==================== bp_update_ctrl
### M2 wires, bp_update_ctrl

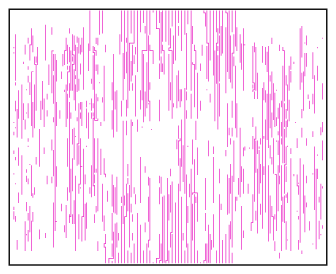

### src/rtl/bp_pkg.sv
// bp_pkg: shared counter encodings, widths and helpers for the branch predictor
// control stage (bp_update_ctrl) and its saturating-counter sub-module.
package bp_pkg;
    localparam int CWIDTH = 2;
    typedef enum logic [CWIDTH-1:0] {
        SNT = 2'b00,
        WNT = 2'b01,
        WT  = 2'b10,
        ST  = 2'b11
    } ctr_e;
    // A branch unseen by the table starts weak in the direction it went,
    // and an unseen branch is guessed not-taken.
    localparam logic [CWIDTH-1:0] MISS_TAKEN     = WT;
    localparam logic [CWIDTH-1:0] MISS_NOT_TAKEN = WNT;
    localparam logic [CWIDTH-1:0] MISS_GUESS     = WNT;
    function automatic logic ctr_taken(input logic [CWIDTH-1:0] c);
        return c[CWIDTH-1];
    endfunction
endpackage

### src/rtl/bp_sat_counter.sv
// bp_sat_counter: next value of a 2-bit saturating predictor counter.
// Ports: old_ctr (current counter), hit (old_ctr is valid), taken (outcome),
//        new_ctr (updated counter; miss-initialised when hit is low).
module bp_sat_counter
    import bp_pkg::*;
(
    input  logic [CWIDTH-1:0] old_ctr,
    input  logic              hit,
    input  logic              taken,
    output logic [CWIDTH-1:0] new_ctr
);
    always_comb
        new_ctr = !hit ? (taken ? MISS_TAKEN : MISS_NOT_TAKEN) :
                  taken ? (old_ctr == ST ? ST : old_ctr + 1'b1) :
                          (old_ctr == SNT ? SNT : old_ctr - 1'b1);
endmodule

### src/rtl/bp_update_ctrl.sv
// bp_update_ctrl: predictor control between fetch/execute and the counter table cache.
// Ports: clk, reset_n (async, active-low)
//        guess_valid/guess_pc -> guess_taken/guess_out_valid (one cycle later)
//        check_valid/check_pc/check_taken -> check_mispredict, cache_wa/din/we (U1)
//        cache_reset, cache_ra0/ra1 out; cache_hit0/1, cache_dout0/1 in
// Optional: BP_STATS_EN adds saturating stat_checks / stat_mispredicts outputs.
module bp_update_ctrl #(
    parameter int AWIDTH = 30,
    parameter int CWIDTH = 2
) (
    input  logic              clk,
    input  logic              reset_n,
    input  logic              guess_valid,
    input  logic [AWIDTH-1:0] guess_pc,
    output logic              guess_taken,
    output logic              guess_out_valid,
    input  logic              check_valid,
    input  logic [AWIDTH-1:0] check_pc,
    input  logic              check_taken,
    output logic              check_mispredict,
    output logic              cache_reset,
    output logic [AWIDTH-1:0] cache_ra0,
    output logic [AWIDTH-1:0] cache_ra1,
    input  logic              cache_hit0,
    input  logic              cache_hit1,
    input  logic [CWIDTH-1:0] cache_dout0,
    input  logic [CWIDTH-1:0] cache_dout1,
    output logic [AWIDTH-1:0] cache_wa,
    output logic [CWIDTH-1:0] cache_din,
    output logic              cache_we
`ifdef BP_STATS_EN
    ,
    output logic [31:0]       stat_checks,
    output logic [31:0]       stat_mispredicts
`endif
);
    import bp_pkg::*;

    if (CWIDTH != 2) begin : g_cwidth_check
        $error("bp_update_ctrl: CWIDTH must be 2");
    end

    logic [1:0]        rst_sync;
    logic              fwd0;
    logic              fwd1;
    logic              hit_u0;
    logic [CWIDTH-1:0] guess_ctr;
    logic [CWIDTH-1:0] old_ctr;
    logic [CWIDTH-1:0] new_ctr;

    assign cache_ra0   = guess_pc;
    assign cache_ra1   = check_pc;
    assign cache_reset = rst_sync[1];

    // The U1 write lands in the cache only at the end of its cycle, so any read
    // of that address during U1 sees a stale counter; take it from cache_din.
    always_comb begin
        fwd0      = cache_we && cache_wa == guess_pc;
        fwd1      = cache_we && cache_wa == check_pc;
        guess_ctr = fwd0 ? cache_din : cache_hit0 ? cache_dout0 : MISS_GUESS;
        hit_u0    = fwd1 || cache_hit1;
        old_ctr   = fwd1 ? cache_din : cache_dout1;
    end

    bp_sat_counter u_sat (
        .old_ctr (old_ctr),
        .hit     (hit_u0),
        .taken   (check_taken),
        .new_ctr (new_ctr)
    );

    always_ff @(posedge clk or negedge reset_n)
        if (!reset_n) begin
            rst_sync         <= 2'b11;
            guess_taken      <= 1'b0;
            guess_out_valid  <= 1'b0;
            check_mispredict <= 1'b0;
            cache_we         <= 1'b0;
            cache_wa         <= '0;
            cache_din        <= '0;
        end else begin
            rst_sync         <= {rst_sync[0], 1'b0};
            guess_out_valid  <= guess_valid;
            if (guess_valid)
                guess_taken <= ctr_taken(guess_ctr);
            cache_we         <= check_valid;
            // A miss reads as weak-NT, so it mispredicts exactly when taken.
            check_mispredict <= check_valid &&
                                (hit_u0 ? ctr_taken(old_ctr) != check_taken : check_taken);
            if (check_valid) begin
                cache_wa  <= check_pc;
                cache_din <= new_ctr;
            end
        end

`ifdef BP_STATS_EN
    always_ff @(posedge clk or negedge reset_n)
        if (!reset_n) begin
            stat_checks      <= '0;
            stat_mispredicts <= '0;
        end else begin
            if (cache_we && !(&stat_checks))
                stat_checks <= stat_checks + 1'b1;
            if (check_mispredict && !(&stat_mispredicts))
                stat_mispredicts <= stat_mispredicts + 1'b1;
        end
`endif
endmodule

### config.mk
export PLATFORM = sky130hd
export DESIGN_NAME = bp_update_ctrl
export DESIGN_NICKNAME = d
export VERILOG_FILES = /design/src/rtl/bp_pkg.sv /design/src/rtl/bp_sat_counter.sv /design/src/rtl/bp_update_ctrl.sv
export SDC_FILE = /design/constraint.sdc
export NUM_CORES = 1
export LEC_CHECK = 0
export ABC_AREA = 0
export ABC_CLOCK_PERIOD_IN_PS = 3100
export CAP_MARGIN = 20
export CORE_ASPECT_RATIO = 0.8
export CORE_UTILIZATION = 40
export DETAILED_ROUTE_END_ITERATION = 12
export GPL_TIMING_DRIVEN = 0
export PLACE_DENSITY = 0.94
export RECOVER_POWER = 50
export SLEW_MARGIN = 10
export SYNTH_ARGS = -nofsm -noshare
export SYNTH_HDL_FRONTEND = slang
export SYNTH_HIERARCHICAL = 1
export SYNTH_SLANG_ARGS = --single-unit
### constraint.sdc
create_clock -name clk -period 3.1 [get_ports clk]
set_clock_uncertainty 0.05 [all_clocks]
set_input_delay 0.62 -clock clk [delete_from_list [all_inputs] [get_ports clk]]
set_output_delay 0.62 -clock clk [all_outputs]
set_load 0.02 [all_outputs]
==================== seq_signed_divider
--- src/rtl/seq_signed_divider.sv ---
// Sequential signed restoring divider.
// One quotient bit per CALC cycle, followed by a single finishing cycle in which
// the step counter reads zero and the signed results are registered.
// Optional feature: define DIV_FASTPATH_EN to let divide-by-zero and overflow
// bypass CALC and go straight to DONE. Result values are the same either way.
//
// state | meaning
// IDLE  | waiting for start
// CALC  | restoring steps while cnt != 0; result capture when cnt == 0
// DONE  | results valid, done pulse; a start here is accepted at once
module seq_signed_divider #(
  parameter int WIDTH = 16
) (
  input  logic             clk,
  input  logic             rst,
  input  logic             start,
  input  logic [WIDTH-1:0] Q,
  input  logic [WIDTH-1:0] M,
  output logic             busy,
  output logic             done,
  output logic [WIDTH-1:0] Quo,
  output logic [WIDTH-1:0] Rem,
  output logic             DVF,
  output logic             ZE
);

  localparam int CW = $clog2(WIDTH + 1);
  localparam logic [WIDTH-1:0] MIN_NEG = {1'b1, {(WIDTH-1){1'b0}}};

  typedef enum logic [1:0] {IDLE, CALC, DONE} state_t;

  state_t           state, next_state;
  logic [WIDTH:0]   a;
  logic [WIDTH-1:0] qr;
  logic [WIDTH-1:0] mabs;
  logic [WIDTH-1:0] q_lat;
  logic             sign_q, sign_x;
  logic             zero_lat, ovf_lat;
  logic [CW-1:0]    cnt;

  logic             accept, finish, fast;
  logic             in_zero, in_ovf;
  logic [WIDTH-1:0] q_abs, m_abs;
  logic [WIDTH:0]   shifted, diff;

  logic             sel_zero, sel_ovf;
  logic [WIDTH-1:0] sel_q;
  logic [WIDTH-1:0] res_quo, res_rem;
  logic             res_dvf, res_ze;

  // Input classification; zero divisor wins over the overflow pattern.
  assign in_zero = (M == '0);
  assign in_ovf  = !in_zero && (Q == MIN_NEG) && (M == '1);
  assign q_abs   = Q[WIDTH-1] ? -Q : Q;
  assign m_abs   = M[WIDTH-1] ? -M : M;

`ifdef DIV_FASTPATH_EN
  assign fast = in_zero | in_ovf;
`else
  assign fast = 1'b0;
`endif

  // State register.
  always_ff @(posedge clk) begin
    if (rst) state <= IDLE;
    else     state <= next_state;
  end

  // Next-state and control decode.
  always_comb begin
    next_state = state;
    accept     = 1'b0;
    finish     = 1'b0;
    case (state)
      IDLE: begin
        if (start) begin
          accept     = 1'b1;
          next_state = fast ? DONE : CALC;
        end
      end
      CALC: begin
        if (cnt == '0) begin
          finish     = 1'b1;
          next_state = DONE;
        end
      end
      DONE: begin
        if (start) begin
          accept     = 1'b1;
          next_state = fast ? DONE : CALC;
        end else begin
          next_state = IDLE;
        end
      end
      default: next_state = IDLE;
    endcase
  end

  assign busy = (state == CALC);
  assign done = (state == DONE);

  // One restoring step: shift {A,Qr} left and trial-subtract |M|.
  always_comb begin
    shifted = {a[WIDTH-1:0], qr[WIDTH-1]};
    diff    = shifted - {1'b0, mabs};
  end

  // Final result selection; on a fast-path accept the live inputs are used.
  always_comb begin
    sel_zero = accept ? in_zero : zero_lat;
    sel_ovf  = accept ? in_ovf  : ovf_lat;
    sel_q    = accept ? Q       : q_lat;
    res_quo  = sign_x ? -qr : qr;
    res_rem  = sign_q ? -a[WIDTH-1:0] : a[WIDTH-1:0];
    res_dvf  = 1'b0;
    res_ze   = 1'b0;
    if (sel_zero) begin
      res_quo = '0;
      res_rem = sel_q;
      res_ze  = 1'b1;
    end else if (sel_ovf) begin
      res_quo = MIN_NEG;
      res_rem = '0;
      res_dvf = 1'b1;
    end
  end

  // Operand capture, iteration and result registers.
  always_ff @(posedge clk) begin
    if (rst) begin
      a        <= '0;
      qr       <= '0;
      mabs     <= '0;
      q_lat    <= '0;
      sign_q   <= 1'b0;
      sign_x   <= 1'b0;
      zero_lat <= 1'b0;
      ovf_lat  <= 1'b0;
      cnt      <= '0;
      Quo      <= '0;
      Rem      <= '0;
      DVF      <= 1'b0;
      ZE       <= 1'b0;
    end else if (accept) begin
      a        <= '0;
      qr       <= q_abs;
      mabs     <= m_abs;
      q_lat    <= Q;
      sign_q   <= Q[WIDTH-1];
      sign_x   <= Q[WIDTH-1] ^ M[WIDTH-1];
      zero_lat <= in_zero;
      ovf_lat  <= in_ovf;
      cnt      <= CW'(WIDTH);
      if (fast) begin
        Quo <= res_quo;
        Rem <= res_rem;
        DVF <= res_dvf;
        ZE  <= res_ze;
      end else begin
        DVF <= 1'b0;
        ZE  <= 1'b0;
      end
    end else if (state == CALC) begin
      if (finish) begin
        Quo <= res_quo;
        Rem <= res_rem;
        DVF <= res_dvf;
        ZE  <= res_ze;
      end else begin
        cnt <= cnt - 1'b1;
        if (!diff[WIDTH]) begin
          a  <= diff;
          qr <= {qr[WIDTH-2:0], 1'b1};
        end else begin
          a  <= shifted;
          qr <= {qr[WIDTH-2:0], 1'b0};
        end
      end
    end
  end

endmodule

--- config.mk ---
export PLATFORM = sky130hd
export DESIGN_NAME = seq_signed_divider
export DESIGN_NICKNAME = d
export VERILOG_FILES = /design/src/rtl/seq_signed_divider.sv
export SDC_FILE = /design/constraint.sdc
export NUM_CORES = 1
export LEC_CHECK = 0
export ABC_AREA = 1
export CAP_MARGIN = 25
export CORE_UTILIZATION = 55
export DETAILED_ROUTE_END_ITERATION = 8
export PLACE_DENSITY = 0.75
export SLEW_MARGIN = 10
export SYNTH_ARGS = -nofsm -noshare
export SYNTH_HDL_FRONTEND = slang
export SYNTH_SLANG_ARGS = --single-unit
--- constraint.sdc ---
create_clock -name clk -period 4.85 [get_ports clk]
set_clock_uncertainty 0.1 [all_clocks]
set_input_delay 0.97 -clock clk [delete_from_list [all_inputs] [get_ports clk]]
set_output_delay 0.97 -clock clk [all_outputs]
set_load 0.02 [all_outputs]
==================== port_ctrl_flat
===== src/rtl/port_ctrl_pkg.sv =====
// port_ctrl_pkg: shared definitions for the tri-state port controller.
//   - register address map (port_addr_e)
//   - debounce counter width
//   - helper that turns a debounce length into the counter terminal value
package port_ctrl_pkg;

   // CPU-visible register map; 6 and 7 are reserved (read 0, writes ignored)
   typedef enum logic [2:0] {
      PORT_ADDR_DIR     = 3'd0,
      PORT_ADDR_OUT     = 3'd1,
      PORT_ADDR_IN      = 3'd2,
      PORT_ADDR_RISE_EN = 3'd3,
      PORT_ADDR_FALL_EN = 3'd4,
      PORT_ADDR_STATUS  = 3'd5,
      PORT_ADDR_RSVD6   = 3'd6,
      PORT_ADDR_RSVD7   = 3'd7
   } port_addr_e;

   localparam int PORT_CNT_W = 8;

   // Counter value at which a differing synchronized value is accepted
   function automatic logic [PORT_CNT_W-1:0] deb_last(input int deb_cnt);
      return PORT_CNT_W'(deb_cnt - 1);
   endfunction

endpackage


===== src/rtl/port_ctrl_if.sv =====
// port_ctrl_if: CPU register bus of the port controller.
//   wr_en  - register write strobe
//   rd_en  - register read strobe
//   addr   - register address (see port_addr_e)
//   wdata  - write data
//   rdata  - registered read data, valid the cycle after rd_en
// Modports: master (CPU side) drives the strobes, slave (port_ctrl) returns rdata.
interface port_ctrl_if #(
   parameter int WIDTH = 8
);
   logic             wr_en;
   logic             rd_en;
   logic [2:0]       addr;
   logic [WIDTH-1:0] wdata;
   logic [WIDTH-1:0] rdata;

   modport master (
      output wr_en,
      output rd_en,
      output addr,
      output wdata,
      input  rdata
   );

   modport slave (
      input  wr_en,
      input  rd_en,
      input  addr,
      input  wdata,
      output rdata
   );
endinterface


===== src/rtl/port_ctrl_debounce.sv =====
// port_debounce: one pin's input path.
//   clk, rst - clock and synchronous active-high reset
//   pin      - asynchronous pin value from the port cell
//   deb      - debounced value (flop)
//   rise     - pulse in the cycle whose edge moves deb 0->1
//   fall     - pulse in the cycle whose edge moves deb 1->0
// The pin is brought in through two flops; deb only follows once the
// synchronized value has differed from it for DEB_CNT consecutive cycles.
module port_debounce
   import port_ctrl_pkg::*;
#(
   parameter int DEB_CNT = 4
) (
   input  logic clk,
   input  logic rst,
   input  logic pin,
   output logic deb,
   output logic rise,
   output logic fall
);

   localparam logic [PORT_CNT_W-1:0] DEB_LAST = deb_last(DEB_CNT);

   logic                  s1_r;
   logic                  s2_r;
   logic                  deb_r;
   logic [PORT_CNT_W-1:0] cnt_r;
   logic                  expire_s;
   logic                  rise_s;
   logic                  fall_s;

   // Decide whether this edge accepts the new value, and in which direction
   always_comb begin
      expire_s = 1'b0;
      rise_s   = 1'b0;
      fall_s   = 1'b0;
      if ((s2_r != deb_r) && (cnt_r == DEB_LAST)) begin
         expire_s = 1'b1;
         rise_s   = s2_r;
         fall_s   = ~s2_r;
      end else begin
         expire_s = 1'b0;
      end
   end

   // Synchronizer, debounce counter and debounced value
   always_ff @(posedge clk) begin
      if (rst) begin
         s1_r  <= 1'b0;
         s2_r  <= 1'b0;
         deb_r <= 1'b0;
         cnt_r <= {PORT_CNT_W{1'b0}};
      end else begin
         s1_r <= pin;
         s2_r <= s1_r;
         if (s2_r == deb_r) begin
            cnt_r <= {PORT_CNT_W{1'b0}};
         end else if (expire_s) begin
            deb_r <= s2_r;
            cnt_r <= {PORT_CNT_W{1'b0}};
         end else begin
            cnt_r <= cnt_r + PORT_CNT_W'(1);
         end
      end
   end

   assign deb  = deb_r;
   assign rise = rise_s;
   assign fall = fall_s;

endmodule


===== src/rtl/port_ctrl.sv =====
// port_ctrl: register-mapped controller for a bank of tri-state pins.
//   clk, rst      - clock and synchronous active-high reset
//   bus           - CPU register bus (port_ctrl_if.slave)
//   drive_enable  - per-pin drive enable (DIR register)
//   drive_value   - per-pin output value (OUT register)
//   port_value    - per-pin pin value, asynchronous
//   irq           - high while any STATUS bit is set
// Holds the register file, the sticky edge status and the read mux; the
// per-pin input path lives in port_debounce.
module port_ctrl
   import port_ctrl_pkg::*;
#(
   parameter int WIDTH   = 8,
   parameter int DEB_CNT = 4
) (
   input  logic             clk,
   input  logic             rst,
   port_ctrl_if.slave       bus,
   output logic [WIDTH-1:0] drive_enable,
   output logic [WIDTH-1:0] drive_value,
   input  logic [WIDTH-1:0] port_value,
   output logic             irq
);

   logic [WIDTH-1:0] dir_r;
   logic [WIDTH-1:0] out_r;
   logic [WIDTH-1:0] rise_en_r;
   logic [WIDTH-1:0] fall_en_r;
   logic [WIDTH-1:0] status_r;
   logic [WIDTH-1:0] rdata_r;
   logic             irq_r;

   logic [WIDTH-1:0] deb_s;
   logic [WIDTH-1:0] rise_s;
   logic [WIDTH-1:0] fall_s;

   port_addr_e       addr_s;
   logic             wr_dir_s;
   logic             wr_out_s;
   logic             wr_rise_en_s;
   logic             wr_fall_en_s;
   logic [WIDTH-1:0] status_clr_s;
   logic [WIDTH-1:0] status_set_s;
   logic [WIDTH-1:0] status_next_s;
   logic [WIDTH-1:0] rd_mux_s;

   assign addr_s = port_addr_e'(bus.addr);

   for (genvar i = 0; i < WIDTH; i++) begin : g_pin
      port_debounce #(
         .DEB_CNT (DEB_CNT)
      ) u_deb (
         .clk  (clk),
         .rst  (rst),
         .pin  (port_value[i]),
         .deb  (deb_s[i]),
         .rise (rise_s[i]),
         .fall (fall_s[i])
      );
   end

   // Write decode; IN and the reserved addresses have no write strobe
   always_comb begin
      wr_dir_s     = 1'b0;
      wr_out_s     = 1'b0;
      wr_rise_en_s = 1'b0;
      wr_fall_en_s = 1'b0;
      status_clr_s = {WIDTH{1'b0}};
      if (bus.wr_en) begin
         case (addr_s)
            PORT_ADDR_DIR:     wr_dir_s     = 1'b1;
            PORT_ADDR_OUT:     wr_out_s     = 1'b1;
            PORT_ADDR_RISE_EN: wr_rise_en_s = 1'b1;
            PORT_ADDR_FALL_EN: wr_fall_en_s = 1'b1;
            PORT_ADDR_STATUS:  status_clr_s = bus.wdata;
            default:           status_clr_s = {WIDTH{1'b0}};
         endcase
      end else begin
         status_clr_s = {WIDTH{1'b0}};
      end
   end

   // Sticky status: the set term is applied after the clear so a
   // coincident event is never lost to a write-1-to-clear
   always_comb begin
      status_set_s  = (rise_s & rise_en_r) | (fall_s & fall_en_r);
      status_next_s = (status_r & ~status_clr_s) | status_set_s;
   end

   // Read mux; sampled into rdata_r only on rd_en
   always_comb begin
      rd_mux_s = {WIDTH{1'b0}};
      case (addr_s)
         PORT_ADDR_DIR:     rd_mux_s = dir_r;
         PORT_ADDR_OUT:     rd_mux_s = out_r;
         PORT_ADDR_IN:      rd_mux_s = deb_s;
         PORT_ADDR_RISE_EN: rd_mux_s = rise_en_r;
         PORT_ADDR_FALL_EN: rd_mux_s = fall_en_r;
         PORT_ADDR_STATUS:  rd_mux_s = status_r;
         default:           rd_mux_s = {WIDTH{1'b0}};
      endcase
   end

   // Register file, status, irq and read data
   always_ff @(posedge clk) begin
      if (rst) begin
         dir_r     <= {WIDTH{1'b0}};
         out_r     <= {WIDTH{1'b0}};
         rise_en_r <= {WIDTH{1'b0}};
         fall_en_r <= {WIDTH{1'b0}};
         status_r  <= {WIDTH{1'b0}};
         rdata_r   <= {WIDTH{1'b0}};
         irq_r     <= 1'b0;
      end else begin
         if (wr_dir_s)     dir_r     <= bus.wdata;
         if (wr_out_s)     out_r     <= bus.wdata;
         if (wr_rise_en_s) rise_en_r <= bus.wdata;
         if (wr_fall_en_s) fall_en_r <= bus.wdata;
         status_r <= status_next_s;
         // irq tracks the status value being loaded so both change together
         irq_r    <= |status_next_s;
         // read sees pre-edge register contents, so read+write returns old data
         if (bus.rd_en) rdata_r <= rd_mux_s;
      end
   end

   assign drive_enable = dir_r;
   assign drive_value  = out_r;
   assign irq          = irq_r;
   assign bus.rdata    = rdata_r;

endmodule


===== src/flat_wrapper.sv =====
// flat-port wrapper written by rule: the top's interface ports become plain ports
module port_ctrl_flat import port_ctrl_pkg::*;
#(
   parameter int WIDTH   = 8,
   parameter int DEB_CNT = 4
)
  (clk, rst, drive_enable, drive_value, port_value, irq, bus_wr_en, bus_rd_en, bus_addr, bus_wdata, bus_rdata);
  port_ctrl_if #(.WIDTH(WIDTH)) bus_i ();
  input  logic clk;
  input  logic rst;
  output logic [WIDTH-1:0] drive_enable;
  output logic [WIDTH-1:0] drive_value;
  input  logic [WIDTH-1:0] port_value;
  output logic irq;
  input wire logic [$bits(bus_i.wr_en)-1:0] bus_wr_en;
  input wire logic [$bits(bus_i.rd_en)-1:0] bus_rd_en;
  input wire logic [$bits(bus_i.addr)-1:0] bus_addr;
  input wire logic [$bits(bus_i.wdata)-1:0] bus_wdata;
  output wire logic [$bits(bus_i.rdata)-1:0] bus_rdata;
  assign bus_i.wr_en = bus_wr_en;
  assign bus_i.rd_en = bus_rd_en;
  assign bus_i.addr = bus_addr;
  assign bus_i.wdata = bus_wdata;
  assign bus_rdata = bus_i.rdata;
  port_ctrl #(.WIDTH(WIDTH), .DEB_CNT(DEB_CNT)) u_core (.clk(clk), .rst(rst), .bus(bus_i), .drive_enable(drive_enable), .drive_value(drive_value), .port_value(port_value), .irq(irq));
endmodule

===== config.mk =====
export PLATFORM = sky130hd
export DESIGN_NAME = port_ctrl_flat
export DESIGN_NICKNAME = d
export VERILOG_FILES = /design/src/rtl/port_ctrl_pkg.sv /design/src/rtl/port_ctrl_if.sv /design/src/rtl/port_ctrl_debounce.sv /design/src/rtl/port_ctrl.sv /design/src/flat_wrapper.sv
export SDC_FILE = /design/constraint.sdc
export NUM_CORES = 1
export LEC_CHECK = 0
export ABC_AREA = 1
export CAP_MARGIN = 20
export CORE_AREA = 2 2 142 144
export DETAILED_ROUTE_END_ITERATION = 10
export DIE_AREA = 0 0 144 146
export MAX_ROUTING_LAYER = met4
export SKIP_LAST_GASP = 1
export SLEW_MARGIN = 20
export SYNTH_ARGS = -nofsm -noshare
export SYNTH_HDL_FRONTEND = slang
export SYNTH_SLANG_ARGS = --single-unit
export TNS_END_PERCENT = 5

===== constraint.sdc =====
create_clock -name clk -period 1.7 [get_ports clk]
set_input_delay 0.17 -clock clk [delete_from_list [all_inputs] [get_ports clk]]
set_output_delay 0.17 -clock clk [all_outputs]
set_load 0.005 [all_outputs]

==================== pipe_stage_reg
===== config.mk =====
export PLATFORM = sky130hd
export DESIGN_NAME = pipe_stage_reg
export DESIGN_NICKNAME = d
export VERILOG_FILES = /design/src/rtl/pipe_pkg.sv /design/src/rtl/pipe_entry.sv /design/src/rtl/pipe_stage_reg.sv
export SDC_FILE = /design/constraint.sdc
export NUM_CORES = 1
export LEC_CHECK = 0
export CAP_MARGIN = 15
export CELL_PAD_IN_SITES_DETAIL_PLACEMENT = 0
export CELL_PAD_IN_SITES_GLOBAL_PLACEMENT = 1
export CORE_MARGIN = 5
export CORE_UTILIZATION = 40
export CTS_CLUSTER_DIAMETER = 30
export DETAILED_ROUTE_END_ITERATION = 7
export PLACE_DENSITY_LB_ADDON = 0.1
export SETUP_SLACK_MARGIN = 0.4
export SYNTH_ARGS = -nofsm -noshare
export SYNTH_HDL_FRONTEND = slang
export SYNTH_SLANG_ARGS = --single-unit
export TNS_END_PERCENT = 20

===== constraint.sdc =====
create_clock -name clk -period 2.9 [get_ports clk]
set_input_delay 0.58 -clock clk [delete_from_list [all_inputs] [get_ports clk]]
set_output_delay 0.58 -clock clk [all_outputs]
set_load 0.02 [all_outputs]

===== src/rtl/pipe_pkg.sv =====
// ---------------------------------------------------------------------------
// pipe_pkg
// Shared definitions for the inter-stage pipeline registers.
//   - Default control/data widths for each stage boundary (IF/ID, ID/EX,
//     EX/MEM, MEM/WB).
//   - Bit offsets of the fields packed into the control vector.
// No ports; imported by pipe_entry and pipe_stage_reg.
// ---------------------------------------------------------------------------
package pipe_pkg;

    // Which boundary a stage register sits on.
    typedef enum logic [1:0] {
        BND_IF_ID  = 2'd0,
        BND_ID_EX  = 2'd1,
        BND_EX_MEM = 2'd2,
        BND_MEM_WB = 2'd3
    } stage_boundary_e;

    // Default widths per boundary.
    localparam int IF_ID_CTRL_W  = 16;
    localparam int IF_ID_DATA_W  = 64;
    localparam int ID_EX_CTRL_W  = 16;
    localparam int ID_EX_DATA_W  = 96;
    localparam int EX_MEM_CTRL_W = 16;
    localparam int EX_MEM_DATA_W = 80;
    localparam int MEM_WB_CTRL_W = 16;
    localparam int MEM_WB_DATA_W = 40;

    // Control-vector field offsets. Every field is zero in a bubble, so a
    // zero control vector is always a harmless no-op.
    localparam int CTRL_REG_WR    = 0;
    localparam int CTRL_MEM_READ  = 1;
    localparam int CTRL_MEM_WRITE = 2;
    localparam int CTRL_MEM_TO_RG = 3;
    localparam int CTRL_ALU_OP_LO = 4;
    localparam int CTRL_ALU_OP_W  = 4;
    localparam int CTRL_ALU_SRC   = 8;
    localparam int CTRL_BRANCH    = 9;
    localparam int CTRL_JUMP      = 10;

    // Default stall-counter width.
    localparam int STALL_CNT_W = 16;

endpackage


===== src/rtl/pipe_entry.sv =====
// ---------------------------------------------------------------------------
// pipe_entry
// One storage slot of a pipeline stage: a valid bit plus a ctrl/data register.
// Ports:
//   clk, reset_n          clock, asynchronous active-low reset
//   flush                 synchronous clear of the valid bit (wins over load)
//   load                  capture load_ctrl/load_data and set valid
//   drain                 clear valid (ignored when load is also high)
//   load_ctrl, load_data  value captured on load
//   valid, ctrl, data     stored contents
// ---------------------------------------------------------------------------
module pipe_entry
    import pipe_pkg::*;
#(
    parameter int CTRL_W = ID_EX_CTRL_W,
    parameter int DATA_W = ID_EX_DATA_W
) (
    input  logic              clk,
    input  logic              reset_n,
    input  logic              flush,
    input  logic              load,
    input  logic              drain,
    input  logic [CTRL_W-1:0] load_ctrl,
    input  logic [DATA_W-1:0] load_data,
    output logic              valid,
    output logic [CTRL_W-1:0] ctrl,
    output logic [DATA_W-1:0] data
);

    // Valid bit: flush beats everything, a new load beats a drain so that
    // a slot being emptied and refilled in the same cycle stays valid.
    // The payload is only rewritten on an actual (unflushed) load; reset
    // clears it so a freshly reset stage shows all-zero outputs.
    always_ff @(posedge clk or negedge reset_n) begin
        if (!reset_n) begin
            valid <= 1'b0;
            ctrl  <= '0;
            data  <= '0;
        end else begin
            if (flush) begin
                valid <= 1'b0;
            end else if (load) begin
                valid <= 1'b1;
                ctrl  <= load_ctrl;
                data  <= load_data;
            end else if (drain) begin
                valid <= 1'b0;
            end
        end
    end

endmodule


===== src/rtl/pipe_stage_reg.sv =====
// ---------------------------------------------------------------------------
// pipe_stage_reg
// Elastic pipeline stage register with valid/ready handshake, optional
// two-entry skid buffer, synchronous flush with bubble insertion and a
// saturating stall-cycle counter.
// Ports:
//   clk, reset_n                  clock, asynchronous active-low reset
//   flush                         kill held entries and the current input beat
//   in_valid/in_ready             upstream handshake
//   in_ctrl/in_data               upstream control vector and payload
//   out_valid/out_ready           downstream handshake
//   out_ctrl/out_data             downstream control vector (zero in bubbles)
//                                 and payload
//   stall_cnt                     cycles with out_valid=1 and out_ready=0
// ---------------------------------------------------------------------------
module pipe_stage_reg
    import pipe_pkg::*;
#(
    parameter int CTRL_W = ID_EX_CTRL_W,
    parameter int DATA_W = ID_EX_DATA_W,
    parameter int SKID   = 1,
    parameter int CNT_W  = STALL_CNT_W
) (
    input  logic              clk,
    input  logic              reset_n,
    input  logic              flush,
    input  logic              in_valid,
    output logic              in_ready,
    input  logic [CTRL_W-1:0] in_ctrl,
    input  logic [DATA_W-1:0] in_data,
    output logic              out_valid,
    input  logic              out_ready,
    output logic [CTRL_W-1:0] out_ctrl,
    output logic [DATA_W-1:0] out_data,
    output logic [CNT_W-1:0]  stall_cnt
);

    localparam logic [CNT_W-1:0] CNT_MAX = '1;

    logic              main_valid;
    logic [CTRL_W-1:0] main_ctrl;
    logic [DATA_W-1:0] main_data;
    logic              main_load;
    logic [CTRL_W-1:0] main_src_ctrl;
    logic [DATA_W-1:0] main_src_data;
    logic              in_xfer;
    logic              out_xfer;

    assign in_xfer  = in_valid && in_ready;
    assign out_xfer = main_valid && out_ready;

    generate
        if (SKID != 0) begin : g_skid
            logic              skid_valid;
            logic [CTRL_W-1:0] skid_ctrl;
            logic [DATA_W-1:0] skid_data;
            logic              skid_load;

            // Ready comes straight from a flop, cutting the ready path.
            assign in_ready = !skid_valid;

            // A beat only parks in skid when main is occupied and held.
            assign skid_load = !skid_valid && in_xfer && main_valid && !out_ready;

            // With skid occupied, in_ready is low, so main can only be
            // refilled from skid; otherwise main takes the new beat when it
            // is empty or draining this cycle.
            assign main_load     = skid_valid ? out_xfer
                                              : (in_xfer && (!main_valid || out_ready));
            assign main_src_ctrl = skid_valid ? skid_ctrl : in_ctrl;
            assign main_src_data = skid_valid ? skid_data : in_data;

            pipe_entry #(
                .CTRL_W (CTRL_W),
                .DATA_W (DATA_W)
            ) u_skid (
                .clk       (clk),
                .reset_n   (reset_n),
                .flush     (flush),
                .load      (skid_load),
                .drain     (out_xfer),
                .load_ctrl (in_ctrl),
                .load_data (in_data),
                .valid     (skid_valid),
                .ctrl      (skid_ctrl),
                .data      (skid_data)
            );
        end else begin : g_single
            // Single register: accept whenever the slot is empty or emptying.
            assign in_ready      = !main_valid || out_ready;
            assign main_load     = in_xfer;
            assign main_src_ctrl = in_ctrl;
            assign main_src_data = in_data;
        end
    endgenerate

    pipe_entry #(
        .CTRL_W (CTRL_W),
        .DATA_W (DATA_W)
    ) u_main (
        .clk       (clk),
        .reset_n   (reset_n),
        .flush     (flush),
        .load      (main_load),
        .drain     (out_xfer),
        .load_ctrl (main_src_ctrl),
        .load_data (main_src_data),
        .valid     (main_valid),
        .ctrl      (main_ctrl),
        .data      (main_data)
    );

    // Bubbles carry an all-zero control vector so that no write-enable can
    // leak out of an empty or flushed stage.
    assign out_valid = main_valid;
    assign out_ctrl  = main_valid ? main_ctrl : '0;
    assign out_data  = main_data;

    // Stall counter: counts cycles where downstream refuses a present beat,
    // saturating instead of wrapping. Flush does not touch it.
    always_ff @(posedge clk or negedge reset_n) begin
        if (!reset_n) begin
            stall_cnt <= '0;
        end else if (out_valid && !out_ready && (stall_cnt != CNT_MAX)) begin
            stall_cnt <= stall_cnt + 1'b1;
        end
    end

endmodule

### Where the registers sit, bp_update_ctrl

The bar under the picture is 20 um long. Other sequential cells in the stronger gray, the rest of the logic in the fainter gray.
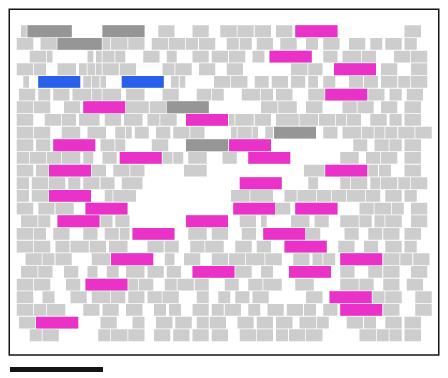
blue -> `cache_din`  # flops 2
magenta -> `cache_wa`  # flops 30
total sequential power: 603 uW
final core utilization: 0.730

Notes on 'M2 wires' of bp_update_ctrl above:
main direction = vertical
wire length on this layer = 4,030 um
nets with wire on the layer = 446
longest straight run = 51.3 um
share of all routed wire = 53%

==> impl_metrics.json, bp_update_ctrl <==
{
  "worst_slew_pin_slew_ps": 1990,
  "fill_cells": 458,
  "fin_crit_ps": 2840,
  "yosysSeqAreaShare": 0.369,
  "taps": 81,
  "sw_frac_of_total": 0.327,
  "use_met2": 0.434,
  "met1_length_mm": 2.97,
  "async_flop_share": 1.00,
  "synth.area.top_cells": "dfrtp_1, buf_4, mux2_2",
  "hp-class": "in -> async",
  "rows": 25,
  "largestClassByArea": "buffers",
  "status": "finished with violations",
  "drv_slew": 36,
  "die_h_um": 73.9,
  "grt_max_degree": 36,
  "combPwrFrac": 0.408,
  "synth_dominant_cell_count": "buf_4",
  "cts_tree": "built",
  "max_slew_margin": -0.325,
  "p_leak_uw": 0.00184,
  "cap_violations": 1,
  "comb_share": 0.261,
  "violations": "capacitance limit, slew limit",
  "path_cells": "clkdlybuf4s50_1 > xnor2_1 > nand4_1 > nor4_2 > nand4_2 > mux2_2 > inv_1 > a211oi_2 > a21oi_1 > mux2_2"
}
==> bp_update_ctrl: state kept, by name, summed over array words and instances (netlist names) <==
signal	flops
cache_we	1
cache_wa	30
rst_sync	2
guess_out_valid	1
cache_din	2
check_mispredict	1
guess_taken	1
==> bp_update_ctrl: power groups by stage <==
stage / clock network [uW] / logic (uW) / registers [uW]
2_1_floorplan: 0 / 270 / 664
3_3_place_gp: 0 / 653 / 611
3_5_place_dp: 0 / 667 / 615
4_1_cts: 340 / 671 / 605
5_1_grt: 363 / 680 / 612
6_report: 329 / 643 / 603
==> bp_update_ctrl: worst max path at each step <==
stage	startpoint	to	slack [ps]	cells after the start
final	check_pc[6]	cache_din[0]	260	10
after global routing	check_pc[6]	cache_din[0]	140	9
after CTS	check_pc[6]	cache_din[0]	250	10
after detailed placement	check_pc[22]	cache_din[0]	-40	10
after global placement	check_pc[6]	cache_din[0]	10	10
after floorplan	check_pc[2]	cache_din[0]	810	9
==> bp_update_ctrl: worst register-to-register path: stages (launching register included) <==
cell and delay, ps:
dfrtp_1 430, xnor2_1 190, nand4_1 140, nor4_2 380
nand4_2 230, mux2_2 310, inv_1 70, a211oi_2 230
a21oi_1 50, mux2_2 260
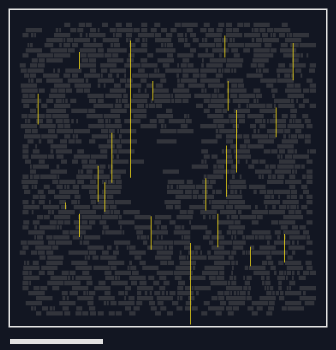
*Metal 4, pipe_stage_reg*
The bar under the picture is 50 um long. Cells faint in the background.
wire length on this layer = 430 um
longest straight run = 73.4 um
Total Routed Length: 25.4 mm
via count: 7,243

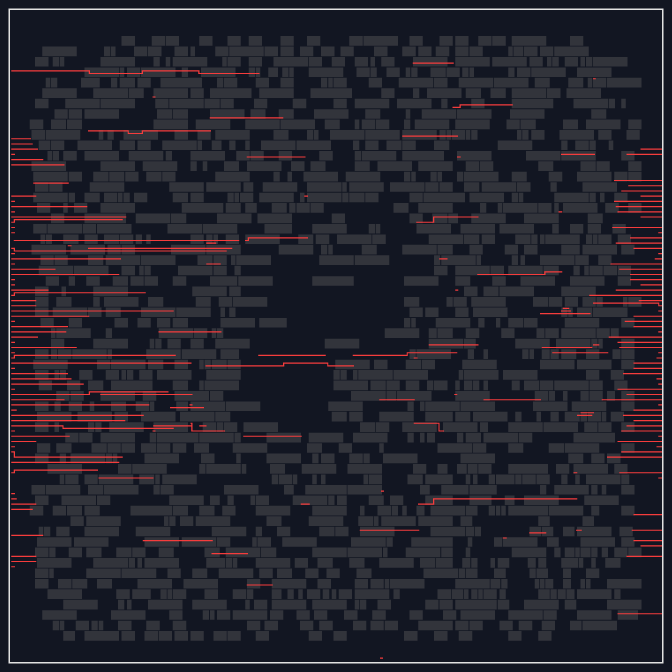
*M3 wires, pipe_stage_reg*
Cells faint in the background.
nets with wire on the layer = 142
share of all routed wire = 8.4%
wire length on this layer = 2,140 um
main direction = horizontal
longest straight run = 58.4 um

==> impl_metrics.json, pipe_stage_reg <==
{
  "status": "finished with violations",
  "violations": "hold timing",
  "fin_crit_sh": 0.866,
  "endpoint": "out_ctrl[11]",
  "cp_slowest_cell": "clkdlybuf4s50_1",
  "hold_viol_final": 2,
  "fin_cells": 1477,
  "required_ps": 2320,
  "syn_area_sq_um": 10200,
  "syn_area_per_cell_sq_um": 12.4,
  "synth_nets": 943,
  "dr.pass1.iters": 4,
  "lay_top_count": "clkdlybuf4s50_1",
  "layout_setup_ws_ps": 389,
  "dr.first_iter.drc_count": 308,
  "seq_cell_power_uw": 4630,
  "clock-sinks": 242,
  "hold_ws_ps": -1.35,
  "yosysSeqAreaShare": 0.592,
  "clock.fmax_mhz": 398
}
pipe_stage_reg: how the worst min path moves through the flow:
| stage | startpoint | to | slack [ps] | cells past startpoint |
|---|---|---|---|---|
| 3_3_place_gp | g_skid.u_skid.data[24] | g_skid.u_skid.data[24] | 490 | 1 |
| 4_1_cts | reset_n | stall_cnt[9] | 10 | 1 |
| 3_5_place_dp | g_skid.u_skid.data[89] | g_skid.u_skid.data[89] | 500 | 1 |
| 6_report | reset_n | stall_cnt[6] | -1 | 1 |
| 2_1_floorplan | reset_n | g_skid.u_skid.ctrl[0] | 280 | 0 |
| 5_1_grt | reset_n | stall_cnt[6] | 20 | 1 |
pipe_stage_reg: cell families after synthesis:
kind of cell | count (synthesis) | synth area share
AND/OR/NAND/NOR | 171 | 0.0756
flip-flops | 242 | 0.592
multiplexers | 226 | 0.235
buffers and inverters | 54 | 0.0254
adder cells (fa/ha/maj) | 1 | 0.00122
AND-OR/OR-AND | 118 | 0.0592
XOR/XNOR | 13 | 0.0111
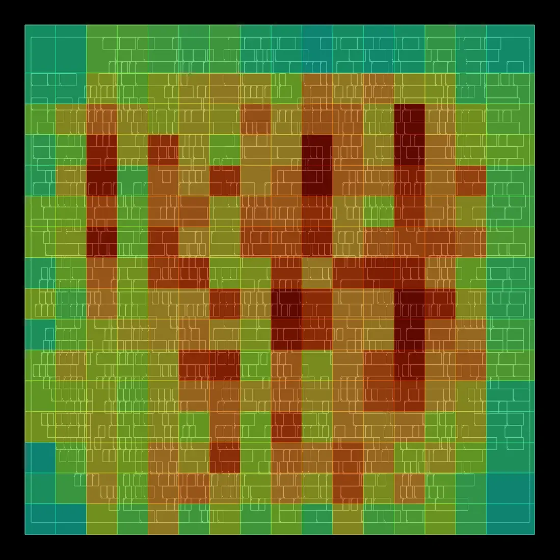
*Congestion heat map, seq_signed_divider*
Top Usage Layer GRT: met2
met3 usage: 0.0392
wire per inst: 14.5 um
met1 Usage GRT: 0.378

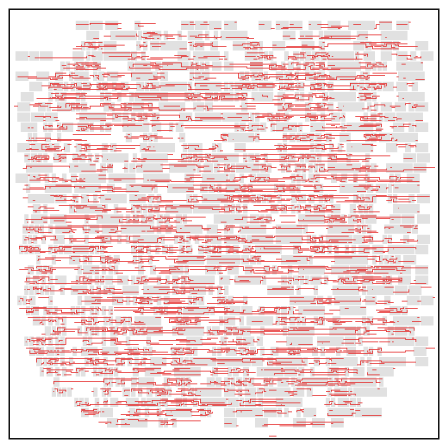
*Signal wires on met1, seq_signed_divider*
Cells faint in the background.
nets with wire on the layer = 1,083
share of all routed wire = 44%
wire length on this layer = 8,070 um
longest straight run = 27.1 um
main direction = horizontal

==> impl_metrics.json, seq_signed_divider <==
{
  "yosysSeqAreaShare": 0.312,
  "clk_share": 0.0366,
  "ir_drop_uv": 155,
  "fin_crit_ps": 3030,
  "n_antenna_cell": 0,
  "common_cells": "nand2_1, inv_1, dfxtp_1",
  "finalWirelength_mm": 18.5,
  "lay_top_count": "nand2_1",
  "core_area_sq_um": 12200,
  "status": "finished, final reports clean",
  "synth_dominant_cell_count": "nand2_1",
  "required_ps": 5050,
  "setup_viol": 0,
  "cp.arrival_ps": 3230,
  "reg2reg_depth": 15,
  "use_met2": 0.473,
  "logic_family": "simple AND/OR/NAND/NOR gates",
  "clkTransAtPathRegs_ps": 80,
  "async_flop_share": 0,
  "placed_area_sq_um": 7700,
  "ys_sh_simple": 0.327,
  "p_per_area_nw_per_um2": 289,
  "fin_util": 0.657,
  "die_h_um": 114,
  "grt_max_degree": 52,
  "synth_cell_types": 47,
  "fin_area_sq_um": 8000
}
-- seq_signed_divider: critical path: stages --
cell and delay [ps]:
clkdlybuf4s50_1 450, inv_1 40, nor2_2 70, buf_4 270, inv_1 70, buf_4 230
nor2_2 190, clkinv_1 460, a21oi_1 290, o21ai_0 110, o21ai_0 70
-- seq_signed_divider: report_power, final --
part           internal [uW]  leakage [uW]  total [uW]  switching [uW]
clock                    373      0.000142         740             366
sequential               934      0.000881         970            36.9
combinational            212       0.00257         601             390
-- seq_signed_divider: cells by family (layout without fill, tap and decap cells) --
| kind of cell | count (synthesis) | after routing |
|---|---|---|
| buf+inv | 204 | 260 |
| compound gates | 174 | 174 |
| simple gates | 502 | 502 |
| flops | 108 | 108 |
| xor+xnor | 40 | 40 |
| fa+ha+maj | 23 | 23 |
-- seq_signed_divider: final timing paths --
kind	slack (ps)	startpoint	end
min reg2reg	360	mabs[14]	mabs[14]
max reg2reg	2210	qr[15]	a[10]
max	1820	start	mabs[12]
min	360	mabs[14]	mabs[14]
-- seq_signed_divider: metal layers --
layer	wire length, um	share of wire	vias to the layer above
met4	778	0.042	0
li1	-	-	3476
met3	1040	0.056	39
met1	8070	0.44	3039
met5	0	0	-
met2	8560	0.46	225
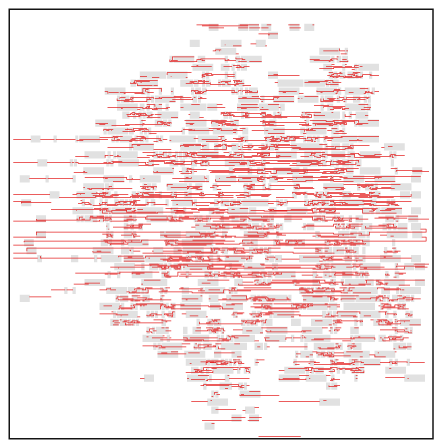
*Signal wires on met1, port_ctrl_flat*
Cells faint in the background.
nets with wire on the layer = 840
main direction = horizontal
share of all routed wire = 50%

==> impl_metrics.json, port_ctrl_flat <==
{
  "regToRegSetupSlack_ps": 180,
  "hp-class": "in -> reg",
  "final_nets": 883,
  "root_buffer": "clkbuf_16",
  "synth_nets": 789,
  "async_flop_share": 0,
  "crit_cells": 1,
  "dp_cells": 1098,
  "cp_num_buf_inv": 1,
  "largest_reg_flops": 64,
  "synth_area_leader_cell": "dfxtp_1",
  "vias": 5060,
  "cp_slowest_cell": "clkdlybuf4s50_1",
  "die_x_um": 144,
  "met1_length_mm": 7.37,
  "num_io_pins": 48,
  "tns_ps": 0,
  "status": "finished, final reports clean",
  "layout_setup_ws_ps": 147,
  "reg2reg_depth": 9,
  "worstSetupEndpointType": "primary output",
  "vias_per_cell": 4.48
}
-- port_ctrl_flat: synthesized netlist by cell type (6+ instances only) --
| master | n |
|---|---|
| a211oi_1 | 11 |
| a221oi_1 | 6 |
| clkbuf_1 | 6 |
| a31oi_1 | 10 |
| dfxtp_1 | 137 |
| ha_1 | 8 |
| nor3b_1 | 12 |
| nand4_1 | 16 |
| nand3_1 | 69 |
| o21ai_0 | 24 |
| nor3_1 | 9 |
| nor2_1 | 153 |
| a21oi_1 | 39 |
| xor2_1 | 22 |
| nand2_1 | 114 |
| inv_1 | 82 |
-- port_ctrl_flat: power breakdown --
part	internal, uW	leakage [uW]	switching [uW]	total [uW]
registers	3270	0.00111	42.3	3310
logic	179	0.00146	212	391
clock network	2370	0.000283	1330	3690
-- port_ctrl_flat: cell type report --
cell class                 instances  area, sq um
timing repair buffer              90          813
tap                              265          332
clock inverter                     8          120
multi-input combinational        522         2620
antenna                            1         2.50
sequential                       137         2740
clock buffer                      23          468
fill                            1972        11900
inverter                          84          315

==================== seg7_scan_ctrl
### M2 wires, seg7_scan_ctrl

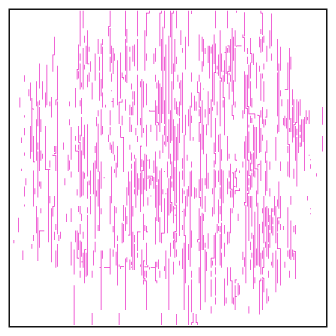

$ cat src/rtl/seg7_scan_ctrl.sv
// ---------------------------------------------------------------------------
// seg7_scan_ctrl
//
// Time-multiplexed scan controller for an 8-digit seven-segment display.
// It holds a 32-bit display value (eight hex nibbles) and steps a digit
// index through 0..7. Each digit is shown for REFRESH_DIV clock cycles. The
// controller does not drive segments or anodes itself. It presents the digit
// index (sel), the nibble for that digit (num) and a blank flag to the
// existing hex-to-7seg / anode decoder.
//
// Loads are double-buffered so that a frame never shows a mix of old and
// new digits:
//   - While the display is off (S_OFF), the first accepted value goes
//     straight into the active register and scanning starts.
//   - While scanning (S_SCAN), an accepted value is parked in a shadow
//     register. It is promoted to active on the edge where sel wraps
//     7 -> 0, so digit 0 of the next frame is the first digit to show it.
//
// Ports
//   clk         in   1    system clock, all logic on the rising edge
//   rst_n       in   1    synchronous reset, active-low
//   ld_valid    in   1    load request; ld_data is valid
//   ld_data     in   32   display value, nibble k -> digit k (digit 0 = [3:0])
//   ld_ready    out  1    a load can be accepted this cycle (= no load pending)
//   digit_en    in   8    per-digit enable mask, used live (not latched)
//   lz_blank    in   1    1 = suppress leading zeros (digit 0 always lit)
//   sel         out  3    digit index for the decoder / anode select
//   num         out  4    nibble for digit sel
//   blank       out  1    1 = current digit dark
//   frame_done  out  1    one-cycle pulse during the last cycle of digit 7
//
// Parameters
//   REFRESH_DIV  clock cycles each digit is shown (must be >= 2)
// ---------------------------------------------------------------------------
module seg7_scan_ctrl #(
    parameter int REFRESH_DIV = 100000
) (
    input  logic        clk,
    input  logic        rst_n,
    input  logic        ld_valid,
    input  logic [31:0] ld_data,
    output logic        ld_ready,
    input  logic [7:0]  digit_en,
    input  logic        lz_blank,
    output logic [2:0]  sel,
    output logic [3:0]  num,
    output logic        blank,
    output logic        frame_done
);

    // -----------------------------------------------------------------------
    // Constants
    // -----------------------------------------------------------------------
    localparam int CNT_W = $clog2(REFRESH_DIV);

    localparam logic [CNT_W-1:0] CNT_LAST = CNT_W'(REFRESH_DIV - 1);
    localparam logic [CNT_W-1:0] CNT_ONE  = CNT_W'(1);
    localparam logic [2:0]       SEL_LAST = 3'd7;

    localparam logic [0:0] S_OFF  = 1'b0;
    localparam logic [0:0] S_SCAN = 1'b1;

    // -----------------------------------------------------------------------
    // State registers and their next-state values
    // -----------------------------------------------------------------------
    logic [0:0]       state_reg,   state_next;
    logic [CNT_W-1:0] cnt_reg,     cnt_next;
    logic [2:0]       sel_reg,     sel_next;
    logic [31:0]      active_reg,  active_next;
    logic [31:0]      shadow_reg,  shadow_next;
    logic             pending_reg, pending_next;

    // -----------------------------------------------------------------------
    // Decoded control
    // -----------------------------------------------------------------------
    logic xfer;        // handshake completes at the coming edge
    logic tick;        // last cycle of the current digit period
    logic frame_end;   // last cycle of the digit-7 period

    // A single load can be outstanding. Once the shadow holds an
    // unpromoted value, further requests wait until the frame boundary.
    assign ld_ready  = !pending_reg;
    assign xfer      = ld_valid && ld_ready;

    assign tick      = (state_reg == S_SCAN) && (cnt_reg == CNT_LAST);
    assign frame_end = tick && (sel_reg == SEL_LAST);

    // -----------------------------------------------------------------------
    // Per-digit views of the active value
    //
    // nibble[k] is the value for digit k. upper_zero[k] is set when digits
    // k..7 are all zero, which is exactly the leading-zero condition for
    // digit k. Each upper_zero bit is taken directly from active_reg.
    // -----------------------------------------------------------------------
    logic [3:0] nibble [8];
    logic [7:0] upper_zero;

    generate
        for (genvar gi = 0; gi < 8; gi++) begin : g_digit
            assign nibble[gi]     = active_reg[4*gi +: 4];
            assign upper_zero[gi] = ~|active_reg[31:4*gi];
        end
    endgenerate

    // -----------------------------------------------------------------------
    // Next-state logic
    // -----------------------------------------------------------------------
    always_comb begin
        state_next   = state_reg;
        cnt_next     = cnt_reg;
        sel_next     = sel_reg;
        active_next  = active_reg;
        shadow_next  = shadow_reg;
        pending_next = pending_reg;

        if (state_reg == S_OFF) begin
            // The display is dark. The scan position stays at the start of
            // a frame, so the first digit-0 period is a full REFRESH_DIV
            // cycles long.
            cnt_next = '0;
            sel_next = '0;
            // Nothing is on screen, so the first load cannot tear. It goes
            // straight to active without waiting for a frame boundary.
            if (xfer) begin
                active_next = ld_data;
                state_next  = S_SCAN;
            end
        end else begin
            // Prescaler and digit stepping. sel is 3 bits wide, so adding
            // one to 7 wraps back to 0 naturally.
            if (tick) begin
                cnt_next = '0;
                sel_next = sel_reg + 3'd1;
            end else begin
                cnt_next = cnt_reg + CNT_ONE;
            end

            // Promote the parked value on the same edge that sel wraps to 0.
            if (frame_end && pending_reg) begin
                active_next  = shadow_reg;
                pending_next = 1'b0;
            end

            // xfer requires pending_reg == 0, so it cannot coincide with the
            // promotion above. A load taken in the frame-end cycle therefore
            // only fills the shadow, and it is shown from the following
            // frame end.
            if (xfer) begin
                shadow_next  = ld_data;
                pending_next = 1'b1;
            end
        end
    end

    // -----------------------------------------------------------------------
    // State registers. Reset can be applied at any time, including
    // mid-scan, and returns the display to dark with no load pending.
    // -----------------------------------------------------------------------
    always_ff @(posedge clk) begin
        if (!rst_n) begin
            state_reg   <= S_OFF;
            cnt_reg     <= '0;
            sel_reg     <= '0;
            active_reg  <= '0;
            shadow_reg  <= '0;
            pending_reg <= 1'b0;
        end else begin
            state_reg   <= state_next;
            cnt_reg     <= cnt_next;
            sel_reg     <= sel_next;
            active_reg  <= active_next;
            shadow_reg  <= shadow_next;
            pending_reg <= pending_next;
        end
    end

    // -----------------------------------------------------------------------
    // Outputs
    //
    // All outputs are decoded from the same registered sel/active/state, so
    // sel, num and blank always describe the same digit in the same cycle.
    // -----------------------------------------------------------------------
    logic lz_hit;

    // Digit 0 is never treated as a leading zero, so a value of 0 shows a
    // single "0" instead of a fully dark display.
    assign lz_hit = lz_blank && (sel_reg != 3'd0) && upper_zero[sel_reg];

    assign sel        = sel_reg;
    assign num        = nibble[sel_reg];
    assign blank      = (state_reg == S_OFF) || !digit_en[sel_reg] || lz_hit;
    assign frame_done = frame_end;

endmodule

$ cat config.mk
export PLATFORM = sky130hd
export DESIGN_NAME = seg7_scan_ctrl
export DESIGN_NICKNAME = d
export VERILOG_FILES = /design/src/rtl/seg7_scan_ctrl.sv
export SDC_FILE = /design/constraint.sdc
export NUM_CORES = 1
export LEC_CHECK = 0
export CAP_MARGIN = 20
export CORE_MARGIN = 2
export CORE_UTILIZATION = 50
export CTS_CLUSTER_DIAMETER = 200
export CTS_CLUSTER_SIZE = 12
export DETAILED_ROUTE_END_ITERATION = 10
export PLACE_DENSITY = 0.73
export SLEW_MARGIN = 20
export SYNTH_ARGS = -nofsm -noshare
export SYNTH_HDL_FRONTEND = slang
export SYNTH_SLANG_ARGS = --single-unit
export TNS_END_PERCENT = 1
$ cat constraint.sdc
create_clock -name clk -period 2.78 [get_ports clk]
set_input_delay 0.556 -clock clk [delete_from_list [all_inputs] [get_ports clk]]
set_output_delay 0.556 -clock clk [all_outputs]
set_load 0.01 [all_outputs]
==================== prime_count_core_flat
## config.mk

```make
export PLATFORM = sky130hd
export DESIGN_NAME = prime_count_core_flat
export DESIGN_NICKNAME = d
export VERILOG_FILES = /design/src/rtl/prime_count_core_if.sv /design/src/rtl/prime_count_core.sv /design/src/flat_wrapper.sv
export SDC_FILE = /design/constraint.sdc
export NUM_CORES = 1
export LEC_CHECK = 0
export CAP_MARGIN = 15
export CORE_UTILIZATION = 40
export CTS_CLUSTER_DIAMETER = 100
export DETAILED_ROUTE_END_ITERATION = 6
export SYNTH_ARGS = -nofsm -noshare
export SYNTH_HDL_FRONTEND = slang
export SYNTH_SLANG_ARGS = --single-unit
```

## constraint.sdc

```tcl
create_clock -name clk -period 6.9 [get_ports clk]
set_input_delay 0.69 -clock clk [delete_from_list [all_inputs] [get_ports clk]]
set_output_delay 0.69 -clock clk [all_outputs]
set_load 0.05 [all_outputs]
```

## src/rtl/prime_count_core_if.sv

```systemverilog
// Method-call handshake bundle for prime_count_core: field write ports,
// field read-back ports and the run_req/run_busy pair.
interface prime_count_core_if #(
  parameter int LIMIT_WIDTH  = 16,
  parameter int RESULT_WIDTH = 32
);
  logic [LIMIT_WIDTH-1:0]  limit_in;
  logic                    limit_we;
  logic [LIMIT_WIDTH-1:0]  limit_out;
  logic [RESULT_WIDTH-1:0] result_in;
  logic                    result_we;
  logic [RESULT_WIDTH-1:0] result_out;
  logic                    finish_flag_in;
  logic                    finish_flag_we;
  logic                    finish_flag_out;
  logic                    run_req;
  logic                    run_busy;

  // Initiator side: drives writes and requests, observes fields.
  modport master (
    output limit_in, limit_we, result_in, result_we,
           finish_flag_in, finish_flag_we, run_req,
    input  limit_out, result_out, finish_flag_out, run_busy
  );

  // Callee side: the core that owns the fields and the run method.
  modport slave (
    input  limit_in, limit_we, result_in, result_we,
           finish_flag_in, finish_flag_we, run_req,
    output limit_out, result_out, finish_flag_out, run_busy
  );
endinterface

```

## src/rtl/prime_count_core.sv

```systemverilog
// Callee for the `run` method: counts primes in [2, limit) by trial
// division, with the modulo done by repeated subtraction.
module prime_count_core #(
  parameter int LIMIT_WIDTH  = 16,
  parameter int RESULT_WIDTH = 32
) (
  input  logic                clk,
  input  logic                reset,
  prime_count_core_if.slave   bus
);

  localparam int NW = LIMIT_WIDTH + 1;      // n, d, r: n may reach 2^LIMIT_WIDTH
  localparam int DW = 2 * LIMIT_WIDTH + 2;  // dsq never overflows

  typedef enum logic [2:0] {
    IDLE,
    INIT,
    CHECK_N,
    CHECK_D,
    MOD,
    DONE
  } state_t;

  state_t                  state_q;
  logic [LIMIT_WIDTH-1:0]  limit_q;
  logic [RESULT_WIDTH-1:0] result_q;
  logic                    finish_q;
  logic                    busy_q;
  logic [NW-1:0]           n_q;
  logic [NW-1:0]           d_q;
  logic [NW-1:0]           r_q;
  logic [DW-1:0]           dsq_q;
  logic [RESULT_WIDTH-1:0] count_q;

  logic [DW-1:0]           dsq_d;
  logic [NW-1:0]           r_d;

  // Next divisor square (d+1)^2 = d^2 + 2d + 1 and one subtraction step.
  always_comb begin
    // NOTE: every always_comb output gets a value on every path; a missed
    // branch would otherwise infer a latch.
    dsq_d = dsq_q + (DW'(d_q) << 1) + DW'(1);
    r_d   = r_q - d_q;
  end

  // Field registers and the run FSM, all registered outputs.
  always_ff @(posedge clk or negedge reset) begin
    if (!reset) begin
      state_q  <= IDLE;
      limit_q  <= '0;
      result_q <= '0;
      finish_q <= 1'b0;
      busy_q   <= 1'b0;
      n_q      <= '0;
      d_q      <= '0;
      r_q      <= '0;
      dsq_q    <= '0;
      count_q  <= '0;
    end else begin
      // NOTE: sequential state uses non-blocking assignments so every
      // register samples values from before this edge.
      case (state_q)
        IDLE: begin
          if (bus.limit_we)       limit_q  <= bus.limit_in;
          if (bus.result_we)      result_q <= bus.result_in;
          if (bus.finish_flag_we) finish_q <= bus.finish_flag_in;
          // Starting a run clears the flag even if it was written this cycle.
          if (bus.run_req) begin
            state_q  <= INIT;
            busy_q   <= 1'b1;
            finish_q <= 1'b0;
          end
        end
        INIT: begin
          n_q     <= NW'(2);
          count_q <= '0;
          state_q <= CHECK_N;
        end
        CHECK_N: begin
          if (n_q >= NW'(limit_q)) begin
            state_q <= DONE;
          end else begin
            d_q     <= NW'(2);
            dsq_q   <= DW'(4);
            state_q <= CHECK_D;
          end
        end
        CHECK_D: begin
          if (dsq_q > DW'(n_q)) begin
            count_q <= count_q + RESULT_WIDTH'(1);
            n_q     <= n_q + NW'(1);
            state_q <= CHECK_N;
          end else begin
            r_q     <= n_q;
            state_q <= MOD;
          end
        end
        MOD: begin
          if (r_q >= d_q) begin
            r_q <= r_d;
          end else if (r_q == '0) begin
            n_q     <= n_q + NW'(1);
            state_q <= CHECK_N;
          end else begin
            d_q     <= d_q + NW'(1);
            dsq_q   <= dsq_d;
            state_q <= CHECK_D;
          end
        end
        DONE: begin
          result_q <= count_q;
          finish_q <= 1'b1;
          busy_q   <= 1'b0;
          state_q  <= IDLE;
        end
        default: state_q <= IDLE;
      endcase
    end
  end

  assign bus.limit_out       = limit_q;
  assign bus.result_out      = result_q;
  assign bus.finish_flag_out = finish_q;
  assign bus.run_busy        = busy_q;

endmodule

```

## src/flat_wrapper.sv

```systemverilog
// flat-port wrapper written by rule: the top's interface ports become plain ports
module prime_count_core_flat 
#(
  parameter int LIMIT_WIDTH  = 16,
  parameter int RESULT_WIDTH = 32
)
  (clk, reset, bus_limit_in, bus_limit_we, bus_result_in, bus_result_we, bus_finish_flag_in, bus_finish_flag_we, bus_run_req, bus_limit_out, bus_result_out, bus_finish_flag_out, bus_run_busy);
  prime_count_core_if #(.LIMIT_WIDTH(LIMIT_WIDTH), .RESULT_WIDTH(RESULT_WIDTH)) bus_i ();
  input  logic clk;
  input  logic reset;
  input wire logic [$bits(bus_i.limit_in)-1:0] bus_limit_in;
  input wire logic [$bits(bus_i.limit_we)-1:0] bus_limit_we;
  input wire logic [$bits(bus_i.result_in)-1:0] bus_result_in;
  input wire logic [$bits(bus_i.result_we)-1:0] bus_result_we;
  input wire logic [$bits(bus_i.finish_flag_in)-1:0] bus_finish_flag_in;
  input wire logic [$bits(bus_i.finish_flag_we)-1:0] bus_finish_flag_we;
  input wire logic [$bits(bus_i.run_req)-1:0] bus_run_req;
  output wire logic [$bits(bus_i.limit_out)-1:0] bus_limit_out;
  output wire logic [$bits(bus_i.result_out)-1:0] bus_result_out;
  output wire logic [$bits(bus_i.finish_flag_out)-1:0] bus_finish_flag_out;
  output wire logic [$bits(bus_i.run_busy)-1:0] bus_run_busy;
  assign bus_i.limit_in = bus_limit_in;
  assign bus_i.limit_we = bus_limit_we;
  assign bus_i.result_in = bus_result_in;
  assign bus_i.result_we = bus_result_we;
  assign bus_i.finish_flag_in = bus_finish_flag_in;
  assign bus_i.finish_flag_we = bus_finish_flag_we;
  assign bus_i.run_req = bus_run_req;
  assign bus_limit_out = bus_i.limit_out;
  assign bus_result_out = bus_i.result_out;
  assign bus_finish_flag_out = bus_i.finish_flag_out;
  assign bus_run_busy = bus_i.run_busy;
  prime_count_core #(.LIMIT_WIDTH(LIMIT_WIDTH), .RESULT_WIDTH(RESULT_WIDTH)) u_core (.clk(clk), .reset(reset), .bus(bus_i));
endmodule
```

==================== fios_operand_feeder
**config.mk**
```make
export PLATFORM = sky130hd
export DESIGN_NAME = fios_operand_feeder
export DESIGN_NICKNAME = d
export VERILOG_FILES = /design/src/rtl/fios_operand_feeder.sv
export SDC_FILE = /design/constraint.sdc
export NUM_CORES = 1
export LEC_CHECK = 0
export ABC_AREA = 0
export CAP_MARGIN = 10
export CELL_PAD_IN_SITES_DETAIL_PLACEMENT = 0
export CELL_PAD_IN_SITES_GLOBAL_PLACEMENT = 1
export CORE_ASPECT_RATIO = 2
export CORE_MARGIN = 3
export CORE_UTILIZATION = 40
export CTS_CLUSTER_DIAMETER = 100
export DETAILED_ROUTE_END_ITERATION = 10
export GPL_TIMING_DRIVEN = 0
export PLACE_DENSITY_LB_ADDON = 0.12
export RECOVER_POWER = 50
export SYNTH_ARGS = -nofsm -noshare
export SYNTH_HDL_FRONTEND = slang
export SYNTH_SLANG_ARGS = --single-unit
```
**constraint.sdc**
```tcl
create_clock -name clock_i -period 2.05 [get_ports clock_i]
set_input_delay 0.615 -clock clock_i [delete_from_list [all_inputs] [get_ports clock_i]]
set_output_delay 0.615 -clock clock_i [all_outputs]
set_load 0.1 [all_outputs]
```
**src/rtl/fios_operand_feeder.sv**
```systemverilog
// Operand stage for the cascaded FIOS Montgomery multiplier: double-buffers {A, B, P},
// launches the multiplier and serves the A window and B/P limbs on its strobes.
module fios_operand_feeder #(
  parameter int unsigned s      = 8,
  parameter int unsigned PE_NB  = 8,
  parameter int unsigned LIMB_W = 17
) (
  input  logic                      clock_i,
  input  logic                      reset_i,
  input  logic                      load_valid_i,
  output logic                      load_ready_o,
  input  logic [s*LIMB_W-1:0]       a_load_i,
  input  logic [s*LIMB_W-1:0]       b_load_i,
  input  logic [s*LIMB_W-1:0]       p_load_i,
  output logic                      start_o,
  output logic                      busy_o,
  input  logic                      a_shift_i,
  input  logic                      b_fetch_i,
  input  logic                      p_fetch_i,
  input  logic                      done_i,
  output logic [PE_NB*LIMB_W-1:0]   a_o,
  output logic [LIMB_W-1:0]         b_o,
  output logic [LIMB_W-1:0]         p_o
);

  localparam int unsigned OpW  = s * LIMB_W;
  localparam int unsigned WinW = PE_NB * LIMB_W;
  localparam int unsigned IdxW = (s > 1) ? $clog2(s) : 1;
  localparam logic [IdxW-1:0] LastIdx = IdxW'(s - 1);

  typedef enum logic [0:0] {StIdle, StRun} state_e;

  state_e state_q, state_d;
  logic   pending_q, pending_d;
  logic   start_q, start_d;

  logic [OpW-1:0] a_sh_q, a_sh_d;
  logic [OpW-1:0] b_sh_q, b_sh_d;
  logic [OpW-1:0] p_sh_q, p_sh_d;

  logic [OpW-1:0]              a_act_q, a_act_d;
  logic [s-1:0][LIMB_W-1:0]    b_act_q, b_act_d;
  logic [s-1:0][LIMB_W-1:0]    p_act_q, p_act_d;
  logic [IdxW-1:0]             b_idx_q, b_idx_d;
  logic [IdxW-1:0]             p_idx_q, p_idx_d;

  always_comb begin
    state_d   = state_q;
    pending_d = pending_q;
    start_d   = 1'b0;
    a_sh_d    = a_sh_q;
    b_sh_d    = b_sh_q;
    p_sh_d    = p_sh_q;
    a_act_d   = a_act_q;
    b_act_d   = b_act_q;
    p_act_d   = p_act_q;
    b_idx_d   = b_idx_q;
    p_idx_d   = p_idx_q;

    // Ready is ~pending, so a load never coincides with the launch that drains the shadow.
    if (load_valid_i && !pending_q) begin
      a_sh_d    = a_load_i;
      b_sh_d    = b_load_i;
      p_sh_d    = p_load_i;
      pending_d = 1'b1;
    end

    unique case (state_q)
      StIdle: begin
        if (pending_q) begin
          a_act_d   = a_sh_q;
          b_act_d   = b_sh_q;
          p_act_d   = p_sh_q;
          pending_d = 1'b0;
          b_idx_d   = '0;
          p_idx_d   = '0;
          start_d   = 1'b1;
          state_d   = StRun;
        end
      end
      StRun: begin
        if (a_shift_i) a_act_d = a_act_q >> WinW;
        // Indices wrap so the multiplier can make several folded passes over B and P.
        if (b_fetch_i) b_idx_d = (b_idx_q == LastIdx) ? '0 : b_idx_q + 1'b1;
        if (p_fetch_i) p_idx_d = (p_idx_q == LastIdx) ? '0 : p_idx_q + 1'b1;
        if (done_i)    state_d = StIdle;
      end
      default: state_d = StIdle;
    endcase
  end

  always_ff @(posedge clock_i or negedge reset_i) begin
    if (!reset_i) begin
      state_q   <= StIdle;
      pending_q <= 1'b0;
      start_q   <= 1'b0;
      a_sh_q    <= '0;
      b_sh_q    <= '0;
      p_sh_q    <= '0;
      a_act_q   <= '0;
      b_act_q   <= '0;
      p_act_q   <= '0;
      b_idx_q   <= '0;
      p_idx_q   <= '0;
    end else begin
      state_q   <= state_d;
      pending_q <= pending_d;
      start_q   <= start_d;
      a_sh_q    <= a_sh_d;
      b_sh_q    <= b_sh_d;
      p_sh_q    <= p_sh_d;
      a_act_q   <= a_act_d;
      b_act_q   <= b_act_d;
      p_act_q   <= p_act_d;
      b_idx_q   <= b_idx_d;
      p_idx_q   <= p_idx_d;
    end
  end

  assign load_ready_o = ~pending_q;
  assign start_o      = start_q;
  // Busy is reported from the cycle after the launch pulse.
  assign busy_o       = (state_q == StRun) && !start_q;
  assign a_o          = a_act_q[WinW-1:0];
  assign b_o          = b_act_q[b_idx_q];
  assign p_o          = p_act_q[p_idx_q];

endmodule

```
==================== pp_tree_pipe
File: src/rtl/pp_tree_pkg.sv
// Shared limits and elaboration helpers for the pp_tree_pipe partial-product reduction tree.
package pp_tree_pkg;

  localparam int W_MIN = 8;
  localparam int W_MAX = 128;
  localparam int N_MIN = 4;
  localparam int N_MAX = 64;

  // Number of 4:2 compressor stages needed to reduce n rows down to two.
  function automatic int num_stages(input int n);
    return $clog2(n) - 1;
  endfunction

  // Index of the first compressor of stage k when all stages are packed
  // back to back: stage 0 has n/4 compressors, stage 1 has n/8, and so on.
  function automatic int stage_offset(input int n, input int k);
    return (n / 2) - (n >> (k + 1));
  endfunction

  function automatic bit params_legal(input int w, input int n, input int tag_w);
    return (w >= W_MIN) && (w <= W_MAX) &&
           (n >= N_MIN) && (n <= N_MAX) && ((n & (n - 1)) == 0) &&
           (tag_w >= 1);
  endfunction

endpackage

File: src/rtl/pp_tree_pipe_compressor42_row.sv
// compressor42_row: combinational 4:2 row compressor; carry_o has weight 2 and its MSB
// is dropped by whoever shifts it, the internal carry-out of the top bit is discarded.
module compressor42_row #(
  parameter int W = 64
) (
  input  logic [W-1:0] a_i,
  input  logic [W-1:0] b_i,
  input  logic [W-1:0] c_i,
  input  logic [W-1:0] d_i,
  output logic [W-1:0] sum_o,
  output logic [W-1:0] carry_o
);

  logic [W-1:0] s1;
  logic [W-1:0] cin;

  always_comb begin
    s1      = a_i ^ b_i ^ c_i;
    // The first adder's carry ripples exactly one column: bit i feeds bit i+1.
    cin     = {(a_i[W-2:0] & b_i[W-2:0]) | (a_i[W-2:0] & c_i[W-2:0]) |
               (b_i[W-2:0] & c_i[W-2:0]), 1'b0};
    sum_o   = s1 ^ d_i ^ cin;
    carry_o = (s1 & d_i) | (s1 & cin) | (d_i & cin);
  end

endmodule

File: src/rtl/pp_tree_pipe.sv
// pp_tree_pipe: pipelined 4:2 compressor tree reducing N operands to a sum/carry pair,
// one register slice per stage with valid/ready flow control. Optional final adder: PP_TREE_PIPE_FINAL_CPA_EN.
module pp_tree_pipe
  import pp_tree_pkg::*;
#(
  parameter int W     = 64,
  parameter int N     = 16,
  parameter int TAG_W = 8
) (
  input  logic               clk,
  input  logic               rst_n,
  input  logic               in_valid,
  output logic               in_ready,
  input  logic [N*W-1:0]     in_pp,
  input  logic [TAG_W-1:0]   in_tag,
  output logic               out_valid,
  input  logic               out_ready,
  output logic [W-1:0]       out_sum,
  output logic [W-1:0]       out_carry,
  output logic [TAG_W-1:0]   out_tag
`ifdef PP_TREE_PIPE_FINAL_CPA_EN
  ,
  output logic [W-1:0]       out_result
`endif
);

  localparam int S    = num_stages(N);
  localparam int NROW = N / 2 - 1;
  localparam int LAST = NROW - 1;
`ifdef PP_TREE_PIPE_FINAL_CPA_EN
  localparam int L = S + 1;
`else
  localparam int L = S;
`endif

  if (!params_legal(W, N, TAG_W)) begin : g_param_check
    $error("pp_tree_pipe: illegal parameters W=%0d N=%0d TAG_W=%0d", W, N, TAG_W);
  end

  logic [L-1:0]              valid_q;
  logic [L-1:0]              adv;
  logic [L-1:0]              vin;
  logic [L-1:0]              load;
  logic [L-1:0][TAG_W-1:0]   tag_q;

  logic [NROW-1:0][W-1:0]    a_w, b_w, c_w, d_w;
  logic [NROW-1:0][W-1:0]    sum_w, carry_w;
  logic [NROW-1:0][W-1:0]    sum_q, carry_q;
  logic [NROW-1:0]           row_load;
  logic [NROW-1:0]           unused_carry_msb;

  // Compressor (k, j) lives at flat index stage_offset(N, k) + j.
  for (genvar k = 0; k < S; k++) begin : g_stage
    for (genvar j = 0; j < (N >> (k + 2)); j++) begin : g_row
      localparam int IDX = stage_offset(N, k) + j;
      if (k == 0) begin : g_first
        assign a_w[IDX] = in_pp[(4*j+0)*W +: W];
        assign b_w[IDX] = in_pp[(4*j+1)*W +: W];
        assign c_w[IDX] = in_pp[(4*j+2)*W +: W];
        assign d_w[IDX] = in_pp[(4*j+3)*W +: W];
      end else begin : g_later
        localparam int PA = stage_offset(N, k - 1) + 2 * j;
        localparam int PB = PA + 1;
        assign a_w[IDX] = sum_q[PA];
        assign b_w[IDX] = {carry_q[PA][W-2:0], 1'b0};
        assign c_w[IDX] = sum_q[PB];
        assign d_w[IDX] = {carry_q[PB][W-2:0], 1'b0};
      end
      assign row_load[IDX] = load[k];

      compressor42_row #(.W(W)) u_cmp (
        .a_i     (a_w[IDX]),
        .b_i     (b_w[IDX]),
        .c_i     (c_w[IDX]),
        .d_i     (d_w[IDX]),
        .sum_o   (sum_w[IDX]),
        .carry_o (carry_w[IDX])
      );
    end
  end

  // Shifting a carry row left pushes its MSB past the row width.
  for (genvar i = 0; i < NROW; i++) begin : g_msb
    assign unused_carry_msb[i] = carry_q[i][W-1];
  end

  always_comb begin
    logic downstream;
    // NOTE: every output of this block gets a default first so no path can infer a latch.
    adv        = '0;
    vin        = '0;
    downstream = out_ready;
    for (int k = L - 1; k >= 0; k--) begin
      adv[k]     = !valid_q[k] || downstream;
      downstream = adv[k];
    end
    vin[0] = in_valid;
    for (int k = 1; k < L; k++) begin
      vin[k] = valid_q[k-1];
    end
    load = adv & vin;
  end

  // NOTE: sequential state uses non-blocking assignments so every slice samples pre-edge values.
  always_ff @(posedge clk) begin
    if (!rst_n) begin
      // NOTE: data rows are cleared as well so the outputs read zero straight out of reset.
      valid_q <= '0;
      tag_q   <= '0;
      sum_q   <= '0;
      carry_q <= '0;
    end else begin
      for (int k = 0; k < L; k++) begin
        if (adv[k]) valid_q[k] <= vin[k];
      end
      if (load[0]) tag_q[0] <= in_tag;
      for (int k = 1; k < L; k++) begin
        if (load[k]) tag_q[k] <= tag_q[k-1];
      end
      for (int i = 0; i < NROW; i++) begin
        if (row_load[i]) begin
          sum_q[i]   <= sum_w[i];
          carry_q[i] <= carry_w[i];
        end
      end
    end
  end

  assign in_ready  = adv[0] && rst_n;
  assign out_valid = valid_q[L-1];
  assign out_tag   = tag_q[L-1];

`ifdef PP_TREE_PIPE_FINAL_CPA_EN
  logic [W-1:0] cpa_sum_q, cpa_carry_q, cpa_result_q;

  always_ff @(posedge clk) begin
    if (!rst_n) begin
      cpa_sum_q    <= '0;
      cpa_carry_q  <= '0;
      cpa_result_q <= '0;
    end else if (load[L-1]) begin
      cpa_sum_q    <= sum_q[LAST];
      cpa_carry_q  <= carry_q[LAST];
      cpa_result_q <= sum_q[LAST] + {carry_q[LAST][W-2:0], 1'b0};
    end
  end

  assign out_sum    = cpa_sum_q;
  assign out_carry  = cpa_carry_q;
  assign out_result = cpa_result_q;
`else
  assign out_sum   = sum_q[LAST];
  assign out_carry = carry_q[LAST];
`endif

endmodule

File: config.mk
export PLATFORM = sky130hd
export DESIGN_NAME = pp_tree_pipe
export DESIGN_NICKNAME = d
export VERILOG_FILES = /design/src/rtl/pp_tree_pkg.sv /design/src/rtl/pp_tree_pipe_compressor42_row.sv /design/src/rtl/pp_tree_pipe.sv
export SDC_FILE = /design/constraint.sdc
export NUM_CORES = 2
export LEC_CHECK = 0
export CORE_AREA = 2 2 460 462
export CTS_CLUSTER_DIAMETER = 150
export DETAILED_ROUTE_END_ITERATION = 10
export DIE_AREA = 0 0 462 464
export GPL_TIMING_DRIVEN = 0
export HOLD_SLACK_MARGIN = 0.05
export PLACE_DENSITY = 0.52
export SETUP_SLACK_MARGIN = 0.5
export SLEW_MARGIN = 20
export SYNTH_ARGS = -nofsm -noshare
export SYNTH_HDL_FRONTEND = slang
export SYNTH_HIERARCHICAL = 1
export SYNTH_SLANG_ARGS = --single-unit
export TNS_END_PERCENT = 10
File: constraint.sdc
create_clock -name clk -period 4.7 [get_ports clk]
set_input_delay 0.94 -clock clk [delete_from_list [all_inputs] [get_ports clk]]
set_output_delay 0.94 -clock clk [all_outputs]
set_load 0.005 [all_outputs]

==> notes/layouts.md <==
Pictures saved along the way, in no particular order.

Congestion heat map.
panel A
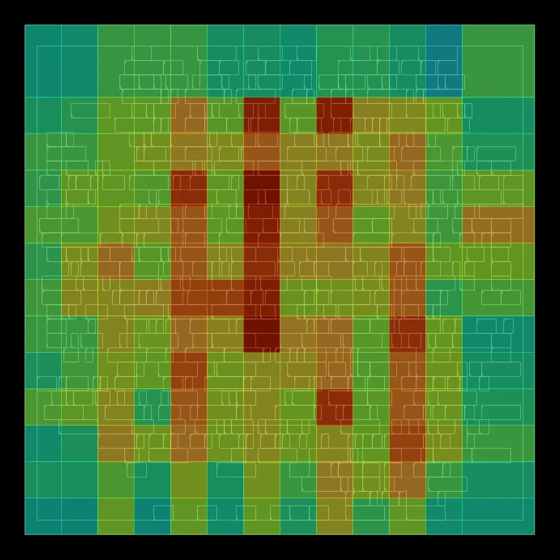
panel B
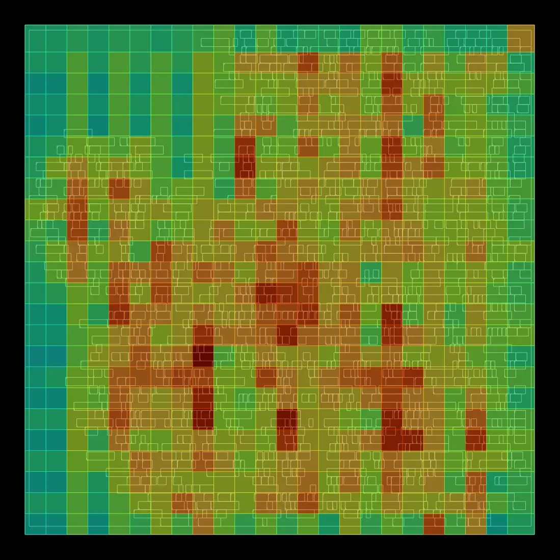
panel C
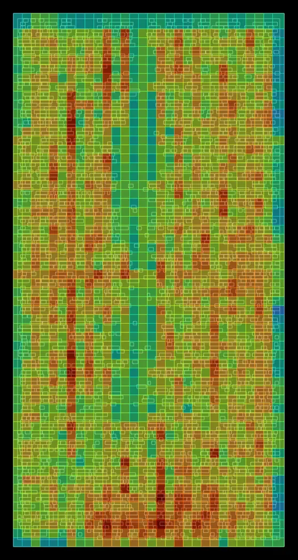
panel D
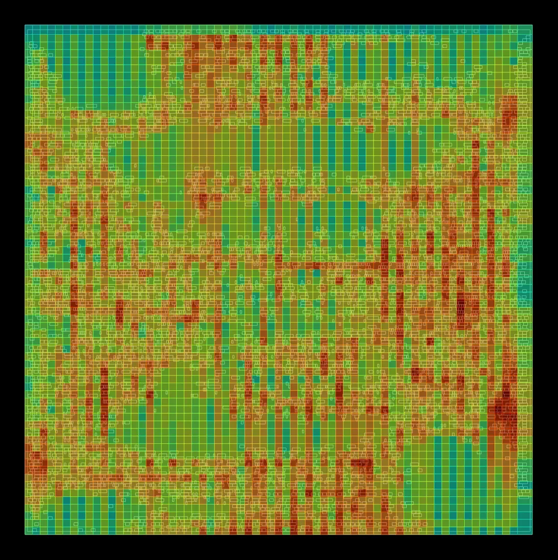
Panel C comes from fios_operand_feeder.
Panel A comes from seg7_scan_ctrl.
Panel B comes from prime_count_core_flat.
Panel D comes from pp_tree_pipe.
- highest utilization: panel A
- least wire per cell: panel A

### M2 wires, pp_tree_pipe

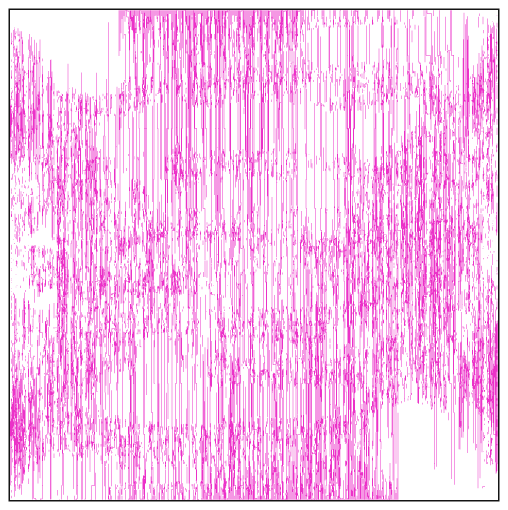
nets with wire on the layer = 7,311
longest straight run = 195 um
wire length on this layer = 129 mm
main direction = vertical
share of all routed wire = 51%

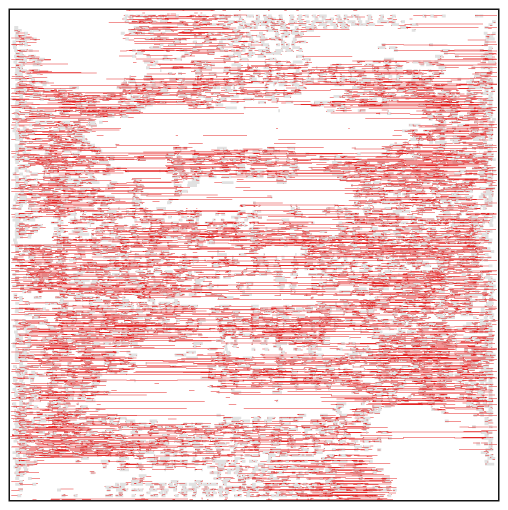
*Signal wires on met1, pp_tree_pipe*
Cells faint in the background.
share of all routed wire = 40%
main direction = horizontal
longest straight run = 177 um
Total Routed Length: 250 mm
via count: 41,035
met1 Usage GRT: 0.277

==> impl_metrics.json, pp_tree_pipe <==
{
  "syn_to_final_growth_pct": 35.7,
  "clk_share": 0.0522,
  "whs_endpoint": "tag_q[9]",
  "status": "finished, final reports clean",
  "clkTransAtPathRegs_ps": 60,
  "rows": 168,
  "synth.area.top_cells": "dfxtp_1, fa_1, mux2i_1",
  "worst_slew_pin_slew_ps": 1110,
  "track_usage": 0.230,
  "portBuffers": 1172,
  "timing.rr.start": "valid_q[2]",
  "critical_path.max_fanout": 10,
  "endpoint": "in_ready",
  "hold_viol_final": 0,
  "die_x_um": 462,
  "antenna_left": 0,
  "largestClassByArea": "combinational gates",
  "rsz0062_at_grt": "no",
  "grt_pass1_vias": 44317
}
pp_tree_pipe: power breakdown:
| group | switching (uW) | internal [uW] | leakage [uW] |
|---|---|---|---|
| Clock | 3820 | 5330 | 0.00188 |
| Sequential | 645 | 8540 | 0.00751 |
| Combinational | 3960 | 3340 | 0.0201 |
| Total | 8420 | 17200 | 0.0295 |
pp_tree_pipe: layer usage:
metal | vias to the layer above | GRT usage
met5 | - | 0
met4 | 12 | 0.0648
met3 | 259 | 0.0427
met2 | 1400 | 0.415
met1 | 20803 | 0.277
li1 | 18561 | -
pp_tree_pipe: kinds of logic after synthesis:
| logic type | after synthesis |
|---|---|
| XOR/XNOR | 7 |
| other | 1 |
| AND-OR/OR-AND | 277 |
| AND/OR/NAND/NOR | 1689 |
| flip-flops | 917 |
| buffers and inverters | 409 |
| multiplexers | 778 |
| adder cells (fa/ha/maj) | 889 |
pp_tree_pipe: through the flow:
step	setup slack, ps	power, uW	util	cells	cell area (sq um)
after floorplan	2190	12400	-	4972	54200
after global placement	629	16800	0.332	8949	69400
after detailed placement	641	16900	0.333	8957	69600
after CTS	634	26200	0.351	9163	73500
after global routing	507	26900	0.351	9176	73500
final	640	25600	0.351	9178	73500
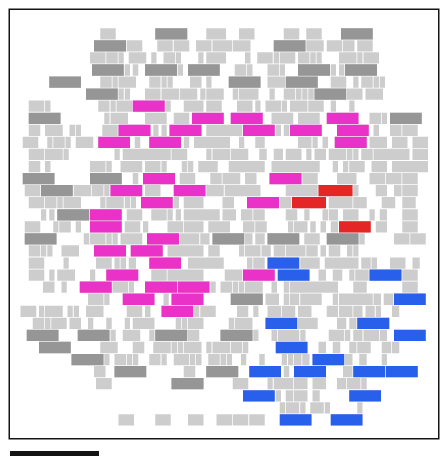
*Where the registers sit, seg7_scan_ctrl*
The bar under the picture is 20 um long. Other sequential cells in the stronger gray, the rest of the logic in the fainter gray.
red -> `sel`  # flops 3
blue -> `cnt_reg`  # flops 17
magenta -> `active_reg`  # flops 32
not colored = 34

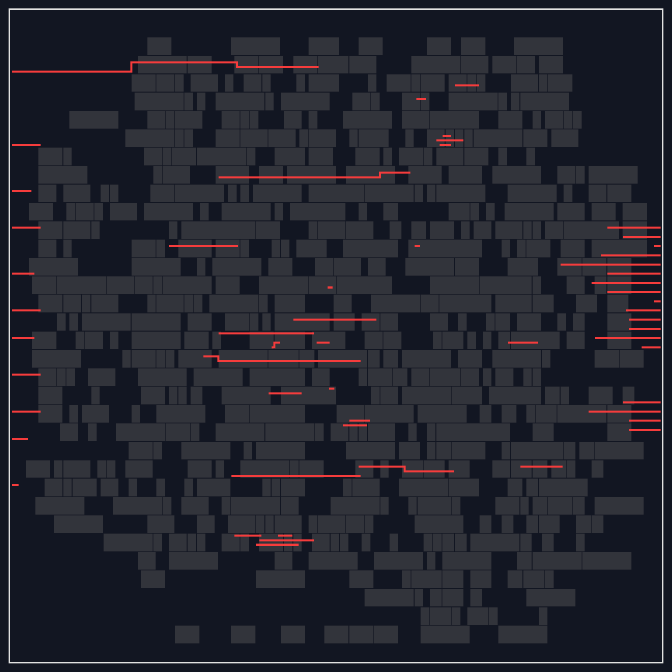
*M3 wires, seg7_scan_ctrl*
Cells faint in the background.
wire length on this layer = 366 um
nets with wire on the layer = 47
longest straight run = 23.7 um
main direction = horizontal
share of all routed wire = 4.0%
Total Routed Length: 9.18 mm
met3 usage: 0.0504
via count: 3,398

Notes on 'M2 wires' of seg7_scan_ctrl above:
share of all routed wire = 48%
wire length on this layer = 4,430 um
nets with wire on the layer = 477
GRT met2 Usage: 0.359

==> impl_metrics.json, seg7_scan_ctrl <==
{
  "status": "finished, final reports clean",
  "n_antenna_cell": 0,
  "grt_pass1_vias": 3333,
  "max_slew_margin": 0.292,
  "synth_nets": 516,
  "seq_cell_power_uw": 1330,
  "use_met1": 0.279,
  "grt_overflow": 0,
  "dr.first_iter.drc_count": 141,
  "p_per_area_nw_per_um2": 529,
  "min_from": "shadow_reg[8]",
  "timing.rr.start": "cnt_reg[0]",
  "netlist_instances": 468,
  "grt_max_degree": 43,
  "fin_util": 0.629,
  "ys_sh_xor": 0.0246,
  "reg2reg_depth": 6,
  "syn_area_per_cell_sq_um": 9.14,
  "synthMuxAreaShare": 0.227,
  "tool_warnings": 27,
  "yosysSeqAreaShare": 0.403,
  "hp-class": "reg -> reg",
  "fin_cells": 625,
  "setup_viol": 0,
  "route.met3.wl_um": 365,
  "antenna_left": 0,
  "combPwrFrac": 0.138,
  "p_leak_uw": 0.00203
}
seg7_scan_ctrl: cells in the final DEF, fill, tap and decap left out, drive strengths merged, types with 6 or more instances in the layout:
master	netlist	final
nand3	8	8
nor2	19	19
dfxtp	86	86
xor2	6	6
clkbuf	19	9
buf	13	17
inv	6	6
mux2	36	36
nand4	6	6
o21ai	7	7
xnor2	6	6
nand2	137	137
a21boi	33	33
mux2i	34	34
clkdlybuf4s50	0	47
mux4	10	10
nor4	9	9
seg7_scan_ctrl: area by class of cell:
class                   count  area [sq um]
well taps                 105           131
inverters                   6          22.5
clock inverters             6           111
multi-input cells         344          2410
flip-flops and latches     86          1720
fillers                   719          3070
clock buffers               9           124
repair buffers             69           667
seg7_scan_ctrl: logic make-up after synthesis:
| logic type | count (synthesis) |
|---|---|
| AND/OR/NAND/NOR | 196 |
| flip-flops | 86 |
| multiplexers | 80 |
| AND-OR/OR-AND | 52 |
| buffers and inverters | 38 |
| XOR/XNOR | 12 |
| adder cells (fa/ha/maj) | 4 |
seg7_scan_ctrl: critical path: cells and delay by family, from the launching register on:
kind / cells / cell delay, ps
simple gates: 2 / 570
compound gates: 2 / 540
flops: 1 / 340
buf+inv: 1 / 260
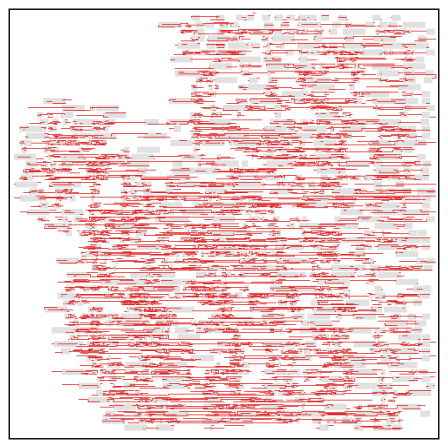
*Signal wires on met1, prime_count_core_flat*
Cells faint in the background.
nets with wire on the layer = 1,328
longest straight run = 52.2 um
share of all routed wire = 50%
wire length on this layer = 14,500 um
main direction = horizontal
via count: 9,574
Total Routed Length: 29.0 mm
met1 Usage GRT: 0.307

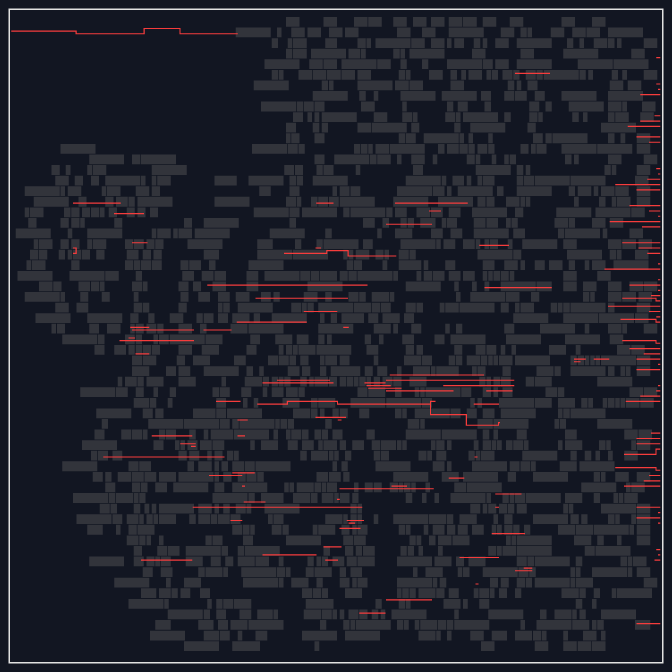
*M3 wires, prime_count_core_flat*
Cells faint in the background.
nets with wire on the layer = 114
wire length on this layer = 1,090 um

==> impl_metrics.json, prime_count_core_flat <==
{
  "status": "finished, final reports clean",
  "track_usage": 0.213,
  "gp_congestion": 0.892,
  "buffer_area_frac": 0.0887,
  "placed_area_sq_um": 12300,
  "syn_area_sq_um": 11000,
  "edf_count": 0,
  "hold_viol_final": 0,
  "critical-path-max-stage-delay_ps": 660,
  "clock_skew_ps": 13.2,
  "hp-class": "in -> async",
  "seq_area_frac": 0.329,
  "ys_cells": 1248,
  "top_power_group": "sequential cells",
  "comb_share": 0.481,
  "cts-buffers-inserted": 17,
  "dr.pass1.iters": 5,
  "final_nets": 1450,
  "taps": 341,
  "seq_cell_power_uw": 995,
  "pre_cts_ws_ps": 3240,
  "async_flop_share": 1.00,
  "cts_setup_buffers": 0,
  "cts_tree": "built",
  "fin_util": 0.480,
  "r2r_end": "u_core.r_q[11]",
  "p_switching_uw": 514
}
## prime_count_core_flat: cell usage in the layout, fill, tap and decap left out, drive strengths merged, types with 15 or more instances in the layout
master         count
ha                70
nor4              27
o21ai             91
nand2b            22
nand2            143
o21a              15
dfrtp            170
inv               85
a21o              18
buf               15
nor2              71
or4               33
xnor2             17
a31oi             15
nand4             20
clkdlybuf4s50    103
mux2i             46
nor3              18
o31ai             40
and3              20
a21oi             93
clkbuf            17
nand3             34
## prime_count_core_flat: metal layers
metal	GRT usage	part of all wire	vias up	wire length, um
met4	0.0487	0.012	0	344
met5	0	0	-	0
met3	0.0293	0.038	22	1090
met1	0.307	0.50	4581	14500
li1	-	-	4761	-
met2	0.337	0.45	210	13100
## prime_count_core_flat: worst register-to-register path, delay by kind of cell, from the launching register on
family | cells | cell delay, ps
AND-OR/OR-AND | 6 | 1930
buffers and inverters | 2 | 660
flip-flops | 1 | 540
adder cells (fa/ha/maj) | 1 | 370
AND/OR/NAND/NOR | 1 | 120
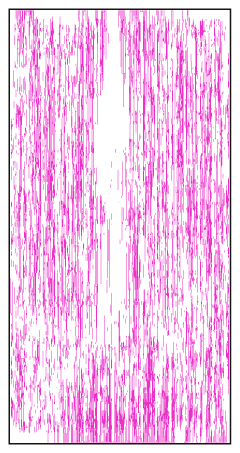
*M2 wires, fios_operand_feeder*
nets with wire on the layer = 2,884
share of all routed wire = 52%
GRT met2 Usage: 0.396
Total Routed Length: 96.7 mm

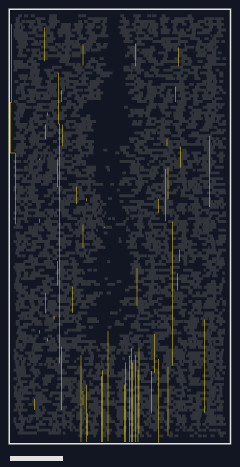
*Metal 4, fios_operand_feeder*
The bar under the picture is 50 um long. Cells faint in the background.
share of all routed wire = 2.6%
main direction = vertical

==> impl_metrics.json, fios_operand_feeder <==
{
  "portBuffers": 587,
  "cap_violations": 1,
  "hold_viol_final": 74,
  "cp.arrival_ps": 2430,
  "async_flop_share": 1.00,
  "route.met2.wl_mm": 50.5,
  "synth_area_leader_cell": "dfrtp_1",
  "clock_skew_ps": 21.5,
  "clock-sinks": 825,
  "use_met1": 0.259,
  "tool_warnings": 43,
  "synth_nets": 2327,
  "grt_overflow": 0,
  "cts_setup_buffers": 15,
  "largestClassByArea": "sequential cells",
  "drv_slew": 63,
  "setup_viol": 601,
  "rsz0062_at_grt": "yes",
  "violations": "hold timing, capacitance limit, slew limit, setup timing",
  "critPathLaunchType": "flip-flop",
  "hold_ws_ps": -163,
  "vias_per_cell": 5.13,
  "met1_length_mm": 36.6,
  "route.met3.wl_mm": 6.87,
  "layout_setup_ws_ps": -995,
  "placed_area_sq_um": 40500,
  "root_buffer": "clkbuf_16",
  "buffer_area_frac": 0.170,
  "status": "finished with violations"
}
fios_operand_feeder: placed cells by master (no fill, tap or decap), types with 20 or more instances in the layout:
cell               n
buf_2             36
clkdlybuf4s50_1  413
a22o_1           136
diode_2           20
buf_4            179
buf_12            41
buf_6             36
mux2_2           587
clkbuf_1          21
dfrtp_1          823
clkbuf_16         83
clkbuf_8          21
mux2_4           129
mux4_2            64
fios_operand_feeder: state kept, by name, indices dropped and copies added (netlist names):
signal	count
a_o	136
a_sh_q	136
b_act_q	136
b_idx_q	3
b_sh_q	136
p_act_q	136
p_idx_q	3
p_sh_q	136
pending_q	1
start_o	1
state_q	1
fios_operand_feeder: logic make-up after synthesis:
logic type,count (synthesis),share of synthesized area
buffers and inverters,128,0.0271
and+or+nand+nor,18,0.00303
muxes,788,0.305
adders and majority gates,4,0.00152
DFF,825,0.626
AOI/OAI and AO/OA,145,0.0379
fios_operand_feeder: where the power goes:
group,internal [uW],total [uW],switching (uW)
clock,8090,14400,6330
sequential,24400,28600,4280
combinational,18600,42200,23600
total,51100,85200,34200

==================== seq_controller
===== config.mk =====
export PLATFORM = sky130hd
export DESIGN_NAME = seq_controller
export DESIGN_NICKNAME = d
export VERILOG_FILES = /design/src/rtl/seq_controller.sv
export SDC_FILE = /design/constraint.sdc
export NUM_CORES = 1
export LEC_CHECK = 0
export ABC_AREA = 1
export ABC_CLOCK_PERIOD_IN_PS = 2800
export CAP_MARGIN = 25
export CELL_PAD_IN_SITES_DETAIL_PLACEMENT = 1
export CELL_PAD_IN_SITES_GLOBAL_PLACEMENT = 1
export CORE_MARGIN = 5
export CORE_UTILIZATION = 35
export DETAILED_ROUTE_END_ITERATION = 10
export PLACE_DENSITY_LB_ADDON = 0.1
export SLEW_MARGIN = 25
export SYNTH_ARGS = -nofsm -noshare
export SYNTH_HDL_FRONTEND = slang
export SYNTH_SLANG_ARGS = --single-unit

===== constraint.sdc =====
create_clock -name clk -period 2.8 [get_ports clk]
set_input_delay 0.28 -clock clk [delete_from_list [all_inputs] [get_ports clk]]
set_output_delay 0.28 -clock clk [all_outputs]
set_load 0.02 [all_outputs]

===== src/rtl/seq_controller.sv =====
// rtl/seq_controller.sv - multi-cycle sequencing controller for the Rockcessor core
module seq_controller #(
    parameter int OPW     = 4,
    parameter int BM_ROWS = 8,
    parameter int RW      = $clog2(BM_ROWS)
) (
    input  logic           clk,
    input  logic           rst,
    input  logic           instr_valid,
    output logic           instr_ready,
    input  logic [OPW-1:0] opcode,
    input  logic           dmem_ack,
    input  logic           ply_done,
    input  logic           go,
    output logic           pc_en,
    output logic           reg_write,
    output logic           bitmap_write,
    output logic           dmem_en,
    output logic           dmem_write,
    output logic [1:0]     sign_ex,
    output logic           ply_req,
    output logic [RW-1:0]  bm_row,
    output logic           busy,
    output logic           halted,
    output logic           illegal
);
    typedef enum logic [2:0] {S_FETCH, S_EXEC, S_MEM, S_BMROW, S_PLYW, S_HALTED} state_t;

    localparam logic [3:0] OP_NOP = 4'h0, OP_HALT = 4'h1, OP_SUB = 4'h2, OP_ADD = 4'h3,
                           OP_BRR = 4'h4, OP_BR   = 4'h5, OP_LD  = 4'h6, OP_ST  = 4'h7,
                           OP_PLY = 4'h8, OP_MV   = 4'h9, OP_BSL = 4'hA, OP_BSH = 4'hB,
                           OP_RET = 4'hC, OP_SES  = 4'hD, OP_STB = 4'hE, OP_LDB = 4'hF;
    localparam logic [RW-1:0] LAST_ROW = RW'(BM_ROWS - 1);

    state_t        r_state, w_state_nxt;
    logic [3:0]    r_op;
    logic          r_ill;
    logic [RW-1:0] r_row, w_row_nxt;
    logic          r_gap, w_gap_nxt;
    logic          w_wide, w_bm_mem, w_last;

    // Any set bit above the 16-entry ISA marks the opcode illegal.
    generate
        if (OPW > 4) begin : g_wide
            assign w_wide = |opcode[OPW-1:4];
        end else begin : g_narrow
            assign w_wide = 1'b0;
        end
    endgenerate

    assign w_bm_mem = (r_op == OP_LDB) || (r_op == OP_STB);
    assign w_last   = (r_row == LAST_ROW);

    always_ff @(posedge clk) begin
        if (rst) begin
            r_state <= S_FETCH;
            r_op    <= 4'h0;
            r_ill   <= 1'b0;
            r_row   <= '0;
            r_gap   <= 1'b0;
        end else begin
            r_state <= w_state_nxt;
            r_row   <= w_row_nxt;
            r_gap   <= w_gap_nxt;
            if (r_state == S_FETCH && instr_valid) begin
                r_op  <= opcode[3:0];
                r_ill <= w_wide;
            end
        end
    end

    always_comb begin
        w_state_nxt = r_state;
        w_row_nxt   = r_row;
        w_gap_nxt   = r_gap;
        case (r_state)
            S_FETCH: if (instr_valid) w_state_nxt = S_EXEC;
            S_EXEC: begin
                w_state_nxt = S_FETCH;
                w_row_nxt   = '0;
                w_gap_nxt   = 1'b1;  // memory-backed rows start with an idle cycle
                if (!r_ill) begin
                    case (r_op)
                        OP_LD, OP_ST:                   w_state_nxt = S_MEM;
                        OP_BSL, OP_BSH, OP_LDB, OP_STB: w_state_nxt = S_BMROW;
                        OP_PLY:                         w_state_nxt = S_PLYW;
                        OP_HALT:                        w_state_nxt = S_HALTED;
                        default:                        w_state_nxt = S_FETCH;
                    endcase
                end
            end
            S_MEM: if (dmem_ack) w_state_nxt = S_FETCH;
            S_BMROW: begin
                if (!w_bm_mem || (!r_gap && dmem_ack)) begin
                    w_gap_nxt = 1'b1;
                    if (w_last) begin
                        w_state_nxt = S_FETCH;
                        w_row_nxt   = '0;
                    end else begin
                        w_row_nxt = r_row + 1'b1;
                    end
                end else if (r_gap) begin
                    w_gap_nxt = 1'b0;
                end
            end
            S_PLYW:   if (ply_done) w_state_nxt = S_FETCH;
            S_HALTED: if (go) w_state_nxt = S_FETCH;
            default:  w_state_nxt = S_FETCH;
        endcase
    end

    always_comb begin
        instr_ready  = (r_state == S_FETCH);
        busy         = (r_state != S_FETCH) && (r_state != S_HALTED);
        halted       = (r_state == S_HALTED);
        bm_row       = r_row;
        pc_en        = 1'b0;
        reg_write    = 1'b0;
        bitmap_write = 1'b0;
        dmem_en      = 1'b0;
        dmem_write   = 1'b0;
        ply_req      = 1'b0;
        illegal      = 1'b0;
        sign_ex      = 2'b00;
        if (busy && !r_ill) begin
            case (r_op)
                OP_LD, OP_ST:   sign_ex = 2'b11;
                OP_LDB, OP_STB: sign_ex = 2'b10;
                OP_MV:          sign_ex = 2'b01;
                default:        sign_ex = 2'b00;
            endcase
        end
        case (r_state)
            S_EXEC: begin
                if (r_ill) begin
                    pc_en   = 1'b1;
                    illegal = 1'b1;
                end else begin
                    case (r_op)
                        OP_SUB, OP_ADD, OP_MV: begin
                            reg_write = 1'b1;
                            pc_en     = 1'b1;
                        end
                        OP_NOP, OP_BR, OP_BRR, OP_RET: pc_en = 1'b1;
                        OP_SES: begin
                            bitmap_write = 1'b1;
                            pc_en        = 1'b1;
                        end
                        default: pc_en = 1'b0;
                    endcase
                end
            end
            S_MEM: begin
                dmem_en    = 1'b1;
                dmem_write = (r_op == OP_ST);
                pc_en      = dmem_ack;
                reg_write  = dmem_ack && (r_op == OP_LD);
            end
            S_BMROW: begin
                if (!w_bm_mem) begin
                    bitmap_write = 1'b1;
                    pc_en        = w_last;
                end else if (!r_gap) begin
                    dmem_en      = 1'b1;
                    dmem_write   = (r_op == OP_STB);
                    bitmap_write = dmem_ack && (r_op == OP_LDB);
                    pc_en        = dmem_ack && w_last;
                end
            end
            S_PLYW: begin
                ply_req = 1'b1;
                pc_en   = ply_done;
            end
            S_HALTED: pc_en = go;
            default: pc_en = 1'b0;
        endcase
    end
endmodule


==================== cpu_mem_arbiter
File: src/rtl/cpu_mem_arbiter_pkg.sv
// cpu_mem_arbiter_pkg: arbiter state encoding and default bus widths shared with the datapath
package cpu_mem_arbiter_pkg;
  localparam int DEF_DATA_W   = 16;
  localparam int DEF_ADDR_W   = 16;
  localparam int DEF_MAX_WAIT = 15;
  typedef enum logic [2:0] {
    ARB_IDLE,
    ARB_D_REQ,
    ARB_D_RESP,
    ARB_F_REQ,
    ARB_F_RESP
  } arb_state_t;
  function automatic logic is_wait(arb_state_t s);
    return s != ARB_IDLE;
  endfunction
endpackage

File: src/rtl/cpu_mem_arbiter_sat_ctr.sv
// cpu_mem_arbiter_sat_ctr: width-parametrised up counter that sticks at all-ones
module cpu_mem_arbiter_sat_ctr #(
  parameter int W = 4
) (
  input  logic         clk,
  input  logic         reset,
  input  logic         clr,
  input  logic         inc,
  output logic [W-1:0] q
);
  logic [W-1:0] r_q;
  assign q = r_q;
  always_ff @(posedge clk or negedge reset)
    if (!reset) r_q <= '0;
    else if (clr) r_q <= '0;
    else if (inc && !(&r_q)) r_q <= r_q + 1'b1;
endmodule

File: src/rtl/cpu_mem_arbiter.sv
// cpu_mem_arbiter: merges fetch and load/store onto one memory port, stalling the pipeline until done.
// Define CPU_ARB_PERF_EN to add the perf_stall_cnt / perf_conflict_cnt counters.
module cpu_mem_arbiter
  import cpu_mem_arbiter_pkg::*;
#(
  parameter int DATA_W   = DEF_DATA_W,
  parameter int ADDR_W   = DEF_ADDR_W,
  parameter int MAX_WAIT = DEF_MAX_WAIT
) (
  input  logic              clk,
  input  logic              reset,
  input  logic              if_req,
  input  logic [ADDR_W-1:0] if_addr,
  output logic [DATA_W-1:0] if_rdata,
  input  logic              d_rd,
  input  logic              d_wr,
  input  logic [ADDR_W-1:0] d_addr,
  input  logic [DATA_W-1:0] d_wdata,
  output logic [DATA_W-1:0] d_rdata,
  output logic              stall,
  output logic              m_req,
  output logic              m_we,
  output logic [ADDR_W-1:0] m_addr,
  output logic [DATA_W-1:0] m_wdata,
  input  logic              m_gnt,
  input  logic              m_rvalid,
  input  logic [DATA_W-1:0] m_rdata,
  output logic              err_timeout
`ifdef CPU_ARB_PERF_EN
  ,
  output logic [31:0]       perf_stall_cnt,
  output logic [31:0]       perf_conflict_cnt
`endif
);
  localparam int CW = $clog2(MAX_WAIT + 1);
  arb_state_t r_state, w_next;
  logic r_d_done, r_f_done, r_m_req, r_m_we, r_err;
  logic [ADDR_W-1:0] r_m_addr, w_addr_nxt;
  logic [DATA_W-1:0] r_m_wdata, w_wdata_nxt, r_if_rdata, r_d_rdata;
  logic [CW-1:0] w_wait_cnt;
  logic w_d_any, w_d_cpl, w_f_cpl, w_d_done_nxt, w_f_done_nxt, w_wait, w_err_set;
  logic w_load, w_req_nxt, w_we_nxt;
  assign w_d_any      = d_rd | d_wr;
  assign w_d_cpl      = (r_state == ARB_D_REQ && m_gnt && r_m_we) || (r_state == ARB_D_RESP && m_rvalid);
  assign w_f_cpl      = r_state == ARB_F_RESP && m_rvalid;
  assign w_d_done_nxt = r_d_done | w_d_cpl;
  assign w_f_done_nxt = r_f_done | w_f_cpl;
  assign stall        = reset & ((w_d_any & ~w_d_done_nxt) | (if_req & ~w_f_done_nxt));
  assign w_wait       = is_wait(r_state);
  // a response landing on the last allowed cycle is still in time
  assign w_err_set    = w_wait & ~(w_d_cpl | w_f_cpl) & (w_wait_cnt >= CW'(MAX_WAIT));
  assign m_req        = r_m_req;
  assign m_we         = r_m_we;
  assign m_addr       = r_m_addr;
  assign m_wdata      = r_m_wdata;
  assign if_rdata     = r_if_rdata;
  assign d_rdata      = r_d_rdata;
  assign err_timeout  = r_err;
  cpu_mem_arbiter_sat_ctr #(.W(CW)) u_wait_ctr (
    .clk(clk), .reset(reset), .clr(r_state == ARB_IDLE), .inc(w_wait), .q(w_wait_cnt)
  );
  always_ff @(posedge clk or negedge reset)
    if (!reset) begin
      r_state    <= ARB_IDLE;
      r_d_done   <= 1'b0;
      r_f_done   <= 1'b0;
      r_m_req    <= 1'b0;
      r_m_we     <= 1'b0;
      r_m_addr   <= '0;
      r_m_wdata  <= '0;
      r_if_rdata <= '0;
      r_d_rdata  <= '0;
      r_err      <= 1'b0;
    end else begin
      r_state   <= w_next;
      r_d_done  <= stall ? w_d_done_nxt : 1'b0;
      r_f_done  <= stall ? w_f_done_nxt : 1'b0;
      r_m_req   <= w_req_nxt;
      r_m_we    <= w_we_nxt;
      r_m_addr  <= w_addr_nxt;
      r_m_wdata <= w_wdata_nxt;
      r_err     <= r_err | w_err_set;
      if (r_state == ARB_D_RESP && m_rvalid) r_d_rdata <= m_rdata;
      if (w_f_cpl) r_if_rdata <= m_rdata;
    end
  // loads and stores belong to the older instruction, so they win over fetch
  always_comb begin
    w_next = r_state;
    case (r_state)
      ARB_IDLE:   w_next = (w_d_any && !r_d_done) ? ARB_D_REQ : (if_req && !r_f_done) ? ARB_F_REQ : ARB_IDLE;
      ARB_D_REQ:  if (m_gnt) w_next = r_m_we ? ARB_IDLE : ARB_D_RESP;
      ARB_D_RESP: if (m_rvalid) w_next = ARB_IDLE;
      ARB_F_REQ:  if (m_gnt) w_next = ARB_F_RESP;
      ARB_F_RESP: if (m_rvalid) w_next = ARB_IDLE;
      default:    w_next = ARB_IDLE;
    endcase
  end
  always_comb begin
    w_load      = r_state == ARB_IDLE && w_next != ARB_IDLE;
    w_req_nxt   = w_next == ARB_D_REQ || w_next == ARB_F_REQ;
    w_we_nxt    = w_load ? (w_next == ARB_D_REQ && d_wr) : (w_req_nxt && r_m_we);
    w_addr_nxt  = !w_load ? r_m_addr : (w_next == ARB_D_REQ) ? d_addr : if_addr;
    w_wdata_nxt = (w_load && w_next == ARB_D_REQ) ? d_wdata : r_m_wdata;
  end
`ifdef CPU_ARB_PERF_EN
  logic w_conflict;
  assign w_conflict = (w_d_any & ~w_d_done_nxt) & (if_req & ~w_f_done_nxt);
  cpu_mem_arbiter_sat_ctr #(.W(32)) u_perf_stall (
    .clk(clk), .reset(reset), .clr(1'b0), .inc(stall), .q(perf_stall_cnt)
  );
  cpu_mem_arbiter_sat_ctr #(.W(32)) u_perf_conflict (
    .clk(clk), .reset(reset), .clr(1'b0), .inc(w_conflict), .q(perf_conflict_cnt)
  );
`endif
endmodule

File: config.mk
export PLATFORM = sky130hd
export DESIGN_NAME = cpu_mem_arbiter
export DESIGN_NICKNAME = d
export VERILOG_FILES = /design/src/rtl/cpu_mem_arbiter_pkg.sv /design/src/rtl/cpu_mem_arbiter_sat_ctr.sv /design/src/rtl/cpu_mem_arbiter.sv
export SDC_FILE = /design/constraint.sdc
export NUM_CORES = 1
export LEC_CHECK = 0
export CORE_ASPECT_RATIO = 1.25
export CORE_UTILIZATION = 47
export CTS_BUF_LIST = sky130_fd_sc_hd__clkbuf_4
export DETAILED_ROUTE_END_ITERATION = 7
export PLACE_DENSITY = 0.95
export SETUP_SLACK_MARGIN = 0.1
export SLEW_MARGIN = 20
export SYNTH_ARGS = -nofsm -noshare
export SYNTH_HDL_FRONTEND = slang
export SYNTH_SLANG_ARGS = --single-unit
File: constraint.sdc
create_clock -name clk -period 3.2 [get_ports clk]
set_input_delay 0.32 -clock clk [delete_from_list [all_inputs] [get_ports clk]]
set_output_delay 0.32 -clock clk [all_outputs]
set_load 0.005 [all_outputs]
==================== seq_mag_comparator
## src/rtl/seq_mag_comparator.sv

```systemverilog
// Slice-serial magnitude comparator (unsigned or two's-complement), MSB slice first with early exit.
// Latency: 1..NSLICE cycles from the start edge to the done pulse (first differing slice, or NSLICE).
// No backpressure: start is ignored while busy, abort cancels silently, done is a one-cycle pulse.
module seq_mag_comparator #(
    parameter int WIDTH = 16,
    parameter int SLICE = 4
) (
    input  logic             clk,
    input  logic             rst_n,
    input  logic             start,
    input  logic             abort,
    input  logic [WIDTH-1:0] a,
    input  logic [WIDTH-1:0] b,
    input  logic             signed_mode,
    input  logic [2:0]       cascade_in,
    output logic             busy,
    output logic             done,
    output logic [2:0]       result
);

    localparam int NSLICE = WIDTH / SLICE;
    localparam int IW     = (NSLICE > 1) ? $clog2(NSLICE) : 1;

    localparam logic [2:0] RES_GT = 3'b100;
    localparam logic [2:0] RES_LT = 3'b010;
    localparam logic [2:0] RES_EQ = 3'b001;

    if (WIDTH % SLICE != 0) begin : g_bad_width
        $error("WIDTH must be an integer multiple of SLICE");
    end

    typedef enum logic {IDLE, COMPARE} state_t;

    state_t           state_q, state_d;
    logic [IW-1:0]    idx_q, idx_d;
    logic [WIDTH-1:0] a_q, a_d, b_q, b_d;
    logic             sm_q, sm_d;
    logic [2:0]       casc_q, casc_d;
    logic             done_q, done_d;
    logic [2:0]       result_q, result_d;

    logic [WIDTH-1:0] a_eff, b_eff;
    logic [SLICE-1:0] slice_a, slice_b;

    // Flipping the sign bit maps two's-complement order onto unsigned order;
    // it only touches the top slice, so lower slices stay unsigned.
    assign a_eff = a_q ^ {sm_q, {(WIDTH-1){1'b0}}};
    assign b_eff = b_q ^ {sm_q, {(WIDTH-1){1'b0}}};

    always_comb begin
        slice_a = '0;
        slice_b = '0;
        for (int i = 0; i < NSLICE; i++) begin
            if (idx_q == IW'(i)) begin
                slice_a = a_eff[i*SLICE +: SLICE];
                slice_b = b_eff[i*SLICE +: SLICE];
            end
        end
    end

    always_comb begin
        state_d  = state_q;
        idx_d    = idx_q;
        a_d      = a_q;
        b_d      = b_q;
        sm_d     = sm_q;
        casc_d   = casc_q;
        done_d   = 1'b0;
        result_d = result_q;

        case (state_q)
            IDLE: begin
                if (start && !abort) begin
                    a_d     = a;
                    b_d     = b;
                    sm_d    = signed_mode;
                    casc_d  = cascade_in;
                    idx_d   = IW'(NSLICE - 1);
                    state_d = COMPARE;
                end
            end
            COMPARE: begin
                if (abort) begin
                    state_d = IDLE;
                end else if (slice_a > slice_b) begin
                    result_d = RES_GT;
                    done_d   = 1'b1;
                    state_d  = IDLE;
                end else if (slice_a < slice_b) begin
                    result_d = RES_LT;
                    done_d   = 1'b1;
                    state_d  = IDLE;
                end else if (idx_q == '0) begin
                    // All slices equal: defer to the lower-order stage; invalid codes read as equal.
                    if (casc_q == RES_GT)      result_d = RES_GT;
                    else if (casc_q == RES_LT) result_d = RES_LT;
                    else                       result_d = RES_EQ;
                    done_d  = 1'b1;
                    state_d = IDLE;
                end else begin
                    idx_d = idx_q - 1'b1;
                end
            end
            default: state_d = IDLE;
        endcase
    end

    always_ff @(posedge clk or negedge rst_n) begin
        if (!rst_n) begin
            state_q  <= IDLE;
            idx_q    <= '0;
            a_q      <= '0;
            b_q      <= '0;
            sm_q     <= 1'b0;
            casc_q   <= '0;
            done_q   <= 1'b0;
            result_q <= '0;
        end else begin
            state_q  <= state_d;
            idx_q    <= idx_d;
            a_q      <= a_d;
            b_q      <= b_d;
            sm_q     <= sm_d;
            casc_q   <= casc_d;
            done_q   <= done_d;
            result_q <= result_d;
        end
    end

    assign busy   = (state_q == COMPARE);
    assign done   = done_q;
    assign result = result_q;

endmodule

```

## config.mk

```make
export PLATFORM = sky130hd
export DESIGN_NAME = seq_mag_comparator
export DESIGN_NICKNAME = d
export VERILOG_FILES = /design/src/rtl/seq_mag_comparator.sv
export SDC_FILE = /design/constraint.sdc
export NUM_CORES = 1
export LEC_CHECK = 0
export ABC_AREA = 1
export ABC_CLOCK_PERIOD_IN_PS = 2800
export CAP_MARGIN = 20
export CORE_MARGIN = 8
export CORE_UTILIZATION = 51
export DETAILED_ROUTE_END_ITERATION = 8
export PLACE_DENSITY = 0.79
export SLEW_MARGIN = 20
export SYNTH_ARGS = -nofsm -noshare
export SYNTH_HDL_FRONTEND = slang
export SYNTH_SLANG_ARGS = --single-unit
```

## constraint.sdc

```tcl
create_clock -name clk -period 2.8 [get_ports clk]
set_clock_uncertainty 0.1 [all_clocks]
set_input_delay 0.28 -clock clk [delete_from_list [all_inputs] [get_ports clk]]
set_output_delay 0.28 -clock clk [all_outputs]
set_load 0.1 [all_outputs]
```

### M2 wires, seq_mag_comparator

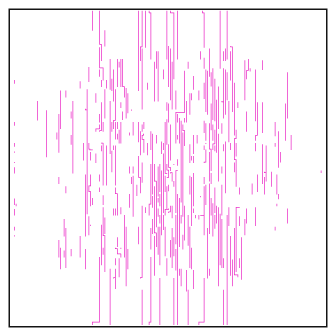
nets with wire on the layer = 243
wire length on this layer = 2,150 um
longest straight run = 33.8 um
share of all routed wire = 47%

==> impl_metrics.json, seq_mag_comparator <==
{
  "status": "finished, final reports clean",
  "netlist_instances": 195,
  "hold_buffers": 0,
  "clock.fmax_mhz": 402,
  "n_all_inverters": 12,
  "fp_util": 0.521,
  "logic_area_sq_um": 1050,
  "largestClassByArea": "sequential cells",
  "buffer_area_frac": 0.164,
  "grt_overflow": 0,
  "chipArea_sq_um": 6720,
  "synth_dominant_cell_count": "dfrtp_1",
  "core_area_sq_um": 4260,
  "fin_area_sq_um": 2800,
  "ys_cells": 195,
  "critical-path-max-stage-delay_ps": 410,
  "p_per_area_nw_per_um2": 795,
  "synth_cell_types": 24,
  "grt_pass1_wl_mm": 7.45,
  "synthAoiAreaFrac": 0.0637,
  "reg2reg_depth": 14,
  "vias_per_cell": 5.12
}
==> seq_mag_comparator: power groups by stage <==
stage	clock (uW)	sequential [uW]	combinational (uW)
3_3_place_gp	0	851	905
2_1_floorplan	0	966	582
5_1_grt	466	858	1050
4_1_cts	437	843	933
6_report	433	842	946
3_5_place_dp	0	850	928
==> seq_mag_comparator: per-stage QoR <==
| step | hold WS [ps] | util | total power, uW | worst slack (ps) |
|---|---|---|---|---|
| after global placement | 372 | 0.627 | 1760 | 223 |
| final | 28.0 | 0.656 | 2220 | 315 |
| after global routing | 109 | 0.656 | 2380 | 31.9 |
| after CTS | 55.6 | 0.650 | 2210 | 135 |
| after floorplan | -116 | - | 1550 | 510 |
| after detailed placement | 369 | 0.627 | 1780 | 168 |
==> seq_mag_comparator: worst paths after layout <==
kind / to / slack, ps
min in group clk: result[0] / 390
hold / removal: b_q[13] / 30
setup / recovery: result[1] / 310
max in group asynchronous: a_q[6] / 1990
setup reg to reg: result[1] / 310
hold reg to reg: result[0] / 390
==> seq_mag_comparator: layer usage <==
layer	up-vias	wire, um
li1	747	-
met3	11	222
met5	-	0
met1	718	2100
met4	0	81
met2	34	2150
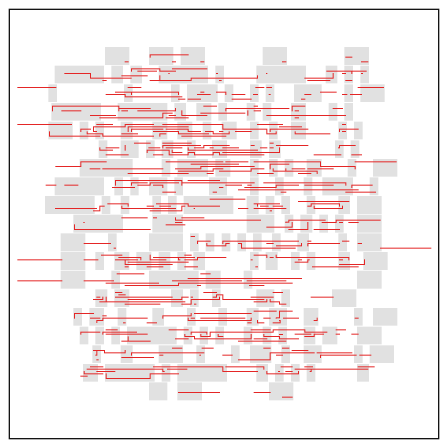
*Signal wires on met1, seq_controller*
Cells faint in the background.
share of all routed wire = 47%
wire length on this layer = 1,350 um
longest straight run = 17.5 um
nets with wire on the layer = 178
main direction = horizontal
met1 Usage GRT: 0.200
via count: 1,085

==> impl_metrics.json, seq_controller <==
{
  "tns_ps": 0,
  "drv_slew": 0,
  "synthAoiAreaFrac": 0.0883,
  "synth_dominant_cell_count": "nand2_1",
  "p_comb_uw": 557,
  "status": "finished, final reports clean",
  "dr.pass1.iters": 4,
  "ff_type": "dfxtp_1",
  "hold_buffers": 0,
  "ys_sh_simple": 0.425,
  "critical_path.max_fanout": 10,
  "final_cell_mix": "nand2_1, inv_1, clkdlybuf4s50_1",
  "p_switching_uw": 499,
  "endpoint": "bitmap_write",
  "logic_family": "simple AND/OR/NAND/NOR gates",
  "pre_cts_ws_ps": 529,
  "r2r_end": "r_state[1]",
  "edf_count": 0,
  "gp_congestion": 0.777,
  "grt_pass1_wl_mm": 4.91,
  "wl_per_cell_um": 13.6,
  "internal_power_uw": 545,
  "ys_sh_xor": 0,
  "required_ps": 2520
}
[seq_controller: cells by family (layout without fill, tap and decap cells)]
family	count (synthesis)	after routing
AND/OR/NAND/NOR	89	89
buffers and inverters	35	61
AND-OR/OR-AND	14	14
flip-flops	14	14
adder cells (fa/ha/maj)	4	4
other	1	1
[seq_controller: routing by layer]
layer / GRT usage / up-vias / wire length [um]
met3: 0.0360 / 5 / 168
met5: 0 / - / 0
met1: 0.200 / 492 / 1350
li1: - / 552 / -
met4: 0.0637 / 0 / 48
met2: 0.238 / 36 / 1340
[seq_controller: final cells by class]
class	count	area [sq um]
fillers	382	1420
inverters	34	128
flip-flops and latches	14	282
multi-input cells	108	548
well taps	31	38.8
clock buffers	4	36.3
repair buffers	23	230
[seq_controller: how the worst min path moves through the flow]
stage,startpoint,to,slack (ps),depth (start not counted)
2_1_floorplan,rst,bm_row[1],350,1
3_3_place_gp,bm_row[2],bm_row[2],470,2
3_5_place_dp,bm_row[2],bm_row[2],490,2
4_1_cts,bm_row[2],bm_row[2],500,2
5_1_grt,bm_row[2],bm_row[2],530,2
6_report,bm_row[2],bm_row[2],500,2
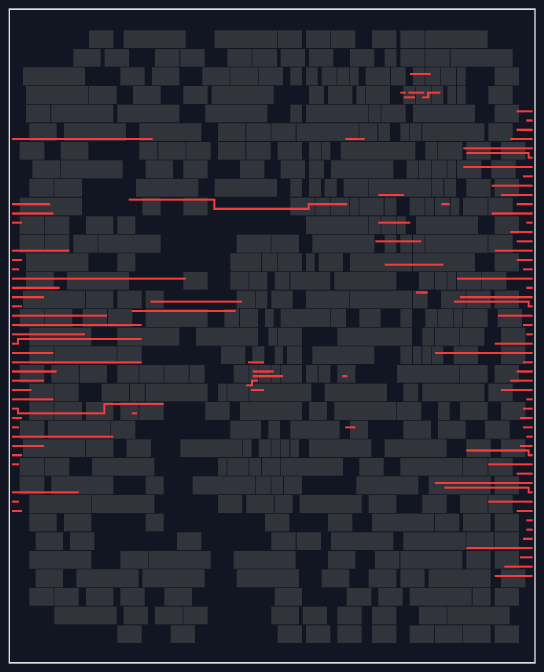
*M3 wires, cpu_mem_arbiter*
Cells faint in the background.
main direction = horizontal
wire length on this layer = 577 um
Total Routed Length: 7.59 mm
via count: 2,560
met3 usage: 0.0641

==> impl_metrics.json, cpu_mem_arbiter <==
{
  "antenna_left": 0,
  "status": "finished, final reports clean",
  "fin_util": 0.730,
  "grt_pass1_vias": 2472,
  "ys_cells": 254,
  "track_usage": 0.216,
  "fin_cells": 486,
  "hold_viol_final": 0,
  "hold_buffers": 1,
  "cap_violations": 0,
  "top_usage_layer": "met2",
  "ys_warn_count": 0,
  "synthAoiAreaFrac": 0.105,
  "critPathKind": "reg -> out",
  "cts_tree": "built",
  "dp_cells": 469,
  "grt_pass1_wl_mm": 12.1,
  "route.met2.wl_mm": 3.75
}
-- cpu_mem_arbiter: area by class of cell --
cell class                 count  area (sq um)  share of cell area
sequential                    76          1900               0.392
tap                           87           109              0.0224
clock inverter                 5          85.1              0.0175
multi-input combinational    162          1250               0.257
clock buffer                  11          82.6              0.0170
inverter                       1          3.75            0.000773
timing repair buffer         144          1430               0.294
-- cpu_mem_arbiter: where the power goes --
part	internal, uW	switching (uW)
sequential	1410	277
clock	339	331
combinational	1310	836
-- cpu_mem_arbiter: cells in the mapped netlist (3+ instances only) --
| cell | number |
|---|---|
| nor2_1 | 21 |
| nand3_1 | 18 |
| a21oi_1 | 3 |
| mux2_2 | 48 |
| nand2_1 | 6 |
| o21ai_0 | 13 |
| a31oi_1 | 17 |
| buf_4 | 5 |
| dfrtp_1 | 76 |
| o21ai_1 | 5 |
| buf_6 | 6 |
-- cpu_mem_arbiter: worst paths after layout --
check,start,endpoint,slack (ps),cells past startpoint
worst max register to register,r_state[2],m_addr[6],1000,4
worst min register to register,err_timeout,err_timeout,490,2
worst min-delay path,reset,m_wdata[5],400,2
max in group asynchronous,reset,m_addr[10],1920,3
worst max-delay path,r_state[1],stall,690,5
min in group clk,d_addr[3],m_addr[3],480,3

==================== vec_add_arbiter_flat
### Signal wires on met1, vec_add_arbiter_flat

Cells faint in the background.
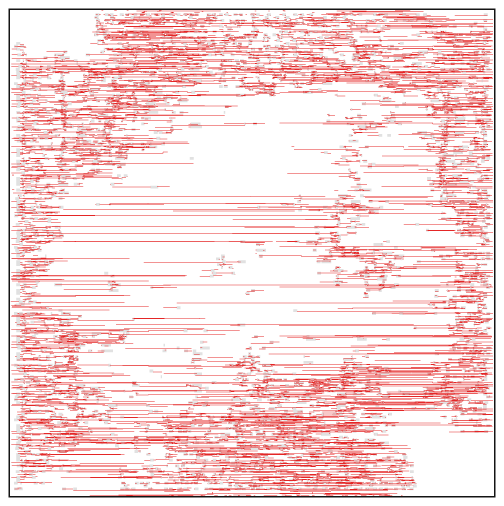

===== config.mk =====
export PLATFORM = sky130hd
export DESIGN_NAME = vec_add_arbiter_flat
export DESIGN_NICKNAME = d
export VERILOG_FILES = /design/src/rtl/vec_add_arbiter_if.sv /design/src/rtl/vec_add_arbiter.sv /design/src/flat_wrapper.sv
export SDC_FILE = /design/constraint.sdc
export NUM_CORES = 1
export LEC_CHECK = 0
export CAP_MARGIN = 20
export CELL_PAD_IN_SITES_DETAIL_PLACEMENT = 1
export CELL_PAD_IN_SITES_GLOBAL_PLACEMENT = 2
export CORE_AREA = 3 3 455 457
export CTS_CLUSTER_SIZE = 8
export DETAILED_ROUTE_END_ITERATION = 8
export DIE_AREA = 0 0 458 460
export PLACE_DENSITY = 0.54
export SLEW_MARGIN = 40
export SYNTH_ARGS = -nofsm -noshare
export SYNTH_HDL_FRONTEND = slang
export SYNTH_SLANG_ARGS = --single-unit

===== constraint.sdc =====
create_clock -name clk -period 9.9 [get_ports clk]
set_clock_uncertainty 0.1 [all_clocks]
set_input_delay 1.98 -clock clk [delete_from_list [all_inputs] [get_ports clk]]
set_output_delay 1.98 -clock clk [all_outputs]
set_load 0.01 [all_outputs]

===== src/rtl/vec_add_arbiter_if.sv =====
// Handshake bundle for vec_add_arbiter. It carries the NUM_REQ operand request
// channels toward the arbiter and the single result channel toward the consumer.
// The master modport is the requester/consumer side; the slave modport is the arbiter.
interface vec_add_arbiter_if #(
    parameter int NUM_REQ    = 4,
    parameter int VEC_LEN    = 8,
    parameter int DATA_WIDTH = 16
);
    localparam int ID_W = $clog2(NUM_REQ);

    logic [NUM_REQ-1:0]                              req_vld;
    logic [NUM_REQ-1:0]                              req_rdy;
    logic [NUM_REQ-1:0][VEC_LEN-1:0][DATA_WIDTH-1:0] req_a;
    logic [NUM_REQ-1:0][VEC_LEN-1:0][DATA_WIDTH-1:0] req_b;
    logic                                            out_vld;
    logic                                            out_rdy;
    logic [VEC_LEN-1:0][DATA_WIDTH-1:0]              out_sum;
    logic [ID_W-1:0]                                 out_id;

    modport master (
        output req_vld, req_a, req_b, out_rdy,
        input  req_rdy, out_vld, out_sum, out_id
    );

    modport slave (
        input  req_vld, req_a, req_b, out_rdy,
        output req_rdy, out_vld, out_sum, out_id
    );
endinterface


===== src/rtl/vec_add_arbiter.sv =====
// vec_add_arbiter: several requesters share one element-wise vector adder.
// A round-robin grant picks one valid requester per cycle. Its sum goes into a
// one-deep output register, together with the requester's index.
// Optional feature macro: VEC_ADD_ARB_BURST_EN. When it is defined, the arbiter
// keeps granting the same requester for up to BURST_LEN back-to-back accepts.

// Element-wise adder. Each lane wraps modulo 2^DATA_WIDTH.
module vec_add #(
    parameter int VEC_LEN    = 8,
    parameter int DATA_WIDTH = 16
) (
    input  logic                               vld_in,
    input  logic                               rdy_in,
    input  logic [VEC_LEN-1:0][DATA_WIDTH-1:0] a,
    input  logic [VEC_LEN-1:0][DATA_WIDTH-1:0] b,
    output logic [VEC_LEN-1:0][DATA_WIDTH-1:0] sum,
    output logic                               vld_out
);
    // The carry out of the top bit is dropped, so the result is the same for signed and unsigned lanes.
    function automatic logic [DATA_WIDTH-1:0] wrap_add(input logic [DATA_WIDTH-1:0] x,
                                                       input logic [DATA_WIDTH-1:0] y);
        return x + y;
    endfunction

    // Lane-by-lane addition.
    always_comb begin
        for (int l = 0; l < VEC_LEN; l++) begin
            sum[l] = wrap_add(a[l], b[l]);
        end
    end

    assign vld_out = vld_in & rdy_in;
endmodule

module vec_add_arbiter #(
    parameter int NUM_REQ    = 4,
    parameter int VEC_LEN    = 8,
    parameter int DATA_WIDTH = 16,
    parameter int BURST_LEN  = 4
) (
    input  logic             clk,
    input  logic             rst,
    vec_add_arbiter_if.slave bus
);
    localparam int ID_W = $clog2(NUM_REQ);

    // Requester index arithmetic wraps modulo NUM_REQ (NUM_REQ need not be a power of two).
    function automatic logic [ID_W-1:0] wrap_idx(input int v);
        return ID_W'(v % NUM_REQ);
    endfunction

    logic [ID_W-1:0]                    rr_ptr;
    logic                               gnt_found;
    logic [ID_W-1:0]                    gnt_id;
    logic                               can_acc;
    logic                               accept;
    logic [NUM_REQ-1:0]                 rdy;
    logic [VEC_LEN-1:0][DATA_WIDTH-1:0] sel_a;
    logic [VEC_LEN-1:0][DATA_WIDTH-1:0] sel_b;
    logic [VEC_LEN-1:0][DATA_WIDTH-1:0] add_sum;
    logic                               add_vld;
    logic                               vld_p1;
    logic [VEC_LEN-1:0][DATA_WIDTH-1:0] sum_p1;
    logic [ID_W-1:0]                    id_p1;

    // The result register can take new data when it is empty or is being drained this cycle.
    assign can_acc = !vld_p1 || bus.out_rdy;

    // First valid requester, searching upward from rr_ptr with wrap-around.
    always_comb begin
        gnt_found = 1'b0;
        gnt_id    = '0;
        for (int k = 0; k < NUM_REQ; k++) begin
            if (!gnt_found && bus.req_vld[wrap_idx(int'(rr_ptr) + k)]) begin
                gnt_found = 1'b1;
                gnt_id    = wrap_idx(int'(rr_ptr) + k);
            end
        end
    end

    // One-hot ready to the winner; all zero while in reset or while the output is stalled.
    always_comb begin
        rdy = '0;
        for (int i = 0; i < NUM_REQ; i++) begin
            rdy[i] = !rst && can_acc && gnt_found && (gnt_id == ID_W'(i));
        end
    end

    assign bus.req_rdy = rdy;

    // Only the winner's operands are routed to the shared adder.
    assign sel_a = bus.req_a[gnt_id];
    assign sel_b = bus.req_b[gnt_id];

    vec_add #(
        .VEC_LEN    (VEC_LEN),
        .DATA_WIDTH (DATA_WIDTH)
    ) u_vec_add (
        .vld_in  (1'b1),
        .rdy_in  (1'b1),
        .a       (sel_a),
        .b       (sel_b),
        .sum     (add_sum),
        .vld_out (add_vld)
    );

    // The reset term is not repeated here: the flops that accept drives are held clear while rst is high.
    assign accept = can_acc && gnt_found && add_vld;

    // Output stage: load on accept, empty on a drain with no accept, otherwise hold.
    always_ff @(posedge clk or posedge rst) begin
        if (rst) begin
            vld_p1 <= 1'b0;
            sum_p1 <= '0;
            id_p1  <= '0;
        end else if (accept) begin
            vld_p1 <= 1'b1;
            sum_p1 <= add_sum;
            id_p1  <= gnt_id;
        end else if (bus.out_rdy) begin
            vld_p1 <= 1'b0;
        end
    end

    assign bus.out_vld = vld_p1;
    assign bus.out_sum = sum_p1;
    assign bus.out_id  = id_p1;

`ifdef VEC_ADD_ARB_BURST_EN
    localparam int CNT_W = $clog2(BURST_LEN + 1);

    logic             locked;
    logic [CNT_W-1:0] burst_cnt;
    logic [CNT_W-1:0] cnt_next;

    // A repeat accept of the locked owner extends the run. Any other accept starts a new run at one.
    assign cnt_next = (locked && gnt_id == rr_ptr) ? burst_cnt + CNT_W'(1) : CNT_W'(1);

    // Burst lock: rr_ptr stays on the owner until BURST_LEN accepts, or until a free cycle finds it idle.
    always_ff @(posedge clk or posedge rst) begin
        if (rst) begin
            rr_ptr    <= '0;
            locked    <= 1'b0;
            burst_cnt <= '0;
        end else if (accept) begin
            if (cnt_next == CNT_W'(BURST_LEN)) begin
                locked    <= 1'b0;
                burst_cnt <= '0;
                rr_ptr    <= wrap_idx(int'(gnt_id) + 1);
            end else begin
                locked    <= 1'b1;
                burst_cnt <= cnt_next;
                rr_ptr    <= gnt_id;
            end
        end else if (can_acc && locked) begin
            locked    <= 1'b0;
            burst_cnt <= '0;
            rr_ptr    <= wrap_idx(int'(rr_ptr) + 1);
        end
    end
`else
    logic unused_burst_len;
    assign unused_burst_len = (BURST_LEN > 0);

    // Plain round-robin: after each accept the pointer moves past the requester just served.
    always_ff @(posedge clk or posedge rst) begin
        if (rst) begin
            rr_ptr <= '0;
        end else if (accept) begin
            rr_ptr <= wrap_idx(int'(gnt_id) + 1);
        end
    end
`endif
endmodule


===== src/flat_wrapper.sv =====
// flat-port wrapper written by rule: the top's interface ports become plain ports
module vec_add_arbiter_flat 
#(
    parameter int NUM_REQ    = 4,
    parameter int VEC_LEN    = 8,
    parameter int DATA_WIDTH = 16,
    parameter int BURST_LEN  = 4
)
  (clk, rst, bus_req_vld, bus_req_a, bus_req_b, bus_out_rdy, bus_req_rdy, bus_out_vld, bus_out_sum, bus_out_id);
  vec_add_arbiter_if #(.NUM_REQ(NUM_REQ), .VEC_LEN(VEC_LEN), .DATA_WIDTH(DATA_WIDTH)) bus_i ();
  input  logic clk;
  input  logic rst;
  input wire logic [$bits(bus_i.req_vld)-1:0] bus_req_vld;
  input wire logic [$bits(bus_i.req_a)-1:0] bus_req_a;
  input wire logic [$bits(bus_i.req_b)-1:0] bus_req_b;
  input wire logic [$bits(bus_i.out_rdy)-1:0] bus_out_rdy;
  output wire logic [$bits(bus_i.req_rdy)-1:0] bus_req_rdy;
  output wire logic [$bits(bus_i.out_vld)-1:0] bus_out_vld;
  output wire logic [$bits(bus_i.out_sum)-1:0] bus_out_sum;
  output wire logic [$bits(bus_i.out_id)-1:0] bus_out_id;
  assign bus_i.req_vld = bus_req_vld;
  assign bus_i.req_a = bus_req_a;
  assign bus_i.req_b = bus_req_b;
  assign bus_i.out_rdy = bus_out_rdy;
  assign bus_req_rdy = bus_i.req_rdy;
  assign bus_out_vld = bus_i.out_vld;
  assign bus_out_sum = bus_i.out_sum;
  assign bus_out_id = bus_i.out_id;
  vec_add_arbiter #(.NUM_REQ(NUM_REQ), .VEC_LEN(VEC_LEN), .DATA_WIDTH(DATA_WIDTH), .BURST_LEN(BURST_LEN)) u_core (.clk(clk), .rst(rst), .bus(bus_i));
endmodule

==================== cpu_control_unit
## src/rtl/cpu_control_unit.sv

```systemverilog
// Multi-cycle control FSM for the 16-bit CPU: fetch/decode/execute sequencing,
// memory handshake, register-file addressing and writeback control.
module cpu_control_unit #(
  parameter int unsigned       ADDR_W   = 16,
  parameter logic [ADDR_W-1:0] RESET_PC = '0
) (
  input  logic              clk,
  input  logic              reset,
  output logic              mem_req,
  output logic              mem_we,
  output logic [ADDR_W-1:0] mem_addr,
  output logic [15:0]       mem_wdata,
  input  logic [15:0]       mem_rdata,
  input  logic              mem_ready,
  input  logic [15:0]       rf_rdata_a,
  input  logic [15:0]       rf_rdata_b,
  output logic [3:0]        rf_raddr_a,
  output logic [3:0]        rf_raddr_b,
  output logic [3:0]        rf_waddr,
  output logic              rf_we,
  output logic [1:0]        rf_wsel,
  output logic [15:0]       imm_out,
  output logic [15:0]       mdr_out,
  output logic [2:0]        alu_op,
  output logic [ADDR_W-1:0] pc_out,
  output logic              halted
);

  typedef enum logic [2:0] {
    S_FETCH,
    S_DECODE,
    S_EXEC,
    S_MEM,
    S_WB,
    S_HALT
  } state_t;

  localparam logic [3:0] OP_LDI  = 4'h8;
  localparam logic [3:0] OP_LD   = 4'h9;
  localparam logic [3:0] OP_ST   = 4'hA;
  localparam logic [3:0] OP_BEQZ = 4'hB;
  localparam logic [3:0] OP_HALT = 4'hF;

  state_t            state_q, state_d;
  logic [ADDR_W-1:0] pc_q, pc_d;
  logic [15:0]       ir_q, ir_d;
  logic [15:0]       mdr_q, mdr_d;

  logic [3:0]        opcode;
  logic [ADDR_W-1:0] br_off;
  logic              writes_in_exec;

  assign opcode         = ir_q[3:0];
  assign br_off         = ADDR_W'($signed(ir_q[11:4]));
  assign writes_in_exec = !opcode[3] || (opcode == OP_LDI);

  always_comb begin
    state_d = state_q;
    pc_d    = pc_q;
    ir_d    = ir_q;
    mdr_d   = mdr_q;
    case (state_q)
      S_FETCH: begin
        if (mem_ready) begin
          ir_d    = mem_rdata;
          pc_d    = pc_q + ADDR_W'(1);
          state_d = S_DECODE;
        end
      end
      S_DECODE: state_d = S_EXEC;
      S_EXEC: begin
        state_d = S_FETCH;
        case (opcode)
          OP_LD, OP_ST: state_d = S_MEM;
          // Offset applies to the pc already advanced past this instruction.
          OP_BEQZ: if (rf_rdata_b == '0) pc_d = pc_q + br_off;
          OP_HALT: state_d = S_HALT;
          default: ;
        endcase
      end
      S_MEM: begin
        if (mem_ready) begin
          if (opcode == OP_LD) begin
            mdr_d   = mem_rdata;
            state_d = S_WB;
          end else begin
            state_d = S_FETCH;
          end
        end
      end
      S_WB:    state_d = S_FETCH;
      S_HALT:  state_d = S_HALT;
      default: state_d = S_FETCH;
    endcase
  end

  always_ff @(posedge clk) begin
    if (reset) begin
      state_q <= S_FETCH;
      pc_q    <= RESET_PC;
      ir_q    <= '0;
      mdr_q   <= '0;
    end else begin
      state_q <= state_d;
      pc_q    <= pc_d;
      ir_q    <= ir_d;
      mdr_q   <= mdr_d;
    end
  end

  always_comb begin
    mem_req   = 1'b0;
    mem_we    = 1'b0;
    mem_addr  = pc_q;
    mem_wdata = rf_rdata_b;
    rf_we     = 1'b0;
    halted    = 1'b0;
    case (state_q)
      S_FETCH: mem_req = 1'b1;
      S_EXEC:  rf_we   = writes_in_exec;
      S_MEM: begin
        mem_req  = 1'b1;
        mem_we   = (opcode == OP_ST);
        mem_addr = ADDR_W'(rf_rdata_a);
      end
      S_WB:    rf_we  = 1'b1;
      S_HALT:  halted = 1'b1;
      default: ;
    endcase
    // Strobes are masked combinationally so an in-flight access dies with reset.
    if (reset) begin
      mem_req = 1'b0;
      rf_we   = 1'b0;
      halted  = 1'b0;
    end
  end

  always_comb begin
    rf_wsel = 2'd0;
    if (state_q == S_WB)       rf_wsel = 2'd2;
    else if (opcode == OP_LDI) rf_wsel = 2'd1;
  end

  assign rf_raddr_a = ir_q[11:8];
  assign rf_raddr_b = ir_q[15:12];
  assign rf_waddr   = ir_q[7:4];
  assign imm_out    = {{8{ir_q[15]}}, ir_q[15:8]};
  assign mdr_out    = mdr_q;
  assign alu_op     = ir_q[2:0];
  assign pc_out     = pc_q;

endmodule

```

## config.mk

```make
export PLATFORM = sky130hd
export DESIGN_NAME = cpu_control_unit
export DESIGN_NICKNAME = d
export VERILOG_FILES = /design/src/rtl/cpu_control_unit.sv
export SDC_FILE = /design/constraint.sdc
export NUM_CORES = 1
export LEC_CHECK = 0
export CORE_MARGIN = 1.5
export CORE_UTILIZATION = 41
export CTS_CLUSTER_SIZE = 24
export DETAILED_ROUTE_END_ITERATION = 6
export PLACE_DENSITY = 0.92
export SLEW_MARGIN = 20
export SYNTH_ARGS = -nofsm -noshare
export SYNTH_HDL_FRONTEND = slang
export SYNTH_SLANG_ARGS = --single-unit
```

## constraint.sdc

```tcl
create_clock -name clk -period 3.8 [get_ports clk]
set_input_delay 0.38 -clock clk [delete_from_list [all_inputs] [get_ports clk]]
set_output_delay 0.38 -clock clk [all_outputs]
set_load 0.1 [all_outputs]
```

==================== sample_avg_flat
--- config.mk ---
export PLATFORM = sky130hd
export DESIGN_NAME = sample_avg_flat
export DESIGN_NICKNAME = d
export VERILOG_FILES = /design/src/rtl/sample_avg_pkg.sv /design/src/rtl/sample_avg_if.sv /design/src/rtl/sample_avg_ring_buf.sv /design/src/rtl/sample_avg.sv /design/src/flat_wrapper.sv
export SDC_FILE = /design/constraint.sdc
export NUM_CORES = 1
export LEC_CHECK = 0
export CELL_PAD_IN_SITES_DETAIL_PLACEMENT = 0
export CELL_PAD_IN_SITES_GLOBAL_PLACEMENT = 2
export CORE_MARGIN = 2
export CORE_UTILIZATION = 41
export DETAILED_ROUTE_END_ITERATION = 12
export HOLD_SLACK_MARGIN = 0.05
export PLACE_DENSITY_LB_ADDON = 0.1
export SLEW_MARGIN = 20
export SYNTH_ARGS = -nofsm -noshare
export SYNTH_HDL_FRONTEND = slang
export SYNTH_HIERARCHICAL = 1
export SYNTH_SLANG_ARGS = --single-unit
export TNS_END_PERCENT = 50
--- constraint.sdc ---
create_clock -name clk -period 5.5 [get_ports clk]
set_clock_uncertainty 0.05 [all_clocks]
set_input_delay 1.1 -clock clk [delete_from_list [all_inputs] [get_ports clk]]
set_output_delay 1.1 -clock clk [all_outputs]
set_load 0.02 [all_outputs]
--- src/rtl/sample_avg_pkg.sv ---
// Shared constants and FSM encoding for the ADC sample averaging path.
// The capture stage imports the same DW so sample widths stay aligned.
package sample_avg_pkg;
    localparam int DW_DEF       = 12;
    localparam int WIN_LOG2_DEF = 3;

    typedef enum logic {
        FILL = 1'b0,
        RUN  = 1'b1
    } state_t;
endpackage

--- src/rtl/sample_avg_if.sv ---
// Sample stream in, averaged result out; master is the producer side.
interface sample_avg_if import sample_avg_pkg::*; #(
    parameter int DW = DW_DEF
) ();
    logic [DW-1:0] sample_in;
    logic          sample_valid;
    logic          clear;
    logic [DW-1:0] avg_out;
    logic          avg_valid;
    logic          primed;
    logic [DW-1:0] peak_out;

    modport master (
        output sample_in, sample_valid, clear,
        input  avg_out, avg_valid, primed, peak_out
    );

    modport slave (
        input  sample_in, sample_valid, clear,
        output avg_out, avg_valid, primed, peak_out
    );
endinterface

--- src/rtl/sample_avg_ring_buf.sv ---
// Window storage: N x DW registers, one write per cycle, old entry read at the same index.
module ring_buf #(
    parameter int DEPTH_LOG2 = 3,
    parameter int DW         = 12
) (
    input  logic                  clk,
    input  logic                  reset,
    input  logic                  flush,
    input  logic                  we,
    input  logic [DEPTH_LOG2-1:0] idx,
    input  logic [DW-1:0]         wdata,
    output logic [DW-1:0]         old
);
    localparam int DEPTH = 2**DEPTH_LOG2;

    logic [DW-1:0] mem [DEPTH];

    always_ff @(posedge clk or negedge reset) begin
        if (!reset) begin
            for (int i = 0; i < DEPTH; i++) mem[i] <= '0;
        end else if (flush) begin
            for (int i = 0; i < DEPTH; i++) mem[i] <= '0;
        end else if (we) begin
            mem[idx] <= wdata;
        end
    end

    // Read-before-write: the entry about to be overwritten is the oldest sample.
    assign old = mem[idx];
endmodule

--- src/rtl/sample_avg.sv ---
// Running mean over the last 2**WIN_LOG2 samples plus peak tracking.
module sample_avg import sample_avg_pkg::*; #(
    parameter int WIN_LOG2 = WIN_LOG2_DEF,
    parameter int DW       = DW_DEF
) (
    input logic         clk,
    input logic         reset,
    sample_avg_if.slave bus
);
    localparam int SW = DW + WIN_LOG2;
    localparam logic [WIN_LOG2-1:0] LAST = WIN_LOG2'((2**WIN_LOG2) - 1);

    state_t              state, state_next;
    logic [SW-1:0]       sum, sum_next;
    logic [WIN_LOG2-1:0] wr_idx, fill_cnt;
    logic [DW-1:0]       old, avg_q, peak_q;
    logic                avg_valid_q, primed_q;
    logic                accept, window_done;

    // clear has priority: a coincident sample is dropped.
    assign accept      = bus.sample_valid && !bus.clear;
    assign window_done = (state == RUN) || (fill_cnt == LAST);
    assign sum_next    = sum + SW'(bus.sample_in) - SW'(old);

    ring_buf #(.DEPTH_LOG2(WIN_LOG2), .DW(DW)) u_buf (
        .clk   (clk),
        .reset (reset),
        .flush (bus.clear),
        .we    (accept),
        .idx   (wr_idx),
        .wdata (bus.sample_in),
        .old   (old)
    );

    always_ff @(posedge clk or negedge reset) begin
        if (!reset) state <= FILL;
        else        state <= state_next;
    end

    always_comb begin
        state_next = state;
        case (state)
            FILL:    if (accept && fill_cnt == LAST) state_next = RUN;
            RUN:     state_next = RUN;
            default: state_next = FILL;
        endcase
        if (bus.clear) state_next = FILL;
    end

    always_ff @(posedge clk or negedge reset) begin
        if (!reset) begin
            sum         <= '0;
            wr_idx      <= '0;
            fill_cnt    <= '0;
            avg_q       <= '0;
            peak_q      <= '0;
            avg_valid_q <= 1'b0;
            primed_q    <= 1'b0;
        end else if (bus.clear) begin
            sum         <= '0;
            wr_idx      <= '0;
            fill_cnt    <= '0;
            avg_q       <= '0;
            peak_q      <= '0;
            avg_valid_q <= 1'b0;
            primed_q    <= 1'b0;
        end else begin
            avg_valid_q <= accept && window_done;
            primed_q    <= (state_next == RUN);
            if (accept) begin
                sum    <= sum_next;
                wr_idx <= wr_idx + 1'b1;
                avg_q  <= sum_next[SW-1:WIN_LOG2];
                if (bus.sample_in > peak_q) peak_q <= bus.sample_in;
                if (state == FILL) fill_cnt <= fill_cnt + 1'b1;
            end
        end
    end

    assign bus.avg_out   = avg_q;
    assign bus.avg_valid = avg_valid_q;
    assign bus.primed    = primed_q;
    assign bus.peak_out  = peak_q;
endmodule

--- src/flat_wrapper.sv ---
// flat-port wrapper written by rule: the top's interface ports become plain ports
module sample_avg_flat import sample_avg_pkg::*;
#(
    parameter int WIN_LOG2 = WIN_LOG2_DEF,
    parameter int DW       = DW_DEF
)
  (clk, reset, bus_sample_in, bus_sample_valid, bus_clear, bus_avg_out, bus_avg_valid, bus_primed, bus_peak_out);
  sample_avg_if #(.DW(DW)) bus_i ();
  input logic clk;
  input logic reset;
  input wire logic [$bits(bus_i.sample_in)-1:0] bus_sample_in;
  input wire logic [$bits(bus_i.sample_valid)-1:0] bus_sample_valid;
  input wire logic [$bits(bus_i.clear)-1:0] bus_clear;
  output wire logic [$bits(bus_i.avg_out)-1:0] bus_avg_out;
  output wire logic [$bits(bus_i.avg_valid)-1:0] bus_avg_valid;
  output wire logic [$bits(bus_i.primed)-1:0] bus_primed;
  output wire logic [$bits(bus_i.peak_out)-1:0] bus_peak_out;
  assign bus_i.sample_in = bus_sample_in;
  assign bus_i.sample_valid = bus_sample_valid;
  assign bus_i.clear = bus_clear;
  assign bus_avg_out = bus_i.avg_out;
  assign bus_avg_valid = bus_i.avg_valid;
  assign bus_primed = bus_i.primed;
  assign bus_peak_out = bus_i.peak_out;
  sample_avg #(.WIN_LOG2(WIN_LOG2), .DW(DW)) u_core (.clk(clk), .reset(reset), .bus(bus_i));
endmodule
==================== gbd_block_buffer_flat
**src/rtl/gbd_block_buffer_if.sv**
```systemverilog
// Bundle of the byte-stream input, the writer-facing block handshake and the
// random-access read port of the block buffer. The buffer uses "slave" and the
// camera/writer side uses "master".
interface gbd_block_buffer_if #(
    parameter int BLKCNT_W = 16
);
    logic                in_valid;
    logic [7:0]          in_data;
    logic                in_ready;
    logic                BlockBufferDataReady;
    logic                BlockRelease;
    logic                RequestReadBuffer;
    logic [9:0]          ReadBufferOffset;
    logic                BufferDataReady;
    logic [7:0]          BufferReadResult;
    logic [BLKCNT_W-1:0] blocks_done;

    modport master (
        output in_valid, in_data, BlockRelease, RequestReadBuffer, ReadBufferOffset,
        input  in_ready, BlockBufferDataReady, BufferDataReady, BufferReadResult,
               blocks_done
    );

    modport slave (
        input  in_valid, in_data, BlockRelease, RequestReadBuffer, ReadBufferOffset,
        output in_ready, BlockBufferDataReady, BufferDataReady, BufferReadResult,
               blocks_done
    );
endinterface

```
**src/rtl/gbd_block_buffer.sv**
```systemverilog
// Ping-pong byte buffer in front of the SRAM bank0 writer. Incoming bytes fill
// bank wb; each completed bank is announced on BlockBufferDataReady and is
// served by a two-cycle random-access read port until the writer releases it.
module gbd_block_buffer #(
    parameter int BLOCK_AW = 8,
    parameter int BLKCNT_W = 16
) (
    input  logic              sys_clock,
    input  logic              sys_resetn,
    input  logic              NewRunReset,
    gbd_block_buffer_if.slave bus
);
    localparam int BLOCK_BYTES = 1 << BLOCK_AW;

    typedef enum logic {R_IDLE, R_PEND} rd_state_e;

    logic [1:0]          bank_full, bank_full_nxt;
    logic                wb, rb;
    logic [BLOCK_AW-1:0] wcnt;
    logic [BLKCNT_W-1:0] blocks_done_q;
    logic                bbdr_q;
    logic                accept, fill_done, release_acc;

    rd_state_e           rd_state, rd_state_nxt;
    logic                rd_issue, rd_complete;
    logic [7:0]          rd_data;
    logic [7:0]          result_q;
    logic                dr_q;

    logic [7:0]          mem [0:2*BLOCK_BYTES-1];

    // Offset bits above the bank size wrap within the bank and are dropped.
    logic unused_offset_bits;
    assign unused_offset_bits = ^bus.ReadBufferOffset[9:BLOCK_AW];

    assign bus.in_ready             = !bank_full[wb];
    assign bus.BlockBufferDataReady = bbdr_q;
    assign bus.BufferDataReady      = dr_q;
    assign bus.BufferReadResult     = result_q;
    assign bus.blocks_done          = blocks_done_q;

    assign accept      = bus.in_valid && !bank_full[wb];
    assign fill_done   = accept && (wcnt == {BLOCK_AW{1'b1}});
    assign release_acc = bus.BlockRelease && bbdr_q;

    // Bank occupancy after this edge: a release and a fill completion always
    // touch different banks, so both apply independently.
    always_comb begin
        // NOTE: every always_comb output gets a default first so no path leaves it unassigned and infers a latch.
        bank_full_nxt = bank_full;
        if (release_acc) bank_full_nxt[rb] = 1'b0;
        if (fill_done)   bank_full_nxt[wb] = 1'b1;
    end

    // Write pointer, bank flags, read-bank pointer and block announce.
    always_ff @(posedge sys_clock or negedge sys_resetn) begin
        // NOTE: sequential state uses non-blocking assignments so every register samples pre-edge values.
        if (!sys_resetn) begin
            bank_full     <= '0;
            wb            <= 1'b0;
            rb            <= 1'b0;
            wcnt          <= '0;
            blocks_done_q <= '0;
            bbdr_q        <= 1'b0;
        end else if (!NewRunReset) begin
            bank_full     <= '0;
            wb            <= 1'b0;
            rb            <= 1'b0;
            wcnt          <= '0;
            blocks_done_q <= '0;
            bbdr_q        <= 1'b0;
        end else begin
            bank_full <= bank_full_nxt;
            if (accept) wcnt <= wcnt + BLOCK_AW'(1);
            if (fill_done) begin
                wb            <= ~wb;
                blocks_done_q <= blocks_done_q + BLKCNT_W'(1);
            end
            if (release_acc) rb <= ~rb;
            // Dropping for the release cycle guarantees a fresh rising edge per block.
            bbdr_q <= bank_full[rb] && !release_acc;
        end
    end

    // Read FSM state register.
    always_ff @(posedge sys_clock or negedge sys_resetn) begin
        if (!sys_resetn)       rd_state <= R_IDLE;
        else if (!NewRunReset) rd_state <= R_IDLE;
        else                   rd_state <= rd_state_nxt;
    end

    // Read FSM next state: one outstanding read, extra requests in R_PEND dropped.
    always_comb begin
        rd_state_nxt = rd_state;
        rd_issue     = 1'b0;
        rd_complete  = 1'b0;
        case (rd_state)
            R_IDLE: if (bus.RequestReadBuffer) begin
                rd_issue     = 1'b1;
                rd_state_nxt = R_PEND;
            end
            R_PEND: begin
                rd_complete  = 1'b1;
                rd_state_nxt = R_IDLE;
            end
            default: rd_state_nxt = R_IDLE;
        endcase
    end

    // Dual-port byte RAM: write port on bank wb, registered read port on bank rb.
    always_ff @(posedge sys_clock) begin
        // NOTE: the RAM and its read register have no reset so they map onto block RAM; a run reset keeps contents.
        if (accept)   mem[{wb, wcnt}] <= bus.in_data;
        if (rd_issue) rd_data <= mem[{rb, bus.ReadBufferOffset[BLOCK_AW-1:0]}];
    end

    // Read result register and completion pulse; a local reset drops a pending read.
    always_ff @(posedge sys_clock or negedge sys_resetn) begin
        if (!sys_resetn) begin
            result_q <= '0;
            dr_q     <= 1'b0;
        end else if (!NewRunReset) begin
            result_q <= '0;
            dr_q     <= 1'b0;
        end else begin
            dr_q <= rd_complete;
            if (rd_complete) result_q <= rd_data;
        end
    end
endmodule
```
**src/flat_wrapper.sv**
```systemverilog
// flat-port wrapper written by rule: the top's interface ports become plain ports
module gbd_block_buffer_flat 
#(
    parameter int BLOCK_AW = 8,
    parameter int BLKCNT_W = 16
)
  (sys_clock, sys_resetn, NewRunReset, bus_in_valid, bus_in_data, bus_BlockRelease, bus_RequestReadBuffer, bus_ReadBufferOffset, bus_in_ready, bus_BlockBufferDataReady, bus_BufferDataReady, bus_BufferReadResult, bus_blocks_done);
  gbd_block_buffer_if #(.BLKCNT_W(BLKCNT_W)) bus_i ();
  input  logic sys_clock;
  input  logic sys_resetn;
  input  logic NewRunReset;
  input wire logic [$bits(bus_i.in_valid)-1:0] bus_in_valid;
  input wire logic [$bits(bus_i.in_data)-1:0] bus_in_data;
  input wire logic [$bits(bus_i.BlockRelease)-1:0] bus_BlockRelease;
  input wire logic [$bits(bus_i.RequestReadBuffer)-1:0] bus_RequestReadBuffer;
  input wire logic [$bits(bus_i.ReadBufferOffset)-1:0] bus_ReadBufferOffset;
  output wire logic [$bits(bus_i.in_ready)-1:0] bus_in_ready;
  output wire logic [$bits(bus_i.BlockBufferDataReady)-1:0] bus_BlockBufferDataReady;
  output wire logic [$bits(bus_i.BufferDataReady)-1:0] bus_BufferDataReady;
  output wire logic [$bits(bus_i.BufferReadResult)-1:0] bus_BufferReadResult;
  output wire logic [$bits(bus_i.blocks_done)-1:0] bus_blocks_done;
  assign bus_i.in_valid = bus_in_valid;
  assign bus_i.in_data = bus_in_data;
  assign bus_i.BlockRelease = bus_BlockRelease;
  assign bus_i.RequestReadBuffer = bus_RequestReadBuffer;
  assign bus_i.ReadBufferOffset = bus_ReadBufferOffset;
  assign bus_in_ready = bus_i.in_ready;
  assign bus_BlockBufferDataReady = bus_i.BlockBufferDataReady;
  assign bus_BufferDataReady = bus_i.BufferDataReady;
  assign bus_BufferReadResult = bus_i.BufferReadResult;
  assign bus_blocks_done = bus_i.blocks_done;
  gbd_block_buffer #(.BLOCK_AW(BLOCK_AW), .BLKCNT_W(BLKCNT_W)) u_core (.sys_clock(sys_clock), .sys_resetn(sys_resetn), .NewRunReset(NewRunReset), .bus(bus_i));
endmodule
```
**config.mk**
```make
export PLATFORM = sky130hd
export DESIGN_NAME = gbd_block_buffer_flat
export DESIGN_NICKNAME = d
export VERILOG_FILES = /design/src/rtl/gbd_block_buffer_if.sv /design/src/rtl/gbd_block_buffer.sv /design/src/flat_wrapper.sv
export SDC_FILE = /design/constraint.sdc
export NUM_CORES = 2
export LEC_CHECK = 0
export ABC_CLOCK_PERIOD_IN_PS = 4600
export CORE_UTILIZATION = 45
export CTS_CLUSTER_DIAMETER = 200
export DETAILED_ROUTE_END_ITERATION = 10
export PLACE_DENSITY = 0.59
export SLEW_MARGIN = 10
export SYNTH_ARGS = -nofsm -noshare
export SYNTH_HDL_FRONTEND = slang
export SYNTH_SLANG_ARGS = --single-unit
```
**constraint.sdc**
```tcl
create_clock -name sys_clock -period 4.6 [get_ports sys_clock]
set_clock_uncertainty 0.2 [all_clocks]
set_input_delay 0.69 -clock sys_clock [delete_from_list [all_inputs] [get_ports sys_clock]]
set_output_delay 0.69 -clock sys_clock [all_outputs]
set_load 0.03 [all_outputs]
```
### M2 wires, vec_add_arbiter_flat

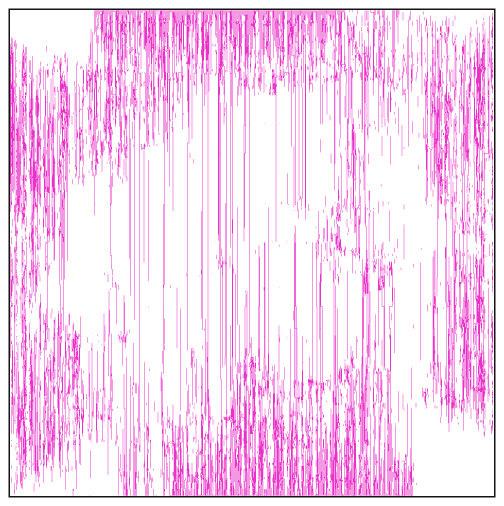
share of all routed wire = 49%
main direction = vertical
longest straight run = 371 um
wire length on this layer = 87.2 mm
via count: 25,038
GRT met2 Usage: 0.286
Total Routed Length: 178 mm

About 'Signal wires on met1' of vec_add_arbiter_flat:
longest straight run = 282 um
nets with wire on the layer = 4,620
main direction = horizontal
wire length on this layer = 76.3 mm
met1 Usage GRT: 0.198

==> impl_metrics.json, vec_add_arbiter_flat <==
{
  "top_usage_layer": "met2",
  "synthAoiAreaFrac": 0.227,
  "rows": 166,
  "regToRegSetupSlack_ps": 4180,
  "tns_ps": 0,
  "edf_count": 0,
  "status": "finished, final reports clean",
  "netlist_instances": 2821,
  "cp.arrival_ps": 5370,
  "total_power_uw": 9880,
  "fin_crit_sh": 0.752,
  "crit_family": "buffers and inverters",
  "num_io_pins": 1166,
  "yosysTopAreaCellShare": 0.241,
  "ys_sh_xor": 0.0592,
  "fill_cells": 24579,
  "timing.rr.start": "u_core.rr_ptr[1]",
  "final_cell_mix": "clkdlybuf4s50_1, nand2_1, and3_1",
  "lay_top_count": "clkdlybuf4s50_1",
  "yosys_area_sq_um": 17900,
  "logic_family": "simple AND/OR/NAND/NOR gates",
  "track_usage": 0.162,
  "drv_slew": 0
}
-- vec_add_arbiter_flat: through the flow --
step | instance area [sq um] | utilization | hold WS [ps] | instances | setup slack, ps
global route | 33300 | 0.163 | 413 | 6553 | 2200
finish | 33300 | 0.163 | 381 | 6566 | 2450
floorplan | 17900 | - | 411 | 2821 | 2520
CTS | 33200 | 0.163 | 389 | 6548 | 2360
global placement | 32500 | 0.160 | 361 | 6515 | 2010
detailed placement | 32600 | 0.160 | 370 | 6516 | 2060
-- vec_add_arbiter_flat: registers in the layout (all words and copies together) (netlist names) --
name / flops
u_core.rr_ptr: 2
u_core.bus.out_id: 2
u_core.bus.out_sum: 128
u_core.bus.out_vld: 1
-- vec_add_arbiter_flat: power by group --
| part | total (uW) | internal, uW | switching [uW] |
|---|---|---|---|
| clock network | 751 | 399 | 352 |
| logic | 8110 | 3130 | 4980 |
| registers | 1010 | 841 | 173 |
-- vec_add_arbiter_flat: layout make-up --
type	count	area, sq um	area share
multi-input combinational	2461	13700	0.411
clock inverter	13	173	0.00518
antenna	16	40.0	0.00120
timing repair buffer	1205	12100	0.364
tap	2688	3360	0.101
inverter	31	139	0.00417
clock buffer	19	433	0.0130
sequential	133	3330	0.0999
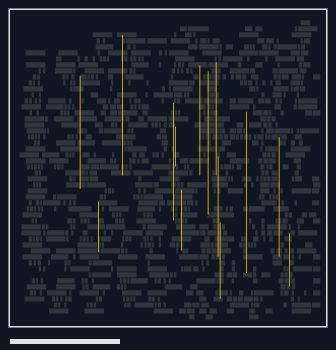
*Metal 4, sample_avg_flat*
The bar under the picture is 50 um long. Cells faint in the background.
nets with wire on the layer = 11
main direction = vertical
longest straight run = 72.8 um
via count: 6,416
Total Routed Length: 23.4 mm

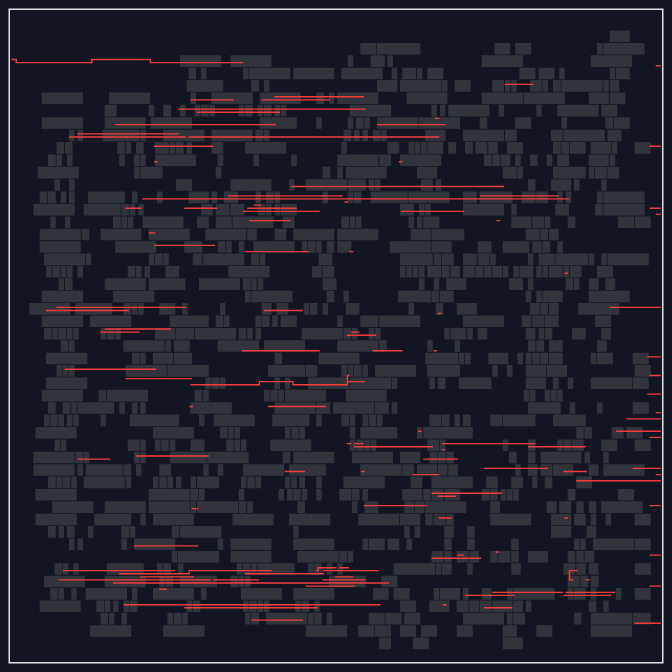
*M3 wires, sample_avg_flat*
Cells faint in the background.
longest straight run = 93.4 um
wire length on this layer = 1,440 um
nets with wire on the layer = 72
main direction = horizontal
share of all routed wire = 6.2%
met3 usage: 0.0409

==> impl_metrics.json, sample_avg_flat <==
{
  "grt_overflow": 0,
  "lay_top_count": "nand2_1",
  "setup_viol": 0,
  "fp_util": 0.422,
  "portBuffers": 41,
  "syn_area_per_cell_sq_um": 8.80,
  "fin_area_sq_um": 8920,
  "p_per_area_nw_per_um2": 372,
  "r2r_end": "u_core/sum[13]",
  "ir_drop_uv": 248,
  "layout_setup_ws_ps": 1140,
  "hold_path_depth": 2,
  "critical-path-max-stage-delay_ps": 890,
  "top_layer": "met4",
  "chipArea_sq_um": 20500,
  "regToRegSetupSlack_ps": 1140,
  "status": "finished, final reports clean"
}
-- sample_avg_flat: kinds of logic after synthesis --
family          synth area share
flops                      0.413
xor+xnor                  0.0154
simple gates               0.198
mux                       0.0747
compound gates             0.134
buf+inv                   0.0873
fa+ha+maj                 0.0776
-- sample_avg_flat: worst max path at each step --
stage                          start  slack, ps             end  cells past startpoint
floorplan           u_core/wr_idx[0]       1890  u_core/sum[13]                     14
global placement    bus_sample_in[1]       1050  u_core/sum[14]                     11
detailed placement  bus_sample_in[1]        970  u_core/sum[14]                     11
CTS                 u_core/wr_idx[0]       1120  u_core/sum[13]                     13
global route        u_core/wr_idx[0]        900  u_core/sum[13]                     12
finish              u_core/wr_idx[0]       1140  u_core/sum[13]                     13
-- sample_avg_flat: area by class of cell --
type | count | area [sq um] | share of cell area
clock buffers | 19 | 453 | 0.0508
clock inverters | 13 | 149 | 0.0167
inverters | 65 | 244 | 0.0273
multi-input cells | 623 | 3970 | 0.444
flip-flops and latches | 131 | 3280 | 0.367
well taps | 260 | 325 | 0.0365
repair buffers | 54 | 507 | 0.0568
-- sample_avg_flat: where the power goes --
group	switching [uW]	internal [uW]
Combinational	626	446
Clock	465	697
Sequential	63.9	1020
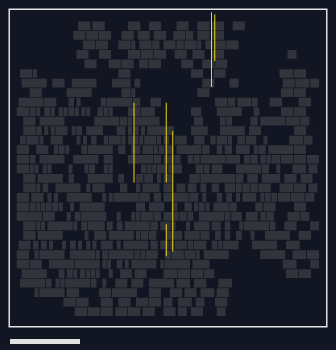
*Metal 4, cpu_control_unit*
The bar under the picture is 20 um long. Cells faint in the background.
share of all routed wire = 1.5%
longest straight run = 34.0 um
main direction = vertical
wire length on this layer = 122 um
nets with wire on the layer = 6

==> impl_metrics.json, cpu_control_unit <==
{
  "status": "finished, final reports clean",
  "ys_sh_simple": 0.230,
  "yosysTopAreaCellShare": 0.327,
  "grt_pass1_wl_mm": 13.7,
  "post_cts_resized": 0,
  "async_flop_share": 0,
  "grt_pass1_vias": 2826,
  "sw_frac_of_total": 0.424,
  "finalWirelength_mm": 8.40,
  "clk_latency_ps": 320,
  "synth_dominant_cell_count": "nand2_1",
  "logic_family": "simple AND/OR/NAND/NOR gates",
  "hp-class": "reg -> reg",
  "lay_top_count": "clkdlybuf4s50_1",
  "reg2reg_depth": 12,
  "ctsLongestPathBuffers": 2,
  "fill_cells": 659,
  "combPwrFrac": 0.367,
  "die_x_um": 90.2,
  "tool_warnings": 26,
  "fin_cells": 585,
  "ys_ff": 51,
  "crit_family": "AND-OR/OR-AND gates",
  "hold_ws_ps": 464
}
==> cpu_control_unit: state kept, by name, indices dropped and copies added, names as in the netlist <==
signal / flops
state_q: 3
pc_out: 16
ir_q: 16
mdr_out: 16
==> cpu_control_unit: power by group through the flow <==
stage | logic, uW | clock network, uW | registers, uW
after floorplan | 402 | 0 | 598
after global placement | 522 | 0 | 583
after detailed placement | 526 | 0 | 584
after CTS | 528 | 342 | 572
after global routing | 544 | 367 | 575
final | 526 | 336 | 572
==> cpu_control_unit: tightest hold or removal path: cells and delay by family (launching register included) <==
family | cells | cell delay, ps
flops | 1 | 320
simple gates | 1 | 50
compound gates | 1 | 50
==> cpu_control_unit: layout make-up <==
type	instances	area (sq um)	area share
Clock inverter	3	22.5	0.00514
Timing Repair Buffer	155	1480	0.339
Clock buffer	5	68.8	0.0157
Sequential cell	51	1020	0.233
Inverter	2	7.51	0.00171
Tap cell	99	124	0.0283
Multi-Input combinational cell	270	1660	0.378
==> cpu_control_unit: per-stage QoR <==
step	setup WS, ps	util
5_1_grt	275	0.601
3_5_place_dp	577	0.589
6_report	526	0.601
4_1_cts	546	0.601
3_3_place_gp	708	0.589
2_1_floorplan	248	-
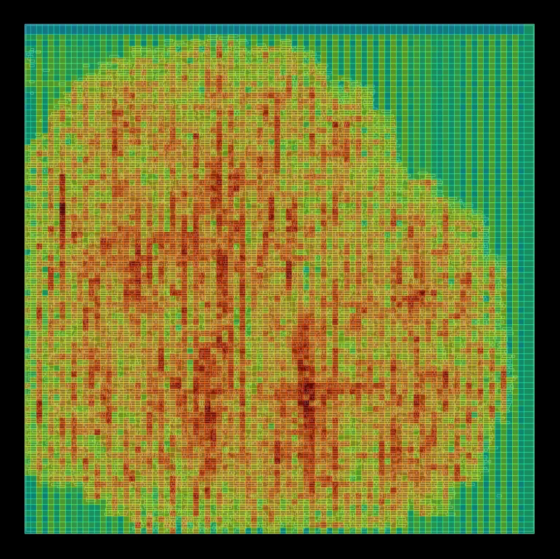
*Congestion heat map, gbd_block_buffer_flat*
met3 usage: 0.0459
GRT met2 Usage: 0.394
met1 Usage GRT: 0.345
GRT Total Usage: 0.247
final core utilization: 0.512

==> impl_metrics.json, gbd_block_buffer_flat <==
{
  "root_buffer": "clkbuf_16",
  "portBuffers": 48,
  "p_leak_uw": 0.0600,
  "yosysSeqAreaShare": 0.758,
  "pwr-share-seq": 0.526,
  "worst_slew_pin_slew_ps": 1190,
  "grt_pass1_wl_mm": 643,
  "status": "finished, final reports clean",
  "clk_latency_ps": 990,
  "clock.fmax_mhz": 229,
  "hold_buffers": 5,
  "hpwlAfterDp_mm": 285,
  "reg2reg_depth": 10,
  "regToRegSetupSlack_ps": 240,
  "pre_cts_ws_ps": -480
}
gbd_block_buffer_flat: critical path, delay by kind of cell (launching register included):
| kind | cells | cell delay, ps |
|---|---|---|
| and+or+nand+nor | 4 | 1420 |
| AOI/OAI and AO/OA | 3 | 930 |
| buffers and inverters | 3 | 810 |
| DFF | 1 | 790 |
gbd_block_buffer_flat: routing by layer:
layer  part of all wire  global-route usage  vias up  wire length, um
li1                   -                   -    35503                -
met5            0.00023                   0        -              107
met1               0.41               0.345    45684           186000
met3              0.084              0.0459      710            38400
met2               0.47               0.394     4001           217000
met4              0.033              0.0778       16            15300
gbd_block_buffer_flat: cell usage after synthesis, types with 31 or more instances:
cell type  count  area (sq um)
nor3_1        75           375
nand2_1      188           706
clkbuf_1     200           751
buf_4         33           248
o221ai_1     262          2290
mux4_1       116          3050
nor2_1       602          2260
and2_1        46           288
buf_1         31           116
a21oi_1      175           876
buf_8         77          1160
mux2i_1      804          8050
o22ai_1      210          1310
buf_2         85           425
mux4_2       534         12000
o21ai_0      122           611
a211oi_1      45           338
dfrtp_1       39           976
nand3_1       68           340
buf_6         67           754
nand4_1       34           213
a31oi_1       39           244
edfxtp_1    4104        123000

==> notes/layouts.md <==
Pictures saved along the way, in no particular order.

Signal wires on met1.
Cells faint in the background.
picture 1
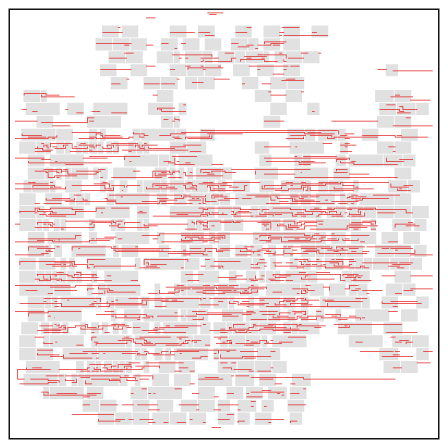
picture 2
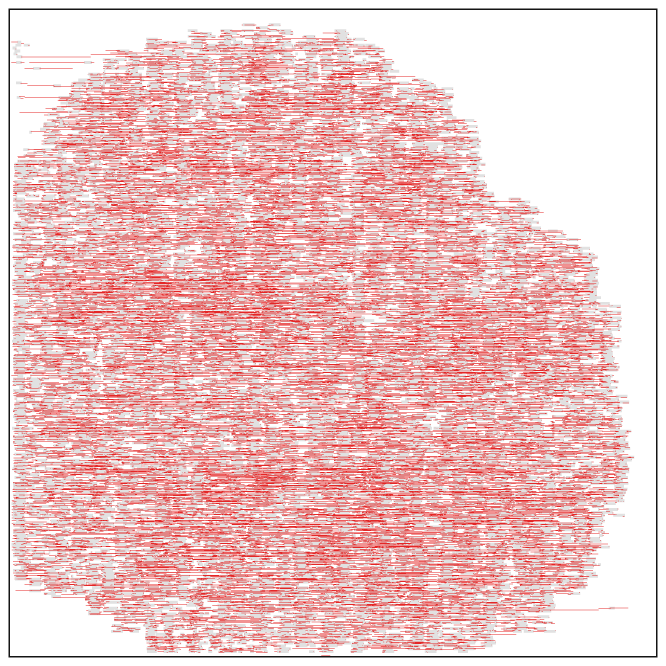
picture 3
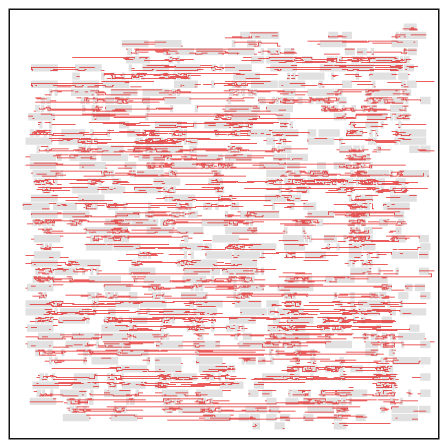
- cpu_control_unit = picture 1
- gbd_block_buffer_flat = picture 2
- sample_avg_flat = picture 3


==================== waveform_sequencer
### Metal 4, waveform_sequencer

The bar under the picture is 50 um long. Cells faint in the background.
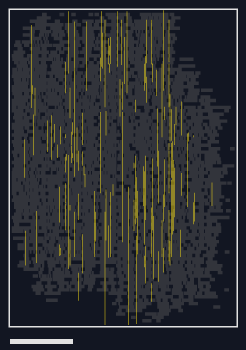

**src/rtl/waveform_sequencer.sv**
```systemverilog
// Segment sequencer feeding the signal generator's waveform select and phase increment.
// Optional per-cycle increment sweep is built when WAVESEQ_SWEEP_EN is defined.
module waveform_sequencer #(
    parameter  int DEPTH = 8,
    parameter  int DUR_W = 24,
    localparam int AW    = $clog2(DEPTH)
) (
    input  logic             clk,
    input  logic             rst_n,
    input  logic             wr_en,
    input  logic [AW-1:0]    wr_addr,
    input  logic [2:0]       wr_wave,
    input  logic [31:0]      wr_adder,
    input  logic [31:0]      wr_step,
    input  logic [DUR_W-1:0] wr_dur,
    input  logic [AW-1:0]    last_seg,
    input  logic             loop_en,
    input  logic             start,
    input  logic             stop,
    input  logic             pause,
    output logic [2:0]       signal_number,
    output logic [31:0]      adder,
    output logic [AW-1:0]    seg_idx,
    output logic             busy,
    output logic             done
);

    typedef enum logic [1:0] {
        S_IDLE  = 2'd0,
        S_RUN   = 2'd1,
        S_PAUSE = 2'd2,
        S_DONE  = 2'd3
    } state_t;

    state_t state_q, state_d;

    logic [2:0]       tbl_wave_q  [DEPTH];
    logic [31:0]      tbl_adder_q [DEPTH];
    logic [DUR_W-1:0] tbl_dur_q   [DEPTH];

    logic [DUR_W-1:0] cnt_q, cnt_d;
    logic [AW-1:0]    seg_q, seg_d;
    logic [AW-1:0]    last_q, last_d;
    logic             loop_q, loop_d;
    logic [2:0]       sig_q, sig_d;
    logic [31:0]      inc_q, inc_d;
    logic [31:0]      adder_q, adder_d;
    logic             busy_q, busy_d;
    logic             done_q, done_d;

    logic             ld;
    logic [AW-1:0]    ld_idx;
    logic             cnt_last;
    logic             last_hit;
    logic [DUR_W-1:0] ld_dur;

`ifdef WAVESEQ_SWEEP_EN
    logic [31:0] tbl_step_q [DEPTH];
    logic [31:0] step_q, step_d;
`else
    logic        unused_step;
    assign unused_step = ^wr_step;
`endif

    // Table: asynchronous read, so a same-cycle write is seen only after the edge.
    always_ff @(posedge clk or negedge rst_n) begin
        if (!rst_n) begin
            for (int i = 0; i < DEPTH; i++) begin
                tbl_wave_q[i]  <= '0;
                tbl_adder_q[i] <= '0;
                tbl_dur_q[i]   <= '0;
`ifdef WAVESEQ_SWEEP_EN
                tbl_step_q[i]  <= '0;
`endif
            end
        end else if (wr_en) begin
            tbl_wave_q[wr_addr]  <= wr_wave;
            tbl_adder_q[wr_addr] <= wr_adder;
            tbl_dur_q[wr_addr]   <= wr_dur;
`ifdef WAVESEQ_SWEEP_EN
            tbl_step_q[wr_addr]  <= wr_step;
`endif
        end
    end

    assign cnt_last = (cnt_q == DUR_W'(1));
    assign last_hit = (seg_q == last_q);

    always_ff @(posedge clk or negedge rst_n) begin
        if (!rst_n) begin
            state_q <= S_IDLE;
        end else begin
            state_q <= state_d;
        end
    end

    // RUN and PAUSE share one step: leaving PAUSE performs the edge that pausing deferred.
    always_comb begin
        state_d = state_q;
        case (state_q)
            S_IDLE: begin
                if (start && !stop) begin
                    state_d = pause ? S_PAUSE : S_RUN;
                end
            end
            S_RUN, S_PAUSE: begin
                if (stop) begin
                    state_d = S_IDLE;
                end else if (pause) begin
                    state_d = S_PAUSE;
                end else if (cnt_last && last_hit && !loop_q) begin
                    state_d = S_DONE;
                end else begin
                    state_d = S_RUN;
                end
            end
            S_DONE: begin
                state_d = S_IDLE;
            end
            default: begin
                state_d = S_IDLE;
            end
        endcase
    end

    always_comb begin
        cnt_d   = cnt_q;
        seg_d   = seg_q;
        last_d  = last_q;
        loop_d  = loop_q;
        sig_d   = sig_q;
        inc_d   = inc_q;
        adder_d = adder_q;
        ld      = 1'b0;
        ld_idx  = '0;
`ifdef WAVESEQ_SWEEP_EN
        step_d  = step_q;
`endif
        case (state_q)
            S_IDLE: begin
                adder_d = '0;
                if (start && !stop) begin
                    ld     = 1'b1;
                    last_d = last_seg;
                    loop_d = loop_en;
                end
            end
            S_RUN, S_PAUSE: begin
                if (stop || pause) begin
                    adder_d = '0;
                end else if (cnt_last) begin
                    if (!last_hit) begin
                        ld     = 1'b1;
                        ld_idx = seg_q + 1'b1;
                    end else if (loop_q) begin
                        ld     = 1'b1;
                    end else begin
                        adder_d = '0;
                    end
                end else begin
                    cnt_d = cnt_q - 1'b1;
`ifdef WAVESEQ_SWEEP_EN
                    inc_d = inc_q + step_q;
`endif
                    adder_d = inc_d;
                end
            end
            default: begin
                adder_d = '0;
            end
        endcase

        ld_dur = tbl_dur_q[ld_idx];
        if (ld) begin
            seg_d   = ld_idx;
            sig_d   = tbl_wave_q[ld_idx];
            inc_d   = tbl_adder_q[ld_idx];
            cnt_d   = (ld_dur == '0) ? DUR_W'(1) : ld_dur;
            adder_d = pause ? '0 : tbl_adder_q[ld_idx];
`ifdef WAVESEQ_SWEEP_EN
            step_d  = tbl_step_q[ld_idx];
`endif
        end

        busy_d = (state_d == S_RUN) || (state_d == S_PAUSE);
        done_d = (state_d == S_DONE);
    end

    always_ff @(posedge clk or negedge rst_n) begin
        if (!rst_n) begin
            cnt_q   <= '0;
            seg_q   <= '0;
            last_q  <= '0;
            loop_q  <= 1'b0;
            sig_q   <= '0;
            inc_q   <= '0;
            adder_q <= '0;
            busy_q  <= 1'b0;
            done_q  <= 1'b0;
`ifdef WAVESEQ_SWEEP_EN
            step_q  <= '0;
`endif
        end else begin
            cnt_q   <= cnt_d;
            seg_q   <= seg_d;
            last_q  <= last_d;
            loop_q  <= loop_d;
            sig_q   <= sig_d;
            inc_q   <= inc_d;
            adder_q <= adder_d;
            busy_q  <= busy_d;
            done_q  <= done_d;
`ifdef WAVESEQ_SWEEP_EN
            step_q  <= step_d;
`endif
        end
    end

    assign signal_number = sig_q;
    assign adder         = adder_q;
    assign seg_idx       = seg_q;
    assign busy          = busy_q;
    assign done          = done_q;

endmodule

```
**config.mk**
```make
export PLATFORM = sky130hd
export DESIGN_NAME = waveform_sequencer
export DESIGN_NICKNAME = d
export VERILOG_FILES = /design/src/rtl/waveform_sequencer.sv
export SDC_FILE = /design/constraint.sdc
export NUM_CORES = 1
export LEC_CHECK = 0
export CAP_MARGIN = 20
export CORE_ASPECT_RATIO = 1.4
export CORE_UTILIZATION = 60
export DETAILED_ROUTE_END_ITERATION = 6
export PLACE_DENSITY = 0.88
export SYNTH_ARGS = -nofsm -noshare
export SYNTH_HDL_FRONTEND = slang
export SYNTH_SLANG_ARGS = --single-unit
```
**constraint.sdc**
```tcl
create_clock -name clk -period 5.15 [get_ports clk]
set_input_delay 1.03 -clock clk [delete_from_list [all_inputs] [get_ports clk]]
set_output_delay 1.03 -clock clk [all_outputs]
set_load 0.005 [all_outputs]
```
==================== unified_mem_arbiter
### src/rtl/unified_mem_arbiter.sv
// Shares one single-port memory between the instruction-fetch and data ports.
// Each access is one command; done pulses one cycle after the accepted acknowledge.
module unified_mem_arbiter #(
    parameter int AW     = 10,
    parameter int STARVE = 4
) (
    input  logic          clk,
    input  logic          rst,
    input  logic          i_req,
    input  logic [31:0]   i_addr,
    input  logic          i_kill,
    output logic [31:0]   i_rdata,
    output logic          i_done,
    output logic          i_stall,
    input  logic          d_req,
    input  logic          d_we,
    input  logic [3:0]    d_be,
    input  logic [31:0]   d_addr,
    input  logic [31:0]   d_wdata,
    output logic [31:0]   d_rdata,
    output logic          d_done,
    output logic          d_stall,
    output logic          mem_cmd,
    output logic          mem_we,
    output logic [3:0]    mem_be,
    output logic [AW-1:0] mem_addr,
    output logic [31:0]   mem_wdata,
    input  logic          mem_ack,
    input  logic [31:0]   mem_rdata
);

    typedef enum logic [1:0] {
        IDLE = 2'd0,
        WAIT = 2'd1,
        DONE = 2'd2
    } state_t;

    localparam logic [3:0] STARVE_C = 4'(STARVE);

    state_t          state_r;
    state_t          next_state_s;
    logic            grant_s;
    logic            grant_fetch_s;
    logic            ack_ok_s;
    logic            kill_eff_s;
    logic            owner_fetch_r;
    logic            kill_r;
    logic [3:0]      starve_cnt_r;
    logic [AW-1:0]   cmd_addr_s;
    logic            cmd_we_s;
    logic [3:0]      cmd_be_s;
    logic [31:0]     cmd_wdata_s;
    logic            unused_s;

    assign unused_s   = ^{i_addr[31:AW+2], i_addr[1:0], d_addr[31:AW+2], d_addr[1:0]};
    assign i_stall    = i_req & ~i_done;
    assign d_stall    = d_req & ~d_done;
    // A kill in the acknowledge cycle itself must already suppress delivery.
    assign kill_eff_s = kill_r | i_kill;

    // Next-state logic: arbitration in IDLE, acknowledge acceptance in WAIT.
    always_comb begin
        next_state_s  = state_r;
        grant_s       = 1'b0;
        grant_fetch_s = 1'b0;
        ack_ok_s      = 1'b0;
        case (state_r)
            IDLE: begin
                if (i_req || d_req) begin
                    grant_s       = 1'b1;
                    grant_fetch_s = i_req && (!d_req || (starve_cnt_r == STARVE_C));
                    next_state_s  = WAIT;
                end else begin
                    next_state_s  = IDLE;
                end
            end
            WAIT: begin
                // An ack alongside our own command strobe cannot belong to it.
                if (mem_ack && !mem_cmd) begin
                    ack_ok_s     = 1'b1;
                    next_state_s = DONE;
                end else begin
                    next_state_s = WAIT;
                end
            end
            DONE: begin
                next_state_s = IDLE;
            end
            default: begin
                next_state_s = IDLE;
            end
        endcase
    end

    // Command field selection for the winning requester.
    always_comb begin
        cmd_addr_s  = {AW{1'b0}};
        cmd_we_s    = 1'b0;
        cmd_be_s    = 4'hF;
        cmd_wdata_s = 32'h0000_0000;
        if (grant_fetch_s) begin
            cmd_addr_s  = i_addr[AW+1:2];
            cmd_we_s    = 1'b0;
            cmd_be_s    = 4'hF;
            cmd_wdata_s = 32'h0000_0000;
        end else begin
            cmd_addr_s  = d_addr[AW+1:2];
            cmd_we_s    = d_we;
            cmd_be_s    = d_we ? d_be : 4'hF;
            cmd_wdata_s = d_wdata;
        end
    end

    // FSM state register.
    always_ff @(posedge clk or negedge rst) begin
        if (!rst) begin
            state_r <= IDLE;
        end else begin
            state_r <= next_state_s;
        end
    end

    // Memory command registers, held stable for the whole access.
    always_ff @(posedge clk or negedge rst) begin
        if (!rst) begin
            mem_cmd       <= 1'b0;
            mem_we        <= 1'b0;
            mem_be        <= 4'h0;
            mem_addr      <= {AW{1'b0}};
            mem_wdata     <= 32'h0000_0000;
            owner_fetch_r <= 1'b0;
        end else begin
            mem_cmd <= grant_s;
            if (grant_s) begin
                mem_we        <= cmd_we_s;
                mem_be        <= cmd_be_s;
                mem_addr      <= cmd_addr_s;
                mem_wdata     <= cmd_wdata_s;
                owner_fetch_r <= grant_fetch_s;
            end
        end
    end

    // Kill flag: armed by a flush while a fetch owns the memory.
    always_ff @(posedge clk or negedge rst) begin
        if (!rst) begin
            kill_r <= 1'b0;
        end else if (grant_s) begin
            kill_r <= 1'b0;
        end else if ((state_r != IDLE) && owner_fetch_r && i_kill) begin
            kill_r <= 1'b1;
        end
    end

    // Starvation counter: consecutive data grants that bypassed a waiting fetch.
    always_ff @(posedge clk or negedge rst) begin
        if (!rst) begin
            starve_cnt_r <= 4'd0;
        end else if (grant_s) begin
            if (grant_fetch_s || !i_req) begin
                starve_cnt_r <= 4'd0;
            end else if (starve_cnt_r != STARVE_C) begin
                starve_cnt_r <= starve_cnt_r + 4'd1;
            end
        end
    end

    // Completion pulses and read-data capture.
    always_ff @(posedge clk or negedge rst) begin
        if (!rst) begin
            i_done  <= 1'b0;
            d_done  <= 1'b0;
            i_rdata <= 32'h0000_0000;
            d_rdata <= 32'h0000_0000;
        end else begin
            i_done <= ack_ok_s && owner_fetch_r && !kill_eff_s;
            d_done <= ack_ok_s && !owner_fetch_r;
            if (ack_ok_s && owner_fetch_r && !kill_eff_s) begin
                i_rdata <= mem_rdata;
            end
            if (ack_ok_s && !owner_fetch_r && !mem_we) begin
                d_rdata <= mem_rdata;
            end
        end
    end

endmodule

### config.mk
export PLATFORM = sky130hd
export DESIGN_NAME = unified_mem_arbiter
export DESIGN_NICKNAME = d
export VERILOG_FILES = /design/src/rtl/unified_mem_arbiter.sv
export SDC_FILE = /design/constraint.sdc
export NUM_CORES = 1
export LEC_CHECK = 0
export ABC_AREA = 1
export CAP_MARGIN = 20
export CORE_MARGIN = 5
export CORE_UTILIZATION = 40
export DETAILED_ROUTE_END_ITERATION = 7
export GPL_ROUTABILITY_DRIVEN = 0
export PLACE_DENSITY = 0.81
export REMOVE_ABC_BUFFERS = 1
export SLEW_MARGIN = 5
export SYNTH_ARGS = -nofsm -noshare
export SYNTH_HDL_FRONTEND = slang
export SYNTH_SLANG_ARGS = --single-unit
### constraint.sdc
create_clock -name clk -period 1.5 [get_ports clk]
set_input_delay 0.3 -clock clk [delete_from_list [all_inputs] [get_ports clk]]
set_output_delay 0.3 -clock clk [all_outputs]
set_load 0.02 [all_outputs]
==================== vga_layer_ctrl_flat
$ cat config.mk
export PLATFORM = sky130hd
export DESIGN_NAME = vga_layer_ctrl_flat
export DESIGN_NICKNAME = d
export VERILOG_FILES = /design/src/rtl/vga_layer_ctrl_if.sv /design/src/rtl/vga_layer_ctrl.sv /design/src/flat_wrapper.sv
export SDC_FILE = /design/constraint.sdc
export NUM_CORES = 1
export LEC_CHECK = 0
export ABC_AREA = 1
export CAP_MARGIN = 15
export CORE_AREA = 2 2 74 146
export CTS_BUF_LIST = sky130_fd_sc_hd__clkbuf_16
export CTS_CLUSTER_DIAMETER = 200
export DETAILED_ROUTE_END_ITERATION = 8
export DIE_AREA = 0 0 76 148
export GPL_ROUTABILITY_DRIVEN = 0
export GPL_TIMING_DRIVEN = 0
export PLACE_DENSITY = 0.85
export SLEW_MARGIN = 30
export SYNTH_ARGS = -nofsm -noshare
export SYNTH_HDL_FRONTEND = slang
export SYNTH_SLANG_ARGS = --single-unit
export TNS_END_PERCENT = 5
$ cat constraint.sdc
create_clock -name i_clk -period 1.6 [get_ports i_clk]
set_input_delay 0.16 -clock i_clk [delete_from_list [all_inputs] [get_ports i_clk]]
set_output_delay 0.16 -clock i_clk [all_outputs]
set_load 0.005 [all_outputs]
$ cat src/rtl/vga_layer_ctrl_if.sv
// Host configuration write channel for vga_layer_ctrl.
// valid/ready handshake; a write lands when both are high at a clock edge.
interface vga_layer_ctrl_if;
  logic       cfg_valid;
  logic       cfg_ready;
  logic [2:0] cfg_addr;
  logic [9:0] cfg_data;

  modport master (
    output cfg_valid,
    output cfg_addr,
    output cfg_data,
    input  cfg_ready
  );

  modport slave (
    input  cfg_valid,
    input  cfg_addr,
    input  cfg_data,
    output cfg_ready
  );
endinterface

$ cat src/rtl/vga_layer_ctrl.sv
// Per-pixel layer controller: shadow/active overlay config committed at the start of
// vertical blanking, and registered map/debug/background outputs one cycle behind the scan.
module vga_layer_ctrl #(
  parameter int unsigned H_VIS     = 640,
  parameter int unsigned V_VIS     = 480,
  parameter int unsigned MAP_W     = 128,
  parameter int unsigned MAP_H     = 128,
  parameter int unsigned DBG_ROWS  = 16,
  parameter int unsigned BLINK_BIT = 4
) (
  input  logic                       i_clk,
  input  logic                       i_reset_n,
  input  logic [9:0]                 i_hpos,
  input  logic [9:0]                 i_vpos,
  input  logic                       i_visible,
  vga_layer_ctrl_if.slave            cfg,
  output logic                       o_visible_q,
  output logic                       o_map_en,
  output logic [$clog2(MAP_W)-1:0]   o_map_col,
  output logic [$clog2(MAP_H)-1:0]   o_map_row,
  output logic                       o_debug_en,
  output logic [5:0]                 o_bg_rgb,
  output logic                       o_frame_tick
);

  localparam int unsigned COL_W = $clog2(MAP_W);
  localparam int unsigned ROW_W = $clog2(MAP_H);

  localparam logic [5:0] SKY_RST   = 6'b000011;
  localparam logic [5:0] FLOOR_RST = 6'b010101;

  if (MAP_W > H_VIS) begin : g_map_w_chk
    $error("MAP_W must not exceed H_VIS");
  end

  logic [9:0] r_sh_x0, r_sh_y0, r_act_x0, r_act_y0;
  logic [2:0] r_sh_flags, r_act_flags;
  logic [5:0] r_sh_sky, r_sh_floor, r_act_sky, r_act_floor;
  logic [5:0] r_frame_cnt;
  logic       r_ready_en;

  logic                r_visible_q, r_map_en, r_debug_en, r_frame_tick;
  logic [COL_W-1:0]    r_map_col;
  logic [ROW_W-1:0]    r_map_row;
  logic [5:0]          r_bg_rgb;

  logic        w_commit, w_ready, w_accept;
  logic [10:0] w_x_end, w_y_end;
  logic        w_in_x, w_in_y, w_blink_off;

  assign w_commit = (i_hpos == 10'd0) && (i_vpos == 10'(V_VIS));
  assign w_ready  = r_ready_en & ~w_commit;
  assign w_accept = cfg.cfg_valid & w_ready;
  assign cfg.cfg_ready = w_ready;

  // 11-bit window ends so a window past column/row 1023 clips instead of wrapping.
  assign w_x_end = {1'b0, r_act_x0} + 11'(MAP_W);
  assign w_y_end = {1'b0, r_act_y0} + 11'(MAP_H);
  assign w_in_x  = (i_hpos >= r_act_x0) && ({1'b0, i_hpos} < w_x_end);
  assign w_in_y  = (i_vpos >= r_act_y0) && ({1'b0, i_vpos} < w_y_end);

  assign w_blink_off = r_act_flags[2] & r_frame_cnt[BLINK_BIT];

  always_ff @(posedge i_clk) begin
    if (!i_reset_n) begin
      r_ready_en  <= 1'b0;
      r_sh_x0     <= '0;
      r_sh_y0     <= '0;
      r_sh_flags  <= '0;
      r_sh_sky    <= SKY_RST;
      r_sh_floor  <= FLOOR_RST;
      r_act_x0    <= '0;
      r_act_y0    <= '0;
      r_act_flags <= '0;
      r_act_sky   <= SKY_RST;
      r_act_floor <= FLOOR_RST;
      r_frame_cnt <= '0;
    end else begin
      r_ready_en <= 1'b1;
      if (w_accept) begin
        case (cfg.cfg_addr)
          3'd0:    r_sh_x0    <= cfg.cfg_data;
          3'd1:    r_sh_y0    <= cfg.cfg_data;
          3'd2:    r_sh_flags <= cfg.cfg_data[2:0];
          3'd3:    r_sh_sky   <= cfg.cfg_data[5:0];
          3'd4:    r_sh_floor <= cfg.cfg_data[5:0];
          default: ;
        endcase
      end
      // No write can land in the commit cycle, so shadow is stable here.
      if (w_commit) begin
        r_act_x0    <= r_sh_x0;
        r_act_y0    <= r_sh_y0;
        r_act_flags <= r_sh_flags;
        r_act_sky   <= r_sh_sky;
        r_act_floor <= r_sh_floor;
        r_frame_cnt <= r_frame_cnt + 6'd1;
      end
    end
  end

  always_ff @(posedge i_clk) begin
    if (!i_reset_n) begin
      r_visible_q  <= 1'b0;
      r_map_en     <= 1'b0;
      r_map_col    <= '0;
      r_map_row    <= '0;
      r_debug_en   <= 1'b0;
      r_bg_rgb     <= '0;
      r_frame_tick <= 1'b0;
    end else begin
      r_visible_q  <= i_visible;
      r_map_en     <= r_act_flags[0] & w_in_x & w_in_y;
      r_map_col    <= COL_W'(i_hpos - r_act_x0);
      r_map_row    <= ROW_W'(i_vpos - r_act_y0);
      r_debug_en   <= r_act_flags[1] & (i_vpos < 10'(DBG_ROWS)) & ~w_blink_off;
      r_bg_rgb     <= (i_vpos < 10'(V_VIS / 2)) ? r_act_sky : r_act_floor;
      r_frame_tick <= w_commit;
    end
  end

  assign o_visible_q  = r_visible_q;
  assign o_map_en     = r_map_en;
  assign o_map_col    = r_map_col;
  assign o_map_row    = r_map_row;
  assign o_debug_en   = r_debug_en;
  assign o_bg_rgb     = r_bg_rgb;
  assign o_frame_tick = r_frame_tick;

endmodule

$ cat src/flat_wrapper.sv
// flat-port wrapper written by rule: the top's interface ports become plain ports
module vga_layer_ctrl_flat 
#(
  parameter int unsigned H_VIS     = 640,
  parameter int unsigned V_VIS     = 480,
  parameter int unsigned MAP_W     = 128,
  parameter int unsigned MAP_H     = 128,
  parameter int unsigned DBG_ROWS  = 16,
  parameter int unsigned BLINK_BIT = 4
)
  (i_clk, i_reset_n, i_hpos, i_vpos, i_visible, o_visible_q, o_map_en, o_map_col, o_map_row, o_debug_en, o_bg_rgb, o_frame_tick, cfg_cfg_valid, cfg_cfg_addr, cfg_cfg_data, cfg_cfg_ready);
  vga_layer_ctrl_if cfg_i ();
  input  logic i_clk;
  input  logic i_reset_n;
  input  logic [9:0] i_hpos;
  input  logic [9:0] i_vpos;
  input  logic i_visible;
  output logic o_visible_q;
  output logic o_map_en;
  output logic [$clog2(MAP_W)-1:0] o_map_col;
  output logic [$clog2(MAP_H)-1:0] o_map_row;
  output logic o_debug_en;
  output logic [5:0] o_bg_rgb;
  output logic o_frame_tick;
  input wire logic [$bits(cfg_i.cfg_valid)-1:0] cfg_cfg_valid;
  input wire logic [$bits(cfg_i.cfg_addr)-1:0] cfg_cfg_addr;
  input wire logic [$bits(cfg_i.cfg_data)-1:0] cfg_cfg_data;
  output wire logic [$bits(cfg_i.cfg_ready)-1:0] cfg_cfg_ready;
  assign cfg_i.cfg_valid = cfg_cfg_valid;
  assign cfg_i.cfg_addr = cfg_cfg_addr;
  assign cfg_i.cfg_data = cfg_cfg_data;
  assign cfg_cfg_ready = cfg_i.cfg_ready;
  vga_layer_ctrl #(.H_VIS(H_VIS), .V_VIS(V_VIS), .MAP_W(MAP_W), .MAP_H(MAP_H), .DBG_ROWS(DBG_ROWS), .BLINK_BIT(BLINK_BIT)) u_core (.i_clk(i_clk), .i_reset_n(i_reset_n), .i_hpos(i_hpos), .i_vpos(i_vpos), .i_visible(i_visible), .cfg(cfg_i), .o_visible_q(o_visible_q), .o_map_en(o_map_en), .o_map_col(o_map_col), .o_map_row(o_map_row), .o_debug_en(o_debug_en), .o_bg_rgb(o_bg_rgb), .o_frame_tick(o_frame_tick));
endmodule
==================== booth_approximate
### config.mk
export PLATFORM = sky130hd
export DESIGN_NAME = booth_approximate
export DESIGN_NICKNAME = d
export VERILOG_FILES = /design/src/rtl/booth_pkg.sv /design/src/rtl/booth_pp_gen.sv /design/src/rtl/booth_approximate.sv
export SDC_FILE = /design/constraint.sdc
export NUM_CORES = 1
export LEC_CHECK = 0
export CAP_MARGIN = 20
export CORE_AREA = 2 2 121 123
export CTS_BUF_LIST = sky130_fd_sc_hd__clkbuf_8
export CTS_CLUSTER_SIZE = 25
export DETAILED_ROUTE_END_ITERATION = 7
export DIE_AREA = 0 0 123 125
export MAX_ROUTING_LAYER = met4
export PLACE_DENSITY_LB_ADDON = 0.2
export SLEW_MARGIN = 20
export SYNTH_ARGS = -nofsm -noshare
export SYNTH_HDL_FRONTEND = slang
export SYNTH_HIERARCHICAL = 1
export SYNTH_SLANG_ARGS = --single-unit
### constraint.sdc
create_clock -name clk -period 5.4 [get_ports clk]
set_input_delay 1.62 -clock clk [delete_from_list [all_inputs] [get_ports clk]]
set_output_delay 1.62 -clock clk [all_outputs]
set_load 0.01 [all_outputs]
### src/rtl/booth_pkg.sv
// rtl/booth_pkg.sv - shared Booth digit type, recoder and default sizing
package booth_pkg;

  localparam int DEFAULT_WIDTH    = 8;
  localparam int DEFAULT_APPROX_K = 6;

  typedef enum logic [2:0] {
    ZERO,
    POS1,
    POS2,
    NEG1,
    NEG2
  } booth_digit_t;

  // Group is {y[2i+1], y[2i], y[2i-1]}.
  function automatic booth_digit_t booth_recode(input logic [2:0] grp);
    booth_digit_t d;
    case (grp)
      3'b001, 3'b010: d = POS1;
      3'b011:         d = POS2;
      3'b100:         d = NEG2;
      3'b101, 3'b110: d = NEG1;
      default:        d = ZERO;
    endcase
    return d;
  endfunction

endpackage

### src/rtl/booth_pp_gen.sv
// rtl/booth_pp_gen.sv - one sign-extended, pre-shifted radix-4 Booth partial product
module booth_pp_gen
  import booth_pkg::*;
#(
  parameter int WIDTH = DEFAULT_WIDTH,
  parameter int SHIFT = 0
) (
  input  logic [WIDTH-1:0]   x,
  input  logic [2:0]         grp,
  output logic [2*WIDTH-1:0] pp
);

  logic [2*WIDTH-1:0] xs;
  logic [2*WIDTH-1:0] mag;

  // Extending before doubling/negating keeps -2 * -2^(WIDTH-1) exact.
  assign xs = {{WIDTH{x[WIDTH-1]}}, x};

  always_comb begin
    mag = '0;
    case (booth_recode(grp))
      POS1:    mag = xs;
      POS2:    mag = xs << 1;
      NEG1:    mag = -xs;
      NEG2:    mag = -(xs << 1);
      default: mag = '0;
    endcase
    pp = mag << SHIFT;
  end

endmodule

### src/rtl/booth_approximate.sv
// rtl/booth_approximate.sv - two-stage radix-4 Booth multiplier with OR-compressed low columns
module booth_approximate
  import booth_pkg::*;
#(
  parameter int WIDTH    = DEFAULT_WIDTH,
  parameter int APPROX_K = DEFAULT_APPROX_K
) (
  input  logic                 clk,
  input  logic                 rst_n,
  input  logic                 in_valid,
  input  logic [WIDTH-1:0]     x,
  input  logic [WIDTH-1:0]     y,
  output logic                 out_valid,
  output logic [2*WIDTH-1:0]   p
);

  localparam int N  = WIDTH / 2;
  localparam int PW = 2 * WIDTH;
  localparam logic [PW-1:0] MASK =
    (APPROX_K == 0) ? '0 : ({PW{1'b1}} >> (PW - APPROX_K));

  logic [WIDTH-1:0] x_r;
  logic [WIDTH-1:0] y_r;
  logic             v_r;
  logic [WIDTH:0]   y_ext;
  logic [PW-1:0]    pp [N];
  logic [PW-1:0]    low;
  logic [PW-1:0]    high;
  logic [PW-1:0]    prod;

  // Appended zero supplies y[-1] for the lowest digit.
  assign y_ext = {y_r, 1'b0};

  for (genvar gi = 0; gi < N; gi++) begin : g_pp
    booth_pp_gen #(
      .WIDTH(WIDTH),
      .SHIFT(2 * gi)
    ) u_pp (
      .x  (x_r),
      .grp(y_ext[2*gi+2:2*gi]),
      .pp (pp[gi])
    );
  end

  // Low columns are OR-merged with no carry chain; high columns add exactly.
  always_comb begin
    low  = '0;
    high = '0;
    for (int i = 0; i < N; i++) begin
      low  = low | (pp[i] & MASK);
      high = high + (pp[i] & ~MASK);
    end
    prod = high | low;
  end

  always_ff @(posedge clk) begin
    if (!rst_n) begin
      x_r       <= '0;
      y_r       <= '0;
      v_r       <= 1'b0;
      out_valid <= 1'b0;
      p         <= '0;
    end else begin
      v_r       <= in_valid;
      out_valid <= v_r;
      if (in_valid) begin
        x_r <= x;
        y_r <= y;
      end
      if (v_r) begin
        p <= prod;
      end
    end
  end

endmodule


## Gallery

Congestion heat map.
image #1
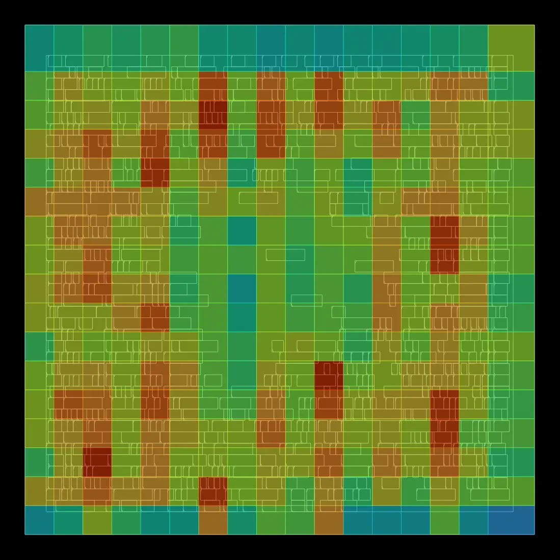
image #2
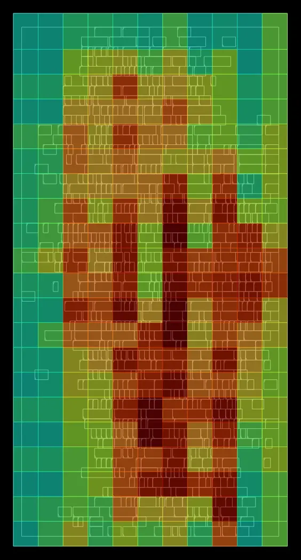
image #3
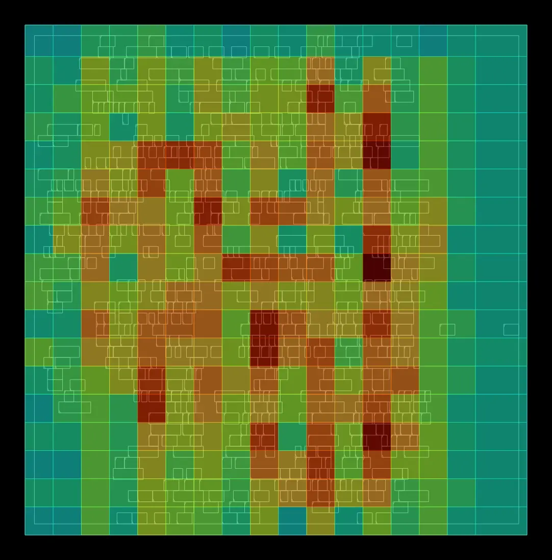
image #4
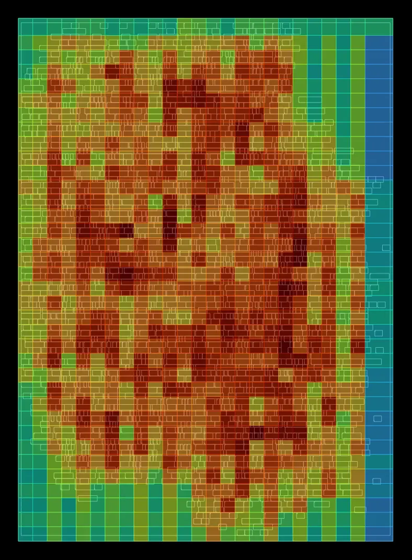
- most wire per cell: image #4
booth_approximate -> image #3
waveform_sequencer -> image #4
unified_mem_arbiter -> image #1
vga_layer_ctrl_flat -> image #2

### Metal 4, vga_layer_ctrl_flat

The bar under the picture is 20 um long. Cells faint in the background.
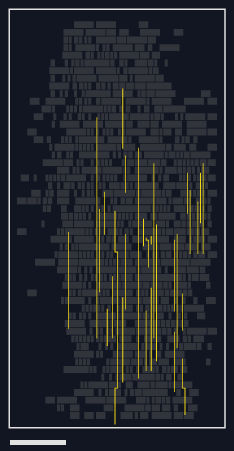
main direction = vertical
wire length on this layer = 849 um
share of all routed wire = 6.2%
longest straight run = 81.6 um

==> impl_metrics.json, vga_layer_ctrl_flat <==
{
  "buffer_area_frac": 0.146,
  "netlist_instances": 651,
  "cp_slowest_cell": "dlygate4sd2_1",
  "critPathLaunchType": "primary input",
  "setup_viol": 2,
  "clkTransAtPathRegs_ps": 70,
  "violations": "setup timing",
  "grt_max_degree": 17,
  "logic_gates": 440,
  "lay_top_count": "nand2_1",
  "ys_cells": 651,
  "use_met3": 0.0476,
  "cts-buffers-inserted": 9,
  "layout_setup_ws_ps": -58.5,
  "n_all_inverters": 87,
  "synth_area_leader_cell": "dfxtp_1",
  "endpoint": "cfg_cfg_ready",
  "status": "finished with violations",
  "max_slew_margin": 0.513,
  "logic_area_sq_um": 2540,
  "grt_overflow": 0,
  "p_per_area_nw_per_um2": 868,
  "dr.first_iter.drc_count": 299,
  "yosys_area_sq_um": 4910,
  "fin_crit_ps": 1660,
  "cp-startpoint": "i_vpos[9]"
}
[vga_layer_ctrl_flat: stage by stage]
| stage | std cells | setup slack (ps) | TNS [ps] | hold slack (ps) | utilization |
|---|---|---|---|---|---|
| detailed placement | 846 | -835 | -36210 | 450 | 0.563 |
| global route | 882 | -193 | -1030 | 212 | 0.623 |
| finish | 882 | -58.5 | -112 | 209 | 0.623 |
| CTS | 873 | -160 | -208 | 198 | 0.607 |
| floorplan | 651 | 86.7 | 0 | 188 | - |
| global placement | 846 | -848 | -31990 | 444 | 0.563 |
[vga_layer_ctrl_flat: repair_timing]
item	CTS	global route
buffers inserted	11	10
gates resized	42	39
pin swaps	11	27
endpoints found under the setup margin	62	61
hold buffers	0	0
gates cloned	0	1
endpoints found under the hold margin	0	0
[vga_layer_ctrl_flat: state kept, by name, indices dropped and copies added, names as in the netlist, 7 cells and up]
name              cells
u_core.o_map_col      7
u_core.r_sh_x0       10
u_core.r_act_y0      10
u_core.r_sh_y0       10
u_core.r_act_x0      10
u_core.o_map_row      7
[vga_layer_ctrl_flat: where the power goes]
| part | internal (uW) | switching (uW) |
|---|---|---|
| Clock | 1360 | 957 |
| Combinational | 246 | 325 |
| Sequential | 2540 | 20.8 |
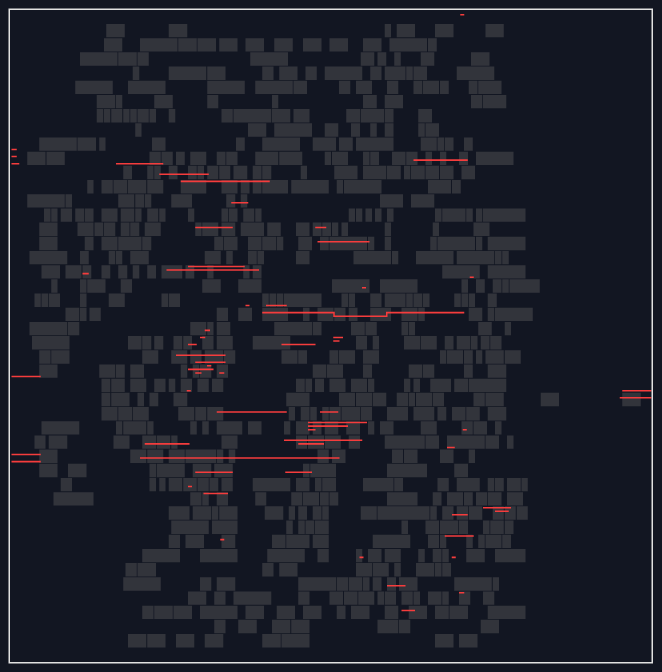
*M3 wires, booth_approximate*
Cells faint in the background.
longest straight run = 38.0 um
share of all routed wire = 2.5%
main direction = horizontal
nets with wire on the layer = 42
Total Routed Length: 13.5 mm
via count: 4,559
met3 usage: 0.0196

==> impl_metrics.json, booth_approximate <==
{
  "syn_area_sq_um": 4870,
  "root_buffer": "clkbuf_8",
  "cap_violations": 0,
  "synth_dominant_cell_count": "inv_1",
  "hold_buffers": 0,
  "ff_type": "dfxtp_1",
  "route.met2.wl_mm": 6.48,
  "p_leak_uw": 0.00214,
  "clk_latency_ps": 300,
  "met1_length_mm": 6.26,
  "drv_slew": 0,
  "die_h_um": 125,
  "top_layer": "met4",
  "syn_area_per_cell_sq_um": 7.74,
  "placed_area_sq_um": 5300,
  "ys_cells": 629,
  "portBuffers": 35,
  "layout-drive-gt1-share": 0.0901,
  "regMostFlops": "p",
  "die_x_um": 123,
  "use_met1": 0.240,
  "cts_setup_buffers": 0,
  "max_slew_margin": 0.285,
  "track_usage": 0.186,
  "status": "finished, final reports clean",
  "critPathKind": "reg -> reg"
}
==> booth_approximate: logic make-up (layout without fill, tap and decap cells) <==
family | count (synthesis) | after routing | synth area share
flops | 34 | 34 | 0.140
buf+inv | 122 | 128 | 0.117
other cells | 4 | 13 | 0.00308
simple gates | 198 | 198 | 0.236
compound gates | 172 | 172 | 0.257
xor+xnor | 28 | 28 | 0.0563
mux | 39 | 39 | 0.0813
fa+ha+maj | 32 | 32 | 0.110
==> booth_approximate: final cells by class <==
class | count | share of cell area
tap | 184 | 0.0426
multi-input combinational | 482 | 0.675
clock inverter | 2 | 0.00231
sequential | 34 | 0.126
inverter | 65 | 0.0451
clock buffer | 6 | 0.0153
timing repair buffer | 55 | 0.0939
==> booth_approximate: power groups by stage <==
stage | registers, uW | logic, uW | clock network (uW)
2_1_floorplan | 308 | 444 | 0
3_3_place_gp | 316 | 585 | 0
3_5_place_dp | 316 | 587 | 0
4_1_cts | 311 | 591 | 224
5_1_grt | 316 | 663 | 234
6_report | 311 | 590 | 215
==> booth_approximate: worst paths after layout <==
path                              from     to
worst max-delay path            x_r[1]  p[15]
worst min-delay path              p[3]   p[3]
worst max register to register  x_r[1]  p[15]
worst min register to register    p[3]   p[3]
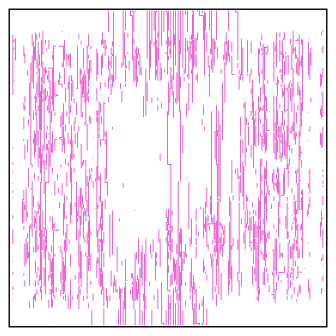
*M2 wires, unified_mem_arbiter*
main direction = vertical
longest straight run = 42.5 um
share of all routed wire = 45%
nets with wire on the layer = 762

==> impl_metrics.json, unified_mem_arbiter <==
{
  "dr.pass1.iters": 7,
  "logic_area_sq_um": 1660,
  "required_ps": 1200,
  "common_cells": "nand2_1, dfrtp_1, nand3_1",
  "netlist_instances": 585,
  "yosys_area_sq_um": 4970,
  "internal_power_uw": 10600,
  "critical_path.max_fanout": 2,
  "p_leak_uw": 0.00449,
  "status": "finished, final reports clean",
  "hp-class": "in -> async",
  "yosysSeqAreaShare": 0.614,
  "antenna_left": 0,
  "finalWirelength_mm": 15.0,
  "top_layer": "met4",
  "clk_share": 0.0788
}
==> unified_mem_arbiter: state kept, by name, summed over array words and instances, names as in the netlist <==
name / cells
kill_r: 1
i_done: 1
d_rdata: 32
state_r: 2
mem_wdata: 32
mem_we: 1
mem_be: 4
i_rdata: 32
mem_cmd: 1
mem_addr: 10
d_done: 1
starve_cnt_r: 4
owner_fetch_r: 1
==> unified_mem_arbiter: how the worst min path moves through the flow <==
stage | from | endpoint | slack (ps) | depth (start not counted)
floorplan | rst | d_done | 4 | 0
global placement | rst | i_rdata[19] | 240 | 1
detailed placement | rst | i_rdata[19] | 240 | 1
CTS | rst | i_rdata[10] | 330 | 2
global route | rst | d_rdata[23] | 340 | 2
finish | rst | i_rdata[10] | 350 | 2
==> unified_mem_arbiter: kinds of logic after synthesis <==
kind of cell | count (synthesis) | synth area share
flip-flops | 122 | 0.614
adder cells (fa/ha/maj) | 2 | 0.00503
buffers and inverters | 67 | 0.0592
XOR/XNOR | 1 | 0.00176
AND/OR/NAND/NOR | 390 | 0.314
AND-OR/OR-AND | 3 | 0.00529
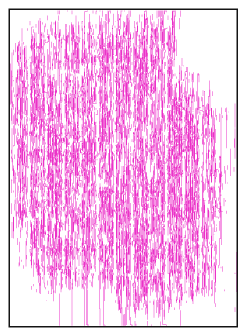
*M2 wires, waveform_sequencer*
nets with wire on the layer = 2,148
wire length on this layer = 36.0 mm

Notes on 'Metal 4' of waveform_sequencer above:
main direction = vertical
nets with wire on the layer = 81
via count: 19,039
Total Routed Length: 70.2 mm

==> impl_metrics.json, waveform_sequencer <==
{
  "register_area_sq_um": 14400,
  "clk_latency_ps": 610,
  "die_x_um": 179,
  "status": "finished, final reports clean",
  "htree_levels": 2,
  "drc_errors": 0,
  "critical_path.max_fanout": 10,
  "timing.rr.start": "cnt_q[18]",
  "hold_buffers": 0,
  "use_met1": 0.382,
  "taps": 552,
  "route.met2.wl_mm": 36.0,
  "num_io_pins": 144,
  "yosysTopAreaCellShare": 0.546,
  "syn_area_per_cell_sq_um": 11.7,
  "ys_ff": 574,
  "worst_slew_pin_slew_ps": 1150,
  "gp_congestion": 0.918,
  "top_usage_layer": "met2",
  "num-nonclk-buffers": 153,
  "ctsLongestPathBuffers": 3,
  "n_all_inverters": 11,
  "buffer_area_frac": 0.0540,
  "critPathKind": "reg -> reg",
  "antenna_left": 0
}
waveform_sequencer: flip-flops by register name, indices dropped and copies added (netlist names):
register       count
done               1
adder             32
tbl_wave_q        24
state_q            2
seg_idx            3
tbl_dur_q        192
inc_q             32
busy               1
tbl_adder_q      256
cnt_q             24
last_q             3
signal_number      3
loop_q             1
waveform_sequencer: placed cells by master, fill, tap and decap left out, types with 15 or more instances in the layout:
| cell | n |
|---|---|
| a21oi_1 | 27 |
| a221o_1 | 32 |
| and3_1 | 38 |
| buf_12 | 15 |
| buf_4 | 27 |
| clkbuf_16 | 55 |
| clkdlybuf4s50_1 | 110 |
| dfrtp_1 | 573 |
| mux2_2 | 513 |
| mux2i_1 | 33 |
| nand2_1 | 362 |
| nand3_1 | 183 |
| nor2_1 | 37 |
| nor3_1 | 19 |
| o21ai_0 | 71 |
| xor2_1 | 16 |
waveform_sequencer: power by group:
group	switching, uW	internal [uW]
combinational	1230	1390
sequential	687	5640
clock	1740	2480
waveform_sequencer: metrics by stage:
stage	std cells	cell area [sq um]	hold slack, ps
finish	2894	30000	362
detailed placement	2792	28100	488
global placement	2792	28100	468
floorplan	2245	26300	471
global route	2893	30000	402
CTS	2888	29900	372


## Gallery

M3 wires.
Cells faint in the background.
(a)
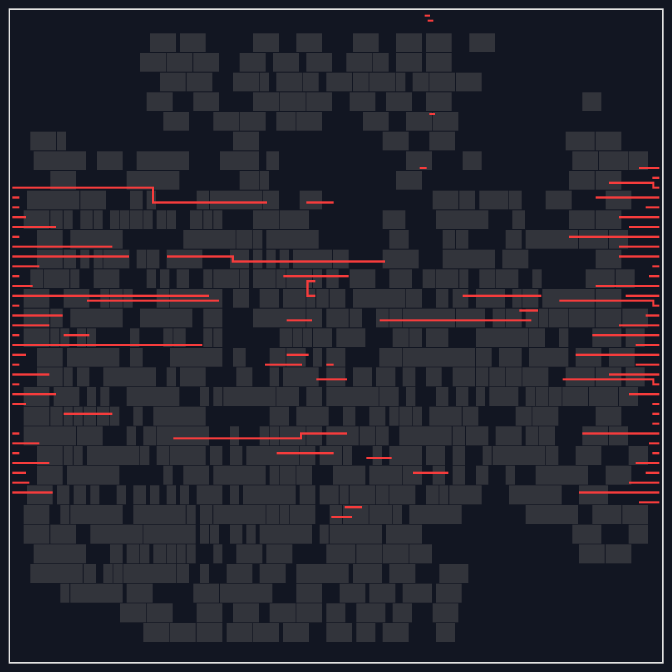
(b)
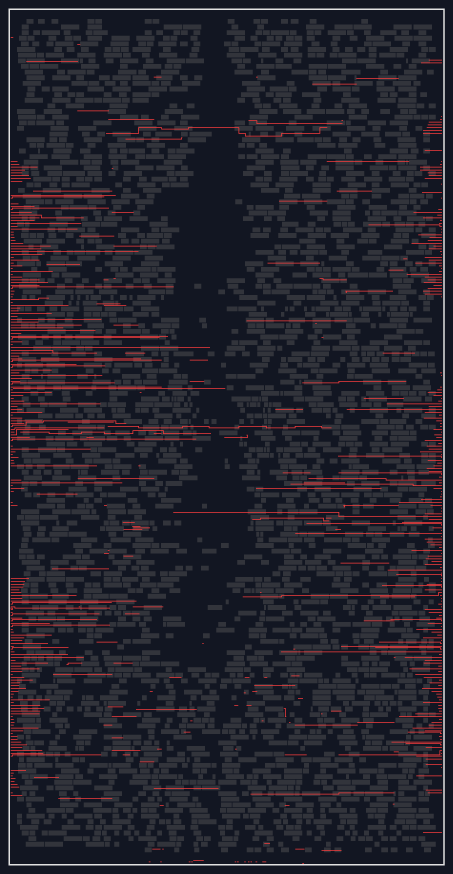
(c)
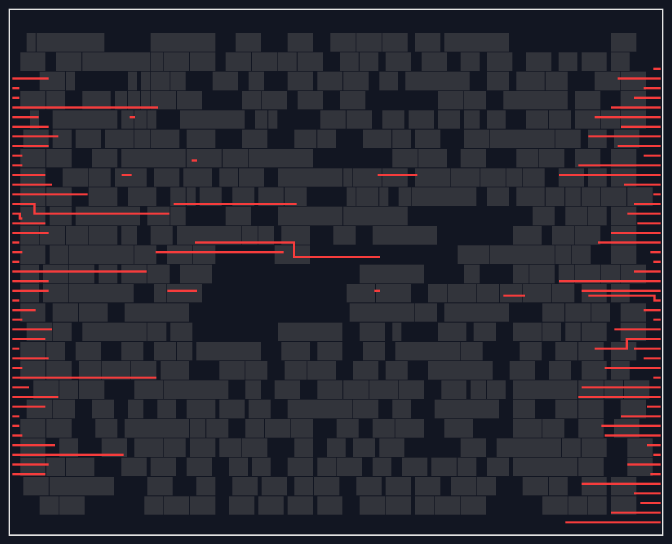
(d)
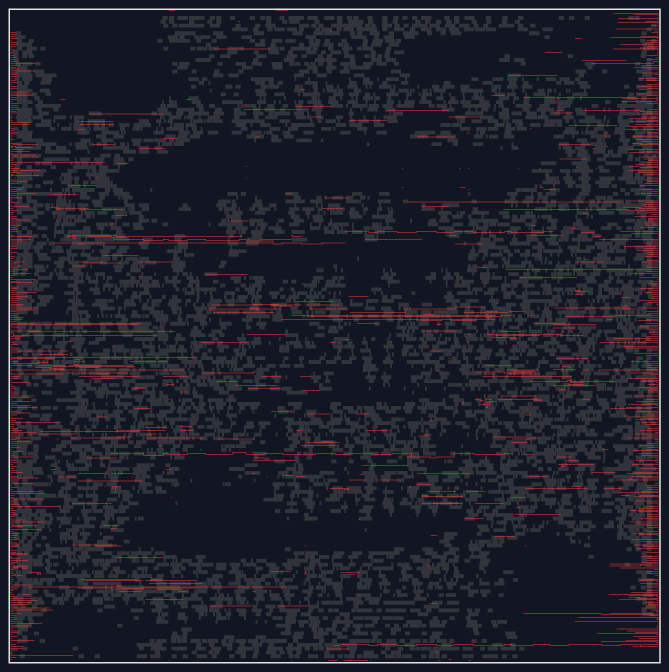
(e)
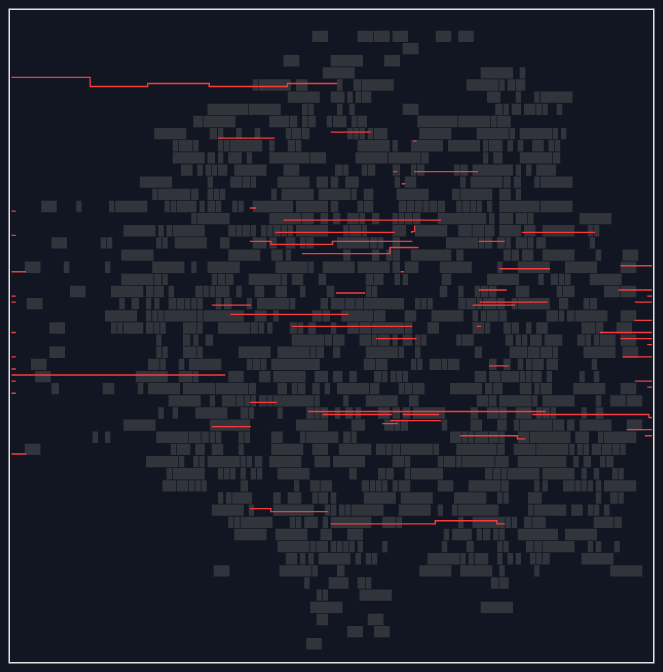
(f)
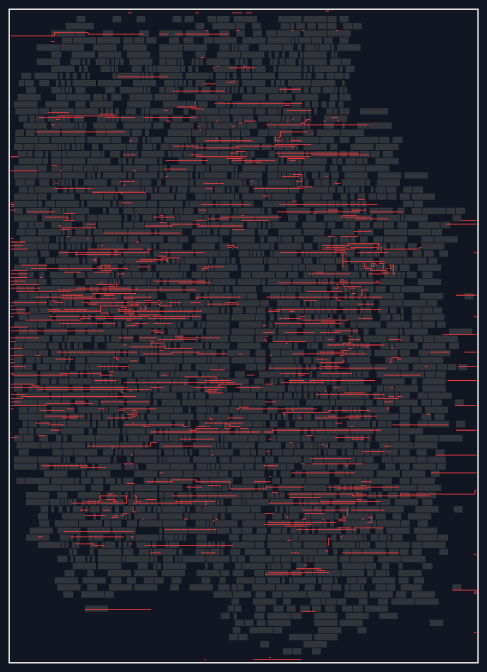
pp_tree_pipe is (d).
cpu_control_unit is (a).
waveform_sequencer is (f).
fios_operand_feeder is (b).
bp_update_ctrl is (c).
port_ctrl_flat is (e).

Key to (a):
main direction = horizontal
longest straight run = 26.9 um
wire length on this layer = 526 um
nets with wire on the layer = 80


==> screenshots <==
M2 wires.
shot_01.png
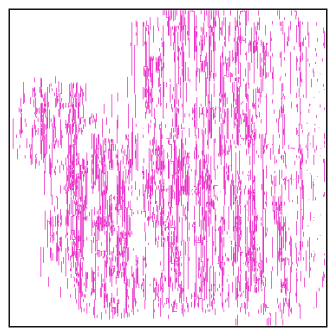
shot_02.png
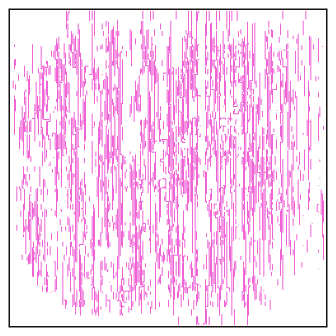
shot_03.png
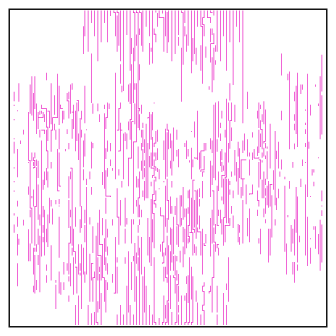
shot_04.png
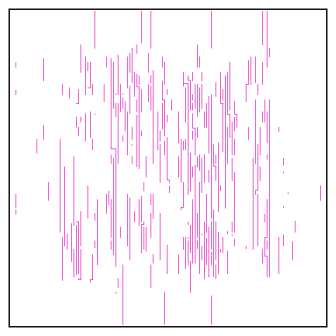
shot_05.png
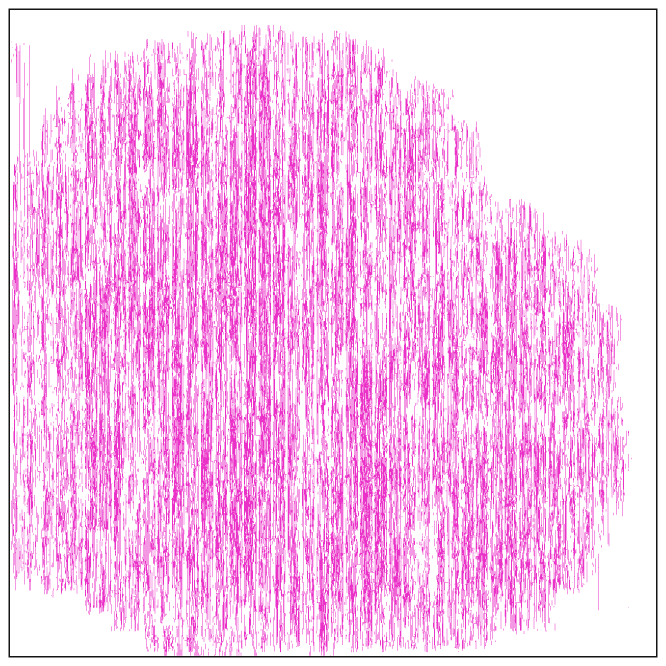
shot_06.png
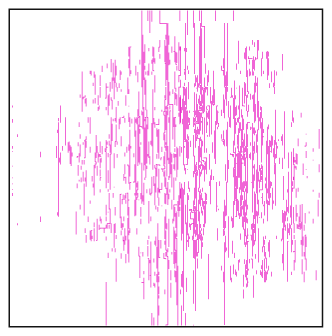
port_ctrl_flat -> shot_06.png
cpu_control_unit -> shot_03.png
prime_count_core_flat -> shot_01.png
seq_signed_divider -> shot_02.png
gbd_block_buffer_flat -> shot_05.png
seq_controller -> shot_04.png

Key to shot_01.png:
wire length on this layer = 13,100 um
nets with wire on the layer = 1,172
main direction = vertical

No activity file was given, so power comes from the tool's default toggle rates.
